==================== block 1
==> block_1/met2.png <==
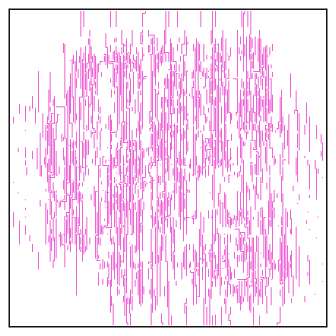

### src/rtl/hdmi_fifo_rd_ctrl_if.sv
// Bundle of the FIFO read port, video timing inputs and pixel outputs used by
// hdmi_fifo_rd_ctrl.
//   fifo_rd_en     read enable toward the frame FIFO
//   fifo_rd_data   FIFO word, valid the cycle after fifo_rd_en
//   fifo_rd_empty  FIFO empty flag
//   vs_in, de_in   vertical sync and pixel request from the timing generator
//   pix_data, pix_valid, underflow, underflow_cnt, state_o  pixel-side results
// slave modport: the controller. master modport: the environment driving it.
interface hdmi_fifo_rd_ctrl_if #(
    parameter int DATA_WIDTH = 32,
    parameter int PIX_WIDTH  = 16,
    parameter int CNT_WIDTH  = 16
);
    logic                  fifo_rd_en;
    logic [DATA_WIDTH-1:0] fifo_rd_data;
    logic                  fifo_rd_empty;
    logic                  vs_in;
    logic                  de_in;
    logic [PIX_WIDTH-1:0]  pix_data;
    logic                  pix_valid;
    logic                  underflow;
    logic [CNT_WIDTH-1:0]  underflow_cnt;
    logic [1:0]            state_o;

    modport slave (
        input  fifo_rd_data, fifo_rd_empty, vs_in, de_in,
        output fifo_rd_en, pix_data, pix_valid, underflow, underflow_cnt, state_o
    );

    modport master (
        output fifo_rd_data, fifo_rd_empty, vs_in, de_in,
        input  fifo_rd_en, pix_data, pix_valid, underflow, underflow_cnt, state_o
    );
endinterface

### src/rtl/hdmi_fifo_rd_ctrl.sv
// Read-side controller for the 32-bit HDMI frame FIFO (pixel clock domain).
// Prefetches up to two FIFO words into a small buffer and unpacks each word
// into two RGB565 pixels (low half first) on data-enable. A rising vertical
// sync realigns to a word boundary; pixel requests with no buffered data emit
// UNDERFLOW_COLOR and are counted.
//   rd_clk  pixel/read clock
//   rd_rst  synchronous active-high reset
//   bus     hdmi_fifo_rd_ctrl_if.slave (FIFO read port, vs/de, pixel outputs)
module hdmi_fifo_rd_ctrl #(
    parameter int                   DATA_WIDTH      = 32,
    parameter int                   PIX_WIDTH       = 16,
    parameter logic [PIX_WIDTH-1:0] UNDERFLOW_COLOR = 16'hF800,
    parameter int                   CNT_WIDTH       = 16
) (
    input logic                 rd_clk,
    input logic                 rd_rst,
    hdmi_fifo_rd_ctrl_if.slave  bus
);

    if (DATA_WIDTH != 2 * PIX_WIDTH) begin : g_bad_width
        $error("hdmi_fifo_rd_ctrl: DATA_WIDTH must equal 2*PIX_WIDTH");
    end

    typedef enum logic [1:0] {
        ST_IDLE    = 2'd0,
        ST_PREFILL = 2'd1,
        ST_STREAM  = 2'd2
    } state_t;

    state_t                r_state;
    logic [DATA_WIDTH-1:0] r_buf0;      // head word
    logic [DATA_WIDTH-1:0] r_buf1;
    logic [1:0]            r_count;
    logic                  r_inflight;
    logic                  r_half_sel;
    logic                  r_vs_d;
    logic [PIX_WIDTH-1:0]  r_pix_data;
    logic                  r_pix_valid;
    logic                  r_underflow;
    logic [CNT_WIDTH-1:0]  r_underflow_cnt;

    logic                  w_vs_rise;
    logic                  w_rd_en;
    logic                  w_stream;
    logic                  w_consume;
    logic                  w_short;
    logic                  w_half_after;
    logic                  w_half_next;
    logic                  w_pop;
    logic [1:0]            w_base;
    logic [PIX_WIDTH-1:0]  w_head_pix;

    assign w_vs_rise = bus.vs_in & ~r_vs_d;
    assign w_rd_en   = (r_state != ST_IDLE) & ~bus.fifo_rd_empty &
                       (({1'b0, r_count} + {2'b00, r_inflight}) < 3'd2);
    assign w_stream  = (r_state == ST_STREAM);
    assign w_consume = bus.de_in & w_stream & (r_count != 2'd0);
    assign w_short   = bus.de_in & w_stream & (r_count == 2'd0);

    // Pixel consumption is applied first; a vs rise then drops any half-used
    // head word so the next frame starts on a word boundary. At most one pop
    // can result: if consumption already popped, half_sel is back to 0.
    assign w_half_after = w_consume ? ~r_half_sel : r_half_sel;
    assign w_pop        = (w_consume & r_half_sel) | (w_vs_rise & w_half_after);
    assign w_half_next  = w_vs_rise ? 1'b0 : w_half_after;

    // Occupancy after the pop; also the slot an arriving word lands in.
    assign w_base     = r_count - {1'b0, w_pop};
    assign w_head_pix = r_half_sel ? r_buf0[DATA_WIDTH-1:PIX_WIDTH]
                                   : r_buf0[PIX_WIDTH-1:0];

    always_ff @(posedge rd_clk) begin
        if (rd_rst) begin
            r_state         <= ST_IDLE;
            r_buf0          <= '0;
            r_buf1          <= '0;
            r_count         <= '0;
            r_inflight      <= 1'b0;
            r_half_sel      <= 1'b0;
            r_vs_d          <= 1'b0;
            r_pix_data      <= '0;
            r_pix_valid     <= 1'b0;
            r_underflow     <= 1'b0;
            r_underflow_cnt <= '0;
        end else begin
            r_vs_d     <= bus.vs_in;
            r_inflight <= w_rd_en;
            r_half_sel <= w_half_next;
            r_count    <= w_base + {1'b0, r_inflight};

            // Shift on pop, then drop the returning word into the first free
            // slot (the later assignment to r_buf0 wins when both apply).
            if (w_pop) begin
                r_buf0 <= r_buf1;
            end
            if (r_inflight) begin
                if (w_base == 2'd0) begin
                    r_buf0 <= bus.fifo_rd_data;
                end else begin
                    r_buf1 <= bus.fifo_rd_data;
                end
            end

            r_pix_valid <= bus.de_in;
            if (bus.de_in) begin
                if (w_consume) begin
                    r_pix_data <= w_head_pix;
                end else if (w_short) begin
                    r_pix_data <= UNDERFLOW_COLOR;
                end else begin
                    r_pix_data <= '0;
                end
            end
            r_underflow <= w_short;
            if (w_short && (r_underflow_cnt != '1)) begin
                r_underflow_cnt <= r_underflow_cnt + CNT_WIDTH'(1);
            end

            case (r_state)
                ST_IDLE: begin
                    if (w_vs_rise) begin
                        r_state <= ST_PREFILL;
                    end
                end
                ST_PREFILL: begin
                    if (!w_vs_rise && (r_count == 2'd2) && !r_inflight) begin
                        r_state <= ST_STREAM;
                    end
                end
                ST_STREAM: begin
                    if (w_vs_rise) begin
                        r_state <= ST_PREFILL;
                    end
                end
                default: r_state <= ST_IDLE;
            endcase
        end
    end

    assign bus.fifo_rd_en    = w_rd_en;
    assign bus.pix_data      = r_pix_data;
    assign bus.pix_valid     = r_pix_valid;
    assign bus.underflow     = r_underflow;
    assign bus.underflow_cnt = r_underflow_cnt;
    assign bus.state_o       = r_state;

endmodule

### src/flat_wrapper.sv
// flat-port wrapper written by rule: the top's interface ports become plain ports
module hdmi_fifo_rd_ctrl_flat 
#(
    parameter int                   DATA_WIDTH      = 32,
    parameter int                   PIX_WIDTH       = 16,
    parameter logic [PIX_WIDTH-1:0] UNDERFLOW_COLOR = 16'hF800,
    parameter int                   CNT_WIDTH       = 16
)
  (rd_clk, rd_rst, bus_fifo_rd_data, bus_fifo_rd_empty, bus_vs_in, bus_de_in, bus_fifo_rd_en, bus_pix_data, bus_pix_valid, bus_underflow, bus_underflow_cnt, bus_state_o);
  hdmi_fifo_rd_ctrl_if #(.DATA_WIDTH(DATA_WIDTH), .PIX_WIDTH(PIX_WIDTH), .CNT_WIDTH(CNT_WIDTH)) bus_i ();
  input logic rd_clk;
  input logic rd_rst;
  input wire logic [$bits(bus_i.fifo_rd_data)-1:0] bus_fifo_rd_data;
  input wire logic [$bits(bus_i.fifo_rd_empty)-1:0] bus_fifo_rd_empty;
  input wire logic [$bits(bus_i.vs_in)-1:0] bus_vs_in;
  input wire logic [$bits(bus_i.de_in)-1:0] bus_de_in;
  output wire logic [$bits(bus_i.fifo_rd_en)-1:0] bus_fifo_rd_en;
  output wire logic [$bits(bus_i.pix_data)-1:0] bus_pix_data;
  output wire logic [$bits(bus_i.pix_valid)-1:0] bus_pix_valid;
  output wire logic [$bits(bus_i.underflow)-1:0] bus_underflow;
  output wire logic [$bits(bus_i.underflow_cnt)-1:0] bus_underflow_cnt;
  output wire logic [$bits(bus_i.state_o)-1:0] bus_state_o;
  assign bus_i.fifo_rd_data = bus_fifo_rd_data;
  assign bus_i.fifo_rd_empty = bus_fifo_rd_empty;
  assign bus_i.vs_in = bus_vs_in;
  assign bus_i.de_in = bus_de_in;
  assign bus_fifo_rd_en = bus_i.fifo_rd_en;
  assign bus_pix_data = bus_i.pix_data;
  assign bus_pix_valid = bus_i.pix_valid;
  assign bus_underflow = bus_i.underflow;
  assign bus_underflow_cnt = bus_i.underflow_cnt;
  assign bus_state_o = bus_i.state_o;
  hdmi_fifo_rd_ctrl #(.DATA_WIDTH(DATA_WIDTH), .PIX_WIDTH(PIX_WIDTH), .UNDERFLOW_COLOR(UNDERFLOW_COLOR), .CNT_WIDTH(CNT_WIDTH)) u_core (.rd_clk(rd_clk), .rd_rst(rd_rst), .bus(bus_i));
endmodule
### config.mk
export PLATFORM = sky130hd
export DESIGN_NAME = hdmi_fifo_rd_ctrl_flat
export DESIGN_NICKNAME = d
export VERILOG_FILES = /design/src/rtl/hdmi_fifo_rd_ctrl_if.sv /design/src/rtl/hdmi_fifo_rd_ctrl.sv /design/src/flat_wrapper.sv
export SDC_FILE = /design/constraint.sdc
export NUM_CORES = 1
export LEC_CHECK = 0
export ABC_AREA = 1
export CORE_MARGIN = 2
export CORE_UTILIZATION = 55
export DETAILED_ROUTE_END_ITERATION = 12
export GPL_TIMING_DRIVEN = 0
export PLACE_DENSITY = 0.89
export SLEW_MARGIN = 30
export SYNTH_ARGS = -nofsm -noshare
export SYNTH_HDL_FRONTEND = slang
export SYNTH_SLANG_ARGS = --single-unit
### constraint.sdc
create_clock -name rd_clk -period 6.8 [get_ports rd_clk]
set_input_delay 0.68 -clock rd_clk [delete_from_list [all_inputs] [get_ports rd_clk]]
set_output_delay 0.68 -clock rd_clk [all_outputs]
set_load 0.01 [all_outputs]
==================== block 2
[src/rtl/ps2_pkg.sv]
// Shared types and helpers for the PS/2 host-side blocks.
//   ps2_tx_state_t : host transmitter FSM states
//   PS2_FRAME_BITS : bits in one PS/2 frame (start, 8 data, parity, stop)
//   odd_parity()   : parity bit that makes the byte plus parity odd
package ps2_pkg;

  typedef enum logic [2:0] {
    IDLE,
    INHIBIT,
    START,
    SHIFT,
    ACK,
    WAIT
  } ps2_tx_state_t;

  localparam int PS2_FRAME_BITS = 11;

  function automatic logic odd_parity(input logic [7:0] b);
    return ~^b;
  endfunction

endpackage

[src/rtl/ps2_line_sync.sv]
// Synchronizer for one raw PS/2 pin.
//   clk, reset_i : system clock, synchronous active-high reset
//   pin_i        : raw asynchronous pin level
//   level_o      : synchronized (optionally filtered) level
//   fall_o       : one-cycle pulse on a high-to-low transition of level_o
//                  (tied low when IS_CLOCK = 0)
// Build option: PS2_TX_FILTER_EN adds an 8-sample deglitch filter on the
// clock-role instance (IS_CLOCK = 1). Without it no filter logic exists.
// Both synchronizer flops reset high because idle PS/2 lines float high.
module ps2_line_sync #(
  parameter bit IS_CLOCK = 1'b1
) (
  input  logic clk,
  input  logic reset_i,
  input  logic pin_i,
  output logic level_o,
  output logic fall_o
);

  logic sync_1;
  logic sync_2;
  logic level_d;

  always_ff @(posedge clk) begin
    if (reset_i) begin
      sync_1 <= 1'b1;
      sync_2 <= 1'b1;
    end else begin
      sync_1 <= pin_i;
      sync_2 <= sync_1;
    end
  end

`ifdef PS2_TX_FILTER_EN
  if (IS_CLOCK) begin : g_filter
    logic       filt;
    logic [2:0] run_cnt;

    // The filtered level flips only after 8 consecutive samples that
    // disagree with it; any agreeing sample restarts the run.
    always_ff @(posedge clk) begin
      if (reset_i) begin
        filt    <= 1'b1;
        run_cnt <= '0;
      end else if (sync_2 == filt) begin
        run_cnt <= '0;
      end else if (run_cnt == 3'd7) begin
        filt    <= sync_2;
        run_cnt <= '0;
      end else begin
        run_cnt <= run_cnt + 3'd1;
      end
    end

    assign level_o = filt;
  end else begin : g_no_filter
    assign level_o = sync_2;
  end
`else
  assign level_o = sync_2;
`endif

  always_ff @(posedge clk) begin
    if (reset_i) begin
      level_d <= 1'b1;
    end else begin
      level_d <= level_o;
    end
  end

  assign fall_o = IS_CLOCK & level_d & ~level_o;

endmodule

[src/rtl/ps2_host_tx.sv]
// Host-to-device PS/2 transmitter: sends one command byte to the device
// over the open-drain clock/data lines and checks the device ACK bit.
//   clk, reset_i   : system clock, synchronous active-high reset
//   data_i,valid_i : command byte; accepted when valid_i && ready_o
//   ready_o        : high only while idle
//   done_o         : one-cycle pulse, byte sent and ACKed
//   err_o          : one-cycle pulse, timeout or NACK
//   ps2_clk_i      : raw PS/2 clock pin
//   ps2_data_i     : raw PS/2 data pin
//   ps2_clk_oe_o   : 1 pulls the clock line low
//   ps2_data_oe_o  : 1 pulls the data line low
// Build option: PS2_TX_FILTER_EN deglitches the synchronized clock line
// (adds 8 cycles of edge latency).
// Handshake: valid_i/ready_o follow valid/ready semantics; a byte is taken
// on the cycle both are high, and valid_i is ignored while ready_o is low
// (nothing is queued).
// All outputs are registered; the always_comb block computes their next
// values together with the next state.
module ps2_host_tx
  import ps2_pkg::*;
#(
  parameter int FREQ_HZ    = 2_000_000,
  parameter int INHIBIT_US = 100,
  parameter int TIMEOUT_US = 15_000
) (
  input  logic       clk,
  input  logic       reset_i,
  input  logic [7:0] data_i,
  input  logic       valid_i,
  output logic       ready_o,
  output logic       done_o,
  output logic       err_o,
  input  logic       ps2_clk_i,
  input  logic       ps2_data_i,
  output logic       ps2_clk_oe_o,
  output logic       ps2_data_oe_o
);

  localparam int INH_CYC = FREQ_HZ / 1_000_000 * INHIBIT_US;
  localparam int TO_CYC  = FREQ_HZ / 1_000_000 * TIMEOUT_US;
  localparam int MAX_CYC = (INH_CYC > TO_CYC) ? INH_CYC : TO_CYC;
  localparam int CW      = $clog2(MAX_CYC + 1);

  localparam logic [CW-1:0] INH_LAST = CW'(INH_CYC - 1);
  localparam logic [CW-1:0] TO_LAST  = CW'(TO_CYC - 1);
  // Falls that shift out data, parity and stop; the last one ends SHIFT.
  localparam logic [3:0]    LAST_FALL = 4'(PS2_FRAME_BITS - 2);

  ps2_tx_state_t state, state_nxt;

  // Bits still to drive after the start bit: {stop, parity, byte}, LSB first.
  logic [PS2_FRAME_BITS-2:0] frame_q, frame_nxt;
  logic [3:0]                fall_cnt, fall_cnt_nxt;
  logic [CW-1:0]             tmr, tmr_nxt;

  logic ready_nxt, done_nxt, err_nxt, clk_oe_nxt, data_oe_nxt;

  logic clk_lvl, clk_fall, data_lvl, data_fall_unused;

  ps2_line_sync #(.IS_CLOCK(1'b1)) u_clk_sync (
    .clk     (clk),
    .reset_i (reset_i),
    .pin_i   (ps2_clk_i),
    .level_o (clk_lvl),
    .fall_o  (clk_fall)
  );

  ps2_line_sync #(.IS_CLOCK(1'b0)) u_data_sync (
    .clk     (clk),
    .reset_i (reset_i),
    .pin_i   (ps2_data_i),
    .level_o (data_lvl),
    .fall_o  (data_fall_unused)
  );

  always_ff @(posedge clk) begin
    if (reset_i) begin
      state         <= IDLE;
      frame_q       <= '0;
      fall_cnt      <= '0;
      tmr           <= '0;
      ready_o       <= 1'b1;
      done_o        <= 1'b0;
      err_o         <= 1'b0;
      ps2_clk_oe_o  <= 1'b0;
      ps2_data_oe_o <= 1'b0;
    end else begin
      state         <= state_nxt;
      frame_q       <= frame_nxt;
      fall_cnt      <= fall_cnt_nxt;
      tmr           <= tmr_nxt;
      ready_o       <= ready_nxt;
      done_o        <= done_nxt;
      err_o         <= err_nxt;
      ps2_clk_oe_o  <= clk_oe_nxt;
      ps2_data_oe_o <= data_oe_nxt;
    end
  end

  always_comb begin
    state_nxt    = state;
    frame_nxt    = frame_q;
    fall_cnt_nxt = fall_cnt;
    tmr_nxt      = tmr;
    ready_nxt    = ready_o;
    done_nxt     = 1'b0;
    err_nxt      = 1'b0;
    clk_oe_nxt   = ps2_clk_oe_o;
    data_oe_nxt  = ps2_data_oe_o;

    unique case (state)
      IDLE: begin
        ready_nxt   = 1'b1;
        clk_oe_nxt  = 1'b0;
        data_oe_nxt = 1'b0;
        if (valid_i && ready_o) begin
          frame_nxt  = {1'b1, odd_parity(data_i), data_i};
          tmr_nxt    = '0;
          ready_nxt  = 1'b0;
          clk_oe_nxt = 1'b1;
          state_nxt  = INHIBIT;
        end
      end

      // Clock held low; clock falls seen here are our own and ignored.
      INHIBIT: begin
        clk_oe_nxt = 1'b1;
        tmr_nxt    = tmr + CW'(1);
        if (tmr == INH_LAST) begin
          data_oe_nxt = 1'b1;
          state_nxt   = START;
        end
      end

      // One cycle with both lines low, then hand the clock to the device.
      START: begin
        clk_oe_nxt   = 1'b0;
        tmr_nxt      = '0;
        fall_cnt_nxt = '0;
        state_nxt    = SHIFT;
      end

      SHIFT: begin
        if (clk_fall) begin
          data_oe_nxt  = ~frame_q[0];
          frame_nxt    = {1'b1, frame_q[PS2_FRAME_BITS-2:1]};
          fall_cnt_nxt = fall_cnt + 4'd1;
          if (fall_cnt == LAST_FALL) begin
            state_nxt = ACK;
          end
        end
      end

      ACK: begin
        if (clk_fall) begin
          if (!data_lvl) begin
            state_nxt = WAIT;
          end else begin
            err_nxt   = 1'b1;
            ready_nxt = 1'b1;
            state_nxt = IDLE;
          end
        end
      end

      WAIT: begin
        if (clk_lvl && data_lvl) begin
          done_nxt  = 1'b1;
          ready_nxt = 1'b1;
          state_nxt = IDLE;
        end
      end

      default: state_nxt = IDLE;
    endcase

    // The timeout runs from clock release and overrides any other outcome,
    // so done and err can never pulse together.
    if (state == SHIFT || state == ACK || state == WAIT) begin
      tmr_nxt = tmr + CW'(1);
      if (tmr == TO_LAST) begin
        clk_oe_nxt  = 1'b0;
        data_oe_nxt = 1'b0;
        done_nxt    = 1'b0;
        err_nxt     = 1'b1;
        ready_nxt   = 1'b1;
        state_nxt   = IDLE;
      end
    end
  end

endmodule

[config.mk]
export PLATFORM = sky130hd
export DESIGN_NAME = ps2_host_tx
export DESIGN_NICKNAME = d
export VERILOG_FILES = /design/src/rtl/ps2_pkg.sv /design/src/rtl/ps2_line_sync.sv /design/src/rtl/ps2_host_tx.sv
export SDC_FILE = /design/constraint.sdc
export NUM_CORES = 1
export LEC_CHECK = 0
export CORE_UTILIZATION = 57
export DETAILED_ROUTE_END_ITERATION = 8
export GPL_TIMING_DRIVEN = 0
export PLACE_DENSITY = 0.82
export SLEW_MARGIN = 20
export SYNTH_ARGS = -nofsm -noshare
export SYNTH_HDL_FRONTEND = slang
export SYNTH_SLANG_ARGS = --single-unit
[constraint.sdc]
create_clock -name clk -period 2.35 [get_ports clk]
set_input_delay 0.47 -clock clk [delete_from_list [all_inputs] [get_ports clk]]
set_output_delay 0.47 -clock clk [all_outputs]
set_load 0.05 [all_outputs]
==> block_2/met1.png <==
Cells faint in the background.
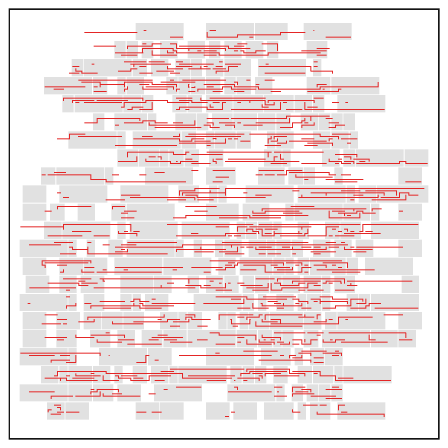
longest straight run: 29.9 microns
nets with wire on the layer: 261
share of all routed wire: 48%
main direction: horizontal
vias: 1927
met1 usage: 33.19%

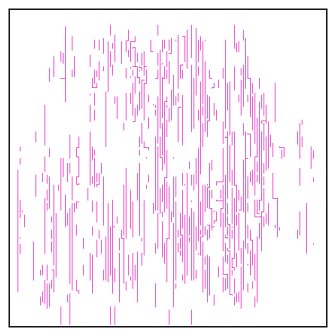
(block_2/met2.png)
main direction: vertical
nets with wire on the layer: 239
wire length on this layer: 2010 microns
longest straight run: 24.8 microns
share of all routed wire: 44%

==> results_dict.tcl, block 2 <==
# metrics dict for downstream scripts
set metrics [dict create \
    status "complete, no violations" \
    finalSetupTns_ns 0 \
    comb_power_uw 200 \
    power-top-group "sequential cells" \
    final_area_sq_mm 0.002547 \
    mostFrequentLayoutCells "dfxtp_1 (42), nor2_1 (25), clkdlybuf4s50_1 (17), a21oi_1 (12), nand3_1 (11)" \
    clk_share_pct 3.733 \
    clkSinkCount 42 \
    final-hold-violation-count 0 \
    rsz0062_at_grt "false" \
    grt_max_degree 14 \
    yosysChipArea_sq_mm 0.002222 \
    switchingPower_uw 374.5 \
    top_layer "met4" \
    wl_per_cell_microns 14.16 \
    most_common_cell "dfxtp_1" \
    cts_buffer_depth 2 \
    antenna_found_initial 0 \
    skew_ns 0.008720 \
    grt-busiest-layer "met2" \
    whs_path_depth 1 \
    lay_top_count "dfxtp_1" \
    synthToLayoutAreaGrowth_pct 14.64 \
    well_tap_count 48 \
]
## block 2: stage by stage
step / utilization [%] / hold slack (ns) / cells / worst slack (ns)
floorplan: - / 0.3895 / 248 / 0.4692
global placement: 66.49 / 0.3938 / 313 / 0.1826
detailed placement: 66.49 / 0.3997 / 313 / 0.1883
CTS: 69.06 / 0.4090 / 321 / 0.3128
global route: 69.06 / 0.4278 / 321 / 0.2718
finish: 69.06 / 0.4129 / 321 / 0.3157
## block 2: registers in the layout, summed over array words and instances (netlist names), 3 cells and up
register / flops
tmr: 15
fall_cnt: 4
frame_q: 10
state: 3
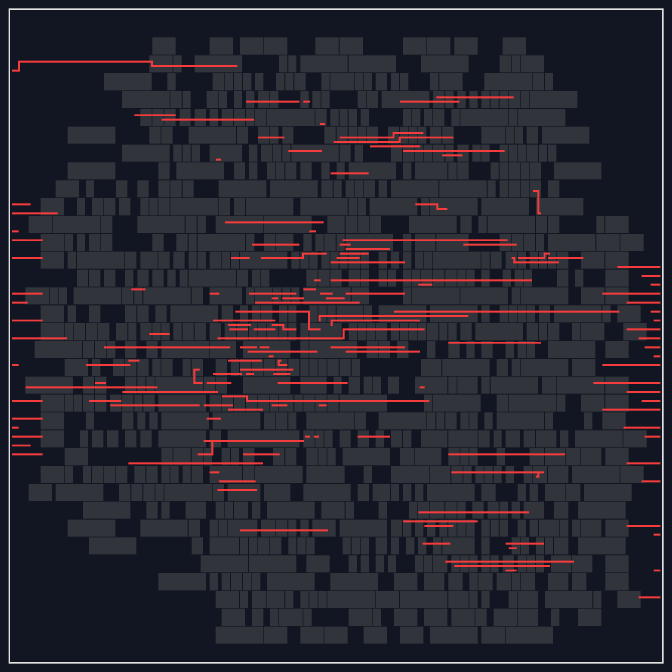
(block_1/met3.png)
Cells faint in the background.
longest straight run: 34.0 microns
wire length on this layer: 1050 microns

Notes on block_1/met2.png above:
main direction: vertical
share of all routed wire: 49%

==> results_dict.tcl, block 1 <==
# metrics dict for downstream scripts
set metrics [dict create \
    grt_pass1_wl_microns 21850 \
    num_vias 5090 \
    hold_end "u_core.bus.pix_data[12]$_SDFFE_PP0P_" \
    critPathArrivalTime_ns 3.66 \
    status "complete, no violations" \
    final_nets 850 \
    nMultiInputCombCells 499 \
    bufAreaShareNonClock_pct 15.35 \
    period_used_pct 49.72 \
    synthTopCellsByCount "nand2_1 (158), dfxtp_1 (105), nand3_1 (103), nor2_1 (83), inv_1 (76)" \
    hold_path_class "register to register" \
    antenna_cells 0 \
    final_area_sq_mm 0.006056 \
    n_all_buffers 114 \
    reg2reg_to "u_core.r_buf0[11]$_SDFF_PP0_" \
    fp_util_pct 57.02 \
    overflow 0 \
    grtUsageTotal_pct 27.18 \
]
-- block 1: flip-flops by register name, indices dropped and copies added, names as in the netlist --
signal                    flops
u_core.r_buf0                32
u_core.r_buf1                32
u_core.bus.pix_data          16
u_core.bus.underflow_cnt     16
u_core.bus.state_o            2
u_core.r_count                2
u_core.bus.pix_valid          1
u_core.bus.underflow          1
u_core.r_half_sel             1
u_core.r_inflight             1
u_core.r_vs_d                 1
-- block 1: power by group --
group,internal [mW],switching (mW)
registers,0.626,0.00744
clock network,0.177,0.233
logic,0.0413,0.0521
total,0.844,0.292

==================== block 3
==> block_3/pins.png <==
Pins as bars across the die edge, other pins in gray.
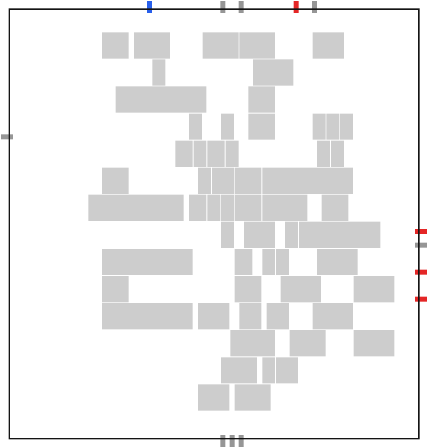

`src/rtl/updown_counter.sv`:
```
// Up/down counter with synchronous parallel load, count enable and async reset.
// Define UPDOWN_COUNTER_SATURATE_EN to saturate at the limits instead of wrapping.
module updown_counter #(
  parameter int WIDTH = 4
) (
  input  logic             clk,
  input  logic             reset,
  input  logic             enable,
  input  logic             direction,
  input  logic [WIDTH-1:0] parallel_in,
  input  logic             load,
  output logic [WIDTH-1:0] cout
);

  localparam logic [WIDTH-1:0] CNT_MAX = '1;
  localparam logic [WIDTH-1:0] CNT_MIN = '0;

  logic [WIDTH-1:0] cnt;
  logic [WIDTH-1:0] cnt_next;

  // Priority below reset: load, then count in the selected direction, else hold.
  always_comb begin
    // NOTE: default first so every path assigns cnt_next and no latch is inferred.
    cnt_next = cnt;
    if (load) begin
      cnt_next = parallel_in;
    end else if (enable) begin
      if (direction) begin
`ifdef UPDOWN_COUNTER_SATURATE_EN
        if (cnt != CNT_MAX) cnt_next = cnt + 1'b1;
`else
        cnt_next = cnt + 1'b1;
`endif
      end else begin
`ifdef UPDOWN_COUNTER_SATURATE_EN
        if (cnt != CNT_MIN) cnt_next = cnt - 1'b1;
`else
        cnt_next = cnt - 1'b1;
`endif
      end
    end
  end

  always_ff @(posedge clk or posedge reset) begin
    // NOTE: non-blocking assignments keep register updates race-free across processes.
    if (reset) cnt <= CNT_MIN;
    else       cnt <= cnt_next;
  end

  assign cout = cnt;

endmodule

```
`config.mk`:
```
export PLATFORM = sky130hd
export DESIGN_NAME = updown_counter
export DESIGN_NICKNAME = d
export VERILOG_FILES = /design/src/rtl/updown_counter.sv
export SDC_FILE = /design/constraint.sdc
export NUM_CORES = 1
export LEC_CHECK = 0
export ABC_AREA = 1
export CAP_MARGIN = 20
export CORE_AREA = 2 2 39 41
export DETAILED_ROUTE_END_ITERATION = 10
export DIE_AREA = 0 0 41 43
export PLACE_DENSITY = 0.46
export REMOVE_ABC_BUFFERS = 1
export SETUP_SLACK_MARGIN = 0.3
export SLEW_MARGIN = 20
export SYNTH_ARGS = -nofsm -noshare
export SYNTH_HDL_FRONTEND = slang
export SYNTH_SLANG_ARGS = --single-unit
```
`constraint.sdc`:
```
create_clock -name clk -period 1.07 [get_ports clk]
set_input_delay 0.214 -clock clk [delete_from_list [all_inputs] [get_ports clk]]
set_output_delay 0.214 -clock clk [all_outputs]
set_load 0.02 [all_outputs]
```
==================== block 4
==> config.mk <==
export PLATFORM = sky130hd
export DESIGN_NAME = ser_tx4
export DESIGN_NICKNAME = d
export VERILOG_FILES = /design/src/rtl/ser_pkg.sv /design/src/rtl/ser_tx4_bit_timer.sv /design/src/rtl/ser_tx4.sv
export SDC_FILE = /design/constraint.sdc
export NUM_CORES = 1
export LEC_CHECK = 0
export CORE_MARGIN = 3
export CORE_UTILIZATION = 47
export CTS_CLUSTER_DIAMETER = 40
export DETAILED_ROUTE_END_ITERATION = 10
export PLACE_DENSITY_LB_ADDON = 0.2
export SLEW_MARGIN = 20
export SYNTH_ARGS = -nofsm -noshare
export SYNTH_HDL_FRONTEND = slang
export SYNTH_SLANG_ARGS = --single-unit
==> constraint.sdc <==
create_clock -name CLK -period 1.4 [get_ports CLK]
set_input_delay 0.14 -clock CLK [delete_from_list [all_inputs] [get_ports CLK]]
set_output_delay 0.14 -clock CLK [all_outputs]
set_load 0.005 [all_outputs]
==> src/rtl/ser_pkg.sv <==
// Shared serial-link definitions: state encoding and frame levels.
// Used by both the transmitter and the matching deserializer.
package ser_pkg;

    typedef enum logic [1:0] {
        IDLE  = 2'd0,
        START = 2'd1,
        DATA  = 2'd2,
        STOP  = 2'd3
    } state_e;

    localparam logic START_BIT  = 1'b0;
    localparam logic STOP_BIT   = 1'b1;
    localparam logic IDLE_LEVEL = 1'b1;

endpackage

==> src/rtl/ser_tx4_bit_timer.sv <==
// Bit-period down-counter: tick marks the last clock of a period,
// pre_tick says the next clock will be the last one.
module bit_timer #(
    parameter int CLKS_PER_BIT = 4
) (
    input  logic CLK,
    input  logic RST_N,
    input  logic restart,
    output logic tick,
    output logic pre_tick
);

    localparam int CW = $clog2(CLKS_PER_BIT + 1);
    localparam logic [CW-1:0] RELOAD = CW'(CLKS_PER_BIT - 1);

    logic [CW-1:0] cnt_q;
    logic [CW-1:0] cnt_d;

    assign tick = (cnt_q == '0);

    always_comb begin
        cnt_d = cnt_q - 1'b1;
        if (restart || tick) begin
            cnt_d = RELOAD;
        end
        pre_tick = (cnt_d == '0);
    end

    always_ff @(posedge CLK or negedge RST_N) begin
        if (!RST_N) begin
            cnt_q <= '0;
        end else begin
            cnt_q <= cnt_d;
        end
    end

endmodule

==> src/rtl/ser_tx4.sv <==
// Parallel-to-serial transmitter: start bit, DATA_W bits LSB-first,
// stop bit, each held CLKS_PER_BIT clocks, LOAD/READY handshake.
module ser_tx4 #(
    parameter int DATA_W       = 4,
    parameter int CLKS_PER_BIT = 4
) (
    input  logic              CLK,
    input  logic              RST_N,
    input  logic [DATA_W-1:0] D_IN,
    input  logic              LOAD,
    output logic              READY,
    output logic              TX,
    output logic              DONE
);

    import ser_pkg::*;

    localparam int BW = (DATA_W > 1) ? $clog2(DATA_W) : 1;
    localparam logic [BW-1:0] LAST_BIT = BW'(DATA_W - 1);

    state_e            state_q, state_d;
    logic [DATA_W-1:0] shift_q, shift_d;
    logic [DATA_W-1:0] shifted;
    logic [BW-1:0]     bit_cnt_q, bit_cnt_d;
    logic              tx_q, tx_d;
    logic              ready_q, ready_d;
    logic              done_q, done_d;
    logic              accept;
    logic              tick;
    logic              pre_tick;

    assign accept = LOAD && ready_q;

    bit_timer #(
        .CLKS_PER_BIT(CLKS_PER_BIT)
    ) u_timer (
        .CLK     (CLK),
        .RST_N   (RST_N),
        .restart (accept),
        .tick    (tick),
        .pre_tick(pre_tick)
    );

    always_comb begin
        state_d   = state_q;
        shift_d   = shift_q;
        bit_cnt_d = bit_cnt_q;
        tx_d      = tx_q;
        ready_d   = ready_q;
        done_d    = 1'b0;
        shifted   = shift_q >> 1;
        unique case (state_q)
            IDLE: begin
                tx_d    = IDLE_LEVEL;
                ready_d = 1'b1;
            end
            START: begin
                if (tick) begin
                    state_d = DATA;
                    tx_d    = shift_q[0];
                end
            end
            DATA: begin
                if (tick) begin
                    shift_d = shifted;
                    if (bit_cnt_q == LAST_BIT) begin
                        state_d   = STOP;
                        bit_cnt_d = '0;
                        tx_d      = STOP_BIT;
                    end else begin
                        bit_cnt_d = bit_cnt_q + 1'b1;
                        tx_d      = shifted[0];
                    end
                end
            end
            STOP: begin
                if (tick) begin
                    state_d = IDLE;
                    tx_d    = IDLE_LEVEL;
                    ready_d = 1'b1;
                    done_d  = 1'b1;
                end
            end
        endcase
        // Open the handshake one clock early so a held LOAD chains frames.
        if (state_d == STOP && pre_tick) begin
            ready_d = 1'b1;
        end
        if (accept) begin
            state_d   = START;
            shift_d   = D_IN;
            bit_cnt_d = '0;
            tx_d      = START_BIT;
            ready_d   = 1'b0;
        end
    end

    always_ff @(posedge CLK or negedge RST_N) begin
        if (!RST_N) begin
            state_q   <= IDLE;
            shift_q   <= '0;
            bit_cnt_q <= '0;
            tx_q      <= IDLE_LEVEL;
            ready_q   <= 1'b1;
            done_q    <= 1'b0;
        end else begin
            state_q   <= state_d;
            shift_q   <= shift_d;
            bit_cnt_q <= bit_cnt_d;
            tx_q      <= tx_d;
            ready_q   <= ready_d;
            done_q    <= done_d;
        end
    end

    assign TX    = tx_q;
    assign READY = ready_q;
    assign DONE  = done_q;

endmodule

==================== block 5
File: config.mk
export PLATFORM = sky130hd
export DESIGN_NAME = ctrl_sequencer
export DESIGN_NICKNAME = d
export VERILOG_FILES = /design/src/rtl/ctrl_sequencer.sv
export SDC_FILE = /design/constraint.sdc
export NUM_CORES = 1
export LEC_CHECK = 0
export ABC_AREA = 1
export CORE_MARGIN = 10
export CORE_UTILIZATION = 40
export CTS_CLUSTER_DIAMETER = 100
export DETAILED_ROUTE_END_ITERATION = 8
export SLEW_MARGIN = 15
export SYNTH_ARGS = -nofsm -noshare
export SYNTH_HDL_FRONTEND = slang
export SYNTH_SLANG_ARGS = --single-unit
File: constraint.sdc
create_clock -name clk -period 1.85 [get_ports clk]
set_input_delay 0.2775 -clock clk [delete_from_list [all_inputs] [get_ports clk]]
set_output_delay 0.2775 -clock clk [all_outputs]
set_load 0.02 [all_outputs]
File: src/rtl/ctrl_sequencer.sv
// ctrl_sequencer: loads a small program RAM while idle and plays it back as one control code per cycle.
// Optional macro SEQ_HOLD_EN adds a hold input that stalls playback in RUN.
module ctrl_sequencer #(
   parameter int unsigned DEPTH = 16,
   parameter int unsigned AW    = 4,
   parameter int unsigned CW    = 3
) (
   input  logic          clk,
   input  logic          rst,
   input  logic          prog_we,
   input  logic [AW-1:0] prog_addr,
   input  logic [CW:0]   prog_data,
   input  logic          start,
`ifdef SEQ_HOLD_EN
   input  logic          hold,
`endif
   output logic [CW-1:0] control,
   output logic          ctrl_valid,
   output logic          busy,
   output logic          done,
   output logic [AW-1:0] pc
);

   typedef enum logic [1:0] {IDLE, RUN, DONE} state_t;

   state_t      state;
   logic [CW:0] mem [DEPTH];
   logic        stall;

`ifdef SEQ_HOLD_EN
   always_comb stall = hold;
`else
   always_comb stall = 1'b0;
`endif

   // Program RAM is never reset; writes land only while idle and inside the table.
   always_ff @(posedge clk) begin
      if (!rst && state == IDLE && prog_we && 32'(prog_addr) < DEPTH)
         mem[prog_addr] <= prog_data;
   end

   always_ff @(posedge clk) begin
      if (rst) begin
         state      <= IDLE;
         control    <= '0;
         ctrl_valid <= 1'b0;
         busy       <= 1'b0;
         done       <= 1'b0;
         pc         <= '0;
      end else begin
         unique case (state)
            IDLE: begin
               control    <= '0;
               ctrl_valid <= 1'b0;
               done       <= 1'b0;
               if (start) begin
                  state <= RUN;
                  busy  <= 1'b1;
                  pc    <= '0;
               end
            end
            RUN: begin
               if (stall) begin
                  ctrl_valid <= 1'b0;
               end else begin
                  control    <= mem[pc][CW-1:0];
                  ctrl_valid <= 1'b1;
                  if (mem[pc][CW] || 32'(pc) == DEPTH - 1)
                     state <= DONE;
                  else
                     pc <= pc + 1'b1;
               end
            end
            DONE: begin
               // First edge raises the done pulse, second edge returns to IDLE.
               control    <= '0;
               ctrl_valid <= 1'b0;
               if (!done) begin
                  done <= 1'b1;
               end else begin
                  done  <= 1'b0;
                  busy  <= 1'b0;
                  pc    <= '0;
                  state <= IDLE;
               end
            end
            default: state <= IDLE;
         endcase
      end
   end

endmodule
==================== block 6
===== config.mk =====
export PLATFORM = sky130hd
export DESIGN_NAME = lcd_bus
export DESIGN_NICKNAME = d
export VERILOG_FILES = /design/src/rtl/lcd_bus.sv
export SDC_FILE = /design/constraint.sdc
export NUM_CORES = 1
export LEC_CHECK = 0
export CELL_PAD_IN_SITES_DETAIL_PLACEMENT = 1
export CELL_PAD_IN_SITES_GLOBAL_PLACEMENT = 1
export CORE_ASPECT_RATIO = 1.5
export CORE_MARGIN = 2
export CORE_UTILIZATION = 43
export CTS_BUF_LIST = sky130_fd_sc_hd__clkbuf_8
export DETAILED_ROUTE_END_ITERATION = 8
export PLACE_DENSITY = 0.71
export SLEW_MARGIN = 20
export SYNTH_ARGS = -nofsm -noshare
export SYNTH_HDL_FRONTEND = slang
export SYNTH_SLANG_ARGS = --single-unit

===== constraint.sdc =====
create_clock -name clk -period 3.4 [get_ports clk]
set_input_delay 0.68 -clock clk [delete_from_list [all_inputs] [get_ports clk]]
set_output_delay 0.68 -clock clk [all_outputs]
set_load 0.02 [all_outputs]

===== src/rtl/lcd_bus.sv =====
// lcd_bus: queued command/data/pixel writer driving an 8080-style 8-bit panel bus.
// Define LCD_RGB565_EN to add 2-byte RGB565 pixel packing selected by the fmt control bit.
module lcd_bus #(
    parameter int WR_LOW     = 2,
    parameter int WR_HIGH    = 2,
    parameter int DEPTH_LOG2 = 2
) (
    input  logic        clk,
    input  logic        rst_n,
    input  logic [1:0]  sel,
    input  logic        go,
    input  logic [17:0] a,
    output logic        busy,
    output logic        idle,
    output logic [7:0]  lcd_d,
    output logic        lcd_wrx,
    output logic        lcd_dcx,
    output logic        lcd_csx,
    output logic        lcd_resx
);
    localparam int DEPTH = 1 << DEPTH_LOG2;
    localparam int CW    = DEPTH_LOG2 + 1;
`ifdef LCD_RGB565_EN
    localparam int EW    = 21;
`else
    localparam int EW    = 20;
`endif

    typedef enum logic [1:0] {IDLE, LOW, HIGH} state_t;

    state_t                r_state;
    state_t                w_state_nxt;
    logic [EW-1:0]         r_mem [DEPTH];
    logic [DEPTH_LOG2-1:0] r_wp;
    logic [DEPTH_LOG2-1:0] r_rp;
    logic [CW-1:0]         r_cnt;
    logic [CW-1:0]         w_cnt_nxt;
    logic                  r_busy;
    logic                  r_cs_hold;
    logic                  r_resx;
    logic                  r_dcx;
    logic [3:0]            r_tmr;
    logic [1:0]            r_left;
    logic [1:0]            w_nleft;
    logic [15:0]           r_shift;
    logic [15:0]           w_rest;
    logic [7:0]            r_d;
    logic [7:0]            w_b0;
    logic                  w_push;
    logic                  w_ctrl;
    logic                  w_pop;
    logic                  w_next;
    logic                  w_phase_end;
    logic                  w_empty;
    logic [EW-1:0]         w_entry;
    logic [EW-1:0]         w_head;
    logic [1:0]            w_kind;
    logic [17:0]           w_px;
    logic                  w_efmt;
    logic                  w_p18;

`ifdef LCD_RGB565_EN
    logic                  r_fmt;
    logic                  w_p565;
    assign w_entry = {sel, r_fmt, a};
    assign w_efmt  = w_head[18];
    assign w_p565  = (w_kind == 2'd2) && w_efmt;
`else
    assign w_entry = {sel, a};
    assign w_efmt  = 1'b0;
`endif

    assign w_push    = go && (sel != 2'd3) && !r_busy;
    assign w_ctrl    = go && (sel == 2'd3);
    assign w_empty   = (r_cnt == '0);
    assign w_head    = r_mem[r_rp];
    assign w_kind    = w_head[EW-1 -: 2];
    assign w_px      = w_head[17:0];
    assign w_p18     = (w_kind == 2'd2) && !w_efmt;
    assign w_cnt_nxt = r_cnt + CW'(w_push) - CW'(w_pop);

    always_ff @(posedge clk) begin
        if (w_push) r_mem[r_wp] <= w_entry;
    end

    always_ff @(posedge clk or negedge rst_n) begin
        if (!rst_n) begin
            r_wp   <= '0;
            r_rp   <= '0;
            r_cnt  <= '0;
            r_busy <= 1'b0;
        end else begin
            if (w_push) r_wp <= r_wp + 1'b1;
            if (w_pop)  r_rp <= r_rp + 1'b1;
            r_cnt  <= w_cnt_nxt;
            r_busy <= (w_cnt_nxt == CW'(DEPTH));
        end
    end

    // Control writes bypass the FIFO and never touch the serializer.
    always_ff @(posedge clk or negedge rst_n) begin
        if (!rst_n) begin
            r_cs_hold <= 1'b0;
            r_resx    <= 1'b0;
`ifdef LCD_RGB565_EN
            r_fmt     <= 1'b0;
`endif
        end else if (w_ctrl) begin
            r_cs_hold <= a[1];
            r_resx    <= a[2];
`ifdef LCD_RGB565_EN
            r_fmt     <= a[0];
`endif
        end
    end

    always_comb begin
        w_b0    = w_px[7:0];
        w_rest  = '0;
        w_nleft = 2'd0;
        unique case (1'b1)
            w_p18: begin
                w_b0    = {w_px[17:12], 2'b00};
                w_rest  = {w_px[11:6], 2'b00, w_px[5:0], 2'b00};
                w_nleft = 2'd2;
            end
`ifdef LCD_RGB565_EN
            w_p565: begin
                w_b0    = {w_px[17:13], w_px[11:9]};
                w_rest  = {w_px[8:6], w_px[5:1], 8'h00};
                w_nleft = 2'd1;
            end
`endif
            default: ;
        endcase
    end

    always_comb begin
        w_state_nxt = r_state;
        w_pop       = 1'b0;
        w_next      = 1'b0;
        w_phase_end = 1'b0;
        unique case (r_state)
            IDLE: begin
                if (!w_empty) begin
                    w_pop       = 1'b1;
                    w_state_nxt = LOW;
                end
            end
            LOW: begin
                if (r_tmr == 4'(WR_LOW - 1)) begin
                    w_phase_end = 1'b1;
                    w_state_nxt = HIGH;
                end
            end
            HIGH: begin
                if (r_tmr == 4'(WR_HIGH - 1)) begin
                    w_phase_end = 1'b1;
                    if (r_left != 2'd0) begin
                        w_next      = 1'b1;
                        w_state_nxt = LOW;
                    end else if (!w_empty) begin
                        w_pop       = 1'b1;
                        w_state_nxt = LOW;
                    end else begin
                        w_state_nxt = IDLE;
                    end
                end
            end
            default: w_state_nxt = IDLE;
        endcase
    end

    always_ff @(posedge clk or negedge rst_n) begin
        if (!rst_n) begin
            r_state <= IDLE;
            r_tmr   <= '0;
        end else begin
            r_state <= w_state_nxt;
            if (w_pop || w_phase_end) r_tmr <= '0;
            else if (r_state != IDLE) r_tmr <= r_tmr + 1'b1;
        end
    end

    always_ff @(posedge clk or negedge rst_n) begin
        if (!rst_n) begin
            r_d     <= 8'h00;
            r_dcx   <= 1'b1;
            r_shift <= '0;
            r_left  <= 2'd0;
        end else if (w_pop) begin
            r_d     <= w_b0;
            r_dcx   <= (w_kind != 2'd0);
            r_shift <= w_rest;
            r_left  <= w_nleft;
        end else if (w_next) begin
            r_d     <= r_shift[15:8];
            r_shift <= {r_shift[7:0], 8'h00};
            r_left  <= r_left - 2'd1;
        end
    end

    assign busy     = r_busy;
    assign idle     = w_empty && (r_state == IDLE);
    assign lcd_d    = r_d;
    assign lcd_wrx  = (r_state != LOW);
    assign lcd_dcx  = r_dcx;
    assign lcd_csx  = !((r_state != IDLE) || r_cs_hold);
    assign lcd_resx = r_resx;
endmodule


==================== block 7
**config.mk**
```make
export PLATFORM = sky130hd
export DESIGN_NAME = osc_core_flat
export DESIGN_NICKNAME = d
export VERILOG_FILES = /design/src/rtl/osc_if.sv /design/src/rtl/osc_core.sv /design/src/flat_wrapper.sv
export SDC_FILE = /design/constraint.sdc
export NUM_CORES = 1
export LEC_CHECK = 0
export ABC_CLOCK_PERIOD_IN_PS = 3000
export CAP_MARGIN = 10
export CORE_MARGIN = 10
export CORE_UTILIZATION = 48
export CTS_CLUSTER_DIAMETER = 150
export DETAILED_ROUTE_END_ITERATION = 16
export GPL_ROUTABILITY_DRIVEN = 0
export HOLD_SLACK_MARGIN = 0.15
export MAX_ROUTING_LAYER = met4
export PLACE_DENSITY = 0.69
export SYNTH_ARGS = -nofsm -noshare
export SYNTH_HDL_FRONTEND = slang
export SYNTH_SLANG_ARGS = --single-unit
```
**constraint.sdc**
```tcl
create_clock -name CLK -period 3 [get_ports CLK]
set_clock_uncertainty 0.2 [all_clocks]
set_input_delay 0.45 -clock CLK [delete_from_list [all_inputs] [get_ports CLK]]
set_output_delay 0.45 -clock CLK [all_outputs]
set_load 0.05 [all_outputs]
```
**src/rtl/osc_if.sv**
```systemverilog
// Control and audio-output signals of the oscillator core.
// The master side drives the note/tick controls; the slave side is the oscillator.
interface osc_if;
  logic               Enable;
  logic               key_on;
  logic               sample_tick;
  logic [15:0]        freq;
  logic [1:0]         wave_sel;
  logic [7:0]         pulse_width;
  logic signed [15:0] sample;
  logic               sample_valid;
  logic               sync_out;

  modport master (
    output Enable, key_on, sample_tick, freq, wave_sel, pulse_width,
    input  sample, sample_valid, sync_out
  );

  modport slave (
    input  Enable, key_on, sample_tick, freq, wave_sel, pulse_width,
    output sample, sample_valid, sync_out
  );
endinterface

```
**src/rtl/osc_core.sv**
```systemverilog
// Phase-accumulator oscillator with IDLE/RUN/FADE gating and a two-cycle
// tick-to-sample pipeline producing saw, square, triangle or pulse samples.
module osc_core #(
  parameter int PHASE_W  = 24,
  parameter int FADE_MAX = 4096
) (
  input logic CLK,
  input logic RESET,
  osc_if.slave bus
);

  localparam int CNT_W = $clog2(FADE_MAX + 1);

  localparam logic [1:0] S_IDLE = 2'd0;
  localparam logic [1:0] S_RUN  = 2'd1;
  localparam logic [1:0] S_FADE = 2'd2;

  logic [1:0]         r_state;
  logic [1:0]         w_state_nxt;
  logic [PHASE_W-1:0] r_phase;
  logic [CNT_W-1:0]   r_fade_cnt;
  logic [CNT_W-1:0]   w_fade_inc;
  logic [PHASE_W:0]   w_sum;
  logic               w_wrap;
  logic               w_active;
  logic               w_fade_exit;

  logic [PHASE_W-1:0] r_phase_p1;
  logic               r_vld_p1;
  logic               r_wrap_p1;
  logic               r_mute_p1;

  logic signed [15:0] r_sample_p2;
  logic               r_vld_p2;
  logic               r_sync_p2;

  function automatic logic signed [15:0] f_wave(
    input logic [15:0] p,
    input logic [1:0]  sel,
    input logic [7:0]  pw
  );
    logic [15:0] t;
    t = p[15] ? ~{p[14:0], 1'b0} : {p[14:0], 1'b0};
    case (sel)
      2'b00:   f_wave = $signed({~p[15], p[14:0]});
      2'b01:   f_wave = p[15] ? 16'sh8000 : 16'sh7FFF;
      2'b10:   f_wave = $signed({~t[15], t[14:0]});
      default: f_wave = (p[15:8] < pw) ? 16'sh7FFF : 16'sh8000;
    endcase
  endfunction

  assign w_sum       = {1'b0, r_phase} + {{(PHASE_W - 15){1'b0}}, bus.freq};
  assign w_wrap      = w_sum[PHASE_W];
  assign w_active    = (r_state == S_RUN) || (r_state == S_FADE);
  assign w_fade_inc  = r_fade_cnt + 1'b1;
  // The exiting tick itself is muted; exit takes priority over a legato re-key.
  assign w_fade_exit = (r_state == S_FADE) && bus.sample_tick &&
                       (w_wrap || (w_fade_inc == CNT_W'(FADE_MAX)));

  always_comb begin
    w_state_nxt = r_state;
    case (r_state)
      S_IDLE:  if (bus.key_on) w_state_nxt = S_RUN;
      S_RUN:   if (!bus.key_on) w_state_nxt = S_FADE;
      S_FADE: begin
        if (w_fade_exit)     w_state_nxt = S_IDLE;
        else if (bus.key_on) w_state_nxt = S_RUN;
      end
      default: w_state_nxt = S_IDLE;
    endcase
    if (!bus.Enable) w_state_nxt = S_IDLE;
  end

  // Stage 1: state, accumulator and tick capture
  always_ff @(posedge CLK) begin
    if (RESET) begin
      r_state    <= S_IDLE;
      r_phase    <= '0;
      r_fade_cnt <= '0;
      r_vld_p1   <= 1'b0;
      r_wrap_p1  <= 1'b0;
      r_mute_p1  <= 1'b0;
    end else begin
      r_state <= w_state_nxt;
      if (w_state_nxt == S_IDLE)
        r_phase <= '0;
      else if (bus.sample_tick && w_active)
        r_phase <= w_sum[PHASE_W-1:0];
      if (r_state != S_FADE)
        r_fade_cnt <= '0;
      else if (bus.sample_tick)
        r_fade_cnt <= w_fade_inc;
      r_vld_p1  <= bus.sample_tick;
      r_wrap_p1 <= w_wrap && w_active && !w_fade_exit;
      r_mute_p1 <= !w_active || w_fade_exit;
    end
  end

  // Phase copy for the waveform stage survives an accumulator clear on the same edge.
  always_ff @(posedge CLK) begin
    if (bus.sample_tick)
      r_phase_p1 <= w_active ? w_sum[PHASE_W-1:0] : '0;
  end

  // Stage 2: waveform lookup and output registers
  always_ff @(posedge CLK) begin
    if (RESET) begin
      r_sample_p2 <= '0;
      r_vld_p2    <= 1'b0;
      r_sync_p2   <= 1'b0;
    end else begin
      r_vld_p2  <= r_vld_p1;
      r_sync_p2 <= r_vld_p1 && r_wrap_p1;
      if (r_vld_p1)
        r_sample_p2 <= r_mute_p1 ? 16'sh0000
                     : f_wave(r_phase_p1[PHASE_W-1 -: 16], bus.wave_sel, bus.pulse_width);
    end
  end

  assign bus.sample       = r_sample_p2;
  assign bus.sample_valid = r_vld_p2;
  assign bus.sync_out     = r_sync_p2;

endmodule

```
**src/flat_wrapper.sv**
```systemverilog
// flat-port wrapper written by rule: the top's interface ports become plain ports
module osc_core_flat 
#(
  parameter int PHASE_W  = 24,
  parameter int FADE_MAX = 4096
)
  (CLK, RESET, bus_Enable, bus_key_on, bus_sample_tick, bus_freq, bus_wave_sel, bus_pulse_width, bus_sample, bus_sample_valid, bus_sync_out);
  osc_if bus_i ();
  input logic CLK;
  input logic RESET;
  input wire logic [$bits(bus_i.Enable)-1:0] bus_Enable;
  input wire logic [$bits(bus_i.key_on)-1:0] bus_key_on;
  input wire logic [$bits(bus_i.sample_tick)-1:0] bus_sample_tick;
  input wire logic [$bits(bus_i.freq)-1:0] bus_freq;
  input wire logic [$bits(bus_i.wave_sel)-1:0] bus_wave_sel;
  input wire logic [$bits(bus_i.pulse_width)-1:0] bus_pulse_width;
  output wire logic [$bits(bus_i.sample)-1:0] bus_sample;
  output wire logic [$bits(bus_i.sample_valid)-1:0] bus_sample_valid;
  output wire logic [$bits(bus_i.sync_out)-1:0] bus_sync_out;
  assign bus_i.Enable = bus_Enable;
  assign bus_i.key_on = bus_key_on;
  assign bus_i.sample_tick = bus_sample_tick;
  assign bus_i.freq = bus_freq;
  assign bus_i.wave_sel = bus_wave_sel;
  assign bus_i.pulse_width = bus_pulse_width;
  assign bus_sample = bus_i.sample;
  assign bus_sample_valid = bus_i.sample_valid;
  assign bus_sync_out = bus_i.sync_out;
  osc_core #(.PHASE_W(PHASE_W), .FADE_MAX(FADE_MAX)) u_core (.CLK(CLK), .RESET(RESET), .bus(bus_i));
endmodule
```
==> block_4/registers.png <==
Scale bar: 10 microns.
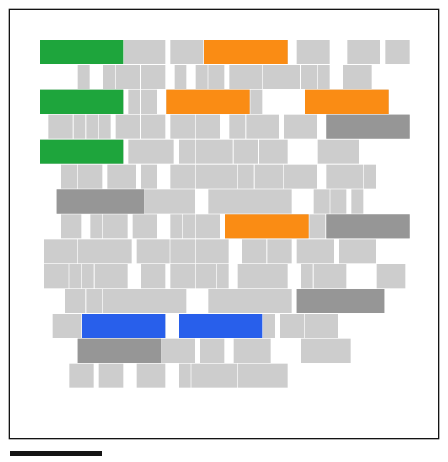
| netlist name | color | sequential cells |
|---|---|---|
| state_q | blue | 2 |
| shift_q | orange | 4 |
| u_timer.cnt_q | green | 3 |
P_seq: 688 uW
Sequential Area: 352.8 sq um
post-layout util: 77.60%

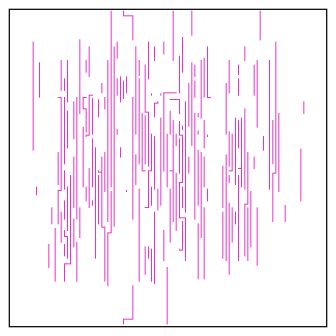
(block_4/met2.png)
nets with wire on the layer: 107
share of all routed wire: 54%
met2 GRT Util: 37.36%
total routed wirelength: 2036 microns

==> results_dict.tcl, block 4 <==
# metrics dict for downstream scripts
set metrics [dict create \
    final-hold-violation-count 0 \
    pg_clk_uw 296 \
    grt_pass1_vias 714 \
    status "finished, violations left" \
    synthesis.nets 93 \
    warnings 33 \
    top_cells_by_area "dfrtp_1 (38%), ha_1 (11%), dfstp_2 (6.7%)" \
    final_nets 129 \
    n_clock_buffer 4 \
    grt.met3_usage_pct 5.747 \
    timing.final.ws_setup_ns -0.1458 \
    met1_usage_pct 25.59 \
    io_pins 10 \
    n_all_buffers 33 \
    wl_met3_microns 71 \
    failed_checks "negative setup slack" \
    drive_gt1_share_pct 46.49 \
    setup_viol 8 \
    die_h_microns 46.76 \
]
==> block 4: cells by family after synthesis <==
family                     count (synthesis)
and+or+nand+nor                           28
AOI/OAI and AO/OA                         17
DFF                                       14
buffers and inverters                      9
adders and majority gates                  7
muxes                                      3
xor gates and xnor gates                   1
==> block 4: cell usage in the layout (no fill, tap or decap), drive strengths merged, types with 4 or more instances in the layout <==
master         count
nor3               4
clkbuf             4
dfrtp             12
o21ai              7
ha                 7
nand2             14
clkdlybuf4s50      7
inv                7
buf               24
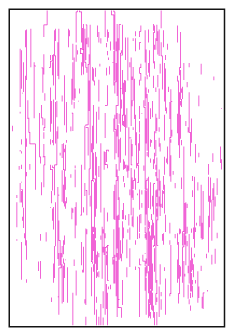
(block_6/met2.png)
share of all routed wire: 54%
longest straight run: 72.4 microns

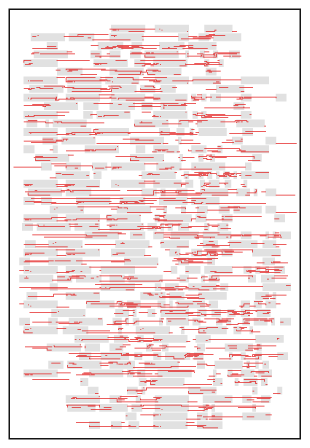
(block_6/met1.png)
Cells faint in the background.
nets with wire on the layer: 346
wire length on this layer: 3960 microns
main direction: horizontal

==> results_dict.tcl, block 6 <==
# metrics dict for downstream scripts
set metrics [dict create \
    status "complete, no violations" \
    drt_pass1_iterations 4 \
    reg2reg_depth 9 \
    finalNonFillerCells 503 \
    wl_per_cell_microns 18.62 \
    crit_start "r_state[1]$_DFFE_PN0P_" \
    vdd_ir_drop_max_v 0.0003491 \
    max_cap_viol_count 0 \
    num_vias 2580 \
    grt_max_degree 40 \
    critPathTopFamily "buffers and inverters" \
    grtUsageTotal_pct 16.99 \
    place_inst 471 \
    finalPower_mw 5.314 \
    numSynthFlops 119 \
    n_clock_buffer 17 \
    timing.final.ws_setup_ns 0.5193 \
    pwr-share-clk_pct 24.7 \
    switchingPower_mw 1.789 \
    hold_path_class "input pin to async pin" \
    io_buffers 36 \
    clkSinkCount 119 \
    final_area_sq_mm 0.005876 \
    seqPwrFrac_pct 39.3 \
    crit_path_max_incr_delay_ns 0.60 \
]
## block 6: cell families after synthesis
group	after synthesis	synth area share, %
compound gates	33	4.193
mux	48	14.91
xor+xnor	8	1.423
flops	119	68.62
buf+inv	26	2.566
fa+ha+maj	14	3.709
simple gates	43	4.573
## block 6: state kept, by name, indices dropped and copies added, names as in the netlist
name,count
busy,1
r_tmr,4
r_wp,2
lcd_dcx,1
r_left,2
lcd_d,8
r_mem,80
lcd_resx,1
r_state,2
r_rp,2
r_cs_hold,1
r_shift,12
r_cnt,3
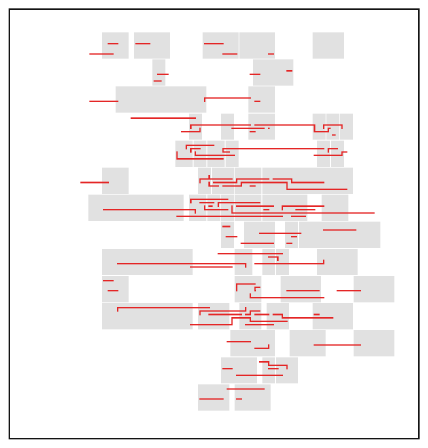
(block_3/met1.png)
Cells faint in the background.
longest straight run: 14.3 microns
nets with wire on the layer: 62
total routed wirelength: 683 microns
met1 usage: 11.36%
vias: 301

About block_3/pins.png:
| port | color | pins | direction | edge |
|---|---|---|---|---|
| cout | red | 4 | output | 3 right, 1 top |
| reset | blue | 1 | input | top |
all pins by edge: 5 top, 4 right, 3 bottom, 1 left
DIE HEIGHT: 43 microns
PortBufs: 12
Die Span X: 41 microns

==> results_dict.tcl, block 3 <==
# metrics dict for downstream scripts
set metrics [dict create \
    synthAoiAreaFrac_pct 11.91 \
    m1WireLength_microns 302 \
    setup_viol 6 \
    timing.final.ws_setup_ns -0.1004 \
    start_kind "register" \
    clkSinkCount 4 \
    power-top-group "combinational logic" \
    failed_checks "negative setup slack" \
    synth-cells-yosys 38 \
    grt_pass1_vias 318 \
    reg2reg_to "cout[3]$_DFFE_PP0P_" \
    rrSetupSlack_ns -0.10 \
    cpMostUsedCell "nand2_1" \
    status "finished, violations left" \
    cp.depth 6 \
    fmax_mhz 854.4 \
]
[block 3: timing repair]
item	4_1_cts	5_1_grt
resized	31	4
hold buffers	0	0
setup endpoints to repair	8	8
buffers inserted	2	1
pin swaps	3	1
[block 3: area by class of cell]
| class | count | area, sq um |
|---|---|---|
| repair buffers | 18 | 175.2 |
| multi-input cells | 27 | 188.9 |
| flip-flops and latches | 4 | 101.3 |
| well taps | 16 | 20.02 |
| inverters | 7 | 28.78 |
| fillers | 157 | 847.1 |
| clock buffers | 3 | 22.52 |
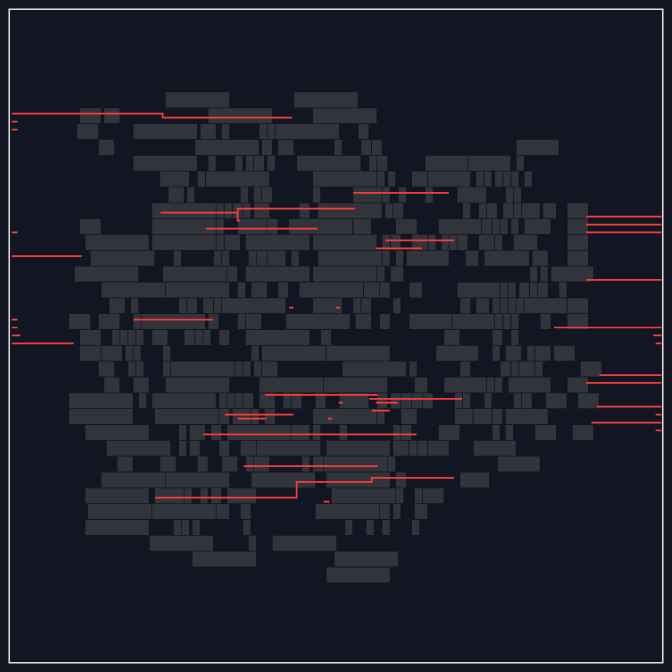
(block_5/met3.png)
Cells faint in the background.
main direction: horizontal
longest straight run: 36.3 microns
nets with wire on the layer: 32
vias: 2327
M3 GR Usage: 4.777%
total routed wirelength: 7023 microns

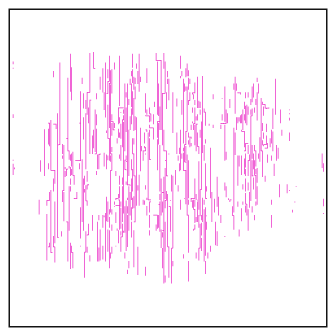
(block_5/met2.png)
longest straight run: 43.9 microns
main direction: vertical

==> results_dict.tcl, block 5 <==
# metrics dict for downstream scripts
set metrics [dict create \
    status "complete, no violations" \
    n_clock_buffer 9 \
    finalSetupTns_ns 0 \
    cp.required_ns 1.57 \
    m1WireLength_microns 3247 \
    period_used_pct 91.77 \
    final_area_sq_mm 0.004003 \
    critPathMaxFanout 7 \
    max_cap_viol_count 0 \
    core_area_sq_mm 0.008217 \
    nMultiInputCombCells 198 \
    num_rows 33 \
    overflow 0 \
    finalNonFillerCells 465 \
    ant_nets 0 \
    syn-instance-count 310 \
    synth_seq_share_pct 66.22 \
    pg_clk_mw 1.21 \
    root_buffer "clkbuf_8" \
    fp_util_pct 41.21 \
    ctsHtreeMaxLevel 3 \
    numCtsBuffers 9 \
    most_common_cell "nor2_1" \
    p_int_mw 3.370 \
    viasPerCell 5.004 \
]
==> block 5: tightest hold or removal path, delay by kind of cell, from the launching register on <==
family / cells / cell delay (ns)
AND-OR/OR-AND: 1 / 0.05
AND/OR/NAND/NOR: 1 / 0.06
flip-flops: 1 / 0.31
==> block 5: worst paths after layout <==
path	end	slack [ns]	cells past startpoint
hold reg to reg	busy$_SDFFE_PP0P_	0.47	2
setup / recovery	pc[2]	0.15	1
hold / removal	busy$_SDFFE_PP0P_	0.47	2
setup reg to reg	register	0.17	10
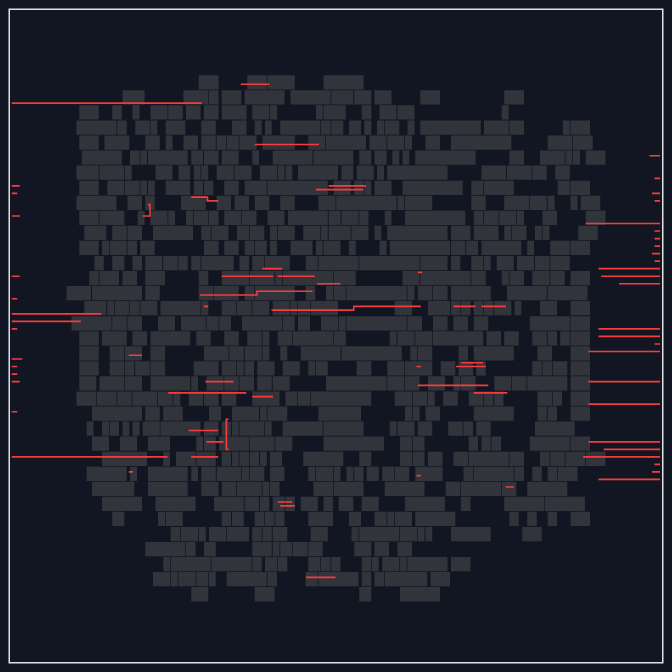
(block_7/met3.png)
Cells faint in the background.
nets with wire on the layer: 62
wire length on this layer: 458 microns
main direction: horizontal

==> results_dict.tcl, block 7 <==
# metrics dict for downstream scripts
set metrics [dict create \
    ys_sh_simple_pct 18.62 \
    drc 0 \
    status "complete, no violations" \
    whs_path_depth 1 \
    wl_microns 11320 \
    most_common_cell "dfxtp_1" \
    numSynthFlops 76 \
    n_clock_buffer 11 \
    critPathTopFamily "AND-OR/OR-AND gates" \
    ys_sh_adder_pct 8.340 \
    final_area_sq_mm 0.006021 \
    cts_hold_buffers 0 \
    largest_class "multi-input combinational cells" \
    viasPerCell 5.429 \
    synth-cells-yosys 529 \
    xor_area_share_pct 10.49 \
    relSlewSlack_pct 65.21 \
    hold_path_class "register to register" \
    warnings 32 \
    synth-edff-count 16 \
    cts_setup_buffers 5 \
    reg2reg_to "u_core.r_phase[9]$_SDFFE_PP0P_" \
    syn-instance-count 529 \
    start_kind "register" \
    whs_ns 0.2471 \
    fmax_mhz 337.4 \
]
-- block 7: metal layers --
| layer | wire (microns) | GRT usage, % | share of wire (%) | vias to the layer above |
|---|---|---|---|---|
| li1 | - | - | - | 2075 |
| met1 | 5293 | 19.91 | 47 | 1921 |
| met2 | 5364 | 26.64 | 47 | 95 |
| met3 | 458 | 2.926 | 4.0 | 19 |
| met4 | 204 | 6.028 | 1.8 | 0 |
| met5 | 0 | - | 0 | - |

==> screenshots <==
Routing congestion.
image #1
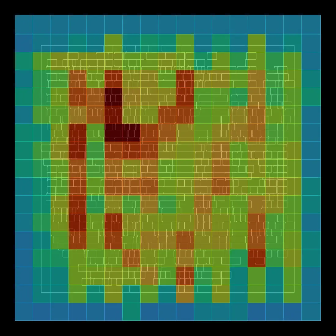
image #2
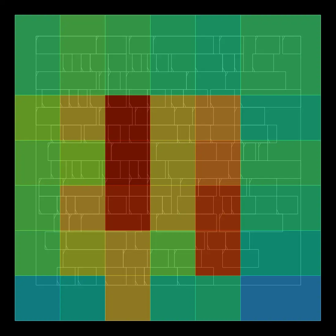
image #3
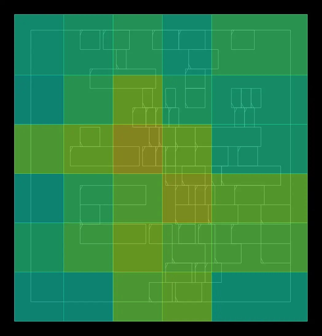
image #4
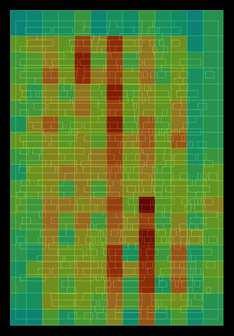
- lowest utilization: image #3
- lowest track usage: image #3
Image #2 is block 4.
Image #4 is block 6.
Image #1 is block 7.
Image #3 is block 3.


==================== block 8
==> block_8/met2.png <==
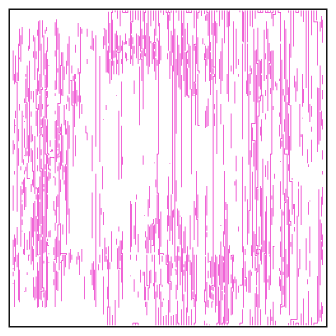

==> config.mk <==
export PLATFORM = sky130hd
export DESIGN_NAME = mem_arbiter
export DESIGN_NICKNAME = d
export VERILOG_FILES = /design/src/rtl/mem_arbiter.sv
export SDC_FILE = /design/constraint.sdc
export NUM_CORES = 1
export LEC_CHECK = 0
export CORE_UTILIZATION = 30
export DETAILED_ROUTE_END_ITERATION = 10
export HOLD_SLACK_MARGIN = 0.02
export PLACE_DENSITY = 0.81
export SYNTH_ARGS = -nofsm -noshare
export SYNTH_HDL_FRONTEND = slang
export SYNTH_SLANG_ARGS = --single-unit
==> constraint.sdc <==
create_clock -name clk_i -period 1.6 [get_ports clk_i]
set_input_delay 0.32 -clock clk_i [delete_from_list [all_inputs] [get_ports clk_i]]
set_output_delay 0.32 -clock clk_i [all_outputs]
set_load 0.02 [all_outputs]
==> src/rtl/mem_arbiter.sv <==
`default_nettype none
// ============================================================================
// Module   : mem_arbiter
// Brief    : Two-port (fetch / load-store) arbiter onto a single-outstanding
//            memory port, with data priority and fetch starvation protection.
// Revision : 1.0 - initial release
// ============================================================================
module mem_arbiter #(
    parameter int STARVE_LIMIT = 4
) (
    input  logic        clk_i,
    input  logic        rstn_i,

    input  logic        if_req_i,
    input  logic [31:0] if_addr_i,
    output logic        if_gnt_o,
    output logic        if_rvalid_o,
    output logic [31:0] if_rdata_o,

    input  logic        ls_req_i,
    input  logic        ls_we_i,
    input  logic [3:0]  ls_be_i,
    input  logic [31:0] ls_addr_i,
    input  logic [31:0] ls_wdata_i,
    output logic        ls_gnt_o,
    output logic        ls_rvalid_o,
    output logic [31:0] ls_rdata_o,

    output logic        mem_req_o,
    output logic        mem_we_o,
    output logic [3:0]  mem_be_o,
    output logic [31:0] mem_addr_o,
    output logic [31:0] mem_wdata_o,
    input  logic        mem_gnt_i,
    input  logic        mem_rvalid_i,
    input  logic [31:0] mem_rdata_i
);

    localparam int CNT_W = ($clog2(STARVE_LIMIT + 1) > 0) ? $clog2(STARVE_LIMIT + 1) : 1;
    localparam logic [CNT_W-1:0] LIMIT = CNT_W'(STARVE_LIMIT);

    localparam logic [1:0] IDLE  = 2'd0;
    localparam logic [1:0] ISSUE = 2'd1;
    localparam logic [1:0] WAIT  = 2'd2;

    localparam logic OWNER_FETCH = 1'b0;
    localparam logic OWNER_DATA  = 1'b1;

    logic [1:0]       r_state;
    logic             r_owner;
    logic [CNT_W-1:0] r_starve_cnt;
    logic             r_we;
    logic [3:0]       r_be;
    logic [31:0]      r_addr;
    logic [31:0]      r_wdata;

    logic w_idle;
    logic w_fetch_wins;
    logic w_if_gnt;
    logic w_ls_gnt;
    logic w_rsp;

    // Fetch only beats a pending data request once it has been starved long enough.
    assign w_idle       = (r_state == IDLE);
    assign w_fetch_wins = if_req_i && (!ls_req_i || (r_starve_cnt == LIMIT));
    assign w_if_gnt     = rstn_i && w_idle && w_fetch_wins;
    assign w_ls_gnt     = rstn_i && w_idle && ls_req_i && !w_fetch_wins;
    assign w_rsp        = rstn_i && (r_state == WAIT) && mem_rvalid_i;

    always_ff @(posedge clk_i) begin
        if (!rstn_i) begin
            r_state      <= IDLE;
            r_owner      <= OWNER_FETCH;
            r_starve_cnt <= '0;
            r_we         <= 1'b0;
            r_be         <= 4'b0000;
            r_addr       <= 32'h0;
            r_wdata      <= 32'h0;
        end else begin
            case (r_state)
                IDLE: begin
                    if (w_if_gnt) begin
                        r_state      <= ISSUE;
                        r_owner      <= OWNER_FETCH;
                        r_starve_cnt <= '0;
                        r_we         <= 1'b0;
                        r_be         <= 4'b1111;
                        r_addr       <= if_addr_i;
                        r_wdata      <= 32'h0;
                    end else if (w_ls_gnt) begin
                        r_state <= ISSUE;
                        r_owner <= OWNER_DATA;
                        r_we    <= ls_we_i;
                        r_be    <= ls_be_i;
                        r_addr  <= ls_addr_i;
                        r_wdata <= ls_wdata_i;
                        if (!if_req_i) begin
                            r_starve_cnt <= '0;
                        end else if (r_starve_cnt != LIMIT) begin
                            r_starve_cnt <= r_starve_cnt + 1'b1;
                        end
                    end
                end
                ISSUE: begin
                    if (mem_gnt_i) begin
                        r_state <= WAIT;
                    end
                end
                WAIT: begin
                    if (mem_rvalid_i) begin
                        r_state <= IDLE;
                    end
                end
                default: begin
                    r_state <= IDLE;
                end
            endcase
        end
    end

    assign if_gnt_o    = w_if_gnt;
    assign ls_gnt_o    = w_ls_gnt;
    assign if_rvalid_o = w_rsp && (r_owner == OWNER_FETCH);
    assign ls_rvalid_o = w_rsp && (r_owner == OWNER_DATA);
    assign if_rdata_o  = mem_rdata_i;
    assign ls_rdata_o  = mem_rdata_i;

    assign mem_req_o   = rstn_i && (r_state == ISSUE);
    assign mem_we_o    = r_we;
    assign mem_be_o    = r_be;
    assign mem_addr_o  = r_addr;
    assign mem_wdata_o = r_wdata;

endmodule
`default_nettype wire

==================== block 9
### src/rtl/fetch_pkg.sv
// fetch_pkg: shared CPU pipeline widths, PC step and fetch state encoding
package fetch_pkg;
  localparam int PC_WIDTH        = 12;
  localparam int PMEM_ADDR_WIDTH = 12;
  localparam int PMEM_WORD_WIDTH = 16;
  localparam int PC_INCREMENT    = 2;
  typedef enum logic {BOOT, RUN} fetch_state_e;
endpackage

### src/rtl/fetch.sv
// fetch: instruction fetch stage driving a synchronous program memory
module fetch #(
  parameter int PC_WIDTH        = fetch_pkg::PC_WIDTH,
  parameter int PMEM_ADDR_WIDTH = fetch_pkg::PMEM_ADDR_WIDTH,
  parameter int PMEM_WORD_WIDTH = fetch_pkg::PMEM_WORD_WIDTH,
  parameter int PC_INCREMENT    = fetch_pkg::PC_INCREMENT
) (
  input  logic                       clock,
  input  logic                       reset,
  input  logic                       in_set_pc,
  input  logic [PMEM_ADDR_WIDTH-1:0] in_branch_pc,
  input  logic                       in_flush,
  input  logic                       in_stall,
  input  logic [PMEM_WORD_WIDTH-1:0] in_pmem_rd_word,
  output logic [PMEM_ADDR_WIDTH-1:0] out_pmem_rd_addr,
  output logic [PMEM_WORD_WIDTH-1:0] out_instr,
  output logic [PC_WIDTH-1:0]        out_pc,
  output logic                       out_flush
);
  import fetch_pkg::*;
  fetch_state_e state_q, state_d;
  logic [PMEM_ADDR_WIDTH-1:0] pc_ff_q, pc_ff_d;
  logic boot;
  // Next-address mux (redirect beats stall beats increment) and bubble masking
  always_comb begin
    boot = state_q == BOOT;
    state_d = RUN;
    pc_ff_d = boot ? '0 : in_set_pc ? in_branch_pc : in_stall ? pc_ff_q : pc_ff_q + PMEM_ADDR_WIDTH'(PC_INCREMENT);
    out_pmem_rd_addr = pc_ff_d;
    out_flush = boot | in_flush | in_set_pc;
    out_instr = out_flush ? '0 : in_pmem_rd_word;
    out_pc = out_flush ? '0 : PC_WIDTH'(pc_ff_q);
  end
  // pc_ff tracks the address whose word arrives from memory next cycle
  always_ff @(posedge clock or posedge reset) begin
    if (reset) begin
      state_q <= BOOT;
      pc_ff_q <= '0;
    end else begin
      state_q <= state_d;
      pc_ff_q <= pc_ff_d;
    end
  end
endmodule

### config.mk
export PLATFORM = sky130hd
export DESIGN_NAME = fetch
export DESIGN_NICKNAME = d
export VERILOG_FILES = /design/src/rtl/fetch_pkg.sv /design/src/rtl/fetch.sv
export SDC_FILE = /design/constraint.sdc
export NUM_CORES = 1
export LEC_CHECK = 0
export CAP_MARGIN = 30
export CELL_PAD_IN_SITES_DETAIL_PLACEMENT = 0
export CELL_PAD_IN_SITES_GLOBAL_PLACEMENT = 1
export CORE_ASPECT_RATIO = 2
export CORE_UTILIZATION = 22
export CTS_CLUSTER_SIZE = 14
export DETAILED_ROUTE_END_ITERATION = 10
export HOLD_SLACK_MARGIN = 0.08
export PLACE_DENSITY = 0.88
export SLEW_MARGIN = 20
export SYNTH_ARGS = -nofsm -noshare
export SYNTH_HDL_FRONTEND = slang
export SYNTH_SLANG_ARGS = --single-unit
### constraint.sdc
create_clock -name clock -period 2.9 [get_ports clock]
set_clock_uncertainty 0.15 [all_clocks]
set_input_delay 0.87 -clock clock [delete_from_list [all_inputs] [get_ports clock]]
set_output_delay 0.87 -clock clock [all_outputs]
set_load 0.005 [all_outputs]
==================== block 10
File: config.mk
export PLATFORM = sky130hd
export DESIGN_NAME = dds_update_scheduler
export DESIGN_NICKNAME = d
export VERILOG_FILES = /design/src/rtl/dds_update_scheduler.sv
export SDC_FILE = /design/constraint.sdc
export NUM_CORES = 1
export LEC_CHECK = 0
export CAP_MARGIN = 5
export CORE_MARGIN = 3
export CORE_UTILIZATION = 49
export CTS_CLUSTER_DIAMETER = 100
export DETAILED_ROUTE_END_ITERATION = 10
export PLACE_DENSITY_LB_ADDON = 0.15
export RECOVER_POWER = 25
export SYNTH_ARGS = -nofsm -noshare
export SYNTH_HDL_FRONTEND = slang
export SYNTH_SLANG_ARGS = --single-unit
File: constraint.sdc
create_clock -name clk_in -period 8 [get_ports clk_in]
set_input_delay 2 -clock clk_in [delete_from_list [all_inputs] [get_ports clk_in]]
set_output_delay 2 -clock clk_in [all_outputs]
set_load 0.005 [all_outputs]
File: src/rtl/dds_update_scheduler.sv
// dds_update_scheduler: round-robin dispatch of pending freq/phase/amp words to a DDS controller
module dds_update_scheduler #(
    parameter int HOLDOFF_CYCLES = 16,
    parameter int TIMEOUT_CYCLES = 4096
) (
    input  logic        clk_in,
    input  logic        reset_in,
    input  logic        enable_in,
    input  logic [47:0] freq_in,
    input  logic        freq_dv_in,
    input  logic [13:0] phase_in,
    input  logic        phase_dv_in,
    input  logic [9:0]  amp_in,
    input  logic        amp_dv_in,
    input  logic        dds_done_in,
    output logic [47:0] freq_out,
    output logic [13:0] phase_out,
    output logic [9:0]  amp_out,
    output logic        freq_dv_out,
    output logic        phase_dv_out,
    output logic        amp_dv_out,
    output logic        busy_out,
    output logic        overwrite_out,
    output logic        timeout_out,
    output logic [15:0] update_count_out
);
    typedef enum logic [1:0] {IDLE, ISSUE, WAIT_DONE, HOLDOFF} state_t;
    state_t      state, state_nxt;
    logic [47:0] freq_pend;
    logic [13:0] phase_pend;
    logic [9:0]  amp_pend;
    logic [2:0]  flags, dv, rot, grant, sum;
    logic [1:0]  rr_ptr, sel, gi;
    logic [15:0] cnt;
    logic        dispatch, done_hit, timeout_hit, holdoff_end;

    assign dv          = {amp_dv_in, phase_dv_in, freq_dv_in};
    assign rot         = rr_ptr == 2'd0 ? flags : rr_ptr == 2'd1 ? {flags[0], flags[2:1]} : {flags[1:0], flags[2]};
    assign sel         = rot[0] ? 2'd0 : rot[1] ? 2'd1 : 2'd2;
    assign sum         = {1'b0, rr_ptr} + {1'b0, sel};
    assign gi          = sum >= 3'd3 ? 2'(sum - 3'd3) : sum[1:0];
    assign grant       = 3'b001 << gi;
    assign dispatch    = state == IDLE && enable_in && |flags;
    assign done_hit    = state == WAIT_DONE && dds_done_in;
    assign timeout_hit = state == WAIT_DONE && !dds_done_in && cnt == 16'(TIMEOUT_CYCLES - 1);
    assign holdoff_end = state == HOLDOFF && cnt == 16'(HOLDOFF_CYCLES - 1);
    assign busy_out    = state != IDLE;

    // next-state selection; ISSUE always lasts a single cycle
    always_comb begin
        state_nxt = state;
        unique case (state)
            IDLE:      state_nxt = dispatch ? ISSUE : IDLE;
            ISSUE:     state_nxt = WAIT_DONE;
            WAIT_DONE: state_nxt = (done_hit || timeout_hit) ? HOLDOFF : WAIT_DONE;
            HOLDOFF:   state_nxt = holdoff_end ? IDLE : HOLDOFF;
        endcase
    end

    // state, shared wait/holdoff counter (0 in the dispatch cycle and on holdoff entry), round-robin pointer
    always_ff @(posedge clk_in) begin
        if (reset_in) begin
            state  <= IDLE;
            cnt    <= '0;
            rr_ptr <= '0;
        end else begin
            state  <= state_nxt;
            cnt    <= (dispatch || done_hit || timeout_hit) ? '0 : state == IDLE ? cnt : cnt + 16'd1;
            rr_ptr <= dispatch ? (gi == 2'd2 ? 2'd0 : gi + 2'd1) : rr_ptr;
        end
    end

    // pending capture: a new dv always wins over the dispatch clear of the same field
    always_ff @(posedge clk_in) begin
        if (reset_in) begin
            flags      <= '0;
            freq_pend  <= '0;
            phase_pend <= '0;
            amp_pend   <= '0;
        end else begin
            flags <= (flags & ~(dispatch ? grant : 3'b000)) | dv;
            if (freq_dv_in) freq_pend <= freq_in;
            if (phase_dv_in) phase_pend <= phase_in;
            if (amp_dv_in) amp_pend <= amp_in;
        end
    end

    // registered outputs: only the granted word moves, strobes and pulses last one cycle
    always_ff @(posedge clk_in) begin
        if (reset_in) begin
            freq_out         <= '0;
            phase_out        <= '0;
            amp_out          <= '0;
            {amp_dv_out, phase_dv_out, freq_dv_out} <= '0;
            overwrite_out    <= 1'b0;
            timeout_out      <= 1'b0;
            update_count_out <= '0;
        end else begin
            if (dispatch && grant[0]) freq_out <= freq_pend;
            if (dispatch && grant[1]) phase_out <= phase_pend;
            if (dispatch && grant[2]) amp_out <= amp_pend;
            {amp_dv_out, phase_dv_out, freq_dv_out} <= dispatch ? grant : 3'b000;
            overwrite_out    <= |(dv & flags);
            timeout_out      <= timeout_hit;
            update_count_out <= update_count_out + {15'd0, done_hit};
        end
    end
endmodule

==================== block 11
`src/rtl/diagv2_const.vh`:
```
// Shared core-wide constants: register address width, data bus width and the
// hard-wired zero register.
`ifndef DIAGV2_CONST_VH
`define DIAGV2_CONST_VH
`define RegAddrBits 5
`define DataBusBits 32
`define RegZero 5'd0
`endif

```
`src/rtl/wb_arbiter_pkg.sv`:
```
// Types, constants and the starvation-counter helper shared by the writeback
// arbiter and its buffer.
`include "diagv2_const.vh"

package wb_arbiter_pkg;

  localparam int ADDR_W   = `RegAddrBits;
  localparam int DATA_W   = `DataBusBits;
  localparam int STARVE_W = 4;

  localparam logic [ADDR_W-1:0]   REG_ZERO   = `RegZero;
  localparam logic [STARVE_W-1:0] STARVE_MAX = 4'd15;

  // Who owns the register file write port this cycle.
  typedef enum logic {
    GRANT_PIPE = 1'b0,
    GRANT_BUF  = 1'b1
  } grant_e;

  // Starvation counter step.
  // The counter restarts whenever the buffer gets served or has nothing to
  // offer. Otherwise the buffer lost to the pipe and the counter climbs,
  // sticking at its maximum.
  function automatic logic [STARVE_W-1:0] starve_update(
    input logic [STARVE_W-1:0] cur,
    input logic                buf_empty,
    input logic                popped
  );
    if (buf_empty || popped) begin
      return '0;
    end else if (cur == STARVE_MAX) begin
      return cur;
    end else begin
      return cur + 4'd1;
    end
  endfunction

endpackage

```
`src/rtl/wb_fifo.sv`:
```
// Late-writeback buffer for loads and CSR reads.
// Each entry carries a live flag. A younger pipeline write to the same
// register clears that flag, so the stale value drains without being written.
// A CAM over the live entries answers "is this register still pending?".
`include "diagv2_const.vh"

module wb_fifo
  import wb_arbiter_pkg::*;
#(
  parameter int DEPTH = 2
) (
  input  logic                        clk,
  input  logic                        reset,
  input  logic                        push,
  input  logic [`RegAddrBits-1:0]     push_rd,
  input  logic [`DataBusBits-1:0]     push_data,
  input  logic                        pop,
  input  logic                        kill_en,
  input  logic [`RegAddrBits-1:0]     kill_rd,
  input  logic [`RegAddrBits-1:0]     query_rd,
  output logic                        head_live,
  output logic [`RegAddrBits-1:0]     head_rd,
  output logic [`DataBusBits-1:0]     head_data,
  output logic [$clog2(DEPTH):0]      count,
  output logic                        empty,
  output logic                        full,
  output logic                        busy_hit
);

  localparam int PTR_W = $clog2(DEPTH);
  localparam int CNT_W = PTR_W + 1;

  logic [ADDR_W-1:0] rd_mem   [DEPTH];
  logic [DATA_W-1:0] data_mem [DEPTH];
  logic [DEPTH-1:0]  live;
  logic [DEPTH-1:0]  hit_vec;
  logic [PTR_W-1:0]  wr_ptr;
  logic [PTR_W-1:0]  rd_ptr;
  logic [CNT_W-1:0]  count_q;
  logic              push_ok;
  logic              pop_ok;

  assign empty   = (count_q == '0);
  assign full    = (count_q == CNT_W'(DEPTH));
  assign push_ok = push && !full;
  assign pop_ok  = pop && !empty;
  assign count   = count_q;

  // Entry storage and live flags.
  // Order matters here. Kills are applied first. Then the popped slot is
  // retired, so free slots never look live to the CAM. A same-cycle push
  // lands last, so a new entry survives a matching pipeline write.
  always_ff @(posedge clk or posedge reset) begin
    if (reset) begin
      for (int i = 0; i < DEPTH; i++) begin
        rd_mem[i]   <= '0;
        data_mem[i] <= '0;
      end
      live <= '0;
    end else begin
      for (int i = 0; i < DEPTH; i++) begin
        if (kill_en && (rd_mem[i] == kill_rd)) begin
          live[i] <= 1'b0;
        end
      end
      if (pop_ok) begin
        live[rd_ptr] <= 1'b0;
      end
      if (push_ok) begin
        rd_mem[wr_ptr]   <= push_rd;
        data_mem[wr_ptr] <= push_data;
        live[wr_ptr]     <= 1'b1;
      end
    end
  end

  // Read/write pointers wrap naturally because the depth is a power of two.
  // The occupancy count holds steady on a simultaneous push and pop.
  always_ff @(posedge clk or posedge reset) begin
    if (reset) begin
      wr_ptr  <= '0;
      rd_ptr  <= '0;
      count_q <= '0;
    end else begin
      if (push_ok) begin
        wr_ptr <= wr_ptr + PTR_W'(1);
      end
      if (pop_ok) begin
        rd_ptr <= rd_ptr + PTR_W'(1);
      end
      case ({push_ok, pop_ok})
        2'b10:   count_q <= count_q + CNT_W'(1);
        2'b01:   count_q <= count_q - CNT_W'(1);
        default: count_q <= count_q;
      endcase
    end
  end

  // CAM lookup against registered entries only.
  // A write being enqueued this cycle is not visible to the lookup yet.
  always_comb begin
    hit_vec = '0;
    for (int i = 0; i < DEPTH; i++) begin
      hit_vec[i] = live[i] && (rd_mem[i] == query_rd);
    end
  end

  assign busy_hit  = (query_rd != REG_ZERO) && (|hit_vec);
  assign head_live = live[rd_ptr];
  assign head_rd   = rd_mem[rd_ptr];
  assign head_data = data_mem[rd_ptr];

endmodule

```
`src/rtl/wb_arbiter.sv`:
```
// Register-file writeback arbiter.
// The in-order pipeline normally owns the single write port. Late results
// (loads, CSR reads) wait in a small buffer and drain whenever the pipe is
// idle. If the buffer has lost STARVE_LIMIT times in a row, the pipe is
// stalled for one cycle so the buffer head can get through.
`include "diagv2_const.vh"

module wb_arbiter
  import wb_arbiter_pkg::*;
#(
  parameter int DEPTH        = 2,
  parameter int STARVE_LIMIT = 4
) (
  input  logic                    clk,
  input  logic                    reset,
  input  logic                    pipe_valid,
  input  logic [`RegAddrBits-1:0] pipe_rd,
  input  logic [`DataBusBits-1:0] pipe_data,
  output logic                    pipe_stall,
  input  logic                    lsu_valid,
  input  logic [`RegAddrBits-1:0] lsu_rd,
  input  logic [`DataBusBits-1:0] lsu_data,
  output logic                    lsu_ready,
  output logic                    rf_we,
  output logic [`RegAddrBits-1:0] rf_waddr,
  output logic [`DataBusBits-1:0] rf_wdata,
  input  logic [`RegAddrBits-1:0] query_rd,
  output logic                    busy_hit,
  output logic [$clog2(DEPTH):0]  fifo_count
);

  logic [STARVE_W-1:0] starve_cnt;
  logic                force_stall;
  grant_e              grant;
  logic                buf_empty;
  logic                buf_full;
  logic                head_live;
  logic [ADDR_W-1:0]   head_rd;
  logic [DATA_W-1:0]   head_data;
  logic                pipe_we;
  logic                push;
  logic                pop;
  logic                kill_en;

  wb_fifo #(
    .DEPTH (DEPTH)
  ) u_fifo (
    .clk       (clk),
    .reset     (reset),
    .push      (push),
    .push_rd   (lsu_rd),
    .push_data (lsu_data),
    .pop       (pop),
    .kill_en   (kill_en),
    .kill_rd   (pipe_rd),
    .query_rd  (query_rd),
    .head_live (head_live),
    .head_rd   (head_rd),
    .head_data (head_data),
    .count     (fifo_count),
    .empty     (buf_empty),
    .full      (buf_full),
    .busy_hit  (busy_hit)
  );

  // The stall decision depends only on registered state.
  // This keeps lsu_valid out of the pipe_stall path.
  assign force_stall = (starve_cnt >= STARVE_W'(STARVE_LIMIT)) && !buf_empty;
  assign pipe_stall  = force_stall;
  assign pipe_we     = pipe_valid && (pipe_rd != REG_ZERO);

  // The pipe wins unless the buffer has something to write and either the pipe
  // is idle or the buffer has starved long enough to force its turn.
  always_comb begin
    grant = GRANT_PIPE;
    if (!buf_empty && !(pipe_valid && !force_stall)) begin
      grant = GRANT_BUF;
    end
  end

  // Drive the write port from whichever side holds the grant.
  // A buffer grant always pops the head; a killed head pops without writing.
  // A pipe write also kills any older buffered entry for the same register.
  always_comb begin
    rf_we    = 1'b0;
    rf_waddr = pipe_rd;
    rf_wdata = pipe_data;
    pop      = 1'b0;
    kill_en  = 1'b0;
    if (grant == GRANT_PIPE) begin
      rf_we   = pipe_we && !reset;
      kill_en = pipe_we;
    end else begin
      rf_we    = head_live && !reset;
      rf_waddr = head_rd;
      rf_wdata = head_data;
      pop      = 1'b1;
    end
  end

  // There is no bypass, so a full buffer refuses even in a cycle where it pops.
  // Writes to the zero register are acknowledged but never stored.
  assign lsu_ready = !reset && !buf_full;
  assign push      = lsu_valid && lsu_ready && (lsu_rd != REG_ZERO);

  // Count consecutive cycles in which a waiting buffer lost to the pipe.
  always_ff @(posedge clk or posedge reset) begin
    if (reset) begin
      starve_cnt <= '0;
    end else begin
      starve_cnt <= starve_update(starve_cnt, buf_empty, pop);
    end
  end

endmodule

```
`config.mk`:
```
export PLATFORM = sky130hd
export DESIGN_NAME = wb_arbiter
export DESIGN_NICKNAME = d
export VERILOG_FILES = /design/src/rtl/wb_arbiter_pkg.sv /design/src/rtl/wb_fifo.sv /design/src/rtl/wb_arbiter.sv
export VERILOG_INCLUDE_DIRS = /design/src /design/src/rtl
export SDC_FILE = /design/constraint.sdc
export NUM_CORES = 1
export LEC_CHECK = 0
export CORE_ASPECT_RATIO = 0.9
export CORE_MARGIN = 2
export CORE_UTILIZATION = 55
export CTS_CLUSTER_DIAMETER = 30
export CTS_CLUSTER_SIZE = 30
export DETAILED_ROUTE_END_ITERATION = 16
export DONT_BUFFER_PORTS = 1
export PLACE_DENSITY = 0.72
export SYNTH_ARGS = -nofsm -noshare
export SYNTH_HDL_FRONTEND = slang
export SYNTH_SLANG_ARGS = --single-unit
```
`constraint.sdc`:
```
create_clock -name clk -period 3.1 [get_ports clk]
set_input_delay 0.62 -clock clk [delete_from_list [all_inputs] [get_ports clk]]
set_output_delay 0.62 -clock clk [all_outputs]
set_load 0.1 [all_outputs]
```
==> block_8/met3.png <==
Cells faint in the background.
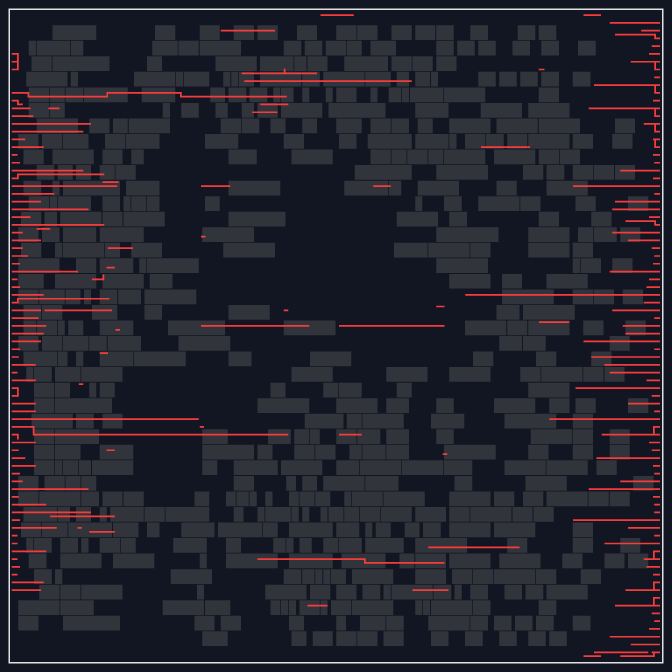
main direction: horizontal
longest straight run: 44.4 microns
wire length on this layer: 1100 microns
share of all routed wire: 7.3%
nets with wire on the layer: 142

Notes on block_8/met2.png above:
wire length on this layer: 7890 microns
main direction: vertical
share of all routed wire: 52%
longest straight run: 84.0 microns
nets with wire on the layer: 614

==> results_dict.tcl, block 8 <==
# metrics dict for downstream scripts
set metrics [dict create \
    status "finished, violations left" \
    failed_checks "negative setup slack" \
    reg2reg_to "mem_addr_o[28]$_SDFFE_PN0P_" \
    layout.area.comb_sq_mm 0.001907 \
    well_tap_count 168 \
    io_pins 277 \
    gp_congestion 0.7997 \
    antenna_found_initial 1 \
    bufAreaShareNonClock_pct 37.91 \
    wl_met3_microns 1104 \
    cts_tree "yes" \
    setup_viol 9 \
    path_buffers 2 \
    synthTopCellsByCount "dfxtp_1 (75), buf_4 (72), inv_1 (37), a32o_1 (33), a31oi_1 (32)" \
    met1_usage_pct 22.03 \
    fin_util_pct 54.14 \
    synth_area_sq_mm 0.003771 \
    timing.final.ws_setup_ns -0.07966 \
    crit_end "if_gnt_o" \
    worstSetupPathType "register to output pin" \
    wl_per_cell_microns 21.75 \
    crit_path_max_incr_delay_ns 0.33 \
    drc 0 \
    most_common_cell "dfxtp_1" \
]
[block 8: kinds of logic after synthesis]
family / Yosys count / synth area share, %
AND/OR/NAND/NOR: 52 / 9.124
flip-flops: 75 / 39.81
adder cells (fa/ha/maj): 2 / 0.6635
buffers and inverters: 141 / 22.03
multiplexers: 1 / 0.2654
AND-OR/OR-AND: 114 / 28.10
[block 8: worst register-to-register path, delay by kind of cell, from the launching register on]
family | cells | cell delay [ns]
simple gates | 1 | 0.39
buf+inv | 4 | 0.49
flops | 1 | 0.32
fa+ha+maj | 1 | 0.14
compound gates | 2 | 0.18
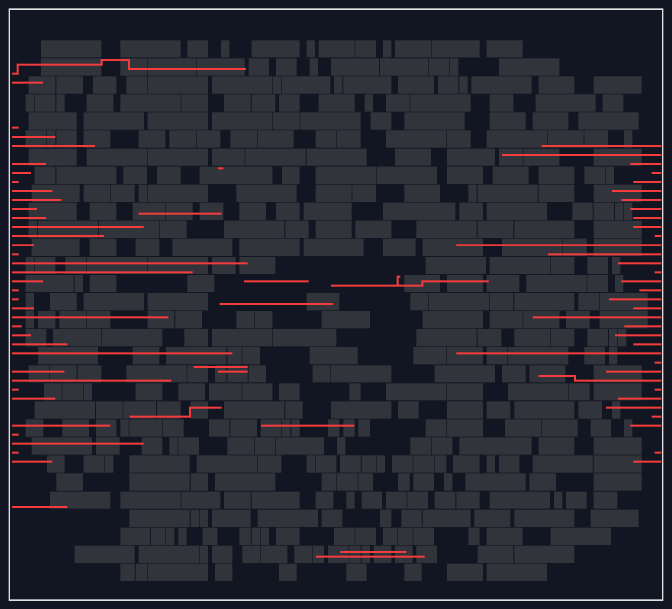
(block_11/met3.png)
Cells faint in the background.
wire length on this layer: 754 microns
nets with wire on the layer: 77
longest straight run: 35.2 microns
share of all routed wire: 7.9%

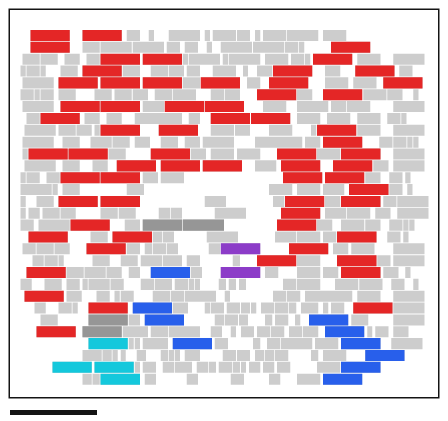
(block_11/registers.png)
Scale bar: 20 microns.
| netlist name | color | sequential cells |
|---|---|---|
| starve_cnt | cyan | 4 |
| u_fifo.data_mem | red | 64 |
| u_fifo.live | purple | 2 |
| u_fifo.rd_mem | blue | 10 |

==> results_dict.tcl, block 11 <==
# metrics dict for downstream scripts
set metrics [dict create \
    dp_hpwl_microns 7050 \
    synth_seq_share_pct 47.82 \
    n_clock_buffer 11 \
    nMultiInputCombCells 252 \
    timing.final.ws_setup_ns 0.2487 \
    core_area_sq_mm 0.007657 \
    layout.area.comb_sq_mm 0.002308 \
    fin_util_pct 73.40 \
    mostFrequentLayoutCells "dfrtp_1 (83), nand2_1 (40), mux2_4 (38), mux2i_1 (37), o21ai_2 (37)" \
    fmax_mhz 350.7 \
    async_reset_ff_share_pct 100.0 \
    num_vias 2890 \
    crit_path_max_incr_delay_ns 0.46 \
    n_all_buffers 53 \
    top_regs "u_fifo.data_mem (64), u_fifo.rd_mem (10), starve_cnt (4)" \
    status "complete, no violations" \
    yosysChipArea_sq_mm 0.004395 \
    maxSlewViolCount 0 \
    numCtsBuffers 9 \
    io_pins 126 \
    most_common_cell "dfrtp_1" \
    path_buffers 2 \
]
## block 11: kinds of logic (layout without fill, tap and decap cells)
kind of cell	count (synthesis)	in the layout	synth area share [%]
other cells	1	1	0.08532
mux	111	111	30.63
xor+xnor	25	25	4.981
simple gates	66	66	6.689
fa+ha+maj	2	2	0.5692
buf+inv	26	73	3.416
flops	84	84	47.82
compound gates	47	47	5.807
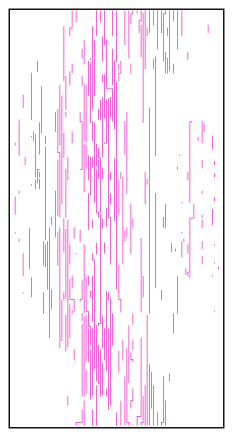
(block_9/met2.png)
nets with wire on the layer: 204
main direction: vertical
share of all routed wire: 56%
longest straight run: 46.9 microns
wire length on this layer: 1890 microns

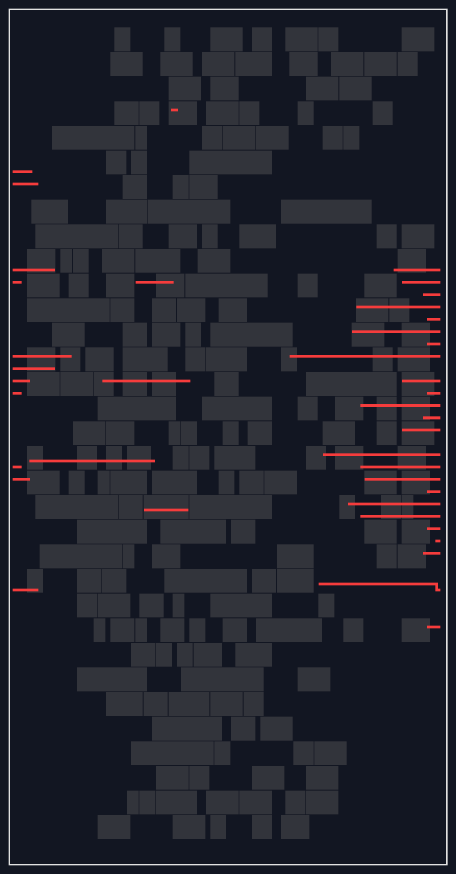
(block_9/met3.png)
Cells faint in the background.
wire length on this layer: 192 microns
main direction: horizontal
share of all routed wire: 5.7%
longest straight run: 16.3 microns
nets with wire on the layer: 37

==> results_dict.tcl, block 9 <==
# metrics dict for downstream scripts
set metrics [dict create \
    status "finished, violations left" \
    failed_checks "negative setup slack" \
    setup_viol 3 \
    timing.final.ws_setup_ns -0.1207 \
    layout.area.comb_sq_um 694.4 \
    drive_gt1_share_pct 31.22 \
    synthesis.nets 142 \
    max_cap_viol_count 0 \
    cp.depth 6 \
    clk_share_pct 2.180 \
    ys_sh_simple_pct 37.60 \
    antenna_cells 0 \
    numCtsBuffers 3 \
    ctsHtreeMaxLevel 1 \
    drtIter0Drc 11 \
]
[block 9: placed cells by master, fill, tap and decap left out, drive strengths merged, types with 4 or more instances in the layout]
cell           Yosys  final
or3                4      4
nand2              4      4
buf                1     38
a31oi              5      5
clkdlybuf4s50      0     29
dfrtp             13     13
dlygate4sd2        0     15
and2              30     30
o21ai             13     13
clkbuf             5      7
clkdlybuf4s15      0     14
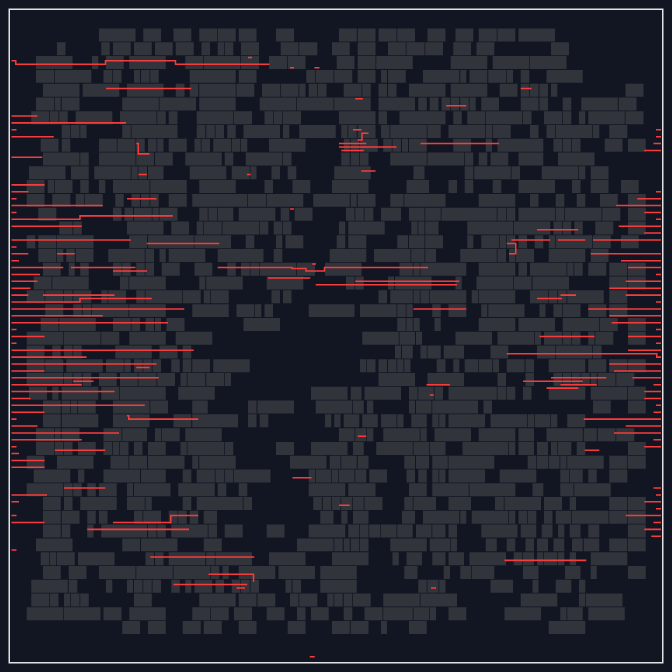
(block_10/met3.png)
Cells faint in the background.
wire length on this layer: 1320 microns
longest straight run: 35.6 microns
share of all routed wire: 7.2%
nets with wire on the layer: 134
total routed wirelength: 18290 microns
vias: 6257

==> results_dict.tcl, block 10 <==
# metrics dict for downstream scripts
set metrics [dict create \
    status "finished, violations left" \
    max_cap_viol_count 1 \
    ff_type "dfxtp_1" \
    min_from "freq_pend[1]$_SDFFE_PP0P_" \
    maxSlewViolCount 83 \
    synthAoiAreaFrac_pct 13.92 \
    viasPerCell 5.552 \
    pre_cts_ws_ns 3.836 \
    finalNonFillerCells 1127 \
    clk_latency_ns 0.43 \
    dp_hpwl_microns 11610 \
    timing.final.ws_setup_ns 2.634 \
    n_fill_cell 1185 \
    ys_sh_adder_pct 1.119 \
    mostFrequentLayoutCells "dfxtp_1 (188), clkdlybuf4s50_1 (150), nor2_1 (103), a21oi_1 (86), nand3_1 (77)" \
    grt_max_degree 93 \
    logic_family "simple AND/OR/NAND/NOR gates" \
    critPathMaxFanout 92 \
    chipWidth_microns 128.7 \
    hold_path_class "register to register" \
    syn_area_per_cell_sq_um 9.279 \
    failed_checks "max-capacitance violations, max-slew violations" \
    clk_pin_slew_worst_paths_ns 0.07 \
    synth_area_leader_cell "dfxtp_1" \
    die_h_microns 128.7 \
    overflow 0 \
    place_inst 1095 \
    io_pins 173 \
]
-- block 10: critical path, cell delays in order --
cell and delay (ns):
clkbuf_1 2.40, buf_4 1.00, nor2_1 0.13

==================== block 12
==> block_12/met4.png <==
Scale bar: 50 microns. Cells faint in the background.
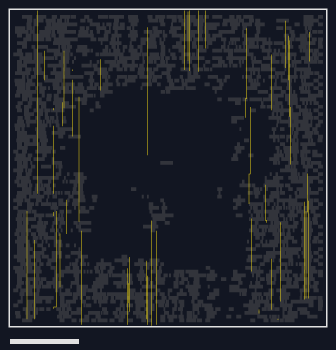

==> src/rtl/des_req_arbiter.sv <==
// -----------------------------------------------------------------------------
// des_req_arbiter
//
// Shares a single iterative DES engine between two requesters. A round-robin
// pick chooses one pending request, its direction/key/block are latched, and
// the engine gets a one-cycle start. When the engine signals done, the result
// is registered onto the granted channel's o_Text and that channel gets a
// one-cycle done strobe. Requests arriving while a transaction is in flight
// are neither acknowledged nor queued; a level still high once the arbiter is
// back in IDLE counts as a fresh request.
//
// Optional feature (compile-time macro DES_ARB_TIMEOUT_EN):
//   Defined   - the engine wait is bounded by TIMEOUT cycles; on expiry the
//               transaction ends with o_fDone and o_fErr together and o_Text
//               keeps its previous value.
//   Undefined - the engine wait is unbounded and o_fErr0/o_fErr1 are 0.
//
// Parameters:
//   TIMEOUT      engine-wait limit in cycles (used only with the macro);
//                must be above the 18-cycle engine latency and fit the
//                6-bit wait counter.
//
// Ports:
//   i_Clk                clock, rising edge
//   i_Rst                synchronous reset, active low
//   i_Req0/1             request levels, held until the matching o_Ack
//   i_Dec0/1             direction per channel: 1 = decrypt, 0 = encrypt
//   i_Key0/1, i_Text0/1  64-bit key and input block per channel
//   o_Ack0/1             one-cycle pulse: request accepted, inputs latched
//   o_fDone0/1           one-cycle pulse: result valid on o_Text0/1
//   o_fErr0/1            one-cycle pulse alongside o_fDone: engine timeout
//   o_Text0/1            registered result, held until that channel's next
//                        completion
//   o_CoreStart          one-cycle engine start
//   o_CoreDec/Key/Text   engine operands, driven from the latched registers
//   i_CoreDone           engine done pulse (only honoured while waiting)
//   i_CoreText           engine result, valid while i_CoreDone = 1
// -----------------------------------------------------------------------------
module des_req_arbiter #(
    parameter int unsigned TIMEOUT = 40
) (
    input  logic        i_Clk,
    input  logic        i_Rst,

    input  logic        i_Req0,
    input  logic        i_Dec0,
    input  logic [63:0] i_Key0,
    input  logic [63:0] i_Text0,
    output logic        o_Ack0,
    output logic        o_fDone0,
    output logic        o_fErr0,
    output logic [63:0] o_Text0,

    input  logic        i_Req1,
    input  logic        i_Dec1,
    input  logic [63:0] i_Key1,
    input  logic [63:0] i_Text1,
    output logic        o_Ack1,
    output logic        o_fDone1,
    output logic        o_fErr1,
    output logic [63:0] o_Text1,

    output logic        o_CoreStart,
    output logic        o_CoreDec,
    output logic [63:0] o_CoreKey,
    output logic [63:0] o_CoreText,
    input  logic        i_CoreDone,
    input  logic [63:0] i_CoreText
);

    // The wait counter is 6 bits wide and the engine needs 18 cycles, so
    // anything outside (18, 64] cannot work.
    if (TIMEOUT <= 18 || TIMEOUT > 64) begin : g_bad_timeout
        $error("des_req_arbiter: TIMEOUT must be in 19..64");
    end

    typedef enum logic [1:0] {
        IDLE  = 2'd0,
        ISSUE = 2'd1,
        WAIT  = 2'd2,
        RESP  = 2'd3
    } state_t;

    state_t      state;
    state_t      state_nxt;
    logic        grant;
    logic        grant_nxt;
    logic        last;
    logic        last_nxt;

    logic        latch_en;
    logic        capture;

    logic        start_nxt;
    logic        ack0_nxt;
    logic        ack1_nxt;
    logic        done0_nxt;
    logic        done1_nxt;

    logic        dec_q;
    logic [63:0] key_q;
    logic [63:0] text_q;

`ifdef DES_ARB_TIMEOUT_EN
    localparam logic [5:0] WAIT_LAST = 6'(TIMEOUT - 1);

    logic [5:0]  wait_cnt;
    logic        timeout_hit;
    logic        err0_nxt;
    logic        err1_nxt;
    logic        err0_q;
    logic        err1_q;

    assign timeout_hit = (state == WAIT) && (wait_cnt == WAIT_LAST);
`endif

    // -------------------------------------------------------------------------
    // Next-state and next-output logic. Every strobe is computed one state
    // ahead and registered, so each pulse lines up with the state it belongs
    // to (Ack/Start during ISSUE, Done/Err during RESP).
    // -------------------------------------------------------------------------
    always_comb begin
        state_nxt = state;
        grant_nxt = grant;
        last_nxt  = last;
        latch_en  = 1'b0;
        capture   = 1'b0;
        start_nxt = 1'b0;
        ack0_nxt  = 1'b0;
        ack1_nxt  = 1'b0;
        done0_nxt = 1'b0;
        done1_nxt = 1'b0;
`ifdef DES_ARB_TIMEOUT_EN
        err0_nxt  = 1'b0;
        err1_nxt  = 1'b0;
`endif

        case (state)
            IDLE: begin
                if (i_Req0 || i_Req1) begin
                    // On a tie the channel that was not served last wins.
                    grant_nxt = (i_Req0 && i_Req1) ? ~last : i_Req1;
                    latch_en  = 1'b1;
                    start_nxt = 1'b1;
                    ack0_nxt  = ~grant_nxt;
                    ack1_nxt  = grant_nxt;
                    state_nxt = ISSUE;
                end
            end

            ISSUE: begin
                // A done pulse here cannot belong to this transaction.
                state_nxt = WAIT;
            end

            WAIT: begin
                // A done arriving on the limit cycle still counts as success.
                if (i_CoreDone) begin
                    capture   = 1'b1;
                    done0_nxt = ~grant;
                    done1_nxt = grant;
                    state_nxt = RESP;
                end
`ifdef DES_ARB_TIMEOUT_EN
                else if (timeout_hit) begin
                    done0_nxt = ~grant;
                    done1_nxt = grant;
                    err0_nxt  = ~grant;
                    err1_nxt  = grant;
                    state_nxt = RESP;
                end
`endif
            end

            RESP: begin
                last_nxt  = grant;
                state_nxt = IDLE;
            end

            default: begin
                state_nxt = IDLE;
            end
        endcase
    end

    // -------------------------------------------------------------------------
    // State, operand latches and registered outputs
    // -------------------------------------------------------------------------
    always_ff @(posedge i_Clk) begin
        if (!i_Rst) begin
            state       <= IDLE;
            grant       <= 1'b0;
            last        <= 1'b1;
            dec_q       <= 1'b0;
            key_q       <= 64'd0;
            text_q      <= 64'd0;
            o_CoreStart <= 1'b0;
            o_Ack0      <= 1'b0;
            o_Ack1      <= 1'b0;
            o_fDone0    <= 1'b0;
            o_fDone1    <= 1'b0;
            o_Text0     <= 64'd0;
            o_Text1     <= 64'd0;
        end else begin
            state       <= state_nxt;
            grant       <= grant_nxt;
            last        <= last_nxt;
            o_CoreStart <= start_nxt;
            o_Ack0      <= ack0_nxt;
            o_Ack1      <= ack1_nxt;
            o_fDone0    <= done0_nxt;
            o_fDone1    <= done1_nxt;

            if (latch_en) begin
                dec_q  <= grant_nxt ? i_Dec1  : i_Dec0;
                key_q  <= grant_nxt ? i_Key1  : i_Key0;
                text_q <= grant_nxt ? i_Text1 : i_Text0;
            end

            // Only the granted channel's result register moves.
            if (capture && !grant) begin
                o_Text0 <= i_CoreText;
            end
            if (capture && grant) begin
                o_Text1 <= i_CoreText;
            end
        end
    end

`ifdef DES_ARB_TIMEOUT_EN
    // -------------------------------------------------------------------------
    // Engine-wait counter: zero on the first WAIT cycle, +1 per WAIT cycle.
    // -------------------------------------------------------------------------
    always_ff @(posedge i_Clk) begin
        if (!i_Rst) begin
            wait_cnt <= 6'd0;
            err0_q   <= 1'b0;
            err1_q   <= 1'b0;
        end else begin
            err0_q <= err0_nxt;
            err1_q <= err1_nxt;
            if (state == WAIT) begin
                wait_cnt <= wait_cnt + 6'd1;
            end else begin
                wait_cnt <= 6'd0;
            end
        end
    end

    assign o_fErr0 = err0_q;
    assign o_fErr1 = err1_q;
`else
    assign o_fErr0 = 1'b0;
    assign o_fErr1 = 1'b0;
`endif

    assign o_CoreDec  = dec_q;
    assign o_CoreKey  = key_q;
    assign o_CoreText = text_q;

endmodule

==> config.mk <==
export PLATFORM = sky130hd
export DESIGN_NAME = des_req_arbiter
export DESIGN_NICKNAME = d
export VERILOG_FILES = /design/src/rtl/des_req_arbiter.sv
export SDC_FILE = /design/constraint.sdc
export NUM_CORES = 1
export LEC_CHECK = 0
export ABC_AREA = 0
export CAP_MARGIN = 10
export CORE_MARGIN = 2
export CORE_UTILIZATION = 23
export CTS_CLUSTER_DIAMETER = 60
export DETAILED_ROUTE_END_ITERATION = 6
export GPL_TIMING_DRIVEN = 0
export HOLD_SLACK_MARGIN = 0.08
export PLACE_DENSITY_LB_ADDON = 0.3
export RECOVER_POWER = 25
export SLEW_MARGIN = 20
export SYNTH_ARGS = -nofsm -noshare
export SYNTH_HDL_FRONTEND = slang
export SYNTH_SLANG_ARGS = --single-unit
export TNS_END_PERCENT = 50
==> constraint.sdc <==
create_clock -name i_Clk -period 2.1 [get_ports i_Clk]
set_input_delay 0.42 -clock i_Clk [delete_from_list [all_inputs] [get_ports i_Clk]]
set_output_delay 0.42 -clock i_Clk [all_outputs]
set_load 0.03 [all_outputs]
==================== block 13
$ cat config.mk
export PLATFORM = sky130hd
export DESIGN_NAME = sobel_magnitude
export DESIGN_NICKNAME = d
export VERILOG_FILES = /design/src/rtl/sobel_magnitude.sv
export SDC_FILE = /design/constraint.sdc
export NUM_CORES = 1
export LEC_CHECK = 0
export ABC_AREA = 1
export CORE_ASPECT_RATIO = 1.2
export CORE_MARGIN = 4
export CORE_UTILIZATION = 50
export CTS_BUF_LIST = sky130_fd_sc_hd__clkbuf_4 sky130_fd_sc_hd__clkbuf_8
export DETAILED_ROUTE_END_ITERATION = 7
export HOLD_SLACK_MARGIN = 0.15
export PLACE_DENSITY = 0.7
export SLEW_MARGIN = 10
export SYNTH_ARGS = -nofsm -noshare
export SYNTH_HDL_FRONTEND = slang
export SYNTH_SLANG_ARGS = --single-unit
$ cat constraint.sdc
create_clock -name clk -period 7.5 [get_ports clk]
set_input_delay 1.5 -clock clk [delete_from_list [all_inputs] [get_ports clk]]
set_output_delay 1.5 -clock clk [all_outputs]
set_load 0.02 [all_outputs]
$ cat src/rtl/sobel_magnitude.sv
// Sobel final stage: Gx/Gy from partial sums, |Gx|+|Gy| saturated per pixel, skid-buffered strobe/busy.
// Define SOBEL_THRESHOLD_EN to emit a binarized edge map (mag >= THRESHOLD) instead of the magnitude.

module sobel_magnitude_lane #(
  parameter int DATAWIDTH = 8,
  parameter int THRESHOLD = 128
) (
  input  logic                     clk,
  input  logic                     ARESET,
  input  logic                     ld1,
  input  logic                     ld2,
  input  logic [2*DATAWIDTH-1:0]   x_0,
  input  logic [2*DATAWIDTH-1:0]   x_2,
  input  logic [2*DATAWIDTH-1:0]   y_0,
  input  logic [2*DATAWIDTH-1:0]   y_2,
  output logic [DATAWIDTH-1:0]     pix
);
  localparam int W = 2*DATAWIDTH;
`ifdef SOBEL_THRESHOLD_EN
  localparam bit BINARIZE = 1'b1;
`else
  localparam bit BINARIZE = 1'b0;
`endif
  // Both modes reduce to one compare: saturation fires at 2^DATAWIDTH, binarization at THRESHOLD.
  localparam logic [W+1:0] LIMIT = BINARIZE ? (W+2)'(THRESHOLD) : (W+2)'(2**DATAWIDTH);

  logic [W:0]         gx, gy;
  logic [W+1:0]       ax, ay, mag;
  logic [DATAWIDTH-1:0] pix_d;

  always_comb begin
    ax    = gx[W] ? {1'b0, ~gx + {{W{1'b0}}, 1'b1}} : {1'b0, gx};
    ay    = gy[W] ? {1'b0, ~gy + {{W{1'b0}}, 1'b1}} : {1'b0, gy};
    mag   = ax + ay;
    pix_d = (mag >= LIMIT) ? '1 : (BINARIZE ? '0 : mag[DATAWIDTH-1:0]);
  end

  always_ff @(posedge clk) begin
    if (ARESET) begin
      gx  <= '0;
      gy  <= '0;
      pix <= '0;
    end else begin
      if (ld1) begin
        gx <= {1'b0, x_2} - {1'b0, x_0};
        gy <= {1'b0, y_2} - {1'b0, y_0};
      end
      if (ld2) pix <= pix_d;
    end
  end
endmodule

module sobel_magnitude #(
  parameter int PIXEL     = 3,
  parameter int DATAWIDTH = 8,
  parameter int THRESHOLD = 128
) (
  input  logic                           clk,
  input  logic                           ARESET,
  input  logic [2*DATAWIDTH*PIXEL-1:0]   packed_in_x_0,
  input  logic [2*DATAWIDTH*PIXEL-1:0]   packed_in_x_2,
  input  logic [2*DATAWIDTH*PIXEL-1:0]   packed_in_y_0,
  input  logic [2*DATAWIDTH*PIXEL-1:0]   packed_in_y_2,
  input  logic                           i_strobe,
  output logic                           o_busy,
  input  logic                           in_tlast,
  output logic [DATAWIDTH*PIXEL-1:0]     packed_out,
  output logic                           o_strobe,
  input  logic                           i_busy,
  output logic                           out_tlast
);
  localparam int W = 2*DATAWIDTH;

  typedef struct packed {
    logic [PIXEL-1:0][W-1:0] x0;
    logic [PIXEL-1:0][W-1:0] x2;
    logic [PIXEL-1:0][W-1:0] y0;
    logic [PIXEL-1:0][W-1:0] y2;
    logic                    tlast;
  } beat_t;

  beat_t in_beat, skid, src;
  logic  skid_vld, in_vld, acc, adv, tlast1;
  logic  [2:1] vld_pipe;
  logic  [PIXEL-1:0][DATAWIDTH-1:0] pix;

  assign in_beat  = {packed_in_x_0, packed_in_x_2, packed_in_y_0, packed_in_y_2, in_tlast};
  assign acc      = i_strobe && !o_busy;
  assign adv      = !o_strobe || !i_busy;
  // A full skid always has priority: o_busy is high then, so no new beat competes with it.
  assign src      = skid_vld ? skid : in_beat;
  assign in_vld   = skid_vld || acc;
  assign o_strobe = vld_pipe[2];
  assign packed_out = pix;

  always_ff @(posedge clk) begin
    if (ARESET) begin
      skid_vld  <= 1'b0;
      skid      <= '0;
      o_busy    <= 1'b1;
      vld_pipe  <= '0;
      tlast1    <= 1'b0;
      out_tlast <= 1'b0;
    end else if (adv) begin
      vld_pipe  <= {vld_pipe[1], in_vld};
      tlast1    <= in_vld && src.tlast;
      out_tlast <= tlast1;
      skid_vld  <= 1'b0;
      o_busy    <= 1'b0;
    end else if (acc) begin
      skid_vld  <= 1'b1;
      skid      <= in_beat;
      o_busy    <= 1'b1;
    end
  end

  for (genvar k = 0; k < PIXEL; k++) begin : g_lane
    sobel_magnitude_lane #(
      .DATAWIDTH(DATAWIDTH),
      .THRESHOLD(THRESHOLD)
    ) u_lane (
      .clk    (clk),
      .ARESET (ARESET),
      .ld1    (adv && in_vld),
      .ld2    (adv && vld_pipe[1]),
      .x_0    (src.x0[k]),
      .x_2    (src.x2[k]),
      .y_0    (src.y0[k]),
      .y_2    (src.y2[k]),
      .pix    (pix[k])
    );
  end
endmodule

==================== block 14
===== src/rtl/ascii_text_scroller.sv =====
// Purpose : message buffer plus scroll sequencer that feeds an ASCII seven-segment display wrapper.
// Latency : every output is registered from next-state, so an accepted event is visible one edge later.
// Backpressure: wr_ready drops while scrolling or when the buffer is full; writes without wr_ready are dropped.
//
// Ports:
//   clk, reset     : system clock and synchronous active-high reset
//   clear          : empty the buffer and return to idle (highest priority after reset)
//   wr_en, wr_char : append one ASCII character per cycle while wr_ready is high
//   wr_ready       : idle and buffer not full
//   start, stop    : begin or halt scrolling (the buffer is kept on stop)
//   busy           : scrolling
//   values         : ASCII per digit, digit k at [8k+7:8k], digit DISPLAY_COUNT-1 is leftmost
//   display_enable : per-digit enable, all ones only while scrolling
module ascii_text_scroller #(
   parameter int DISPLAY_COUNT = 4,
   parameter int SOURCE_FREQ   = 100_000_000,
   parameter int SCROLL_HZ     = 2,
   parameter int MAX_LEN       = 16
) (
   input  logic                       clk,
   input  logic                       reset,
   input  logic                       clear,
   input  logic                       wr_en,
   input  logic [7:0]                 wr_char,
   output logic                       wr_ready,
   input  logic                       start,
   input  logic                       stop,
   output logic                       busy,
   output logic [8*DISPLAY_COUNT-1:0] values,
   output logic [DISPLAY_COUNT-1:0]   display_enable
);

   localparam int DIV    = SOURCE_FREQ / SCROLL_HZ;
   localparam int DIV_W  = (DIV > 1) ? $clog2(DIV) : 1;
   localparam int LEN_W  = $clog2(MAX_LEN + 1);
   localparam int POS_W  = $clog2(MAX_LEN + DISPLAY_COUNT);
   // Wide enough for pos + DISPLAY_COUNT-1 before the single wrap subtract.
   localparam int IDX_W  = $clog2(2 * (MAX_LEN + DISPLAY_COUNT));
   localparam int ADDR_W = (MAX_LEN > 1) ? $clog2(MAX_LEN) : 1;

   typedef enum logic {IDLE, SCROLL} state_t;

   state_t                     state, state_n;
   logic [7:0]                 char_buf [MAX_LEN];
   logic [LEN_W-1:0]           len, len_n;
   logic [POS_W-1:0]           pos, pos_n;
   logic [DIV_W-1:0]           div_cnt, div_n;
   logic                       do_write;
   logic                       tick;
   logic [IDX_W-1:0]           seq_len, seq_len_n;
   logic [IDX_W-1:0]           idx [DISPLAY_COUNT];
   logic [8*DISPLAY_COUNT-1:0] window;

   assign tick      = (div_cnt == DIV_W'(DIV - 1));
   assign seq_len   = IDX_W'(len)   + IDX_W'(DISPLAY_COUNT);
   assign seq_len_n = IDX_W'(len_n) + IDX_W'(DISPLAY_COUNT);

   // Next-state with priority clear > stop > start > tick > write.
   always_comb begin
      state_n  = state;
      len_n    = len;
      pos_n    = pos;
      div_n    = div_cnt;
      do_write = 1'b0;
      if (clear) begin
         state_n = IDLE;
         len_n   = '0;
         pos_n   = '0;
         div_n   = '0;
      end else if (state == SCROLL) begin
         if (stop) begin
            // A tick landing on the same cycle is dropped: pos stays put.
            state_n = IDLE;
            div_n   = '0;
         end else if (tick) begin
            div_n = '0;
            pos_n = (IDX_W'(pos) == seq_len - 1'b1) ? '0 : pos + 1'b1;
         end else begin
            div_n = div_cnt + 1'b1;
         end
      end else if (!stop) begin
         if (start && len != '0) begin
            state_n = SCROLL;
            pos_n   = '0;
            div_n   = '0;
         end else if (wr_en && len < LEN_W'(MAX_LEN)) begin
            do_write = 1'b1;
            len_n    = len + 1'b1;
         end
      end
   end

   // Window from next-state pos/len; positions past len read as space padding.
   always_comb begin
      window = '0;
      for (int k = 0; k < DISPLAY_COUNT; k++) begin
         idx[k] = IDX_W'(pos_n) + IDX_W'(DISPLAY_COUNT - 1 - k);
         if (idx[k] >= seq_len_n)
            idx[k] = idx[k] - seq_len_n;
         window[8*k +: 8] = (idx[k] < IDX_W'(len_n)) ? char_buf[idx[k][ADDR_W-1:0]] : 8'h20;
      end
   end

   always_ff @(posedge clk) begin
      if (reset) begin
         state          <= IDLE;
         len            <= '0;
         pos            <= '0;
         div_cnt        <= '0;
         wr_ready       <= 1'b1;
         busy           <= 1'b0;
         values         <= {DISPLAY_COUNT{8'h20}};
         display_enable <= '0;
      end else begin
         state          <= state_n;
         len            <= len_n;
         pos            <= pos_n;
         div_cnt        <= div_n;
         wr_ready       <= (state_n == IDLE) && (len_n < LEN_W'(MAX_LEN));
         busy           <= (state_n == SCROLL);
         display_enable <= {DISPLAY_COUNT{state_n == SCROLL}};
         values         <= (state_n == SCROLL) ? window : {DISPLAY_COUNT{8'h20}};
      end
   end

   // Buffer contents are not cleared; len alone defines what is valid.
   always_ff @(posedge clk) begin
      if (!reset && do_write)
         char_buf[len[ADDR_W-1:0]] <= wr_char;
   end

endmodule


===== config.mk =====
export PLATFORM = sky130hd
export DESIGN_NAME = ascii_text_scroller
export DESIGN_NICKNAME = d
export VERILOG_FILES = /design/src/rtl/ascii_text_scroller.sv
export SDC_FILE = /design/constraint.sdc
export NUM_CORES = 1
export LEC_CHECK = 0
export CAP_MARGIN = 20
export CORE_MARGIN = 2
export CORE_UTILIZATION = 30
export CTS_BUF_LIST = sky130_fd_sc_hd__clkbuf_16
export CTS_CLUSTER_DIAMETER = 200
export CTS_CLUSTER_SIZE = 20
export DETAILED_ROUTE_END_ITERATION = 12
export GPL_TIMING_DRIVEN = 1
export SLEW_MARGIN = 20
export SYNTH_ARGS = -nofsm -noshare
export SYNTH_HDL_FRONTEND = slang
export SYNTH_SLANG_ARGS = --single-unit

===== constraint.sdc =====
create_clock -name clk -period 8.4 [get_ports clk]
set_input_delay 1.68 -clock clk [delete_from_list [all_inputs] [get_ports clk]]
set_output_delay 1.68 -clock clk [all_outputs]
set_load 0.05 [all_outputs]

==> block_12/met1.png <==
Cells faint in the background.
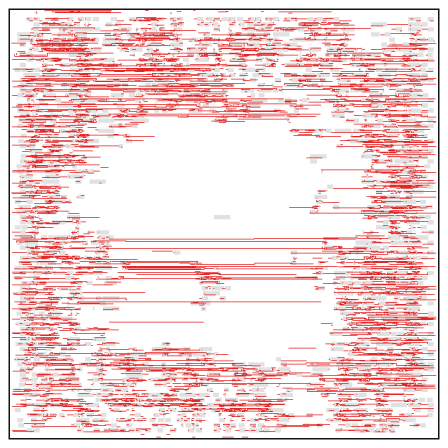
share of all routed wire: 39%
longest straight run: 130 microns
nets with wire on the layer: 2081
wire length on this layer: 21.7 mm
met1 usage: 22.68%
total routed wirelength: 55030 microns
vias: 12730

## Picture notes: block_12/met4.png
nets with wire on the layer: 39
wire length on this layer: 2120 microns

==> results_dict.tcl, block 12 <==
# metrics dict for downstream scripts
set metrics [dict create \
    ctsHtreeMaxLevel 2 \
    synthToLayoutAreaGrowth_pct 68.93 \
    drc 0 \
    yosysTopAreaCellShare_pct 45.60 \
    placed_cell_area_sq_mm 0.01839 \
    synth-edff-count 0 \
    clk_pin_slew_worst_paths_ns 0.06 \
    synth_area_sq_mm 0.01168 \
    well_tap_count 672 \
    p_sw_share_pct 37.79 \
    reg2reg_to "o_CoreKey[10]$_SDFFE_PN0P_" \
    p_int_mw 14.32 \
    pwr-share-clk_pct 29.3 \
    status "complete, no violations" \
    async_reset_ff_share_pct 0 \
    pre_cts_ws_ns -0.5478 \
    cts-resized-gates 19 \
    r2r_start "last$_SDFFE_PN1N_" \
    cts_hold_buffers 0 \
    crit_chain "clkdlybuf4s50_1" \
    tightest_slew_ns 0.9301 \
    grtUsageTotal_pct 20.12 \
    ff_type "dfxtp_1" \
    clk_latency_ns 0.54 \
    fin_util_pct 39.32 \
    synth-cells-yosys 1348 \
    register_area_sq_mm 0.005325 \
    critPathArrivalTime_ns 1.61 \
    seq-cell-share_pct 26.99 \
    n_all_buffers 732 \
]
## block 12: per-layer routing
layer	GRT usage, %	part of all wire (%)	vias to the layer above
met5	0	0.13	-
met4	8.320	3.8	10
met3	6.823	8.7	109
met2	34.66	48	514
met1	22.68	39	6073
li1	-	-	6024
## block 12: cells by family after synthesis
kind of cell               count (synthesis)  synth area share [%]
AOI/OAI and AO/OA                        394                 28.06
adders and majority gates                  4                0.4286
buffers and inverters                    281                 10.02
DFF                                      266                 45.60
muxes                                      1               0.08571
other                                      1               0.03211
and+or+nand+nor                          401                 15.78
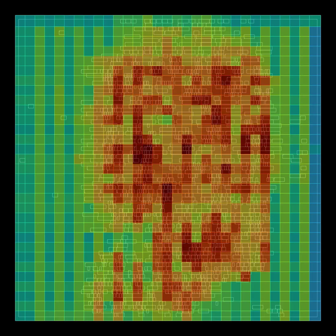
(block_14/final_congestion.png)
Wirelength per Cell: 22.48 microns
met1 usage: 26.55%
Total GRT Usage: 20.37%

==> results_dict.tcl, block 14 <==
# metrics dict for downstream scripts
set metrics [dict create \
    synth_area_leader_cell "edfxtp_1" \
    num_vias 12389 \
    switchingPower_uw 461.8 \
    critPathMaxFanout 11 \
    r2r_start "len[0]$_SDFF_PP0_" \
    wl_microns 48080 \
    rrSetupSlack_ns 0.76 \
    tightest_slew_ns 1.097 \
    hold_end "div_cnt[1]$_SDFFE_PP0P_" \
    critPathArrivalTime_ns 8.24 \
    yosysTopAreaCellShare_pct 28.79 \
    fmax_mhz 127.3 \
    rsz0062_at_grt "false" \
    io_buffers 51 \
    status "complete, no violations" \
    post-route-min-period_ns 7.856 \
    die_h_microns 215.0 \
]
block 14: power by group through the flow:
stage / sequential, mW / combinational (mW) / clock [mW]
floorplan: 1.06 / 0.0209 / 0
global placement: 1.06 / 0.0487 / 0
detailed placement: 1.06 / 0.0494 / 0
CTS: 1.04 / 0.0495 / 0.870
global route: 1.04 / 0.0536 / 0.905
finish: 1.04 / 0.0503 / 0.855
block 14: area by class of cell:
class,instances,area [sq um]
diodes,2,5.005
clock buffers,17,425.4
clock inverters,15,183.9
fillers,4421,28630
inverters,26,97.59
multi-input cells,1173,7649
flip-flops and latches,198,5245
well taps,592,740.7
repair buffers,116,1052
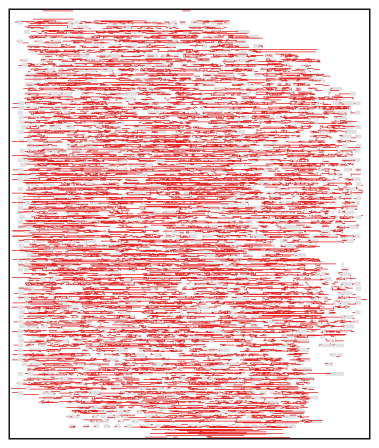
(block_13/met1.png)
Cells faint in the background.
longest straight run: 110 microns
nets with wire on the layer: 3929
wire length on this layer: 33.1 mm
met1 usage: 39.01%
vias: 22929

==> results_dict.tcl, block 13 <==
# metrics dict for downstream scripts
set metrics [dict create \
    status "complete, no violations" \
    flop-count 325 \
    cts_hold_buffers 0 \
    p_int_mw 3.463 \
    place_inst 4341 \
    async_reset_ff_share_pct 0 \
    ctsHtreeMaxLevel 2 \
    pre_cts_ws_ns 3.158 \
    grt_util_met2_pct 41.49 \
    pwr-share-clk_pct 34.4 \
    numCtsBuffers 54 \
    yosysChipArea_sq_mm 0.02343 \
    syn_area_per_cell_sq_um 6.451 \
    synthToLayoutAreaGrowth_pct 16.13 \
    maxSlewViolCount 0 \
    seqPwrFrac_pct 35.2 \
    slowest_stage "buf_4" \
    skew_ns 0.02513 \
    chipWidth_microns 205.6 \
]
## block 13: final timing paths
check	from	end	slack (ns)	cells after the start
worst min-delay path	skid[162]$_SDFFE_PP0P_	skid[162]$_SDFFE_PP0P_	0.47	2
worst max-delay path	i_busy	skid[68]$_SDFFE_PP0P_	3.72	8
worst max register to register	g_lane[0].u_lane.gy[0]$_SDFFE_PP0P_	g_lane[0].u_lane.pix[0]$_SDFFE_PP0P_	3.84	21
worst min register to register	skid[162]$_SDFFE_PP0P_	skid[162]$_SDFFE_PP0P_	0.47	2

==================== block 15
## config.mk

```make
export PLATFORM = sky130hd
export DESIGN_NAME = issue_select
export DESIGN_NICKNAME = d
export VERILOG_FILES = /design/src/rtl/issue_select.sv
export SDC_FILE = /design/constraint.sdc
export NUM_CORES = 1
export LEC_CHECK = 0
export ABC_AREA = 1
export CORE_MARGIN = 4
export CORE_UTILIZATION = 30
export CTS_CLUSTER_SIZE = 24
export DETAILED_ROUTE_END_ITERATION = 16
export GPL_TIMING_DRIVEN = 0
export SLEW_MARGIN = 5
export SYNTH_ARGS = -nofsm -noshare
export SYNTH_HDL_FRONTEND = slang
export SYNTH_SLANG_ARGS = --single-unit
```

## constraint.sdc

```tcl
create_clock -name clk -period 5.1 [get_ports clk]
set_input_delay 1.02 -clock clk [delete_from_list [all_inputs] [get_ports clk]]
set_output_delay 1.02 -clock clk [all_outputs]
set_load 0.005 [all_outputs]
```

## src/rtl/issue_select.sv

```systemverilog
// Oldest-first issue selector for a reservation station.
// It tracks entries, orders them with an age matrix and paces grants by the FU initiation interval.
module issue_select #(
  parameter int RS_ENTRIES = 8,
  parameter int ISSUE_II   = 1
) (
  input  logic                            clk,
  input  logic                            rst,
  input  logic                            disp_valid,
  input  logic [$clog2(RS_ENTRIES)-1:0]   disp_entry,
  input  logic [RS_ENTRIES-1:0]           reqs,
  input  logic                            fu_ready,
  input  logic                            flush,
  output logic [RS_ENTRIES-1:0]           grant,
  output logic                            grant_valid,
  output logic [$clog2(RS_ENTRIES)-1:0]   grant_idx,
  output logic [$clog2(RS_ENTRIES):0]     pending_cnt
);

  localparam int IDX_W = $clog2(RS_ENTRIES);
  localparam int CNT_W = $clog2(RS_ENTRIES) + 1;

  function automatic logic [CNT_W-1:0] popcount(input logic [RS_ENTRIES-1:0] v);
    logic [CNT_W-1:0] cnt;
    cnt = '0;
    for (int i = 0; i < RS_ENTRIES; i++) begin
      cnt = cnt + CNT_W'(v[i]);
    end
    return cnt;
  endfunction

  logic [RS_ENTRIES-1:0] tracked_r;
  logic [RS_ENTRIES-1:0] tracked_nxt_s;
  logic [RS_ENTRIES-1:0] age_r     [RS_ENTRIES];
  logic [RS_ENTRIES-1:0] age_nxt_s [RS_ENTRIES];
  logic [3:0]            ii_cnt_r;
  logic [3:0]            ii_cnt_nxt_s;

  logic [RS_ENTRIES-1:0] disp_oh_s;
  logic [RS_ENTRIES-1:0] eligible_s;
  logic [RS_ENTRIES-1:0] blocked_s;
  logic [RS_ENTRIES-1:0] select_s;
  logic [IDX_W-1:0]      select_idx_s;
  logic                  grant_fire_s;

  logic [RS_ENTRIES-1:0] grant_r;
  logic                  grant_valid_r;
  logic [IDX_W-1:0]      grant_idx_r;
  logic [CNT_W-1:0]      pending_cnt_r;

  // Decode the dispatched entry into a one-hot mask.
  always_comb begin
    disp_oh_s = '0;
    if (disp_valid) begin
      disp_oh_s[disp_entry] = 1'b1;
    end else begin
      disp_oh_s = '0;
    end
  end

  // Pick the eligible entry that no other eligible entry is older than.
  always_comb begin
    eligible_s = reqs & tracked_r & ~disp_oh_s;
    blocked_s  = '0;
    select_s   = '0;
    for (int i = 0; i < RS_ENTRIES; i++) begin
      for (int j = 0; j < RS_ENTRIES; j++) begin
        blocked_s[i] = blocked_s[i] | ((j != i) & eligible_s[j] & age_r[j][i]);
      end
      select_s[i] = eligible_s[i] & ~blocked_s[i];
    end
    grant_fire_s = (|eligible_s) & fu_ready & ~flush & (ii_cnt_r == 4'd0);
  end

  // Encode the one-hot selection into a binary index.
  always_comb begin
    select_idx_s = '0;
    for (int i = 0; i < RS_ENTRIES; i++) begin
      select_idx_s = select_idx_s | (select_s[i] ? IDX_W'(i) : {IDX_W{1'b0}});
    end
  end

  // Next tracked set, age matrix and initiation-interval counter.
  always_comb begin
    tracked_nxt_s = tracked_r;
    age_nxt_s     = age_r;
    ii_cnt_nxt_s  = ii_cnt_r;
    if (flush) begin
      tracked_nxt_s = '0;
      for (int i = 0; i < RS_ENTRIES; i++) begin
        age_nxt_s[i] = '0;
      end
      ii_cnt_nxt_s = 4'd0;
    end else begin
      tracked_nxt_s = (tracked_r & ~(grant_fire_s ? select_s : {RS_ENTRIES{1'b0}})) | disp_oh_s;
      if (disp_valid) begin
        // The new entry is younger than everything already tracked, itself included never.
        for (int i = 0; i < RS_ENTRIES; i++) begin
          if (IDX_W'(i) == disp_entry) begin
            age_nxt_s[i] = '0;
          end else begin
            age_nxt_s[i][disp_entry] = tracked_r[i];
          end
        end
      end else begin
        age_nxt_s = age_r;
      end
      if (grant_fire_s) begin
        ii_cnt_nxt_s = 4'(ISSUE_II - 1);
      end else if (ii_cnt_r != 4'd0) begin
        ii_cnt_nxt_s = ii_cnt_r - 4'd1;
      end else begin
        ii_cnt_nxt_s = ii_cnt_r;
      end
    end
  end

  // Tracking state registers.
  always_ff @(posedge clk or posedge rst) begin
    if (rst) begin
      tracked_r <= '0;
      for (int i = 0; i < RS_ENTRIES; i++) begin
        age_r[i] <= '0;
      end
      ii_cnt_r <= 4'd0;
    end else begin
      tracked_r <= tracked_nxt_s;
      for (int i = 0; i < RS_ENTRIES; i++) begin
        age_r[i] <= age_nxt_s[i];
      end
      ii_cnt_r <= ii_cnt_nxt_s;
    end
  end

  // Registered grant and occupancy outputs.
  always_ff @(posedge clk or posedge rst) begin
    if (rst) begin
      grant_r       <= '0;
      grant_valid_r <= 1'b0;
      grant_idx_r   <= '0;
      pending_cnt_r <= '0;
    end else begin
      grant_r       <= grant_fire_s ? select_s : {RS_ENTRIES{1'b0}};
      grant_valid_r <= grant_fire_s;
      grant_idx_r   <= grant_fire_s ? select_idx_s : {IDX_W{1'b0}};
      pending_cnt_r <= popcount(tracked_nxt_s);
    end
  end

  assign grant       = grant_r;
  assign grant_valid = grant_valid_r;
  assign grant_idx   = grant_idx_r;
  assign pending_cnt = pending_cnt_r;

endmodule

```

==================== block 16
$ cat config.mk
export PLATFORM = sky130hd
export DESIGN_NAME = mul_share_arb_flat
export DESIGN_NICKNAME = d
export VERILOG_FILES = /design/src/rtl/mul_pkg.sv /design/src/rtl/mul_share_arb_if.sv /design/src/rtl/mul_resp_fifo.sv /design/src/rtl/mul_share_arb.sv /design/src/flat_wrapper.sv
export SDC_FILE = /design/constraint.sdc
export NUM_CORES = 1
export LEC_CHECK = 0
export CAP_MARGIN = 20
export CORE_ASPECT_RATIO = 0.8
export CORE_MARGIN = 4
export CORE_UTILIZATION = 51
export DETAILED_ROUTE_END_ITERATION = 8
export PLACE_DENSITY = 0.87
export SLEW_MARGIN = 10
export SYNTH_ARGS = -nofsm -noshare
export SYNTH_HDL_FRONTEND = slang
export SYNTH_SLANG_ARGS = --single-unit
$ cat constraint.sdc
create_clock -name clk -period 3.8 [get_ports clk]
set_input_delay 1.14 -clock clk [delete_from_list [all_inputs] [get_ports clk]]
set_output_delay 1.14 -clock clk [all_outputs]
set_load 0.005 [all_outputs]
$ cat src/rtl/mul_pkg.sv
// Shared constants and types for the shared-multiplier arbiter.
package mul_pkg;
    localparam int SIZE   = 4;
    localparam int PROD_W = 2 * SIZE;
    localparam int LAT    = 2;
    localparam int NREQ   = 4;
    localparam int DEPTH  = 4;

    function automatic int clog2(input int value);
        int r;
        r = 0;
        for (int i = 0; i < 31; i++) begin
            if ((1 << i) < value) begin
                r = i + 1;
            end
        end
        return r;
    endfunction

    localparam int IDW = clog2(NREQ);

    typedef struct packed {
        logic [IDW-1:0]    id;
        logic [PROD_W-1:0] product;
    } resp_entry_t;
endpackage

$ cat src/rtl/mul_share_arb_if.sv
// Requester and response handshake bundle of the shared-multiplier arbiter.
interface mul_share_arb_if #(
    parameter int NREQ = mul_pkg::NREQ,
    parameter int SIZE = mul_pkg::SIZE,
    parameter int IDW  = mul_pkg::IDW
);
    logic [NREQ-1:0]      req_valid;
    logic [NREQ-1:0]      req_ready;
    logic [NREQ*SIZE-1:0] req_a;
    logic [NREQ*SIZE-1:0] req_b;
    logic                 resp_valid;
    logic                 resp_ready;
    logic [IDW-1:0]       resp_id;
    logic [2*SIZE-1:0]    resp_data;

    modport master (
        output req_valid, req_a, req_b, resp_ready,
        input  req_ready, resp_valid, resp_id, resp_data
    );

    modport slave (
        input  req_valid, req_a, req_b, resp_ready,
        output req_ready, resp_valid, resp_id, resp_data
    );
endinterface

$ cat src/rtl/mul_resp_fifo.sv
// Result FIFO with a registered head entry that holds its value while empty.
module mul_resp_fifo
    import mul_pkg::clog2;
#(
    parameter int W     = 10,
    parameter int DEPTH = 4,
    localparam int AW   = (clog2(DEPTH) < 1) ? 1 : clog2(DEPTH),
    localparam int CW   = clog2(DEPTH) + 1
) (
    input  logic          clk,
    input  logic          rst,
    input  logic          push,
    input  logic [W-1:0]  push_data,
    input  logic          pop,
    output logic [CW-1:0] count,
    output logic [W-1:0]  head
);
    logic [W-1:0]  mem_r [DEPTH];
    logic [AW-1:0] wr_ptr_r;
    logic [AW-1:0] rd_ptr_r;
    logic [AW-1:0] rd_nxt_s;
    logic [CW-1:0] count_r;
    logic [CW-1:0] count_nxt_s;
    logic [W-1:0]  head_r;
    logic [W-1:0]  head_nxt_s;

    // Next read pointer, occupancy and head value after this cycle's push/pop.
    always_comb begin
        rd_nxt_s    = pop ? (rd_ptr_r + AW'(1)) : rd_ptr_r;
        count_nxt_s = count_r + CW'(push) - CW'(pop);
        if (count_nxt_s == '0) begin
            head_nxt_s = head_r;
        end else if (push && (rd_nxt_s == wr_ptr_r)) begin
            // The slot about to become head is being written right now.
            head_nxt_s = push_data;
        end else begin
            head_nxt_s = mem_r[rd_nxt_s];
        end
    end

    // Storage array write port.
    always_ff @(posedge clk) begin
        if (push) begin
            mem_r[wr_ptr_r] <= push_data;
        end
    end

    // Pointers, occupancy and registered head.
    always_ff @(posedge clk) begin
        if (rst) begin
            wr_ptr_r <= '0;
            rd_ptr_r <= '0;
            count_r  <= '0;
            head_r   <= '0;
        end else begin
            if (push) begin
                wr_ptr_r <= wr_ptr_r + AW'(1);
            end
            rd_ptr_r <= rd_nxt_s;
            count_r  <= count_nxt_s;
            head_r   <= head_nxt_s;
        end
    end

    assign count = count_r;
    assign head  = head_r;
endmodule

$ cat src/rtl/mul_share_arb.sv
// Round-robin sharing of one external pipelined multiplier among NREQ requesters,
// with ID tags tracked alongside the pipeline and credit-protected result buffering.
module mul_share_arb
    import mul_pkg::clog2;
#(
    parameter int SIZE  = mul_pkg::SIZE,
    parameter int NREQ  = mul_pkg::NREQ,
    parameter int LAT   = mul_pkg::LAT,
    parameter int DEPTH = mul_pkg::DEPTH,
    parameter int IDW   = mul_pkg::IDW
) (
    input  logic              clk,
    input  logic              rst,
    mul_share_arb_if.slave    bus,
    output logic [SIZE-1:0]   mul_a,
    output logic [SIZE-1:0]   mul_b,
    input  logic [2*SIZE-1:0] mul_out,
    output logic              busy
);
    localparam int CW = clog2(DEPTH) + 1;
    localparam int EW = IDW + 2 * SIZE;

    logic [IDW-1:0] ptr_r;
    logic [IDW-1:0] grant_s;
    logic           found_s;
    logic           issue_ok_s;
    logic           hs_s;
    logic [LAT-1:0] tag_vld_r;
    logic [IDW-1:0] tag_id_r [LAT];
    logic [CW-1:0]  fifo_count_s;
    logic [CW-1:0]  inflight_s;
    logic [CW:0]    credit_used_s;
    logic           pop_s;
    logic [EW-1:0]  head_s;
    int             idx_s;

    // Round-robin scan starting at ptr_r.
    always_comb begin
        found_s = 1'b0;
        grant_s = '0;
        idx_s   = 0;
        for (int k = 0; k < NREQ; k++) begin
            idx_s = (int'(ptr_r) + k) % NREQ;
            if (!found_s && bus.req_valid[idx_s[IDW-1:0]]) begin
                found_s = 1'b1;
                grant_s = idx_s[IDW-1:0];
            end else begin
                found_s = found_s;
            end
        end
    end

    // Number of occupied tag stages.
    always_comb begin
        inflight_s = '0;
        for (int s = 0; s < LAT; s++) begin
            inflight_s = inflight_s + CW'(tag_vld_r[s]);
        end
    end

    // Every in-flight op already owns a FIFO slot, so a push can never find it full.
    assign credit_used_s = {1'b0, fifo_count_s} + {1'b0, inflight_s};
    assign issue_ok_s    = credit_used_s < (CW + 1)'(DEPTH);
    assign hs_s          = found_s & issue_ok_s;

    // Grant strobe and operand steering toward the multiplier.
    always_comb begin
        bus.req_ready = '0;
        mul_a         = '0;
        mul_b         = '0;
        if (hs_s) begin
            bus.req_ready[grant_s] = 1'b1;
            mul_a = bus.req_a[grant_s*SIZE +: SIZE];
            mul_b = bus.req_b[grant_s*SIZE +: SIZE];
        end else begin
            bus.req_ready = '0;
        end
    end

    // Priority pointer moves past the requester just served.
    always_ff @(posedge clk) begin
        if (rst) begin
            ptr_r <= '0;
        end else if (hs_s) begin
            ptr_r <= (int'(grant_s) == NREQ - 1) ? '0 : grant_s + IDW'(1);
        end
    end

    // Tag pipeline shadowing the multiplier latency.
    always_ff @(posedge clk) begin
        if (rst) begin
            tag_vld_r <= '0;
            for (int s = 0; s < LAT; s++) begin
                tag_id_r[s] <= '0;
            end
        end else begin
            tag_vld_r[0] <= hs_s;
            tag_id_r[0]  <= grant_s;
            for (int s = 1; s < LAT; s++) begin
                tag_vld_r[s] <= tag_vld_r[s-1];
                tag_id_r[s]  <= tag_id_r[s-1];
            end
        end
    end

    mul_resp_fifo #(
        .W     (EW),
        .DEPTH (DEPTH)
    ) u_fifo (
        .clk       (clk),
        .rst       (rst),
        .push      (tag_vld_r[LAT-1]),
        .push_data ({tag_id_r[LAT-1], mul_out}),
        .pop       (pop_s),
        .count     (fifo_count_s),
        .head      (head_s)
    );

    assign bus.resp_valid = (fifo_count_s != '0);
    assign pop_s          = bus.resp_valid & bus.resp_ready;
    assign bus.resp_id    = head_s[EW-1 -: IDW];
    assign bus.resp_data  = head_s[2*SIZE-1:0];
    assign busy           = (inflight_s != '0) | (fifo_count_s != '0);
endmodule

$ cat src/flat_wrapper.sv
// flat-port wrapper written by rule: the top's interface ports become plain ports
module mul_share_arb_flat import mul_pkg::clog2;
#(
    parameter int SIZE  = mul_pkg::SIZE,
    parameter int NREQ  = mul_pkg::NREQ,
    parameter int LAT   = mul_pkg::LAT,
    parameter int DEPTH = mul_pkg::DEPTH,
    parameter int IDW   = mul_pkg::IDW
)
  (clk, rst, mul_a, mul_b, mul_out, busy, bus_req_valid, bus_req_a, bus_req_b, bus_resp_ready, bus_req_ready, bus_resp_valid, bus_resp_id, bus_resp_data);
  mul_share_arb_if #(.NREQ(NREQ), .SIZE(SIZE), .IDW(IDW)) bus_i ();
  input  logic clk;
  input  logic rst;
  output logic [SIZE-1:0] mul_a;
  output logic [SIZE-1:0] mul_b;
  input  logic [2*SIZE-1:0] mul_out;
  output logic busy;
  input wire logic [$bits(bus_i.req_valid)-1:0] bus_req_valid;
  input wire logic [$bits(bus_i.req_a)-1:0] bus_req_a;
  input wire logic [$bits(bus_i.req_b)-1:0] bus_req_b;
  input wire logic [$bits(bus_i.resp_ready)-1:0] bus_resp_ready;
  output wire logic [$bits(bus_i.req_ready)-1:0] bus_req_ready;
  output wire logic [$bits(bus_i.resp_valid)-1:0] bus_resp_valid;
  output wire logic [$bits(bus_i.resp_id)-1:0] bus_resp_id;
  output wire logic [$bits(bus_i.resp_data)-1:0] bus_resp_data;
  assign bus_i.req_valid = bus_req_valid;
  assign bus_i.req_a = bus_req_a;
  assign bus_i.req_b = bus_req_b;
  assign bus_i.resp_ready = bus_resp_ready;
  assign bus_req_ready = bus_i.req_ready;
  assign bus_resp_valid = bus_i.resp_valid;
  assign bus_resp_id = bus_i.resp_id;
  assign bus_resp_data = bus_i.resp_data;
  mul_share_arb #(.SIZE(SIZE), .NREQ(NREQ), .LAT(LAT), .DEPTH(DEPTH), .IDW(IDW)) u_core (.clk(clk), .rst(rst), .bus(bus_i), .mul_a(mul_a), .mul_b(mul_b), .mul_out(mul_out), .busy(busy));
endmodule
==================== block 17
## config.mk

```make
export PLATFORM = sky130hd
export DESIGN_NAME = mem_port_arbiter
export DESIGN_NICKNAME = d
export VERILOG_FILES = /design/src/rtl/mem_port_arbiter.sv
export SDC_FILE = /design/constraint.sdc
export NUM_CORES = 1
export LEC_CHECK = 0
export ABC_CLOCK_PERIOD_IN_PS = 4500
export CORE_MARGIN = 1.5
export CORE_UTILIZATION = 40
export DETAILED_ROUTE_END_ITERATION = 7
export GPL_ROUTABILITY_DRIVEN = 1
export GPL_TIMING_DRIVEN = 0
export PLACE_DENSITY = 0.85
export SYNTH_ARGS = -nofsm -noshare
export SYNTH_HDL_FRONTEND = slang
export SYNTH_SLANG_ARGS = --single-unit
```

## constraint.sdc

```tcl
create_clock -name clock_i -period 4.5 [get_ports clock_i]
set_clock_uncertainty 0.1 [all_clocks]
set_input_delay 0.9 -clock clock_i [delete_from_list [all_inputs] [get_ports clock_i]]
set_output_delay 0.9 -clock clock_i [all_outputs]
set_load 0.005 [all_outputs]
```

## src/rtl/mem_port_arbiter.sv

```systemverilog
// rtl/mem_port_arbiter.sv - round-robin IFU/LSU arbiter for the shared memory port
module mem_port_arbiter #(
  parameter int unsigned       ADDR_W   = 32,
  parameter int unsigned       DATA_W   = 32,
  parameter int unsigned       TIMEOUT  = 255,
  parameter logic [DATA_W-1:0] ERR_DATA = DATA_W'(32'hFFFF_FFFF)
) (
  input  logic                clock_i,
  input  logic                reset_i,
  input  logic                ifu_req_valid_i,
  output logic                ifu_req_ready_o,
  input  logic [ADDR_W-1:0]   ifu_addr_i,
  output logic                ifu_resp_valid_o,
  output logic [DATA_W-1:0]   ifu_rdata_o,
  input  logic                lsu_req_valid_i,
  output logic                lsu_req_ready_o,
  input  logic [ADDR_W-1:0]   lsu_addr_i,
  input  logic                lsu_wen_i,
  input  logic [DATA_W-1:0]   lsu_wdata_i,
  input  logic [DATA_W/8-1:0] lsu_wmask_i,
  output logic                lsu_resp_valid_o,
  output logic [DATA_W-1:0]   lsu_rdata_o,
  output logic                mem_req_valid_o,
  input  logic                mem_req_ready_i,
  output logic [ADDR_W-1:0]   mem_addr_o,
  output logic                mem_wen_o,
  output logic [DATA_W-1:0]   mem_wdata_o,
  output logic [DATA_W/8-1:0] mem_wmask_o,
  input  logic                mem_resp_valid_i,
  input  logic [DATA_W-1:0]   mem_rdata_i,
  output logic                timeout_err_o
);

  localparam int unsigned      MASK_W    = DATA_W / 8;
  localparam int unsigned      WDOG_W    = $clog2(TIMEOUT + 1);
  localparam logic [WDOG_W-1:0] WDOG_LAST = WDOG_W'(TIMEOUT - 1);

  typedef enum logic [1:0] {
    ST_IDLE = 2'd0,
    ST_REQ  = 2'd1,
    ST_RESP = 2'd2
  } state_e;

  typedef enum logic {
    OWN_IFU = 1'b0,
    OWN_LSU = 1'b1
  } owner_e;

  state_e              state_q, state_d;
  owner_e              owner_q, owner_d;
  owner_e              last_grant_q, last_grant_d;
  logic [ADDR_W-1:0]   addr_q, addr_d;
  logic                wen_q, wen_d;
  logic [DATA_W-1:0]   wdata_q, wdata_d;
  logic [MASK_W-1:0]   wmask_q, wmask_d;
  logic [WDOG_W-1:0]   wdog_q, wdog_d;

  logic                grant_ifu;
  logic                grant_lsu;
  logic                resp_hit;
  logic                wdog_fire;
  logic                resp_fire;
  logic [DATA_W-1:0]   resp_data;
  logic                in_req;

  // Contention goes to whichever side did not win last; reset biases toward IFU.
  always_comb begin
    grant_ifu = 1'b0;
    grant_lsu = 1'b0;
    if (state_q == ST_IDLE && !reset_i) begin
      if (ifu_req_valid_i && lsu_req_valid_i) begin
        grant_ifu = (last_grant_q == OWN_LSU);
        grant_lsu = (last_grant_q == OWN_IFU);
      end else begin
        grant_ifu = ifu_req_valid_i;
        grant_lsu = lsu_req_valid_i;
      end
    end
  end

  always_comb begin
    resp_hit  = (state_q == ST_RESP) && mem_resp_valid_i && !reset_i;
    wdog_fire = (state_q == ST_RESP) && !mem_resp_valid_i &&
                (wdog_q == WDOG_LAST) && !reset_i;
    resp_fire = resp_hit || wdog_fire;
    if (wdog_fire) begin
      resp_data = ERR_DATA;
    end else if (wen_q) begin
      resp_data = '0;
    end else begin
      resp_data = mem_rdata_i;
    end
  end

  always_comb begin
    state_d      = state_q;
    owner_d      = owner_q;
    last_grant_d = last_grant_q;
    addr_d       = addr_q;
    wen_d        = wen_q;
    wdata_d      = wdata_q;
    wmask_d      = wmask_q;
    wdog_d       = wdog_q;
    case (state_q)
      ST_IDLE: begin
        if (grant_ifu) begin
          addr_d       = ifu_addr_i;
          wen_d        = 1'b0;
          wdata_d      = '0;
          wmask_d      = '0;
          owner_d      = OWN_IFU;
          last_grant_d = OWN_IFU;
          state_d      = ST_REQ;
        end else if (grant_lsu) begin
          addr_d       = lsu_addr_i;
          wen_d        = lsu_wen_i;
          wdata_d      = lsu_wdata_i;
          wmask_d      = lsu_wmask_i;
          owner_d      = OWN_LSU;
          last_grant_d = OWN_LSU;
          state_d      = ST_REQ;
        end
      end
      ST_REQ: begin
        if (mem_req_ready_i) begin
          state_d = ST_RESP;
          wdog_d  = '0;
        end
      end
      ST_RESP: begin
        if (resp_fire) begin
          state_d = ST_IDLE;
        end else begin
          wdog_d = wdog_q + 1'b1;
        end
      end
      default: state_d = ST_IDLE;
    endcase
  end

  always_ff @(posedge clock_i) begin
    if (reset_i) begin
      state_q      <= ST_IDLE;
      owner_q      <= OWN_IFU;
      last_grant_q <= OWN_LSU;
      addr_q       <= '0;
      wen_q        <= 1'b0;
      wdata_q      <= '0;
      wmask_q      <= '0;
      wdog_q       <= '0;
    end else begin
      state_q      <= state_d;
      owner_q      <= owner_d;
      last_grant_q <= last_grant_d;
      addr_q       <= addr_d;
      wen_q        <= wen_d;
      wdata_q      <= wdata_d;
      wmask_q      <= wmask_d;
      wdog_q       <= wdog_d;
    end
  end

  // Payload is visible only while a request is presented downstream.
  assign in_req          = (state_q == ST_REQ);
  assign mem_req_valid_o = in_req;
  assign mem_addr_o      = in_req ? addr_q  : '0;
  assign mem_wen_o       = in_req ? wen_q   : 1'b0;
  assign mem_wdata_o     = in_req ? wdata_q : '0;
  assign mem_wmask_o     = in_req ? wmask_q : '0;

  assign ifu_req_ready_o  = grant_ifu;
  assign lsu_req_ready_o  = grant_lsu;
  assign ifu_resp_valid_o = resp_fire && (owner_q == OWN_IFU);
  assign lsu_resp_valid_o = resp_fire && (owner_q == OWN_LSU);
  assign ifu_rdata_o      = ifu_resp_valid_o ? resp_data : '0;
  assign lsu_rdata_o      = lsu_resp_valid_o ? resp_data : '0;
  assign timeout_err_o    = wdog_fire;

endmodule

```

==================== block 18
**config.mk**
```make
export PLATFORM = sky130hd
export DESIGN_NAME = lfsr_gen
export DESIGN_NICKNAME = d
export VERILOG_FILES = /design/src/rtl/lfsr_gen.sv
export SDC_FILE = /design/constraint.sdc
export NUM_CORES = 1
export LEC_CHECK = 0
export ABC_CLOCK_PERIOD_IN_PS = 3500
export CORE_UTILIZATION = 43
export DETAILED_ROUTE_END_ITERATION = 6
export GPL_TIMING_DRIVEN = 0
export PLACE_DENSITY = 0.82
export SLEW_MARGIN = 10
export SYNTH_ARGS = -nofsm -noshare
export SYNTH_HDL_FRONTEND = slang
export SYNTH_SLANG_ARGS = --single-unit
```
**constraint.sdc**
```tcl
create_clock -name sys_clk -period 3.5 [get_ports sys_clk]
set_clock_uncertainty 0.2 [all_clocks]
set_input_delay 1.05 -clock sys_clk [delete_from_list [all_inputs] [get_ports sys_clk]]
set_output_delay 1.05 -clock sys_clk [all_outputs]
set_load 0.05 [all_outputs]
```
**src/rtl/lfsr_gen.sv**
```systemverilog
// Parametrised LFSR generator with Fibonacci/Galois modes, seed load,
// all-zero lockup recovery and a period-wrap pulse.
module lfsr_gen #(
    parameter int               WIDTH = 16,
    parameter logic [WIDTH-1:0] TAPS  = 16'hB400,
    parameter logic [WIDTH-1:0] SEED  = WIDTH'(1),
    parameter int               MODE  = 0
) (
    input  logic             sys_clk,
    input  logic             sys_rst,
    input  logic             en,
    input  logic             load,
    input  logic [WIDTH-1:0] load_val,
    output logic [WIDTH-1:0] out,
    output logic             bit_out,
    output logic             lockup,
    output logic             wrap
);

    if (WIDTH < 2 || WIDTH > 64) begin : g_bad_width
        $error("lfsr_gen: WIDTH must be in 2..64");
    end
    if (SEED == '0) begin : g_bad_seed
        $error("lfsr_gen: SEED must be non-zero");
    end
    if (MODE != 0 && MODE != 1) begin : g_bad_mode
        $error("lfsr_gen: MODE must be 0 or 1");
    end

    logic [WIDTH-1:0] state_q, state_d;
    logic             lockup_q, lockup_d;
    logic             wrap_q, wrap_d;
    logic [WIDTH-1:0] step_val;
    logic             fib_fb;

    always_comb begin
        fib_fb = ^(state_q & TAPS);
        if (MODE == 0) begin
            step_val = {state_q[WIDTH-2:0], fib_fb};
        end else begin
            step_val = (state_q >> 1) ^ (state_q[0] ? TAPS : '0);
        end
    end

    // Zero state never steps: it is replaced by SEED and flagged instead.
    always_comb begin
        state_d  = state_q;
        lockup_d = 1'b0;
        wrap_d   = 1'b0;
        if (load) begin
            state_d = load_val;
        end else if (en) begin
            if (state_q == '0) begin
                state_d  = SEED;
                lockup_d = 1'b1;
            end else begin
                state_d = step_val;
                wrap_d  = (step_val == SEED);
            end
        end
    end

    always_ff @(posedge sys_clk) begin
        if (sys_rst) begin
            state_q  <= SEED;
            lockup_q <= 1'b0;
            wrap_q   <= 1'b0;
        end else begin
            state_q  <= state_d;
            lockup_q <= lockup_d;
            wrap_q   <= wrap_d;
        end
    end

    assign out     = state_q;
    assign bit_out = (MODE == 0) ? state_q[WIDTH-1] : state_q[0];
    assign lockup  = lockup_q;
    assign wrap    = wrap_q;

endmodule

```
==> block_18/pins.png <==
Pins as bars across the die edge, other pins in gray.
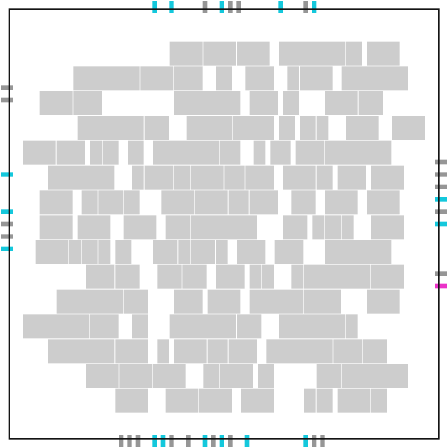
| port | color | pins | direction | edge |
|---|---|---|---|---|
| wrap | magenta | 1 | output | right |
| load_val | cyan | 16 | input | 6 bottom, 5 top, 3 left, 2 right |
all pins by edge: 15 bottom, 9 top, 8 right, 7 left
DIE HEIGHT: 46.94 microns
PortBufs: 35
Die Span X: 46.94 microns

==> results_dict.tcl, block 18 <==
# metrics dict for downstream scripts
set metrics [dict create \
    status "complete, no violations" \
    cts_setup_buffers 0 \
    core_area_sq_mm 0.001802 \
    reg2reg_to "out[13]$_SDFFE_PP0P_" \
    flop-count 18 \
    grtUsageTotal_pct 22.78 \
    hold_path_class "register to register" \
    r2r_start "out[4]$_SDFFE_PP0P_" \
    synthesis.nets 116 \
    m1WireLength_microns 1053 \
    clk_share_pct 2.821 \
    max_cap_viol_count 0 \
    syn-instance-count 95 \
    hold_end "out[10]$_SDFFE_PP0P_" \
    seq-cell-share_pct 28.02 \
    io_pins 39 \
    lay_top_count "clkdlybuf4s50_1" \
]
## block 18: worst max-delay path, cell delays in order, from the launching register on
cell	delay (ns)
dfxtp_1	0.45
buf_4	0.15
clkdlybuf4s50_1	0.78
## block 18: through the flow
step	instances	utilization [%]	total power, mW	area, sq um
2_1_floorplan	95	-	0.3207	868.3
3_3_place_gp	155	69.38	0.3735	1250
3_5_place_dp	155	69.38	0.3758	1250
4_1_cts	159	71.39	0.4996	1286
5_1_grt	159	71.39	0.5202	1286
6_report	159	71.39	0.4992	1286
## block 18: registers in the layout (all words and copies together) (netlist names)
register  count
lockup        1
out          16
wrap          1
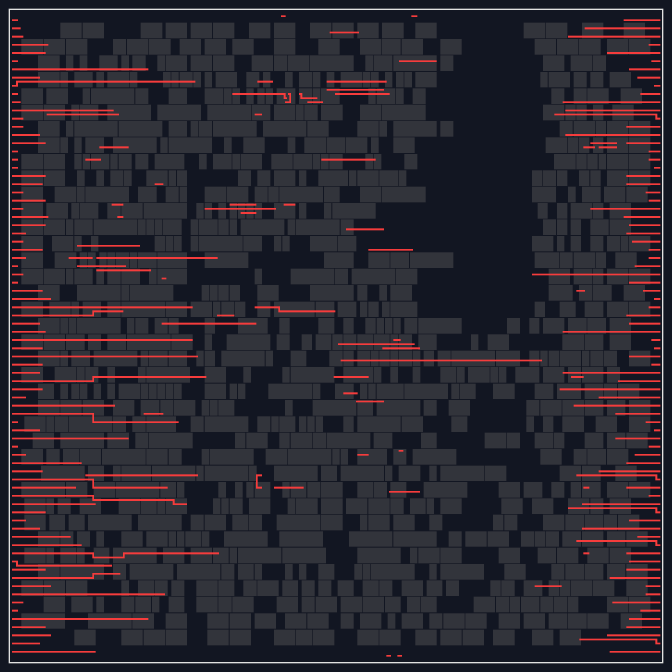
(block_17/met3.png)
Cells faint in the background.
main direction: horizontal
share of all routed wire: 9.6%
wire length on this layer: 1540 microns
longest straight run: 33.1 microns
nets with wire on the layer: 197

==> results_dict.tcl, block 17 <==
# metrics dict for downstream scripts
set metrics [dict create \
    status "complete, no violations" \
    grt-busiest-layer "met2" \
    root_buffer "clkbuf_8" \
    reg2reg_to "wdata_q[0]$_SDFFE_PP0P_" \
    io_buffers 277 \
    crit_path_max_incr_delay_ns 0.57 \
    wl_microns 16070 \
    pg_seq_uw 787 \
    fp_util_pct 40.95 \
    register_area_sq_mm 0.001622 \
    ys_sh_simple_pct 30.15 \
    cts-resized-gates 0 \
    synth_area_leader_cell "dfxtp_1" \
    p_per_area_mw_per_mm2 222.7 \
    vdd_ir_drop_max_v 0.0002330 \
    rsz0062_at_grt "false" \
]
[block 17: cell usage in the layout (no fill, tap or decap), drive strengths merged, types with 4 or more instances in the layout]
| cell | synthesis | final |
|---|---|---|
| a311oi | 32 | 32 |
| o21ai | 4 | 4 |
| a22oi | 38 | 38 |
| dfxtp | 81 | 81 |
| clkbuf | 31 | 42 |
| nor3 | 4 | 4 |
| nand2b | 34 | 34 |
| nand3 | 5 | 5 |
| inv | 9 | 10 |
| and2 | 69 | 69 |
| a21oi | 66 | 66 |
| nor2 | 77 | 77 |
| nand2 | 73 | 73 |
| buf | 23 | 23 |
| clkdlybuf4s50 | 0 | 276 |
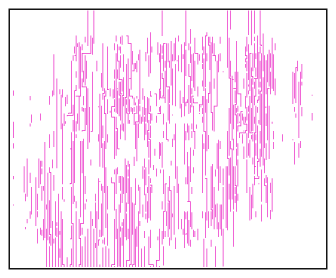
(block_16/met2.png)
main direction: vertical
share of all routed wire: 50%
nets with wire on the layer: 375

==> results_dict.tcl, block 16 <==
# metrics dict for downstream scripts
set metrics [dict create \
    failed_checks "negative setup slack" \
    numCtsBuffers 9 \
    grt_pass1_vias 2675 \
    setup_viol 1 \
    cp.depth 10 \
    p_int_mw 1.903 \
    n_clock_buffer 12 \
    p_per_area_mw_per_mm2 656.2 \
    critPathTopFamily "buffers and inverters" \
    synth_area_sq_mm 0.003296 \
    crit_path_max_incr_delay_ns 0.25 \
    crit_chain "clkdlybuf4s15_2 > nand2b_1 > nor2b_2 > o22ai_4 > buf_6 > buf_12 > buf_16 > mux2i_1 > o22ai_2 > clkbuf_2" \
    inv_count 14 \
    antenna_cells 0 \
    async_reset_ff_share_pct 0 \
    fmax_mhz 262.3 \
    comb_power_mw 1.49 \
    wl_per_cell_microns 18.28 \
    timing.final.ws_setup_ns -0.01219 \
    crit_end "mul_a[1]" \
    status "finished, violations left" \
    combAreaFraction_pct 34.39 \
    worstSetupPathType "input pin to output pin" \
    m1WireLength_microns 3527 \
    flop-count 65 \
    clk_latency_ns 0.34 \
    largest_class "flip-flops and latches" \
    pre_cts_ws_ns -0.5468 \
    cts_hold_buffers 0 \
]
-- block 16: registers in the layout (all words and copies together) (netlist names) --
register,flops
u_core.tag_id_r,4
u_core.u_fifo.rd_ptr_r,2
u_core.u_fifo.count,3
u_core.u_fifo.head,10
u_core.ptr_r,2
u_core.tag_vld_r,2
u_core.u_fifo.mem_r,40
u_core.u_fifo.wr_ptr_r,2
-- block 16: kinds of logic after synthesis --
kind of cell             synth area share (%)
AND-OR/OR-AND                           18.68
AND/OR/NAND/NOR                         12.07
adder cells (fa/ha/maj)                 5.543
buffers and inverters                   3.872
multiplexers                            5.467
flip-flops                              51.63
XOR/XNOR                                2.733
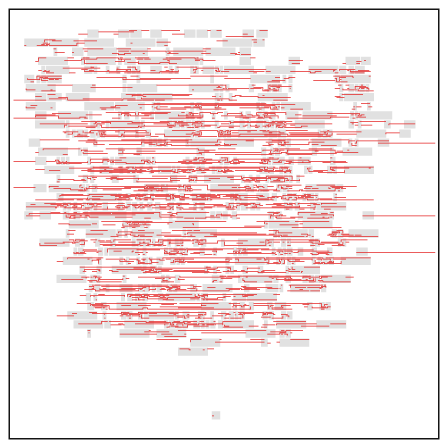
(block_15/met1.png)
Cells faint in the background.
nets with wire on the layer: 573
share of all routed wire: 46%

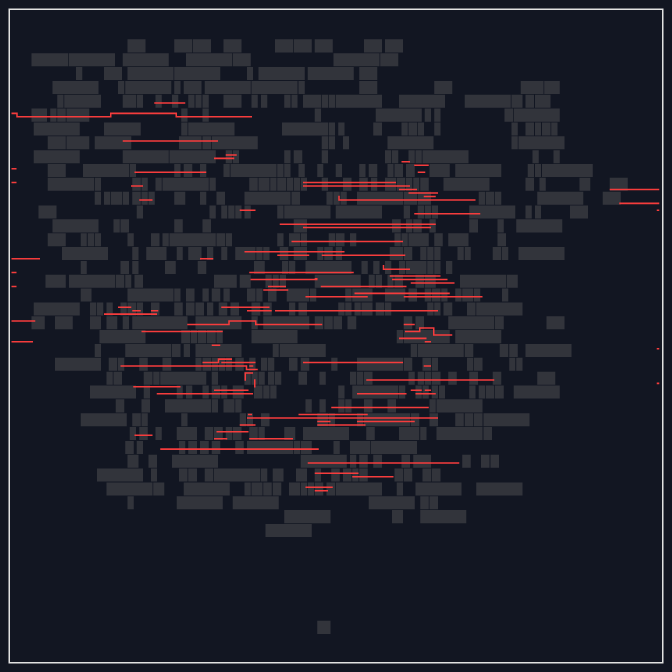
(block_15/met3.png)
Cells faint in the background.
wire length on this layer: 948 microns
nets with wire on the layer: 77
longest straight run: 37.3 microns
share of all routed wire: 6.9%
main direction: horizontal

==> results_dict.tcl, block 15 <==
# metrics dict for downstream scripts
set metrics [dict create \
    layout.area.comb_sq_mm 0.001833 \
    status "complete, no violations" \
    cts_buffer_depth 2 \
    drive_gt1_share_pct 7.167 \
    n_fill_cell 1490 \
    overflow 0 \
    clk_share_pct 5.542 \
    slowest_stage "clkdlybuf4s50_1" \
    grt.met3_usage_pct 3.167 \
    whs_path_depth 2 \
    reg2reg_depth 14 \
    skew_ns 0.005848 \
    lay_top_count "nand2_1" \
    combAreaFraction_pct 35.61 \
    critPathTopFamily "adder cells" \
    ys_warn_count 0 \
]
-- block 15: power by group --
part / switching (mW) / leakage [nW] / internal (mW) / total [mW]
Combinational: 0.132 / 1.27 / 0.0693 / 0.201
Sequential: 0.00952 / 1.17 / 0.685 / 0.695
Clock: 0.270 / 0.139 / 0.377 / 0.647
Total: 0.411 / 2.57 / 1.13 / 1.54
-- block 15: stage by stage --
step	total power [mW]	instances
floorplan	0.8367	541
global placement	0.8973	749
detailed placement	0.9078	750
CTS	1.550	766
global route	1.605	766
finish	1.543	766

==================== block 19
==> block_19/met2.png <==
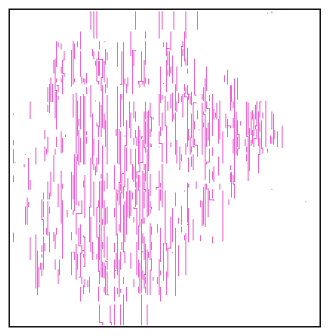

--- src/rtl/spi_master_pkg.sv ---
// spi_master_pkg: shared state encodings and frame constants for the SPI master.
// Revision 1.0
`default_nettype none

package spi_master_pkg;

  typedef enum logic [2:0] {
    IDLE    = 3'd0,
    SEL     = 3'd1,
    SHIFT   = 3'd2,
    TURN    = 3'd3,
    CAPTURE = 3'd4,
    GAP     = 3'd5
  } frame_state_t;

  typedef enum logic [1:0] {
    SEQ_IDLE   = 2'd0,
    SEQ_LAUNCH = 2'd1,
    SEQ_FRAME1 = 2'd2,
    SEQ_FRAME2 = 2'd3
  } seq_state_t;

  localparam logic [1:0] WR_ADDR = 2'b00;
  localparam logic [1:0] WR_DATA = 2'b01;
  localparam logic [1:0] RD_ADDR = 2'b10;
  localparam logic [1:0] RD_DATA = 2'b11;

  localparam int SHIFT_BITS   = 10;
  localparam int CAPTURE_BITS = 8;

endpackage

`default_nettype wire

--- src/rtl/spi_frame_engine.sv ---
// spi_frame_engine: runs one SS_n-low frame (SEL/SHIFT/TURN/CAPTURE) plus its trailing gap.
// Revision 1.0
`default_nettype none

module spi_frame_engine
  import spi_master_pkg::*;
#(
  parameter int ADDR_WIDTH = 8,
  parameter int MISO_SKIP  = 1,
  parameter int GAP_CYCLES = 1
) (
  input  logic                  clk,
  input  logic                  rst,
  input  logic                  start,
  input  logic [1:0]            cmd,
  input  logic [ADDR_WIDTH-1:0] payload,
  input  logic                  miso,
  output logic                  ss_n,
  output logic                  mosi,
  output logic                  done,
  output logic [ADDR_WIDTH-1:0] cap_data
);

  localparam int         FRAME_W    = ADDR_WIDTH + 2;
  localparam logic [3:0] SHIFT_LOAD = 4'(SHIFT_BITS);
  localparam logic [3:0] TURN_LOAD  = 4'((MISO_SKIP > 0) ? MISO_SKIP - 1 : 0);
  localparam logic [3:0] CAP_LOAD   = 4'(CAPTURE_BITS - 1);
  localparam logic [3:0] GAP_LOAD   = 4'(GAP_CYCLES - 1);

  frame_state_t          state, state_d;
  logic [3:0]            cnt, cnt_d;
  logic [FRAME_W:0]      sreg, sreg_d;
  logic                  is_rd, is_rd_d;
  logic                  ss_n_d, mosi_d, load;
  logic [ADDR_WIDTH-1:0] cap_d;

  always_ff @(posedge clk) begin
    if (rst) begin
      state    <= IDLE;
      cnt      <= 4'd0;
      sreg     <= '0;
      is_rd    <= 1'b0;
      ss_n     <= 1'b1;
      mosi     <= 1'b0;
      cap_data <= '0;
    end else begin
      state    <= state_d;
      cnt      <= cnt_d;
      sreg     <= sreg_d;
      is_rd    <= is_rd_d;
      ss_n     <= ss_n_d;
      mosi     <= mosi_d;
      cap_data <= cap_d;
    end
  end

  // SS_n/MOSI are computed for the state being entered, so the pins line up with it.
  always_comb begin
    state_d = state;
    cnt_d   = cnt;
    sreg_d  = sreg;
    is_rd_d = is_rd;
    ss_n_d  = 1'b1;
    mosi_d  = 1'b0;
    cap_d   = cap_data;
    done    = 1'b0;
    load    = 1'b0;
    case (state)
      IDLE: load = start;
      SEL: begin
        state_d = SHIFT;
        cnt_d   = SHIFT_LOAD;
        ss_n_d  = 1'b0;
        mosi_d  = sreg[FRAME_W];
        sreg_d  = {sreg[FRAME_W-1:0], 1'b0};
      end
      SHIFT: begin
        ss_n_d = 1'b0;
        if (cnt != 4'd0) begin
          cnt_d  = cnt - 4'd1;
          mosi_d = sreg[FRAME_W];
          sreg_d = {sreg[FRAME_W-1:0], 1'b0};
        end else if (!is_rd) begin
          state_d = GAP;
          cnt_d   = GAP_LOAD;
          ss_n_d  = 1'b1;
        end else if (MISO_SKIP != 0) begin
          state_d = TURN;
          cnt_d   = TURN_LOAD;
        end else begin
          state_d = CAPTURE;
          cnt_d   = CAP_LOAD;
        end
      end
      TURN: begin
        ss_n_d = 1'b0;
        if (cnt != 4'd0) begin
          cnt_d = cnt - 4'd1;
        end else begin
          state_d = CAPTURE;
          cnt_d   = CAP_LOAD;
        end
      end
      CAPTURE: begin
        ss_n_d = 1'b0;
        cap_d  = {cap_data[ADDR_WIDTH-2:0], miso};
        if (cnt != 4'd0) begin
          cnt_d = cnt - 4'd1;
        end else begin
          state_d = GAP;
          cnt_d   = GAP_LOAD;
          ss_n_d  = 1'b1;
        end
      end
      GAP: begin
        if (cnt != 4'd0) begin
          cnt_d = cnt - 4'd1;
        end else begin
          done    = 1'b1;
          state_d = IDLE;
          load    = start;
        end
      end
      default: state_d = IDLE;
    endcase
    // The path-select bit is sent twice: once ahead of the frame, once as its MSB.
    if (load) begin
      state_d = SEL;
      sreg_d  = {cmd[1], cmd, payload};
      is_rd_d = (cmd == RD_DATA);
      ss_n_d  = 1'b0;
      mosi_d  = 1'b0;
    end
  end

endmodule

`default_nettype wire

--- src/rtl/spi_master_ctrl.sv ---
// spi_master_ctrl: host command handshake; sequences address+data frames per command.
// Revision 1.0
`default_nettype none

module spi_master_ctrl
  import spi_master_pkg::*;
#(
  parameter int ADDR_WIDTH = 8,
  parameter int MISO_SKIP  = 1,
  parameter int GAP_CYCLES = 1
) (
  input  logic                  clk,
  input  logic                  rst,
  input  logic                  cmd_valid,
  output logic                  cmd_ready,
  input  logic                  cmd_write,
  input  logic [ADDR_WIDTH-1:0] cmd_addr,
  input  logic [ADDR_WIDTH-1:0] cmd_wdata,
  output logic                  rsp_valid,
  output logic [ADDR_WIDTH-1:0] rsp_rdata,
  output logic                  busy,
  output logic                  SS_n,
  output logic                  MOSI,
  input  logic                  MISO
);

  seq_state_t            seq, seq_d;
  logic                  lat_write;
  logic [ADDR_WIDTH-1:0] lat_addr, lat_wdata;
  logic                  start, done;
  logic [1:0]            frame_cmd;
  logic [ADDR_WIDTH-1:0] frame_payload, cap_data;

  assign cmd_ready = (seq == SEQ_IDLE);
  assign busy      = !cmd_ready;

  always_ff @(posedge clk) begin
    if (rst) begin
      seq       <= SEQ_IDLE;
      lat_write <= 1'b0;
      lat_addr  <= '0;
      lat_wdata <= '0;
      rsp_valid <= 1'b0;
      rsp_rdata <= '0;
    end else begin
      seq       <= seq_d;
      rsp_valid <= (seq == SEQ_FRAME2) && done;
      if (cmd_valid && cmd_ready) begin
        lat_write <= cmd_write;
        lat_addr  <= cmd_addr;
        lat_wdata <= cmd_wdata;
      end
      if ((seq == SEQ_FRAME2) && done && !lat_write) begin
        rsp_rdata <= cap_data;
      end
    end
  end

  // The second frame is launched from the first frame's final gap cycle, so no dead cycle.
  always_comb begin
    seq_d         = seq;
    start         = 1'b0;
    frame_cmd     = lat_write ? WR_ADDR : RD_ADDR;
    frame_payload = lat_addr;
    case (seq)
      SEQ_IDLE:   if (cmd_valid) seq_d = SEQ_LAUNCH;
      SEQ_LAUNCH: begin
        start = 1'b1;
        seq_d = SEQ_FRAME1;
      end
      SEQ_FRAME1: begin
        if (done) begin
          start         = 1'b1;
          seq_d         = SEQ_FRAME2;
          frame_cmd     = lat_write ? WR_DATA : RD_DATA;
          frame_payload = lat_write ? lat_wdata : '0;
        end
      end
      SEQ_FRAME2: if (done) seq_d = SEQ_IDLE;
      default:    seq_d = SEQ_IDLE;
    endcase
  end

  spi_frame_engine #(
    .ADDR_WIDTH(ADDR_WIDTH),
    .MISO_SKIP (MISO_SKIP),
    .GAP_CYCLES(GAP_CYCLES)
  ) u_engine (
    .clk     (clk),
    .rst     (rst),
    .start   (start),
    .cmd     (frame_cmd),
    .payload (frame_payload),
    .miso    (MISO),
    .ss_n    (SS_n),
    .mosi    (MOSI),
    .done    (done),
    .cap_data(cap_data)
  );

endmodule

`default_nettype wire

--- config.mk ---
export PLATFORM = sky130hd
export DESIGN_NAME = spi_master_ctrl
export DESIGN_NICKNAME = d
export VERILOG_FILES = /design/src/rtl/spi_master_pkg.sv /design/src/rtl/spi_frame_engine.sv /design/src/rtl/spi_master_ctrl.sv
export SDC_FILE = /design/constraint.sdc
export NUM_CORES = 1
export LEC_CHECK = 0
export CORE_AREA = 4 4 92 94
export CTS_CLUSTER_DIAMETER = 150
export DETAILED_ROUTE_END_ITERATION = 8
export DIE_AREA = 0 0 96 98
export PLACE_DENSITY = 0.62
export SETUP_SLACK_MARGIN = 0.02
export SLEW_MARGIN = 0
export SYNTH_ARGS = -nofsm -noshare
export SYNTH_HDL_FRONTEND = slang
export SYNTH_SLANG_ARGS = --single-unit
--- constraint.sdc ---
create_clock -name clk -period 1.8 [get_ports clk]
set_input_delay 0.18 -clock clk [delete_from_list [all_inputs] [get_ports clk]]
set_output_delay 0.18 -clock clk [all_outputs]
set_load 0.005 [all_outputs]
==================== block 20
<file path="config.mk">
export PLATFORM = sky130hd
export DESIGN_NAME = interrupt_sequencer_flat
export DESIGN_NICKNAME = d
export VERILOG_FILES = /design/src/rtl/interrupt_sequencer_if.sv /design/src/rtl/interrupt_sequencer.sv /design/src/flat_wrapper.sv
export SDC_FILE = /design/constraint.sdc
export NUM_CORES = 1
export LEC_CHECK = 0
export ABC_AREA = 1
export CAP_MARGIN = 10
export CORE_ASPECT_RATIO = 0.8
export CORE_MARGIN = 2
export CORE_UTILIZATION = 30
export CTS_BUF_LIST = sky130_fd_sc_hd__clkbuf_16
export CTS_CLUSTER_SIZE = 16
export DETAILED_ROUTE_END_ITERATION = 7
export HOLD_SLACK_MARGIN = 0.1
export PLACE_DENSITY = 0.7
export SLEW_MARGIN = 30
export SYNTH_ARGS = -nofsm -noshare
export SYNTH_HDL_FRONTEND = slang
export SYNTH_SLANG_ARGS = --single-unit
</file>
<file path="constraint.sdc">
create_clock -name clk -period 1.7 [get_ports clk]
set_input_delay 0.34 -clock clk [delete_from_list [all_inputs] [get_ports clk]]
set_output_delay 0.34 -clock clk [all_outputs]
set_load 0.1 [all_outputs]
</file>
<file path="src/rtl/interrupt_sequencer_if.sv">
// Pipeline-side bundle for the interrupt sequencer.
// slave: the sequencer itself. master: the pipeline / controller that drives
// requests, mask writes and EXE/ID status, and consumes flush and redirect.
interface interrupt_sequencer_if #(
    parameter int unsigned N_IRQ = 4
);
    // Requests and mask programming
    logic [N_IRQ-1:0] irq_in;
    logic             irq_en_wen;
    logic [N_IRQ-1:0] irq_en_wdata;

    // Pipeline status
    logic             exe_valid;
    logic [31:0]      exe_pc;
    logic             exe_in_delay_slot;
    logic             pipe_stall;
    logic             eret_id;

    // Control back into the pipeline
    logic             int_flush;
    logic             eret_flush;
    logic             pc_redirect;
    logic [31:0]      pc_target;

    // Visible state
    logic [31:0]      epc;
    logic [2:0]       irq_cause;
    logic [N_IRQ-1:0] irq_en;
    logic             in_service;

    modport slave (
        input  irq_in, irq_en_wen, irq_en_wdata,
        input  exe_valid, exe_pc, exe_in_delay_slot, pipe_stall, eret_id,
        output int_flush, eret_flush, pc_redirect, pc_target,
        output epc, irq_cause, irq_en, in_service
    );

    modport master (
        output irq_in, irq_en_wen, irq_en_wdata,
        output exe_valid, exe_pc, exe_in_delay_slot, pipe_stall, eret_id,
        input  int_flush, eret_flush, pc_redirect, pc_target,
        input  epc, irq_cause, irq_en, in_service
    );
endinterface

</file>
<file path="src/rtl/interrupt_sequencer.sv">
// External interrupt entry/return sequencer for the 5-stage MIPS pipeline.
// Synchronizes and masks the request lines, picks the lowest-index winner,
// squashes EXE and younger at a safe point, saves the restart PC and
// redirects fetch to VECTOR; ERET redirects fetch back to the saved PC.
module interrupt_sequencer #(
    parameter int unsigned N_IRQ  = 4,
    parameter logic [31:0] VECTOR = 32'h0000_0180
) (
    input logic                  clk,
    input logic                  rst,
    interrupt_sequencer_if.slave bus
);

    typedef enum logic {
        IDLE    = 1'b0,
        SERVICE = 1'b1
    } state_e;

    // Registered state
    state_e           state_q,     state_d;
    logic [N_IRQ-1:0] sync1_q,     sync1_d;
    logic [N_IRQ-1:0] sync2_q,     sync2_d;
    logic [N_IRQ-1:0] irq_en_q,    irq_en_d;
    logic [31:0]      epc_q,       epc_d;
    logic [2:0]       irq_cause_q, irq_cause_d;

    // Combinational decisions
    logic [N_IRQ-1:0] pending;
    logic [2:0]       winner;
    logic             take;
    logic             ret;
    logic [31:0]      restart_pc;
    logic             pc_redirect;
    logic [31:0]      pc_target;

    // Masked requests; only synchronized levels reach the decision logic, so
    // there is no combinational path from irq_in to any output.
    assign pending = sync2_q & irq_en_q;

    // Fixed priority: scan from the top so the lowest set index is kept.
    always_comb begin
        // NOTE: every combinationally assigned signal gets a default first so
        // no path leaves it unassigned, which would otherwise infer a latch.
        winner = '0;
        for (int i = int'(N_IRQ) - 1; i >= 0; i--) begin
            if (pending[i]) begin
                winner = 3'(i);
            end
        end
    end

    // Safe-point decisions: entry needs a real, non-stalled EXE instruction;
    // return only fires from SERVICE, which also makes ret win over pending.
    always_comb begin
        take = (state_q == IDLE) && (pending != '0) &&
               bus.exe_valid && !bus.pipe_stall;
        ret  = (state_q == SERVICE) && bus.eret_id && !bus.pipe_stall;
    end

    // Restart PC: a delay-slot victim restarts at its branch (wraps mod 2^32).
    always_comb begin
        restart_pc = bus.exe_pc;
        if (bus.exe_in_delay_slot) begin
            restart_pc = bus.exe_pc - 32'd4;
        end
    end

    // Fetch redirect: vector on entry, saved PC on return, zero otherwise.
    always_comb begin
        pc_redirect = take || ret;
        pc_target   = '0;
        if (take) begin
            pc_target = VECTOR;
        end else if (ret) begin
            pc_target = epc_q;
        end
    end

    // Next-state computation for the synchronizer, mask and FSM.
    always_comb begin
        sync1_d     = bus.irq_in;
        sync2_d     = sync1_q;
        state_d     = state_q;
        epc_d       = epc_q;
        irq_cause_d = irq_cause_q;
        // The mask is written in parallel with a take; take above already used
        // the old mask, so the new value only affects pending from next cycle.
        irq_en_d    = bus.irq_en_wen ? bus.irq_en_wdata : irq_en_q;

        unique case (state_q)
            IDLE: begin
                if (take) begin
                    epc_d       = restart_pc;
                    irq_cause_d = winner;
                    state_d     = SERVICE;
                end
            end
            SERVICE: begin
                // epc and irq_cause hold until the next take.
                if (ret) begin
                    state_d = IDLE;
                end
            end
            default: state_d = IDLE;
        endcase
    end

    // All state, including the FSM, registered with an asynchronous reset.
    always_ff @(posedge clk or negedge rst) begin
        // NOTE: sequential state uses non-blocking assignments so every flop
        // samples pre-edge values regardless of statement order.
        if (!rst) begin
            state_q     <= IDLE;
            sync1_q     <= '0;
            sync2_q     <= '0;
            irq_en_q    <= '0;
            epc_q       <= '0;
            irq_cause_q <= '0;
        end else begin
            state_q     <= state_d;
            sync1_q     <= sync1_d;
            sync2_q     <= sync2_d;
            irq_en_q    <= irq_en_d;
            epc_q       <= epc_d;
            irq_cause_q <= irq_cause_d;
        end
    end

    // Output mapping: flush/redirect are Mealy, the rest come from flops.
    assign bus.int_flush   = take;
    assign bus.eret_flush  = ret;
    assign bus.pc_redirect = pc_redirect;
    assign bus.pc_target   = pc_target;
    assign bus.epc         = epc_q;
    assign bus.irq_cause   = irq_cause_q;
    assign bus.irq_en      = irq_en_q;
    assign bus.in_service  = (state_q == SERVICE);

endmodule

</file>
<file path="src/flat_wrapper.sv">
// flat-port wrapper written by rule: the top's interface ports become plain ports
module interrupt_sequencer_flat 
#(
    parameter int unsigned N_IRQ  = 4,
    parameter logic [31:0] VECTOR = 32'h0000_0180
)
  (clk, rst, bus_irq_in, bus_irq_en_wen, bus_irq_en_wdata, bus_exe_valid, bus_exe_pc, bus_exe_in_delay_slot, bus_pipe_stall, bus_eret_id, bus_int_flush, bus_eret_flush, bus_pc_redirect, bus_pc_target, bus_epc, bus_irq_cause, bus_irq_en, bus_in_service);
  interrupt_sequencer_if #(.N_IRQ(N_IRQ)) bus_i ();
  input logic clk;
  input logic rst;
  input wire logic [$bits(bus_i.irq_in)-1:0] bus_irq_in;
  input wire logic [$bits(bus_i.irq_en_wen)-1:0] bus_irq_en_wen;
  input wire logic [$bits(bus_i.irq_en_wdata)-1:0] bus_irq_en_wdata;
  input wire logic [$bits(bus_i.exe_valid)-1:0] bus_exe_valid;
  input wire logic [$bits(bus_i.exe_pc)-1:0] bus_exe_pc;
  input wire logic [$bits(bus_i.exe_in_delay_slot)-1:0] bus_exe_in_delay_slot;
  input wire logic [$bits(bus_i.pipe_stall)-1:0] bus_pipe_stall;
  input wire logic [$bits(bus_i.eret_id)-1:0] bus_eret_id;
  output wire logic [$bits(bus_i.int_flush)-1:0] bus_int_flush;
  output wire logic [$bits(bus_i.eret_flush)-1:0] bus_eret_flush;
  output wire logic [$bits(bus_i.pc_redirect)-1:0] bus_pc_redirect;
  output wire logic [$bits(bus_i.pc_target)-1:0] bus_pc_target;
  output wire logic [$bits(bus_i.epc)-1:0] bus_epc;
  output wire logic [$bits(bus_i.irq_cause)-1:0] bus_irq_cause;
  output wire logic [$bits(bus_i.irq_en)-1:0] bus_irq_en;
  output wire logic [$bits(bus_i.in_service)-1:0] bus_in_service;
  assign bus_i.irq_in = bus_irq_in;
  assign bus_i.irq_en_wen = bus_irq_en_wen;
  assign bus_i.irq_en_wdata = bus_irq_en_wdata;
  assign bus_i.exe_valid = bus_exe_valid;
  assign bus_i.exe_pc = bus_exe_pc;
  assign bus_i.exe_in_delay_slot = bus_exe_in_delay_slot;
  assign bus_i.pipe_stall = bus_pipe_stall;
  assign bus_i.eret_id = bus_eret_id;
  assign bus_int_flush = bus_i.int_flush;
  assign bus_eret_flush = bus_i.eret_flush;
  assign bus_pc_redirect = bus_i.pc_redirect;
  assign bus_pc_target = bus_i.pc_target;
  assign bus_epc = bus_i.epc;
  assign bus_irq_cause = bus_i.irq_cause;
  assign bus_irq_en = bus_i.irq_en;
  assign bus_in_service = bus_i.in_service;
  interrupt_sequencer #(.N_IRQ(N_IRQ), .VECTOR(VECTOR)) u_core (.clk(clk), .rst(rst), .bus(bus_i));
endmodule
</file>
==================== block 21
$ cat config.mk
export PLATFORM = sky130hd
export DESIGN_NAME = serial_sub16
export DESIGN_NICKNAME = d
export VERILOG_FILES = /design/src/rtl/serial_sub16.sv
export SDC_FILE = /design/constraint.sdc
export NUM_CORES = 1
export LEC_CHECK = 0
export CORE_AREA = 3 3 81 83
export DETAILED_ROUTE_END_ITERATION = 16
export DIE_AREA = 0 0 84 86
export PLACE_DENSITY = 0.88
export SYNTH_ARGS = -nofsm -noshare
export SYNTH_HDL_FRONTEND = slang
export SYNTH_SLANG_ARGS = --single-unit
$ cat constraint.sdc
create_clock -name clk -period 2.3 [get_ports clk]
set_input_delay 0.345 -clock clk [delete_from_list [all_inputs] [get_ports clk]]
set_output_delay 0.345 -clock clk [all_outputs]
set_load 0.02 [all_outputs]
$ cat src/rtl/serial_sub16.sv
// serial_sub16 -- bit-serial 16-bit subtractor with valid/ready handshakes.
//
// Computes y = a - b - Bin (mod 2^16), Bo = borrow out (a < b + Bin unsigned)
// and ovf = signed two's-complement overflow. The subtraction is done
// BITS_PER_CYCLE bits at a time, LSB first, as a + ~b + ~borrow.
//
// Parameter:
//   BITS_PER_CYCLE  operand bits per CALC cycle; 1, 2, 4, 8 or 16.
// Ports:
//   clk        clock, rising edge
//   rst_n      asynchronous active-low reset
//   in_valid   operands valid          in_ready   block can accept operands
//   a, b, Bin  minuend, subtrahend, borrow in
//   out_valid  result valid            out_ready  consumer accepts result
//   y, Bo, ovf difference, borrow out, signed overflow
// Configuration:
//   SERIAL_SUB16_OVF_EN  compiles in the signed-overflow logic; when left
//                        undefined the ovf port is tied to 0.
//
// Timing: operands are taken on the accepting edge, CALC then runs for
// 16/BITS_PER_CYCLE cycles, and the result registers are loaded on the first
// HOLD edge, so out_valid rises 16/BITS_PER_CYCLE+1 edges after acceptance.
module serial_sub16 #(
    parameter int BITS_PER_CYCLE = 2
) (
    input  logic        clk,
    input  logic        rst_n,
    input  logic        in_valid,
    output logic        in_ready,
    input  logic [15:0] a,
    input  logic [15:0] b,
    input  logic        Bin,
    output logic        out_valid,
    input  logic        out_ready,
    output logic [15:0] y,
    output logic        Bo,
    output logic        ovf
);

    localparam int          NUM_SLICES = 16 / BITS_PER_CYCLE;
    localparam logic [4:0]  LAST_SLICE = 5'(NUM_SLICES - 1);

    typedef enum logic [1:0] {IDLE, CALC, HOLD} state_t;

    state_t      state_reg;
    state_t      state_next;
    logic        ready_en_reg;   // low during reset and until the first edge after it
    logic [15:0] a_reg;
    logic [15:0] b_reg;
    logic [15:0] diff_reg;       // partial difference, filled from the top down
    logic        borrow_reg;
    logic [4:0]  cnt_reg;
    logic        done_reg;       // result registers loaded in this HOLD visit
    logic [15:0] y_reg;
    logic        bo_reg;
    logic        accept;

    logic [BITS_PER_CYCLE:0] slice_sum;
    logic [15:0]             diff_next;

    // One slice of a + ~b + ~borrow; the carry out is the inverted borrow.
    assign slice_sum = {1'b0, a_reg[BITS_PER_CYCLE-1:0]}
                     + {1'b0, ~b_reg[BITS_PER_CYCLE-1:0]}
                     + {{BITS_PER_CYCLE{1'b0}}, ~borrow_reg};

    // New slice enters at the top so after the last slice diff_reg is aligned.
    generate
        if (BITS_PER_CYCLE == 16) begin : g_full_width
            assign diff_next = slice_sum[15:0];
        end else begin : g_sliced
            assign diff_next = {slice_sum[BITS_PER_CYCLE-1:0],
                                diff_reg[15:BITS_PER_CYCLE]};
        end
    endgenerate

    assign accept = in_valid && in_ready;

    // State register
    always_ff @(posedge clk or negedge rst_n) begin
        if (!rst_n) begin
            state_reg <= IDLE;
        end else begin
            state_reg <= state_next;
        end
    end

    // Next-state logic
    always_comb begin
        state_next = state_reg;
        case (state_reg)
            IDLE:    if (accept)                    state_next = CALC;
            CALC:    if (cnt_reg == LAST_SLICE)     state_next = HOLD;
            HOLD:    if (done_reg && out_ready)     state_next = IDLE;
            default:                                state_next = IDLE;
        endcase
    end

    // Outputs
    always_comb begin
        in_ready  = (state_reg == IDLE) && ready_en_reg;
        out_valid = (state_reg == HOLD) && done_reg;
        y         = y_reg;
        Bo        = bo_reg;
    end

`ifdef SERIAL_SUB16_OVF_EN
    logic a_msb_reg;
    logic b_msb_reg;
    logic ovf_reg;

    always_ff @(posedge clk or negedge rst_n) begin
        if (!rst_n) begin
            a_msb_reg <= 1'b0;
            b_msb_reg <= 1'b0;
            ovf_reg   <= 1'b0;
        end else if (state_reg == IDLE && accept) begin
            a_msb_reg <= a[15];
            b_msb_reg <= b[15];
        end else if (state_reg == HOLD && !done_reg) begin
            // Overflow when operand signs differ and the result sign
            // disagrees with the minuend.
            ovf_reg <= (a_msb_reg != b_msb_reg) && (diff_reg[15] != a_msb_reg);
        end
    end

    assign ovf = ovf_reg;
`else
    assign ovf = 1'b0;
`endif

    // Datapath
    always_ff @(posedge clk or negedge rst_n) begin
        if (!rst_n) begin
            ready_en_reg <= 1'b0;
            a_reg        <= '0;
            b_reg        <= '0;
            diff_reg     <= '0;
            borrow_reg   <= 1'b0;
            cnt_reg      <= '0;
            done_reg     <= 1'b0;
            y_reg        <= '0;
            bo_reg       <= 1'b0;
        end else begin
            ready_en_reg <= 1'b1;
            case (state_reg)
                IDLE: begin
                    if (accept) begin
                        a_reg      <= a;
                        b_reg      <= b;
                        borrow_reg <= Bin;
                        cnt_reg    <= '0;
                        done_reg   <= 1'b0;
                    end
                end
                CALC: begin
                    a_reg      <= a_reg >> BITS_PER_CYCLE;
                    b_reg      <= b_reg >> BITS_PER_CYCLE;
                    diff_reg   <= diff_next;
                    borrow_reg <= ~slice_sum[BITS_PER_CYCLE];
                    cnt_reg    <= cnt_reg + 5'd1;
                end
                HOLD: begin
                    if (!done_reg) begin
                        y_reg    <= diff_reg;
                        bo_reg   <= borrow_reg;
                        done_reg <= 1'b1;
                    end else if (out_ready) begin
                        done_reg <= 1'b0;
                    end
                end
                default: ;
            endcase
        end
    end

endmodule

==================== block 22
===== config.mk =====
export PLATFORM = sky130hd
export DESIGN_NAME = alu_exec_stage_flat
export DESIGN_NICKNAME = d
export VERILOG_FILES = /design/src/rtl/alu_pkg.sv /design/src/rtl/alu_exec_stage_if.sv /design/src/rtl/alu_core.sv /design/src/rtl/alu_exec_stage.sv /design/src/flat_wrapper.sv
export SDC_FILE = /design/constraint.sdc
export NUM_CORES = 1
export LEC_CHECK = 0
export CORE_UTILIZATION = 60
export DETAILED_ROUTE_END_ITERATION = 16
export PLACE_DENSITY = 0.79
export SKIP_CTS_REPAIR_TIMING = 1
export SLEW_MARGIN = 20
export SYNTH_ARGS = -nofsm -noshare
export SYNTH_HDL_FRONTEND = slang
export SYNTH_HIERARCHICAL = 1
export SYNTH_SLANG_ARGS = --single-unit

===== constraint.sdc =====
create_clock -name clk -period 9 [get_ports clk]
set_clock_uncertainty 0.1 [all_clocks]
set_input_delay 1.8 -clock clk [delete_from_list [all_inputs] [get_ports clk]]
set_output_delay 1.8 -clock clk [all_outputs]
set_load 0.03 [all_outputs]

===== src/rtl/alu_pkg.sv =====
// Shared definitions for the ALU execute stage: command encodings, command-word layout,
// batch sizing and the batch-control state type.
package alu_pkg;

  localparam int unsigned NUM_WORDS = 8;
  localparam int unsigned RES_W     = 16;
  localparam int unsigned WORD_W    = 24;
  localparam logic [3:0]  CNT_SAT   = 4'd9;

  localparam int unsigned BIT_R   = 23;
  localparam int unsigned BIT_C   = 22;
  localparam int unsigned ADDR_HI = 21;
  localparam int unsigned ADDR_LO = 19;
  localparam int unsigned CMD_HI  = 18;
  localparam int unsigned CMD_LO  = 16;
  localparam int unsigned A_HI    = 15;
  localparam int unsigned A_LO    = 8;
  localparam int unsigned B_HI    = 7;
  localparam int unsigned B_LO    = 0;

  typedef enum logic [2:0] {
    CMD_ADD = 3'd0,
    CMD_SUB = 3'd1,
    CMD_AND = 3'd2,
    CMD_OR  = 3'd3,
    CMD_XOR = 3'd4,
    CMD_SHL = 3'd5,
    CMD_SHR = 3'd6,
    CMD_MUL = 3'd7
  } cmd_e;

  typedef enum logic [1:0] {
    StIdle,
    StBusy,
    StDone
  } state_e;

  typedef struct packed {
    logic       r;
    logic       c;
    logic [2:0] addr;
    cmd_e       cmd;
    logic [7:0] a;
    logic [7:0] b;
  } word_t;

  function automatic word_t decode_word(input logic [WORD_W-1:0] w);
    word_t d;
    d.r    = w[BIT_R];
    d.c    = w[BIT_C];
    d.addr = w[ADDR_HI:ADDR_LO];
    d.cmd  = cmd_e'(w[CMD_HI:CMD_LO]);
    d.a    = w[A_HI:A_LO];
    d.b    = w[B_HI:B_LO];
    return d;
  endfunction

endpackage


===== src/rtl/alu_exec_stage_if.sv =====
// Bus between the ALU execute stage and its environment: command stream in,
// result read port and batch status out.
interface alu_exec_stage_if;
  import alu_pkg::*;

  logic              alu_en;
  logic [WORD_W-1:0] in_data;
  logic [2:0]        rd_addr;
  logic [RES_W-1:0]  rd_data;
  logic              rd_valid;
  logic              busy;
  logic              done;

  modport master (
    output alu_en, in_data, rd_addr,
    input  rd_data, rd_valid, busy, done
  );

  modport slave (
    input  alu_en, in_data, rd_addr,
    output rd_data, rd_valid, busy, done
  );

endinterface


===== src/rtl/alu_core.sv =====
// Combinational 8-bit ALU with a 16-bit result; operands are zero-extended.
module alu_core
  import alu_pkg::*;
(
  input  cmd_e             cmd,
  input  logic [7:0]       a,
  input  logic [7:0]       b,
  output logic [RES_W-1:0] result
);

  logic [RES_W-1:0] a_x;
  logic [RES_W-1:0] b_x;

  assign a_x = {{(RES_W-8){1'b0}}, a};
  assign b_x = {{(RES_W-8){1'b0}}, b};

  always_comb begin
    result = '0;
    unique case (cmd)
      CMD_ADD: result = a_x + b_x;
      CMD_SUB: result = a_x - b_x;
      CMD_AND: result = a_x & b_x;
      CMD_OR:  result = a_x | b_x;
      CMD_XOR: result = a_x ^ b_x;
      CMD_SHL: result = a_x << b[2:0];
      CMD_SHR: result = a_x >> b[2:0];
      CMD_MUL: result = a_x * b_x;
      default: result = '0;
    endcase
  end

endmodule


===== src/rtl/alu_exec_stage.sv =====
// Two-stage execute pipeline fed by the 8-entry source bank: samples command words,
// runs them through alu_core and stores results in an 8-entry buffer with a registered read port.
module alu_exec_stage
  import alu_pkg::*;
(
  input logic              clk,
  input logic              rst,
  alu_exec_stage_if.slave  bus
);

  logic [3:0]       cnt_q;
  logic             s1_valid_q;
  logic             s1_last_q;
  word_t            s1_q;
  logic [7:0]       chain_q;
  logic [RES_W-1:0] buf_q [NUM_WORDS];
  logic [NUM_WORDS-1:0] valid_q;
  logic [RES_W-1:0] rd_data_q;
  logic             rd_valid_q;
  state_e           state_q, state_d;

  logic             start;
  logic             sample;
  logic             s2_fire;
  logic [7:0]       op_a;
  logic [RES_W-1:0] result;

  assign start   = bus.alu_en && (cnt_q == 4'd0);
  assign sample  = bus.alu_en && (cnt_q >= 4'd1) && (cnt_q <= 4'(NUM_WORDS));
  // A word caught in S1 when alu_en drops is discarded rather than executed.
  assign s2_fire = s1_valid_q && bus.alu_en;
  assign op_a    = s1_q.c ? chain_q : s1_q.a;

  alu_core u_alu_core (
    .cmd    (s1_q.cmd),
    .a      (op_a),
    .b      (s1_q.b),
    .result (result)
  );

  // Counter tracks the upstream bank's read pointer, offset by one.
  always_ff @(posedge clk or posedge rst) begin
    if (rst) begin
      cnt_q <= 4'd0;
    end else if (!bus.alu_en) begin
      cnt_q <= 4'd0;
    end else if (cnt_q != CNT_SAT) begin
      cnt_q <= cnt_q + 4'd1;
    end
  end

  always_ff @(posedge clk or posedge rst) begin
    if (rst) begin
      s1_valid_q <= 1'b0;
      s1_last_q  <= 1'b0;
      s1_q       <= '0;
    end else begin
      s1_valid_q <= sample;
      if (sample) begin
        s1_q      <= decode_word(bus.in_data);
        s1_last_q <= (cnt_q == 4'(NUM_WORDS));
      end
    end
  end

  always_ff @(posedge clk or posedge rst) begin
    if (rst) begin
      chain_q <= 8'd0;
      valid_q <= '0;
      for (int i = 0; i < int'(NUM_WORDS); i++) begin
        buf_q[i] <= '0;
      end
    end else if (start) begin
      chain_q <= 8'd0;
      valid_q <= '0;
    end else if (s2_fire) begin
      chain_q <= result[7:0];
      if (s1_q.r) begin
        buf_q[s1_q.addr]   <= result;
        valid_q[s1_q.addr] <= 1'b1;
      end
    end
  end

  // Non-blocking reads naturally return pre-write contents on a same-edge collision.
  always_ff @(posedge clk or posedge rst) begin
    if (rst) begin
      rd_data_q  <= '0;
      rd_valid_q <= 1'b0;
    end else begin
      rd_data_q  <= buf_q[bus.rd_addr];
      rd_valid_q <= valid_q[bus.rd_addr];
    end
  end

  always_ff @(posedge clk or posedge rst) begin
    if (rst) begin
      state_q <= StIdle;
    end else begin
      state_q <= state_d;
    end
  end

  always_comb begin
    state_d = state_q;
    if (!bus.alu_en) begin
      state_d = StIdle;
    end else begin
      unique case (state_q)
        StIdle:  if (start) state_d = StBusy;
        StBusy:  if (s2_fire && s1_last_q) state_d = StDone;
        StDone:  state_d = StDone;
        default: state_d = StIdle;
      endcase
    end
  end

  always_comb begin
    bus.busy     = (state_q == StBusy);
    bus.done     = (state_q == StDone);
    bus.rd_data  = rd_data_q;
    bus.rd_valid = rd_valid_q;
  end

endmodule

===== src/flat_wrapper.sv =====
// flat-port wrapper written by rule: the top's interface ports become plain ports
module alu_exec_stage_flat import alu_pkg::*;
  (clk, rst, bus_alu_en, bus_in_data, bus_rd_addr, bus_rd_data, bus_rd_valid, bus_busy, bus_done);
  alu_exec_stage_if bus_i ();
  input logic clk;
  input logic rst;
  input wire logic [$bits(bus_i.alu_en)-1:0] bus_alu_en;
  input wire logic [$bits(bus_i.in_data)-1:0] bus_in_data;
  input wire logic [$bits(bus_i.rd_addr)-1:0] bus_rd_addr;
  output wire logic [$bits(bus_i.rd_data)-1:0] bus_rd_data;
  output wire logic [$bits(bus_i.rd_valid)-1:0] bus_rd_valid;
  output wire logic [$bits(bus_i.busy)-1:0] bus_busy;
  output wire logic [$bits(bus_i.done)-1:0] bus_done;
  assign bus_i.alu_en = bus_alu_en;
  assign bus_i.in_data = bus_in_data;
  assign bus_i.rd_addr = bus_rd_addr;
  assign bus_rd_data = bus_i.rd_data;
  assign bus_rd_valid = bus_i.rd_valid;
  assign bus_busy = bus_i.busy;
  assign bus_done = bus_i.done;
  alu_exec_stage u_core (.clk(clk), .rst(rst), .bus(bus_i));
endmodule

==> block_21/met3.png <==
Cells faint in the background.
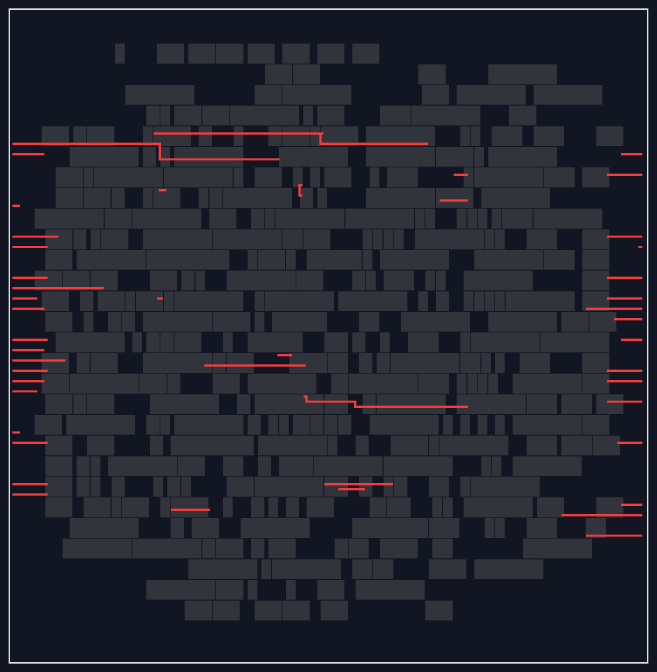
longest straight run: 22.1 microns
share of all routed wire: 4.8%
nets with wire on the layer: 40
wire length on this layer: 283 microns

==> results_dict.tcl, block 21 <==
# metrics dict for downstream scripts
set metrics [dict create \
    clk_share_pct 5.353 \
    ant_nets 0 \
    largest_class "flip-flops and latches" \
    status "complete, no violations" \
    grt_max_degree 76 \
    p_leak_nw 2.032 \
    fmax_mhz 472.7 \
    grt_pass1_wl_microns 10250 \
    ys_warn_count 0 \
    placed_cell_area_sq_mm 0.003827 \
    final-hold-violation-count 0 \
    io_buffers 55 \
    reg2reg_depth 4 \
    drt_pass1_iterations 4 \
    setup_viol 0 \
    dp_hpwl_microns 3898 \
]
## block 21: worst max-delay path: stages, from the launching register on
cell and delay (ns):
dfrtp_1 0.45, nand2b_2 0.25, nor2_1 0.11, clkdlybuf4s50_1 0.61
## block 21: routing by layer
metal  wire length (microns)  track usage [%]  up-vias
li1                        -                -     1079
met1                    2575            23.28     1082
met2                    2953            28.63       53
met3                     283            4.899        9
met4                      89            8.333        0
met5                       0                0        -
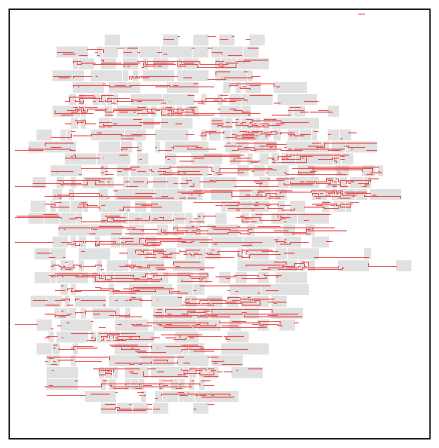
(block_19/met1.png)
Cells faint in the background.
main direction: horizontal
longest straight run: 28.1 microns
total routed wirelength: 6635 microns
met1 usage: 19.55%
vias: 2440

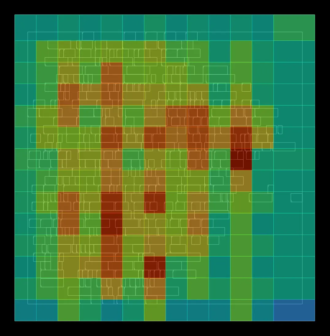
(block_19/final_congestion.png)
Wirelength per Cell: 13.65 microns
busiest grt layer: met2

Notes on block_19/met2.png above:
longest straight run: 32.0 microns
nets with wire on the layer: 330
main direction: vertical
met2 GRT Util: 20.92%

==> results_dict.tcl, block 19 <==
# metrics dict for downstream scripts
set metrics [dict create \
    hold_end "u_engine.state[0]$_SDFFE_PP0P_" \
    rsz0062_at_grt "true" \
    finalSetupTns_ns -0.01357 \
    io_pins 34 \
    timing.final.ws_setup_ns -0.01357 \
    grt_pass1_wl_microns 10770 \
    seqPwrFrac_pct 27.2 \
    n_clock_buffer 11 \
    placed_cell_area_sq_mm 0.003312 \
    failed_checks "negative setup slack" \
    largest_class "multi-input combinational cells" \
    power-top-group "combinational logic" \
    io_buffers 33 \
    antenna_cells 0 \
    setup_viol 1 \
    grt.met3_usage_pct 3.467 \
    cp.required_ns 2.04 \
    status "finished, violations left" \
    ys_sh_adder_pct 2.365 \
    wl_met3_microns 226 \
    synthesis.nets 340 \
]
block 19: stage by stage:
step	hold WS, ns	worst slack [ns]	util (%)	instances	power [mW]
global route	0.3283	-0.07615	51.75	486	6.745
finish	0.3181	-0.01357	51.75	486	6.361
floorplan	0.3160	-0.06113	-	314	3.105
detailed placement	0.4302	-0.1570	43.31	462	3.929
CTS	0.3040	-0.0001974	48.22	481	5.710
global placement	0.4344	-0.1159	43.31	462	3.887
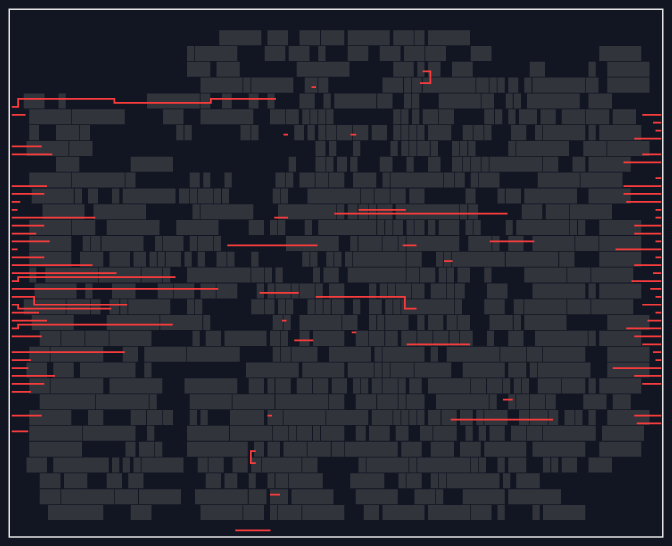
(block_20/met3.png)
Cells faint in the background.
longest straight run: 35.2 microns
main direction: horizontal
wire length on this layer: 587 microns

==> results_dict.tcl, block 20 <==
# metrics dict for downstream scripts
set metrics [dict create \
    drive_gt1_share_pct 42.27 \
    grt_max_degree 26 \
    mostFrequentLayoutCells "nand2_1 (99), buf_12 (81), buf_4 (71), inv_1 (50), dfrtp_1 (42)" \
    ys_warn_count 0 \
    p_per_area_mw_per_mm2 1837 \
    p_comb_share_pct 71.2 \
    reg2reg_depth 9 \
    most_common_cell "nand2_1" \
    clkSinkCount 47 \
    antenna_cells 0 \
    rsz0062_at_grt "true" \
    failed_checks "negative setup slack" \
    timing.final.ws_setup_ns -0.3916 \
    yosysChipArea_sq_mm 0.002801 \
    p_int_mw 5.289 \
    setup_viol 49 \
    warnings 29 \
    hold_path_class "register to register" \
    ff_type "dfrtp_1" \
    num_vias 3335 \
    status "finished, violations left" \
    critPathMaxFanout 4 \
    dp_hpwl_microns 7930 \
]
[block 20: worst max path at each step]
stage / start / end / slack, ns
after CTS: u_core.bus.in_service$_DFF_PN0_ / bus_pc_target[7] / -0.40
after global placement: bus_pipe_stall / bus_pc_target[31] / -0.62
final: u_core.bus.in_service$_DFF_PN0_ / bus_pc_target[7] / -0.39
after global routing: u_core.bus.irq_en[0]$_DFFE_PN0P_ / bus_pc_target[25] / -0.47
after floorplan: u_core.bus.in_service$_DFF_PN0_ / bus_pc_target[10] / -1.15
after detailed placement: bus_pipe_stall / bus_pc_target[21] / -0.72
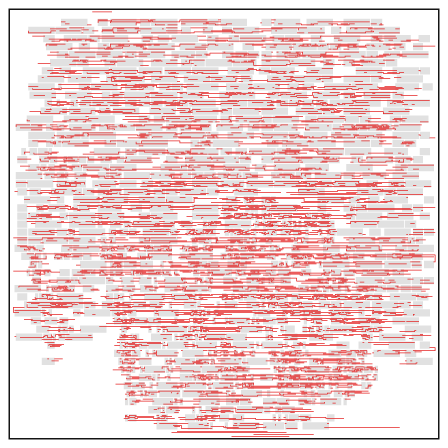
(block_22/met1.png)
Cells faint in the background.
main direction: horizontal
longest straight run: 39.6 microns

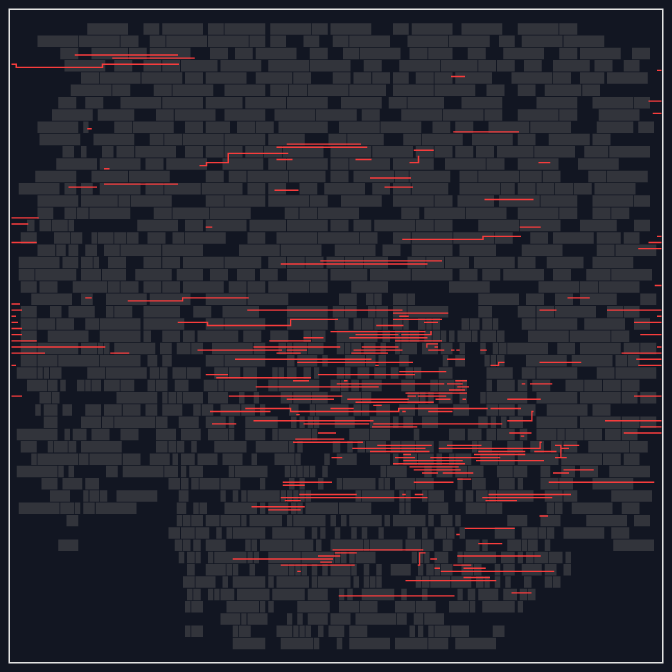
(block_22/met3.png)
Cells faint in the background.
share of all routed wire: 6.4%
longest straight run: 34.0 microns
wire length on this layer: 1840 microns
M3 GR Usage: 5.364%
total routed wirelength: 28780 microns

==> results_dict.tcl, block 22 <==
# metrics dict for downstream scripts
set metrics [dict create \
    drt_pass1_iterations 6 \
    inv_count 86 \
    grtUsageTotal_pct 29.87 \
    ff_type "dfrtp_1" \
    cp.depth 17 \
    clk_share_pct 4.537 \
    switchingPower_mw 1.893 \
    synth_area_leader_cell "dfrtp_1" \
    finalPower_mw 4.359 \
    m1WireLength_microns 12780 \
    maxSlewViolCount 0 \
    crit_chain "mux2_2 > inv_1 > nor2_1 > fa_1 > fa_1 > fa_1 > inv_1 > fa_1 > inv_1 > ha_1 > a2111oi_0 > o21ai_0 > a41oi_1 > a21oi_1 > xnor2_1 > o221ai_1 > mux2_2" \
    placed_cell_area_sq_mm 0.01284 \
    crit_end "u_core/buf_q[30]$_DFFE_PP0P_" \
    gp_congestion 0.9554 \
    seqPwrFrac_pct 28.3 \
    xor_area_share_pct 1.010 \
    period_used_pct 69.31 \
    grt-busiest-layer "met2" \
    flop-count 193 \
    status "complete, no violations" \
    overflow 0 \
    endpoint_kind "register" \
    max_cap_viol_count 0 \
]
[block 22: Yosys cell counts (all sizes together) (10+ instances only)]
cell type and n:
fa 38, mux2i 18, nand2 41, ha 67, clkbuf 15, buf 32
a22o 10, a21oi 28, o21ai 30, inv 83, nor2b 10, a21o 11
mux2 179, nor2 80, dfrtp 193, nand2b 11, nor3 23, mux4 35
[block 22: metrics by stage]
step,util [%],instances
final,68.48,1335
after global routing,68.48,1335
after CTS,68.46,1335
after detailed placement,65.36,1303
after global placement,65.36,1303
after floorplan,-,1020

==================== block 23
==> block_23/met1.png <==
Cells faint in the background.
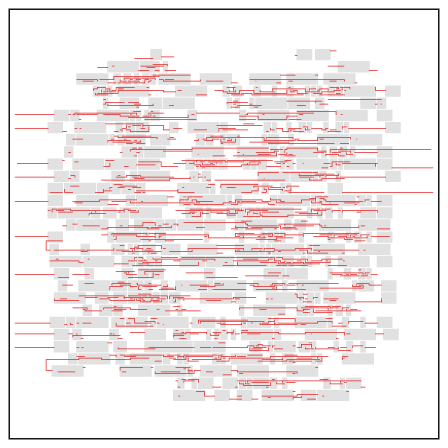

$ cat src/rtl/seven_segment_pkg.sv
// Shared constants for seven-segment capture: active-low a..g patterns, special codes, frame FSM states.
package seven_segment_pkg;

  localparam int unsigned SEG_W   = 7;
  localparam int unsigned DIGIT_W = 4;

  // Bit 6 is segment a, bit 0 is segment g; a 0 lights the segment.
  localparam logic [SEG_W-1:0] SEG_0     = 7'b0000001;
  localparam logic [SEG_W-1:0] SEG_1     = 7'b1001111;
  localparam logic [SEG_W-1:0] SEG_2     = 7'b0010010;
  localparam logic [SEG_W-1:0] SEG_3     = 7'b0000110;
  localparam logic [SEG_W-1:0] SEG_4     = 7'b1001100;
  localparam logic [SEG_W-1:0] SEG_5     = 7'b0100100;
  localparam logic [SEG_W-1:0] SEG_6     = 7'b0100000;
  localparam logic [SEG_W-1:0] SEG_7     = 7'b0001111;
  localparam logic [SEG_W-1:0] SEG_8     = 7'b0000000;
  localparam logic [SEG_W-1:0] SEG_9     = 7'b0000100;
  localparam logic [SEG_W-1:0] SEG_BLANK = 7'b1111111;

  localparam logic [DIGIT_W-1:0] BLANK_CODE = 4'h0;
  localparam logic [DIGIT_W-1:0] ERR_CODE   = 4'hF;

  typedef enum logic {
    COLLECT = 1'b0,
    PUBLISH = 1'b1
  } frame_state_e;

endpackage

$ cat src/rtl/seven_segment_pattern_decode.sv
// Combinational inverse of the BCD-to-segment decoder: one active-low pattern to digit/blank/err.
module seven_segment_pattern_decode
  import seven_segment_pkg::*;
(
  input  logic [SEG_W-1:0]   seg_n_i,
  output logic [DIGIT_W-1:0] digit_c_o,
  output logic               blank_c_o,
  output logic               err_c_o
);

  always_comb begin
    digit_c_o = ERR_CODE;
    blank_c_o = 1'b0;
    err_c_o   = 1'b0;
    case (seg_n_i)
      SEG_0:     digit_c_o = 4'd0;
      SEG_1:     digit_c_o = 4'd1;
      SEG_2:     digit_c_o = 4'd2;
      SEG_3:     digit_c_o = 4'd3;
      SEG_4:     digit_c_o = 4'd4;
      SEG_5:     digit_c_o = 4'd5;
      SEG_6:     digit_c_o = 4'd6;
      SEG_7:     digit_c_o = 4'd7;
      SEG_8:     digit_c_o = 4'd8;
      SEG_9:     digit_c_o = 4'd9;
      SEG_BLANK: begin
        digit_c_o = BLANK_CODE;
        blank_c_o = 1'b1;
      end
      default:   err_c_o = 1'b1;
    endcase
  end

endmodule

$ cat src/rtl/seven_segment_capture.sv
// Recovers BCD digits from a multiplexed active-low seven-segment bus and
// publishes one frame per complete sweep of all digit positions.
module seven_segment_capture
  import seven_segment_pkg::*;
#(
  parameter int unsigned NUM_DIGITS    = 4,
  parameter int unsigned STABLE_CYCLES = 16
) (
  input  logic                    clk_i,
  input  logic                    reset_i,
  input  logic [1:7]              seg_n_i,
  input  logic [NUM_DIGITS-1:0]   an_n_i,
  input  logic                    out_ready_i,
  output logic                    out_valid_o,
  output logic [4*NUM_DIGITS-1:0] out_digits_o,
  output logic [NUM_DIGITS-1:0]   out_blank_o,
  output logic [NUM_DIGITS-1:0]   out_err_o,
  output logic                    overrun_o
);

  localparam int unsigned DIG_W = DIGIT_W * NUM_DIGITS;
  localparam int unsigned CNT_W = $clog2(STABLE_CYCLES);
  localparam logic [CNT_W-1:0] CNT_MAX = CNT_W'(STABLE_CYCLES - 1);

  logic [SEG_W-1:0]      seg_q, prev_seg_q;
  logic [NUM_DIGITS-1:0] an_q, prev_an_q;
  logic [CNT_W-1:0]      cnt_q, cnt_d;
  logic                  fire_q, fire_d;
  logic [NUM_DIGITS-1:0] seen_q, seen_d;
  logic [NUM_DIGITS-1:0] cap_mask_c;
  logic [DIG_W-1:0]      sh_digits_q, sh_digits_d;
  logic [NUM_DIGITS-1:0] sh_blank_q, sh_blank_d;
  logic [NUM_DIGITS-1:0] sh_err_q, sh_err_d;
  frame_state_e          state_q, state_d;
  logic                  out_valid_q, out_valid_d;
  logic [DIG_W-1:0]      out_digits_q, out_digits_d;
  logic [NUM_DIGITS-1:0] out_blank_q, out_blank_d;
  logic [NUM_DIGITS-1:0] out_err_q, out_err_d;
  logic                  overrun_q, overrun_d;

  logic [DIGIT_W-1:0]    dec_digit_c;
  logic                  dec_blank_c;
  logic                  dec_err_c;

  // prev_* holds the pattern that the counter has been qualifying, so decode it.
  seven_segment_pattern_decode u_decode (
    .seg_n_i   (prev_seg_q),
    .digit_c_o (dec_digit_c),
    .blank_c_o (dec_blank_c),
    .err_c_o   (dec_err_c)
  );

  // Stability counter; fire marks the single cycle the threshold is first reached.
  always_comb begin
    cnt_d = '0;
    if ($onehot(~an_q) && (an_q == prev_an_q) && (seg_q == prev_seg_q)) begin
      cnt_d = (cnt_q == CNT_MAX) ? CNT_MAX : cnt_q + CNT_W'(1);
    end
    fire_d = (cnt_d == CNT_MAX) && (cnt_q != CNT_MAX);
  end

  // In PUBLISH the seen mask is being cleared, so a capture there starts the next frame.
  always_comb begin
    cap_mask_c = '0;
    if (fire_q) begin
      cap_mask_c = ~prev_an_q & ((state_q == PUBLISH) ? {NUM_DIGITS{1'b1}} : ~seen_q);
    end
  end

  always_comb begin
    sh_digits_d = sh_digits_q;
    sh_blank_d  = sh_blank_q;
    sh_err_d    = sh_err_q;
    for (int unsigned i = 0; i < NUM_DIGITS; i++) begin
      if (cap_mask_c[i]) begin
        sh_digits_d[DIGIT_W*i +: DIGIT_W] = dec_digit_c;
        sh_blank_d[i]                     = dec_blank_c;
        sh_err_d[i]                       = dec_err_c;
      end
    end
  end

  // Frame FSM and output handshake.
  always_comb begin
    state_d      = state_q;
    seen_d       = seen_q | cap_mask_c;
    out_valid_d  = out_valid_q;
    out_digits_d = out_digits_q;
    out_blank_d  = out_blank_q;
    out_err_d    = out_err_q;
    overrun_d    = 1'b0;
    if (out_valid_q && out_ready_i) begin
      out_valid_d = 1'b0;
    end
    case (state_q)
      COLLECT: begin
        if (&seen_q) begin
          state_d = PUBLISH;
        end
      end
      PUBLISH: begin
        if (!out_valid_q || out_ready_i) begin
          out_valid_d  = 1'b1;
          out_digits_d = sh_digits_q;
          out_blank_d  = sh_blank_q;
          out_err_d    = sh_err_q;
        end else begin
          overrun_d = 1'b1;
        end
        seen_d  = cap_mask_c;
        state_d = COLLECT;
      end
    endcase
  end

  always_ff @(posedge clk_i) begin
    if (reset_i) begin
      seg_q        <= '0;
      an_q         <= '0;
      prev_seg_q   <= '0;
      prev_an_q    <= '0;
      cnt_q        <= '0;
      fire_q       <= 1'b0;
      seen_q       <= '0;
      sh_digits_q  <= '0;
      sh_blank_q   <= '0;
      sh_err_q     <= '0;
      state_q      <= COLLECT;
      out_valid_q  <= 1'b0;
      out_digits_q <= '0;
      out_blank_q  <= '0;
      out_err_q    <= '0;
      overrun_q    <= 1'b0;
    end else begin
      seg_q        <= seg_n_i;
      an_q         <= an_n_i;
      prev_seg_q   <= seg_q;
      prev_an_q    <= an_q;
      cnt_q        <= cnt_d;
      fire_q       <= fire_d;
      seen_q       <= seen_d;
      sh_digits_q  <= sh_digits_d;
      sh_blank_q   <= sh_blank_d;
      sh_err_q     <= sh_err_d;
      state_q      <= state_d;
      out_valid_q  <= out_valid_d;
      out_digits_q <= out_digits_d;
      out_blank_q  <= out_blank_d;
      out_err_q    <= out_err_d;
      overrun_q    <= overrun_d;
    end
  end

  assign out_valid_o  = out_valid_q;
  assign out_digits_o = out_digits_q;
  assign out_blank_o  = out_blank_q;
  assign out_err_o    = out_err_q;
  assign overrun_o    = overrun_q;

endmodule

$ cat config.mk
export PLATFORM = sky130hd
export DESIGN_NAME = seven_segment_capture
export DESIGN_NICKNAME = d
export VERILOG_FILES = /design/src/rtl/seven_segment_pkg.sv /design/src/rtl/seven_segment_pattern_decode.sv /design/src/rtl/seven_segment_capture.sv
export SDC_FILE = /design/constraint.sdc
export NUM_CORES = 1
export LEC_CHECK = 0
export CAP_MARGIN = 10
export CORE_MARGIN = 8
export CORE_UTILIZATION = 51
export DETAILED_ROUTE_END_ITERATION = 16
export PLACE_DENSITY_LB_ADDON = 0.2
export SYNTH_ARGS = -nofsm -noshare
export SYNTH_HDL_FRONTEND = slang
export SYNTH_SLANG_ARGS = --single-unit
$ cat constraint.sdc
create_clock -name clk_i -period 3.7 [get_ports clk_i]
set_input_delay 0.37 -clock clk_i [delete_from_list [all_inputs] [get_ports clk_i]]
set_output_delay 0.37 -clock clk_i [all_outputs]
set_load 0.02 [all_outputs]
==================== block 24
--- src/rtl/psum_accum_pkg.sv ---
// Shared types and constants for the partial-sum accumulator.
package psum_accum_pkg;

    localparam int LANE_W    = 16;
    localparam int PROD_W    = 32;
    localparam int NUM_LANES = PROD_W / LANE_W;
    localparam int ACC_W_DEF = 24;
    localparam int LEN_W_DEF = 8;

    typedef enum logic [1:0] {
        IDLE  = 2'd0,
        ACCUM = 2'd1,
        HOLD  = 2'd2
    } state_t;

endpackage

--- src/rtl/psum_accum_if.sv ---
// Product-beat input and psum output handshakes of psum_accum.
interface psum_accum_if
    import psum_accum_pkg::*;
#(
    parameter int ACC_W = ACC_W_DEF
);
    logic              in_valid;
    logic              in_ready;
    logic [PROD_W-1:0] prod;
    logic              out_valid;
    logic              out_ready;
    logic [ACC_W-1:0]  out_psum;
    logic              out_ovf;

    modport master (
        output in_valid, prod, out_ready,
        input  in_ready, out_valid, out_psum, out_ovf
    );

    modport slave (
        input  in_valid, prod, out_ready,
        output in_ready, out_valid, out_psum, out_ovf
    );
endinterface

--- src/rtl/psum_accum_lane_adder.sv ---
// Lane reduction plus overflow-checked accumulator update.
// PSUM_SAT_EN selects saturating instead of wrapping accumulation.
module lane_adder
    import psum_accum_pkg::*;
#(
    parameter int ACC_W = ACC_W_DEF
) (
    input  logic [PROD_W-1:0] prod,
    input  logic [ACC_W-1:0]  acc,
    input  logic              first,
    output logic [ACC_W-1:0]  acc_nxt,
    output logic              ovf
);
    logic [NUM_LANES-1:0][LANE_W-1:0] lanes;
    logic [LANE_W:0]                  beat_sum;
    logic [ACC_W:0]                   sum_w;

    assign lanes = prod;

    // first beat of a psum starts from zero rather than the stale acc
    always_comb begin
        beat_sum = '0;
        for (int i = 0; i < NUM_LANES; i++)
            beat_sum = beat_sum + {1'b0, lanes[i]};
        sum_w = (first ? '0 : {1'b0, acc}) + {{(ACC_W - LANE_W){1'b0}}, beat_sum};
    end

    assign ovf = sum_w[ACC_W];

`ifdef PSUM_SAT_EN
    assign acc_nxt = ovf ? '1 : sum_w[ACC_W-1:0];
`else
    assign acc_nxt = sum_w[ACC_W-1:0];
`endif

endmodule

--- src/rtl/psum_accum.sv ---
// Accumulates cfg_len two-lane product beats into one psum and holds it
// until downstream takes it. Optional macro: PSUM_SAT_EN (saturating acc).
module psum_accum
    import psum_accum_pkg::*;
#(
    parameter int ACC_W = ACC_W_DEF,
    parameter int LEN_W = LEN_W_DEF
) (
    input  logic             clk,
    input  logic             rst_n,
    input  logic             clear,
    input  logic [LEN_W-1:0] cfg_len,
    psum_accum_if.slave      bus
);
    state_t           state, state_nx;
    logic [ACC_W-1:0] acc, acc_nxt;
    logic [LEN_W-1:0] cnt, len, len_cfg, cnt_inc;
    logic             ovf, add_ovf;
    logic             rdy_en;
    logic             beat, handoff, in_idle;

    assign in_idle = (state == IDLE);
    assign len_cfg = (cfg_len == '0) ? LEN_W'(1) : cfg_len;
    assign cnt_inc = cnt + 1'b1;
    assign beat    = bus.in_valid && bus.in_ready;
    assign handoff = (state == HOLD) && bus.out_ready;

    lane_adder #(.ACC_W(ACC_W)) u_add (
        .prod    (bus.prod),
        .acc     (acc),
        .first   (in_idle),
        .acc_nxt (acc_nxt),
        .ovf     (add_ovf)
    );

    // keeps in_ready low until the first edge after reset release
    always_ff @(posedge clk or negedge rst_n) begin
        if (!rst_n) rdy_en <= 1'b0;
        else        rdy_en <= 1'b1;
    end

    always_ff @(posedge clk or negedge rst_n) begin
        if (!rst_n) state <= IDLE;
        else        state <= state_nx;
    end

    always_comb begin
        state_nx = state;
        if (clear) begin
            state_nx = IDLE;
        end else begin
            case (state)
                IDLE:    if (beat) state_nx = (len_cfg == LEN_W'(1)) ? HOLD : ACCUM;
                ACCUM:   if (beat && cnt_inc == len) state_nx = HOLD;
                HOLD:    if (bus.out_ready) state_nx = IDLE;
                default: state_nx = IDLE;
            endcase
        end
    end

    always_comb begin
        bus.in_ready  = rdy_en && (state != HOLD) && !clear;
        bus.out_valid = (state == HOLD);
        bus.out_psum  = (state == HOLD) ? acc : '0;
        bus.out_ovf   = (state == HOLD) && ovf;
    end

    always_ff @(posedge clk or negedge rst_n) begin
        if (!rst_n) begin
            acc <= '0;
            cnt <= '0;
            len <= LEN_W'(1);
            ovf <= 1'b0;
        end else if (clear || handoff) begin
            acc <= '0;
            cnt <= '0;
            ovf <= 1'b0;
        end else if (beat) begin
            acc <= acc_nxt;
            if (in_idle) begin
                cnt <= LEN_W'(1);
                len <= len_cfg;
                ovf <= add_ovf;
            end else begin
                cnt <= cnt_inc;
                ovf <= ovf | add_ovf;
            end
        end
    end

endmodule

--- src/flat_wrapper.sv ---
// flat-port wrapper written by rule: the top's interface ports become plain ports
module psum_accum_flat import psum_accum_pkg::*;
#(
    parameter int ACC_W = ACC_W_DEF,
    parameter int LEN_W = LEN_W_DEF
)
  (clk, rst_n, clear, cfg_len, bus_in_valid, bus_prod, bus_out_ready, bus_in_ready, bus_out_valid, bus_out_psum, bus_out_ovf);
  psum_accum_if #(.ACC_W(ACC_W)) bus_i ();
  input  logic clk;
  input  logic rst_n;
  input  logic clear;
  input  logic [LEN_W-1:0] cfg_len;
  input wire logic [$bits(bus_i.in_valid)-1:0] bus_in_valid;
  input wire logic [$bits(bus_i.prod)-1:0] bus_prod;
  input wire logic [$bits(bus_i.out_ready)-1:0] bus_out_ready;
  output wire logic [$bits(bus_i.in_ready)-1:0] bus_in_ready;
  output wire logic [$bits(bus_i.out_valid)-1:0] bus_out_valid;
  output wire logic [$bits(bus_i.out_psum)-1:0] bus_out_psum;
  output wire logic [$bits(bus_i.out_ovf)-1:0] bus_out_ovf;
  assign bus_i.in_valid = bus_in_valid;
  assign bus_i.prod = bus_prod;
  assign bus_i.out_ready = bus_out_ready;
  assign bus_in_ready = bus_i.in_ready;
  assign bus_out_valid = bus_i.out_valid;
  assign bus_out_psum = bus_i.out_psum;
  assign bus_out_ovf = bus_i.out_ovf;
  psum_accum #(.ACC_W(ACC_W), .LEN_W(LEN_W)) u_core (.clk(clk), .rst_n(rst_n), .clear(clear), .cfg_len(cfg_len), .bus(bus_i));
endmodule
--- config.mk ---
export PLATFORM = sky130hd
export DESIGN_NAME = psum_accum_flat
export DESIGN_NICKNAME = d
export VERILOG_FILES = /design/src/rtl/psum_accum_pkg.sv /design/src/rtl/psum_accum_if.sv /design/src/rtl/psum_accum_lane_adder.sv /design/src/rtl/psum_accum.sv /design/src/flat_wrapper.sv
export SDC_FILE = /design/constraint.sdc
export NUM_CORES = 1
export LEC_CHECK = 0
export CORE_MARGIN = 2
export CORE_UTILIZATION = 45
export CTS_BUF_LIST = sky130_fd_sc_hd__clkbuf_16
export DETAILED_ROUTE_END_ITERATION = 8
export HOLD_SLACK_MARGIN = 0.08
export PLACE_DENSITY_LB_ADDON = 0.1
export RECOVER_POWER = 25
export SLEW_MARGIN = 20
export SYNTH_ARGS = -nofsm -noshare
export SYNTH_HDL_FRONTEND = slang
export SYNTH_SLANG_ARGS = --single-unit
--- constraint.sdc ---
create_clock -name clk -period 3.2 [get_ports clk]
set_clock_uncertainty 0.1 [all_clocks]
set_input_delay 0.64 -clock clk [delete_from_list [all_inputs] [get_ports clk]]
set_output_delay 0.64 -clock clk [all_outputs]
set_load 0.01 [all_outputs]
==> block_24/final_congestion.png <==
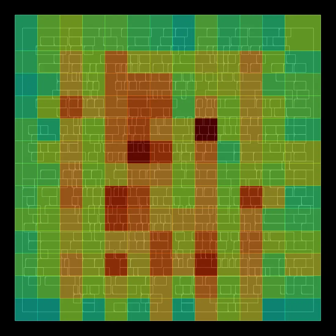
met2 GRT Util: 38.63%
met1 usage: 32.92%
Wirelength per Cell: 16.33 microns
M3 GR Usage: 2.809%
busiest grt layer: met2

==> results_dict.tcl, block 24 <==
# metrics dict for downstream scripts
set metrics [dict create \
    mostFrequentLayoutCells "clkdlybuf4s50_1 (70), buf_4 (50), dfrtp_1 (43), and2_1 (39), nand2_1 (37)" \
    pwr-share-clk_pct 31.5 \
    setup_viol 10 \
    failed_checks "max-capacitance violations, max-slew violations, negative setup slack" \
    timing.final.ws_setup_ns -0.1509 \
    maxSlewViolCount 27 \
    ys_sh_simple_pct 21.98 \
    status "finished, violations left" \
    period_used_pct 104.7 \
    crit_start "u_core.state[0]$_DFFE_PN0P_" \
    max_cap_viol_count 1 \
    synth_area_sq_mm 0.003626 \
    num_vias 3317 \
    n_clock_buffer 5 \
    start_kind "register" \
    finalNonFillerCells 603 \
    synth-edff-count 0 \
    io_buffers 71 \
]
## block 24: worst max-delay path: cells and delay by family (launching register included)
kind / cells / cell delay (ns)
flip-flops: 1 / 0.42
AND/OR/NAND/NOR: 4 / 0.70
adder cells (fa/ha/maj): 3 / 1.03
AND-OR/OR-AND: 4 / 0.96
## block 24: sequential cells by signal, indices dropped and copies added, names as in the netlist
register	flops
u_core.rdy_en	1
u_core.ovf	1
u_core.state	2
u_core.cnt	8
u_core.len	8
u_core.acc	24
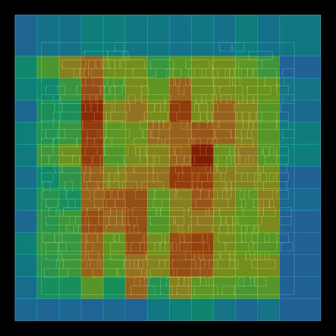
(block_23/final_congestion.png)
Wirelength per Cell: 13.28 microns
busiest grt layer: met2

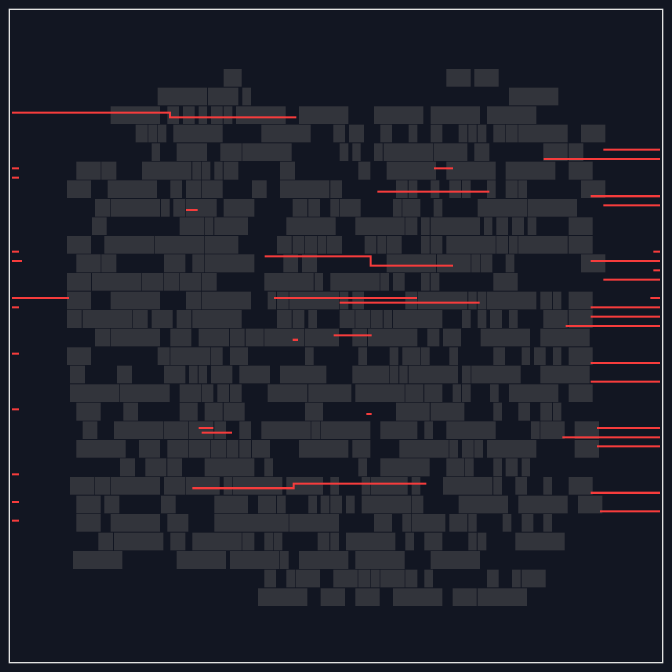
(block_23/met3.png)
Cells faint in the background.
nets with wire on the layer: 37
share of all routed wire: 5.8%
longest straight run: 23.0 microns
wire length on this layer: 360 microns
total routed wirelength: 6201 microns
M3 GR Usage: 3.150%
vias: 2397

## Picture notes: block_23/met1.png
main direction: horizontal
nets with wire on the layer: 369
wire length on this layer: 2950 microns
share of all routed wire: 48%
longest straight run: 27.6 microns
met1 usage: 17.81%

==> results_dict.tcl, block 23 <==
# metrics dict for downstream scripts
set metrics [dict create \
    ff_type "dfxtp_1" \
    setup_viol 0 \
    synth_seq_share_pct 50.73 \
    m1WireLength_microns 2950 \
    p_comb_share_pct 5.7 \
    fp_util_pct 51.84 \
    switchingPower_uw 365.2 \
    grt_util_met2_pct 23.89 \
    status "complete, no violations" \
    p_per_area_mw_per_mm2 427.5 \
    yosysChipArea_sq_mm 0.003236 \
    grt_max_degree 78 \
    placed_cell_area_sq_mm 0.003615 \
    period_used_pct 74.57 \
    seqPwrFrac_pct 55.7 \
    inv_count 5 \
    slowest_stage "fa_1" \
    cp.depth 8 \
    critPathTopFamily "simple AND/OR/NAND/NOR gates" \
    root_buffer "clkbuf_8" \
    rsz0062_at_grt "false" \
    crit_chain "fa_1 > inv_1 > ha_1 > ha_1 > or4b_1 > nor4_1 > nand3_1 > nor4_2" \
    ys_warn_count 0 \
    pg_seq_uw 907 \
]
==> block 23: worst paths after layout <==
check | from | to | slack [ns]
worst max-delay path | an_q[0]$_SDFF_PP0_ | fire_q$_SDFF_PP0_ | 0.94
worst min-delay path | out_digits_o[1]$_SDFFE_PP0P_ | out_digits_o[1]$_SDFFE_PP0P_ | 0.45
worst max register to register | an_q[0]$_SDFF_PP0_ | fire_q$_SDFF_PP0_ | 0.94
worst min register to register | out_digits_o[1]$_SDFFE_PP0P_ | out_digits_o[1]$_SDFFE_PP0P_ | 0.45

==================== block 25
==> block_25/met2.png <==
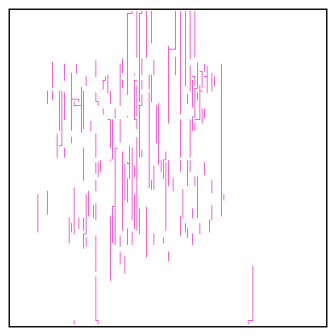

File: src/rtl/uart_pkg.sv
// Shared frame constants and transmitter state encoding for the UART link.
// The receiver imports this package as well.
package uart_pkg;

  typedef enum logic [1:0] {
    IDLE  = 2'd0,
    START = 2'd1,
    DATA  = 2'd2,
    STOP  = 2'd3
  } uart_tx_state_e;

  localparam int UART_DATA_BITS    = 8;
  localparam int UART_CLKS_PER_BIT = 8;

endpackage

File: src/rtl/tx_bit_timer.sv
// Bit-period timer: counts 0..CLKS_PER_BIT-1 and flags the terminal count.
// bit_tick_next marks the cycle before bit_tick so the caller can register a pulse for the terminal cycle.
module tx_bit_timer #(
  parameter int CLKS_PER_BIT = 8
) (
  input  logic clk,
  input  logic reset,
  input  logic clr,
  output logic bit_tick,
  output logic bit_tick_next
);

  localparam int CNT_W = $clog2(CLKS_PER_BIT);
  localparam logic [CNT_W-1:0] CNT_LAST = CNT_W'(CLKS_PER_BIT - 1);
  localparam logic [CNT_W-1:0] CNT_PRE  = CNT_W'(CLKS_PER_BIT - 2);

  logic [CNT_W-1:0] count_q;
  logic [CNT_W-1:0] count_d;

  // Next count: clear on request, wrap at the terminal count.
  always_comb begin
    count_d = count_q;
    if (clr) begin
      count_d = '0;
    end else if (bit_tick) begin
      count_d = '0;
    end else begin
      count_d = count_q + CNT_W'(1);
    end
  end

  // Count register.
  always_ff @(posedge clk or negedge reset) begin
    if (!reset) begin
      count_q <= '0;
    end else begin
      count_q <= count_d;
    end
  end

  assign bit_tick      = (count_q == CNT_LAST);
  assign bit_tick_next = (count_q == CNT_PRE) && !clr;

endmodule

File: src/rtl/uart_tx.sv
// UART transmitter: serialises one byte per valid/ready handshake as an 8N1 frame.
// tx and tx_done are registered; tx is computed from the next state so it lines up with it.
module uart_tx
  import uart_pkg::*;
#(
  parameter int CLKS_PER_BIT = UART_CLKS_PER_BIT,
  parameter int DATA_BITS    = UART_DATA_BITS
) (
  input  logic                 clk,
  input  logic                 reset,
  input  logic                 tx_valid,
  input  logic [DATA_BITS-1:0] tx_data,
  output logic                 tx_ready,
  output logic                 tx,
  output logic                 busy,
  output logic                 tx_done
);

  localparam int IDX_W = $clog2(DATA_BITS);
  localparam logic [IDX_W-1:0] IDX_LAST = IDX_W'(DATA_BITS - 1);

  uart_tx_state_e       state_q, state_d;
  logic [DATA_BITS-1:0] shift_q, shift_d;
  logic [IDX_W-1:0]     idx_q, idx_d;
  logic                 tx_q, tx_d;
  logic                 done_q, done_d;
  logic                 timer_clr;
  logic                 bit_tick;
  logic                 bit_tick_next;

  tx_bit_timer #(
    .CLKS_PER_BIT(CLKS_PER_BIT)
  ) u_timer (
    .clk          (clk),
    .reset        (reset),
    .clr          (timer_clr),
    .bit_tick     (bit_tick),
    .bit_tick_next(bit_tick_next)
  );

  // Next-state, shift register and registered-output decode.
  always_comb begin
    state_d = state_q;
    shift_d = shift_q;
    idx_d   = idx_q;
    tx_d    = 1'b1;
    case (state_q)
      IDLE: begin
        if (tx_valid) begin
          shift_d = tx_data;
          state_d = START;
        end
      end
      START: begin
        if (bit_tick) begin
          state_d = DATA;
          idx_d   = '0;
        end
      end
      DATA: begin
        if (bit_tick) begin
          shift_d = shift_q >> 1;
          idx_d   = idx_q + IDX_W'(1);
          if (idx_q == IDX_LAST) begin
            state_d = STOP;
          end
        end
      end
      STOP: begin
        if (bit_tick) begin
          state_d = IDLE;
        end
      end
      default: state_d = IDLE;
    endcase

    // The timer restarts on every state entry and is held at zero in IDLE.
    timer_clr = (state_q == IDLE) || (state_d != state_q);

    case (state_d)
      IDLE:    tx_d = 1'b1;
      START:   tx_d = 1'b0;
      DATA:    tx_d = shift_d[0];
      STOP:    tx_d = 1'b1;
      default: tx_d = 1'b1;
    endcase

    done_d = (state_q == STOP) && bit_tick_next;
  end

  // State, datapath and output registers.
  always_ff @(posedge clk or negedge reset) begin
    if (!reset) begin
      state_q <= IDLE;
      shift_q <= '0;
      idx_q   <= '0;
      tx_q    <= 1'b1;
      done_q  <= 1'b0;
    end else begin
      state_q <= state_d;
      shift_q <= shift_d;
      idx_q   <= idx_d;
      tx_q    <= tx_d;
      done_q  <= done_d;
    end
  end

  assign tx_ready = (state_q == IDLE);
  assign busy     = (state_q != IDLE);
  assign tx       = tx_q;
  assign tx_done  = done_q;

endmodule

File: config.mk
export PLATFORM = sky130hd
export DESIGN_NAME = uart_tx
export DESIGN_NICKNAME = d
export VERILOG_FILES = /design/src/rtl/uart_pkg.sv /design/src/rtl/tx_bit_timer.sv /design/src/rtl/uart_tx.sv
export SDC_FILE = /design/constraint.sdc
export NUM_CORES = 1
export LEC_CHECK = 0
export CORE_MARGIN = 4
export CORE_UTILIZATION = 35
export CTS_CLUSTER_DIAMETER = 100
export CTS_CLUSTER_SIZE = 16
export DETAILED_ROUTE_END_ITERATION = 8
export DONT_BUFFER_PORTS = 1
export PLACE_DENSITY_LB_ADDON = 0.3
export SLEW_MARGIN = 15
export SYNTH_ARGS = -nofsm -noshare
export SYNTH_HDL_FRONTEND = slang
export SYNTH_SLANG_ARGS = --single-unit
File: constraint.sdc
create_clock -name clk -period 2.3 [get_ports clk]
set_input_delay 0.46 -clock clk [delete_from_list [all_inputs] [get_ports clk]]
set_output_delay 0.46 -clock clk [all_outputs]
set_load 0.005 [all_outputs]
==================== block 26
### config.mk
export PLATFORM = sky130hd
export DESIGN_NAME = bka_serial_adder_ctrl
export DESIGN_NICKNAME = d
export VERILOG_FILES = /design/src/rtl/bka_serial_adder_ctrl.sv
export SDC_FILE = /design/constraint.sdc
export NUM_CORES = 1
export LEC_CHECK = 0
export ABC_AREA = 1
export CORE_MARGIN = 2
export CORE_UTILIZATION = 53
export CTS_CLUSTER_SIZE = 12
export DETAILED_ROUTE_END_ITERATION = 8
export HOLD_SLACK_MARGIN = 0.03
export PLACE_DENSITY = 0.8
export SLEW_MARGIN = 10
export SYNTH_ARGS = -nofsm -noshare
export SYNTH_HDL_FRONTEND = slang
export SYNTH_SLANG_ARGS = --single-unit
### constraint.sdc
create_clock -name clk_i -period 3.4 [get_ports clk_i]
set_input_delay 1.02 -clock clk_i [delete_from_list [all_inputs] [get_ports clk_i]]
set_output_delay 1.02 -clock clk_i [all_outputs]
set_load 0.03 [all_outputs]
### src/rtl/bka_serial_adder_ctrl.sv
// Nibble-serial W-bit adder: a single 4-bit Brent-Kung slice is reused once per cycle,
// least-significant nibble first, behind valid/ready handshakes on both sides.

module brent_kung_adder_4bit (
    input  logic [3:0] a_i,
    input  logic [3:0] b_i,
    input  logic       c_i,
    output logic [3:0] s_o,
    output logic       c_o
);
    logic [3:0] g;
    logic [3:0] p;
    logic       g10, p10, g32, p32, g20, p20, g30, p30;
    logic [4:0] c;

    generate
        for (genvar gi = 0; gi < 4; gi++) begin : g_gp
            assign g[gi] = a_i[gi] & b_i[gi];
            assign p[gi] = a_i[gi] ^ b_i[gi];
        end
    endgenerate

    // Up-sweep pairs, then the down-sweep fills in the odd group (2:0).
    assign g10 = g[1] | (p[1] & g[0]);
    assign p10 = p[1] & p[0];
    assign g32 = g[3] | (p[3] & g[2]);
    assign p32 = p[3] & p[2];
    assign g30 = g32 | (p32 & g10);
    assign p30 = p32 & p10;
    assign g20 = g[2] | (p[2] & g10);
    assign p20 = p[2] & p10;

    assign c[0] = c_i;
    assign c[1] = g[0] | (p[0] & c_i);
    assign c[2] = g10 | (p10 & c_i);
    assign c[3] = g20 | (p20 & c_i);
    assign c[4] = g30 | (p30 & c_i);

    assign s_o = p ^ c[3:0];
    assign c_o = c[4];
endmodule

module bka_serial_adder_ctrl #(
    parameter int NIBBLES = 4
) (
    input  logic                 clk_i,
    input  logic                 rst_i,
    input  logic                 valid_i,
    output logic                 ready_o,
    input  logic [4*NIBBLES-1:0] A_i,
    input  logic [4*NIBBLES-1:0] B_i,
    input  logic                 c_i,
    output logic                 valid_o,
    input  logic                 ready_i,
    output logic [4*NIBBLES-1:0] S_o,
    output logic                 c_o,
    output logic                 busy_o
);
    localparam int W     = 4 * NIBBLES;
    localparam int CNT_W = $clog2(NIBBLES);

    typedef enum logic [1:0] {IDLE, CALC, DONE} state_t;

    state_t           state_reg;
    logic [CNT_W-1:0] cnt_reg;
    logic             carry_reg;
    logic [W-1:0]     a_reg;
    logic [W-1:0]     b_reg;
    logic [W-1:0]     sum_work_reg;
    logic [W-1:0]     s_reg;
    logic             c_reg;

    logic [CNT_W+1:0] nib_base;
    logic [3:0]       nib_a;
    logic [3:0]       nib_b;
    logic [3:0]       nib_sum;
    logic             nib_carry;
    logic             last_nib;
    logic [W-1:0]     sum_work_next;

    assign nib_base = {cnt_reg, 2'b00};
    assign nib_a    = a_reg[nib_base +: 4];
    assign nib_b    = b_reg[nib_base +: 4];
    assign last_nib = (cnt_reg == CNT_W'(NIBBLES - 1));

    brent_kung_adder_4bit u_bka (
        .a_i (nib_a),
        .b_i (nib_b),
        .c_i (carry_reg),
        .s_o (nib_sum),
        .c_o (nib_carry)
    );

    always_comb begin
        sum_work_next = sum_work_reg;
        sum_work_next[nib_base +: 4] = nib_sum;
    end

    // Partial sums build up in sum_work_reg; S_o/c_o only change on the final nibble
    // so the previous result stays visible while a new one is being computed.
    always_ff @(posedge clk_i or posedge rst_i) begin
        if (rst_i) begin
            state_reg    <= IDLE;
            cnt_reg      <= '0;
            carry_reg    <= 1'b0;
            a_reg        <= '0;
            b_reg        <= '0;
            sum_work_reg <= '0;
            s_reg        <= '0;
            c_reg        <= 1'b0;
        end else begin
            case (state_reg)
                IDLE: begin
                    if (valid_i) begin
                        a_reg     <= A_i;
                        b_reg     <= B_i;
                        carry_reg <= c_i;
                        cnt_reg   <= '0;
                        state_reg <= CALC;
                    end
                end
                CALC: begin
                    sum_work_reg <= sum_work_next;
                    carry_reg    <= nib_carry;
                    if (last_nib) begin
                        cnt_reg   <= '0;
                        s_reg     <= sum_work_next;
                        c_reg     <= nib_carry;
                        state_reg <= DONE;
                    end else begin
                        cnt_reg <= cnt_reg + 1'b1;
                    end
                end
                DONE: begin
                    if (ready_i) begin
                        state_reg <= IDLE;
                    end
                end
                default: state_reg <= IDLE;
            endcase
        end
    end

    assign ready_o = (state_reg == IDLE) & ~rst_i;
    assign valid_o = (state_reg == DONE);
    assign busy_o  = (state_reg != IDLE);
    assign S_o     = s_reg;
    assign c_o     = c_reg;
endmodule

==================== block 27
### src/rtl/input_module.sv
// Operator input block: debounced enter button pushes a switch word into a
// per-process FIFO that the CPU drains with IN, stalling on an empty queue.
module input_module #(
   parameter int DATA_WIDTH      = 32,
   parameter int NPROCESS        = 11,
   parameter int DEPTH           = 4,
   parameter int DEBOUNCE_CYCLES = 1000
) (
   input  logic                  clock,
   input  logic                  reset,
   input  logic                  enter,
   input  logic [DATA_WIDTH-1:0] switches,
   input  logic [DATA_WIDTH-1:0] WritepId,
   input  logic                  rd_en,
   input  logic [DATA_WIDTH-1:0] ReadpId,
   output logic [DATA_WIDTH-1:0] dataout,
   output logic                  empty,
   output logic                  full,
   output logic                  stall,
   output logic                  overflow
);

   localparam int PW = $clog2(DEPTH);
   localparam int IW = (NPROCESS > 1) ? $clog2(NPROCESS) : 1;
   localparam int CW = (DEBOUNCE_CYCLES > 1) ? $clog2(DEBOUNCE_CYCLES) : 1;
   localparam logic [CW-1:0] CNT_LAST = CW'(DEBOUNCE_CYCLES - 1);
   localparam logic [PW:0]   CNT_FULL = (PW + 1)'(DEPTH);

   typedef enum logic [1:0] {
      IDLE,
      PRESS,
      PUSH,
      RELEASE
   } state_t;

   state_t        state, state_n;
   logic [CW-1:0] cnt, cnt_n;
   logic          en_m, en_s;

   logic [DATA_WIDTH-1:0] mem [NPROCESS][DEPTH];
   logic [PW-1:0]         wr_ptr [NPROCESS];
   logic [PW-1:0]         rd_ptr [NPROCESS];
   logic [PW:0]           count  [NPROCESS];

   logic          w_ok, r_ok;
   logic [IW-1:0] widx, ridx;
   logic [PW:0]   w_cnt, r_cnt;
   logic          pop, push, accept, drop;

   always_ff @(posedge clock or negedge reset) begin
      if (!reset) begin
         en_m <= 1'b0;
         en_s <= 1'b0;
      end else begin
         en_m <= enter;
         en_s <= en_m;
      end
   end

   always_ff @(posedge clock or negedge reset) begin
      if (!reset) begin
         state <= IDLE;
         cnt   <= '0;
      end else begin
         state <= state_n;
         cnt   <= cnt_n;
      end
   end

   always_comb begin
      state_n = state;
      cnt_n   = cnt;
      unique case (state)
         IDLE: begin
            if (en_s) begin
               state_n = PRESS;
               cnt_n   = '0;
            end
         end
         PRESS: begin
            if (!en_s)
               state_n = IDLE;
            else if (cnt == CNT_LAST)
               state_n = PUSH;
            else
               cnt_n = cnt + CW'(1);
         end
         PUSH: begin
            state_n = RELEASE;
            cnt_n   = '0;
         end
         RELEASE: begin
            if (en_s)
               cnt_n = '0;
            else if (cnt == CNT_LAST)
               state_n = IDLE;
            else
               cnt_n = cnt + CW'(1);
         end
         default: state_n = IDLE;
      endcase
   end

   // Out-of-range process ids behave as an empty, never-full queue
   always_comb begin
      w_ok    = WritepId < DATA_WIDTH'(NPROCESS);
      r_ok    = ReadpId < DATA_WIDTH'(NPROCESS);
      widx    = WritepId[IW-1:0];
      ridx    = ReadpId[IW-1:0];
      w_cnt   = w_ok ? count[widx] : '0;
      r_cnt   = r_ok ? count[ridx] : '0;
      empty   = (r_cnt == '0);
      full    = w_ok && (w_cnt == CNT_FULL);
      pop     = rd_en && !empty;
      stall   = rd_en && empty;
      dataout = empty ? '0 : mem[ridx][rd_ptr[ridx]];
      push    = (state == PUSH);
      accept  = push && w_ok && (!full || (pop && (ridx == widx)));
      drop    = push && !accept;
   end

   always_ff @(posedge clock or negedge reset) begin
      if (!reset) begin
         for (int q = 0; q < NPROCESS; q++) begin
            wr_ptr[q] <= '0;
            rd_ptr[q] <= '0;
            count[q]  <= '0;
         end
         overflow <= 1'b0;
      end else begin
         for (int q = 0; q < NPROCESS; q++) begin
            logic inc, dec;
            inc = accept && (widx == IW'(q));
            dec = pop && (ridx == IW'(q));
            if (inc)
               wr_ptr[q] <= wr_ptr[q] + PW'(1);
            if (dec)
               rd_ptr[q] <= rd_ptr[q] + PW'(1);
            if (inc && !dec)
               count[q] <= count[q] + (PW + 1)'(1);
            else if (dec && !inc)
               count[q] <= count[q] - (PW + 1)'(1);
         end
         if (drop)
            overflow <= 1'b1;
      end
   end

   // When full with a same-cycle pop, the write lands in the slot being read;
   // the popped word was already taken combinationally from the old head.
   always_ff @(posedge clock) begin
      if (accept)
         mem[widx][wr_ptr[widx]] <= switches;
   end

endmodule

### config.mk
export PLATFORM = sky130hd
export DESIGN_NAME = input_module
export DESIGN_NICKNAME = d
export VERILOG_FILES = /design/src/rtl/input_module.sv
export SDC_FILE = /design/constraint.sdc
export NUM_CORES = 2
export LEC_CHECK = 0
export CAP_MARGIN = 20
export CORE_AREA = 2 2 394 298
export DETAILED_ROUTE_END_ITERATION = 10
export DIE_AREA = 0 0 396 300
export DONT_BUFFER_PORTS = 1
export GPL_TIMING_DRIVEN = 1
export HOLD_SLACK_MARGIN = 0.08
export PLACE_DENSITY = 0.67
export SLEW_MARGIN = 15
export SYNTH_ARGS = -nofsm -noshare
export SYNTH_HDL_FRONTEND = slang
export SYNTH_SLANG_ARGS = --single-unit
### constraint.sdc
create_clock -name clock -period 6.3 [get_ports clock]
set_input_delay 1.26 -clock clock [delete_from_list [all_inputs] [get_ports clock]]
set_output_delay 1.26 -clock clock [all_outputs]
set_load 0.01 [all_outputs]
==> block_25/registers.png <==
Scale bar: 20 microns.
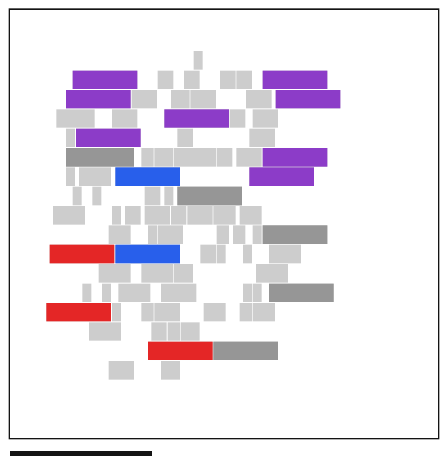
| netlist name | color | sequential cells |
|---|---|---|
| shift_q | purple | 8 |
| state_q | blue | 2 |
| u_timer.count_q | red | 3 |

Notes on block_25/met2.png above:
main direction: vertical
wire length on this layer: 771 microns
share of all routed wire: 45%
nets with wire on the layer: 94
longest straight run: 28.9 microns
total routed wirelength: 1701 microns
met2 GRT Util: 16.20%
vias: 633

==> results_dict.tcl, block 25 <==
# metrics dict for downstream scripts
set metrics [dict create \
    status "complete, no violations" \
    drt_pass1_iterations 4 \
    clk_latency_ns 0.30 \
    ant_nets 0 \
    top_layer "met4" \
    start_kind "register" \
    regMostFlops "shift_q" \
    pg_seq_uw 549 \
    nMultiInputCombCells 55 \
    fmax_mhz 530.1 \
    p_comb_share_pct 33.6 \
    top_regs "shift_q (8), idx_q (3), u_timer.count_q (3)" \
    mostFrequentLayoutCells "dfrtp_1 (17), ha_1 (8), inv_1 (7)" \
    clk_share_pct 3.625 \
    slowest_stage "dfrtp_1" \
    pg_clk_uw 200 \
    synth-cells-yosys 85 \
]
-- block 25: Yosys cell counts --
master,count
dfrtp_1,17
ha_1,8
inv_1,7
a221o_1,6
and3_1,6
nand2_1,6
a21oi_1,3
a221oi_1,3
nor2_1,3
buf_2,2
mux2i_1,2
nor2b_1,2
o21ai_0,2
a21boi_0,1
a21oi_4,1
a311o_1,1
a311oi_2,1
a31oi_1,1
a32o_1,1
and2_1,1
and3b_1,1
and4b_1,1
buf_4,1
buf_6,1
clkbuf_2,1
dfstp_2,1
nand2b_1,1
nand3_1,1
nor2_2,1
nor3b_1,1
xnor2_1,1
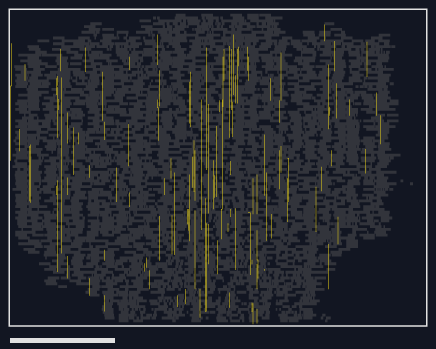
(block_27/met4.png)
Scale bar: 100 microns. Cells faint in the background.
longest straight run: 167 microns
main direction: vertical
share of all routed wire: 2.8%
wire length on this layer: 4240 microns

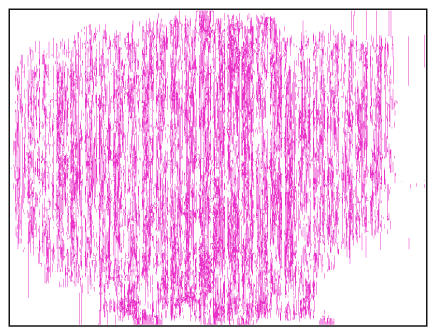
(block_27/met2.png)
wire length on this layer: 70.9 mm
longest straight run: 146 microns

==> results_dict.tcl, block 27 <==
# metrics dict for downstream scripts
set metrics [dict create \
    core_area_sq_mm 0.1150 \
    num_vias 31990 \
    fmax_mhz 161.2 \
    drc 0 \
    placed_cell_area_sq_mm 0.06177 \
    n_all_buffers 111 \
    status "finished, violations left" \
    maxSlewViolCount 159 \
    synth-edff-count 1408 \
    slowest_stage "a32oi_4" \
    tightest_slew_ns 1.822 \
    synth_area_leader_cell "edfxtp_1" \
    drive_gt1_share_pct 19.68 \
    reg2reg_depth 8 \
    failed_checks "max-slew violations" \
]
[block 27: routing by layer]
metal  wire length (microns)  global-route usage, %  up-vias
met5                       0                      0        -
met4                    4242                  8.084        0
met3                   17690                  6.818      263
met2                   70900                  39.59     1850
met1                   61680                  37.81    16710
li1                        -                      -    13167
[block 27: registers in the layout (all words and copies together), names as in the netlist, named ones only]
register	count
overflow	1
state	1
cnt	10
mem	1408
wr_ptr	22
en_s	1
en_m	1
rd_ptr	22
count	33
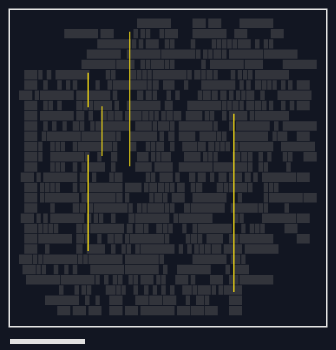
(block_26/met4.png)
Scale bar: 20 microns. Cells faint in the background.
nets with wire on the layer: 2
wire length on this layer: 129 microns
share of all routed wire: 1.8%
main direction: vertical
longest straight run: 46.9 microns

==> results_dict.tcl, block 26 <==
# metrics dict for downstream scripts
set metrics [dict create \
    cpMostUsedCell "clkdlybuf4s50_1" \
    final_nets 528 \
    synthToLayoutAreaGrowth_pct 22.81 \
    drc 0 \
    crit_path_max_incr_delay_ns 0.67 \
    cp.required_ns 2.38 \
    tightest_slew_ns 0.6187 \
    seqPwrFrac_pct 32.8 \
    numSynthFlops 70 \
    yosysTopAreaCellShare_pct 51.93 \
    synth_area_sq_mm 0.003373 \
    status "complete, no violations" \
    top_layer "met4" \
    hold_path_class "register to register" \
    post-route-min-period_ns 3.253 \
    n_fill_cell 555 \
    p_sw_share_pct 46.20 \
    placed_cell_area_sq_mm 0.003988 \
    yosysChipArea_sq_mm 0.003373 \
    synthAoiAreaFrac_pct 8.828 \
    critPathArrivalTime_ns 2.23 \
    fp_util_pct 54.05 \
    p_int_mw 2.203 \
    core_area_sq_mm 0.006241 \
    top_cells_by_area "dfrtp_1 (52%), nand2_1 (22%), o21ai_0 (4.9%)" \
    p_leak_nw 2.115 \
    root_buffer "clkbuf_8" \
    cp.depth 3 \
    max_cap_viol_count 0 \
    num_rows 29 \
]
==> block 26: layout make-up <==
cell class	count	area (sq um)	area share (%)
multi-input combinational	304	1418	34.22
clock inverter	2	10.01	0.2416
sequential	70	1752	42.28
timing repair buffer	60	590.6	14.26
clock buffer	12	145.1	3.503
inverter	35	131.4	3.171
tap	77	96.34	2.326
==> block 26: cell families after synthesis <==
group	after synthesis
xor+xnor	1
simple gates	239
fa+ha+maj	11
buf+inv	50
compound gates	53
flops	70

==> notes/layouts.md <==
Pictures saved along the way, in no particular order.

Signal wires on met1.
Cells faint in the background.
picture 1
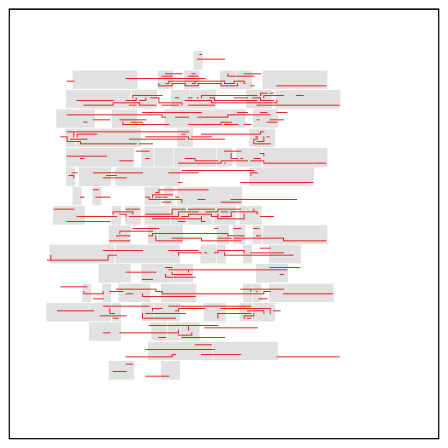
picture 2
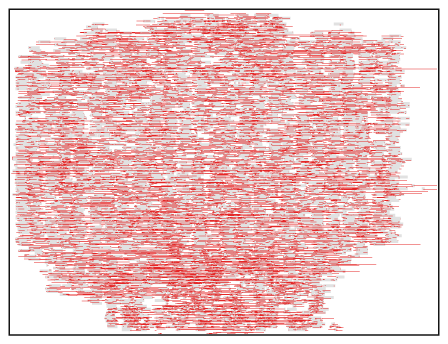
picture 3
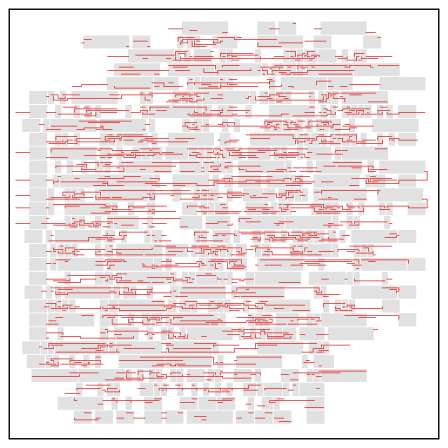
Picture 3 is block 26.
Picture 1 is block 25.
Picture 2 is block 27.

Key to picture 2:
share of all routed wire: 40%
wire length on this layer: 61.7 mm
nets with wire on the layer: 3328



==> screenshots <==
The metal 4 layer.
Plate I
Scale bar: 20 microns. Cells faint in the background.
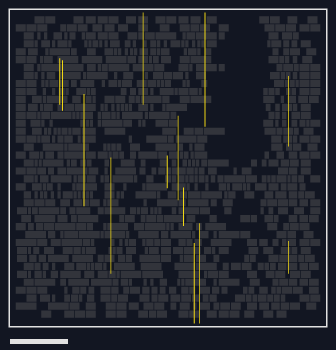
Plate II
Scale bar: 20 microns. Cells faint in the background.
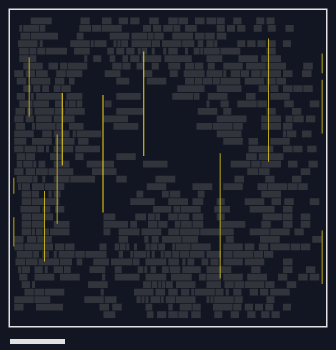
Plate III
Scale bar: 20 microns. Cells faint in the background.
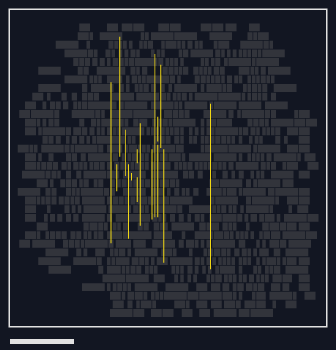
Plate IV
Scale bar: 20 microns. Cells faint in the background.
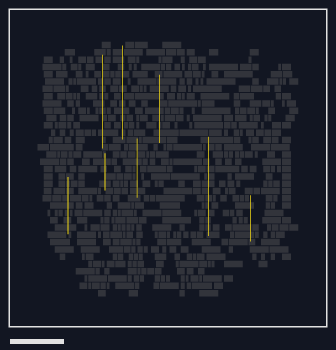
Plate V
Scale bar: 50 microns. Cells faint in the background.
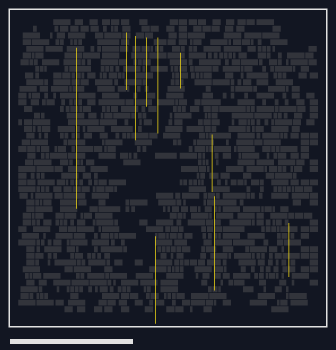
Plate VI
Scale bar: 50 microns. Cells faint in the background.
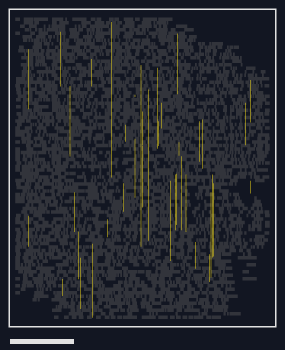
Of these, largest die: Plate VI
Of these, smallest die: Plate III
| picture | from |
|---|---|
| Plate I | block 17 |
| Plate V | block 10 |
| Plate III | block 1 |
| Plate IV | block 7 |
| Plate II | block 8 |
| Plate VI | block 13 |

Key to Plate VI:
longest straight run: 120 microns
wire length on this layer: 1690 microns


==> layout pictures side by side <==
Register map, names as in the netlist.
Scale bar: 20 microns.
(a)
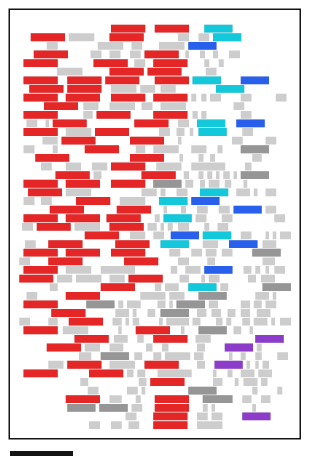
(b)
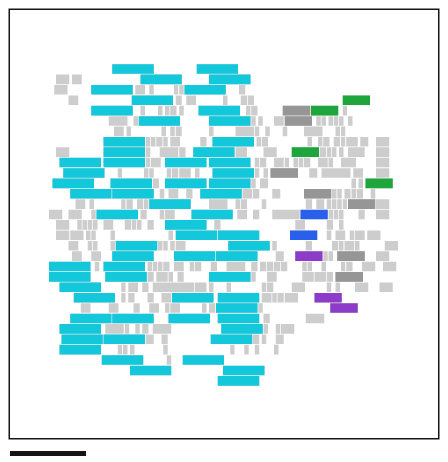
(c)
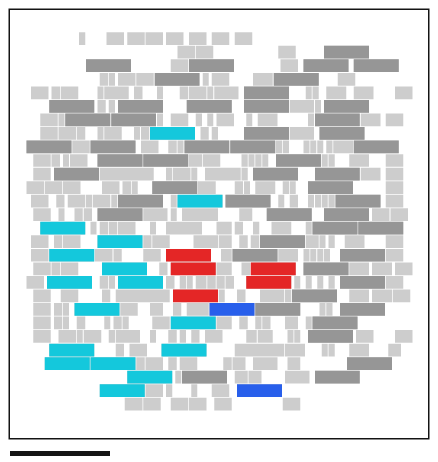
(d)
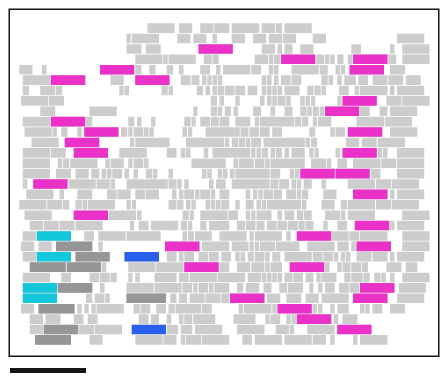
(e)
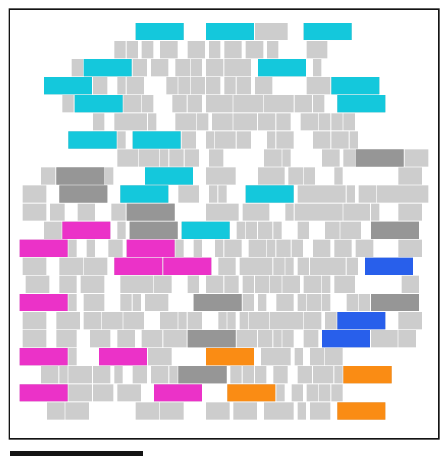
(f)
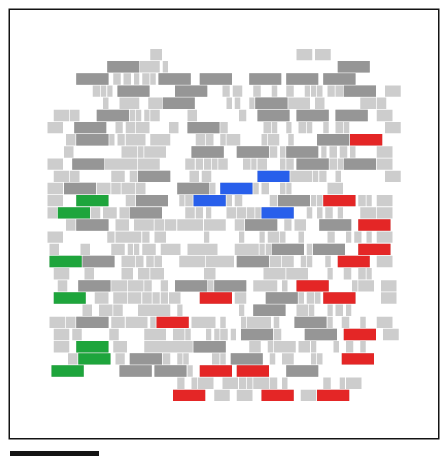
| from | picture |
|---|---|
| block 20 | (d) |
| block 2 | (e) |
| block 23 | (f) |
| block 6 | (a) |
| block 21 | (c) |
| block 5 | (b) |

Power figures rest on the tool's default switching activity, not on a simulated workload.
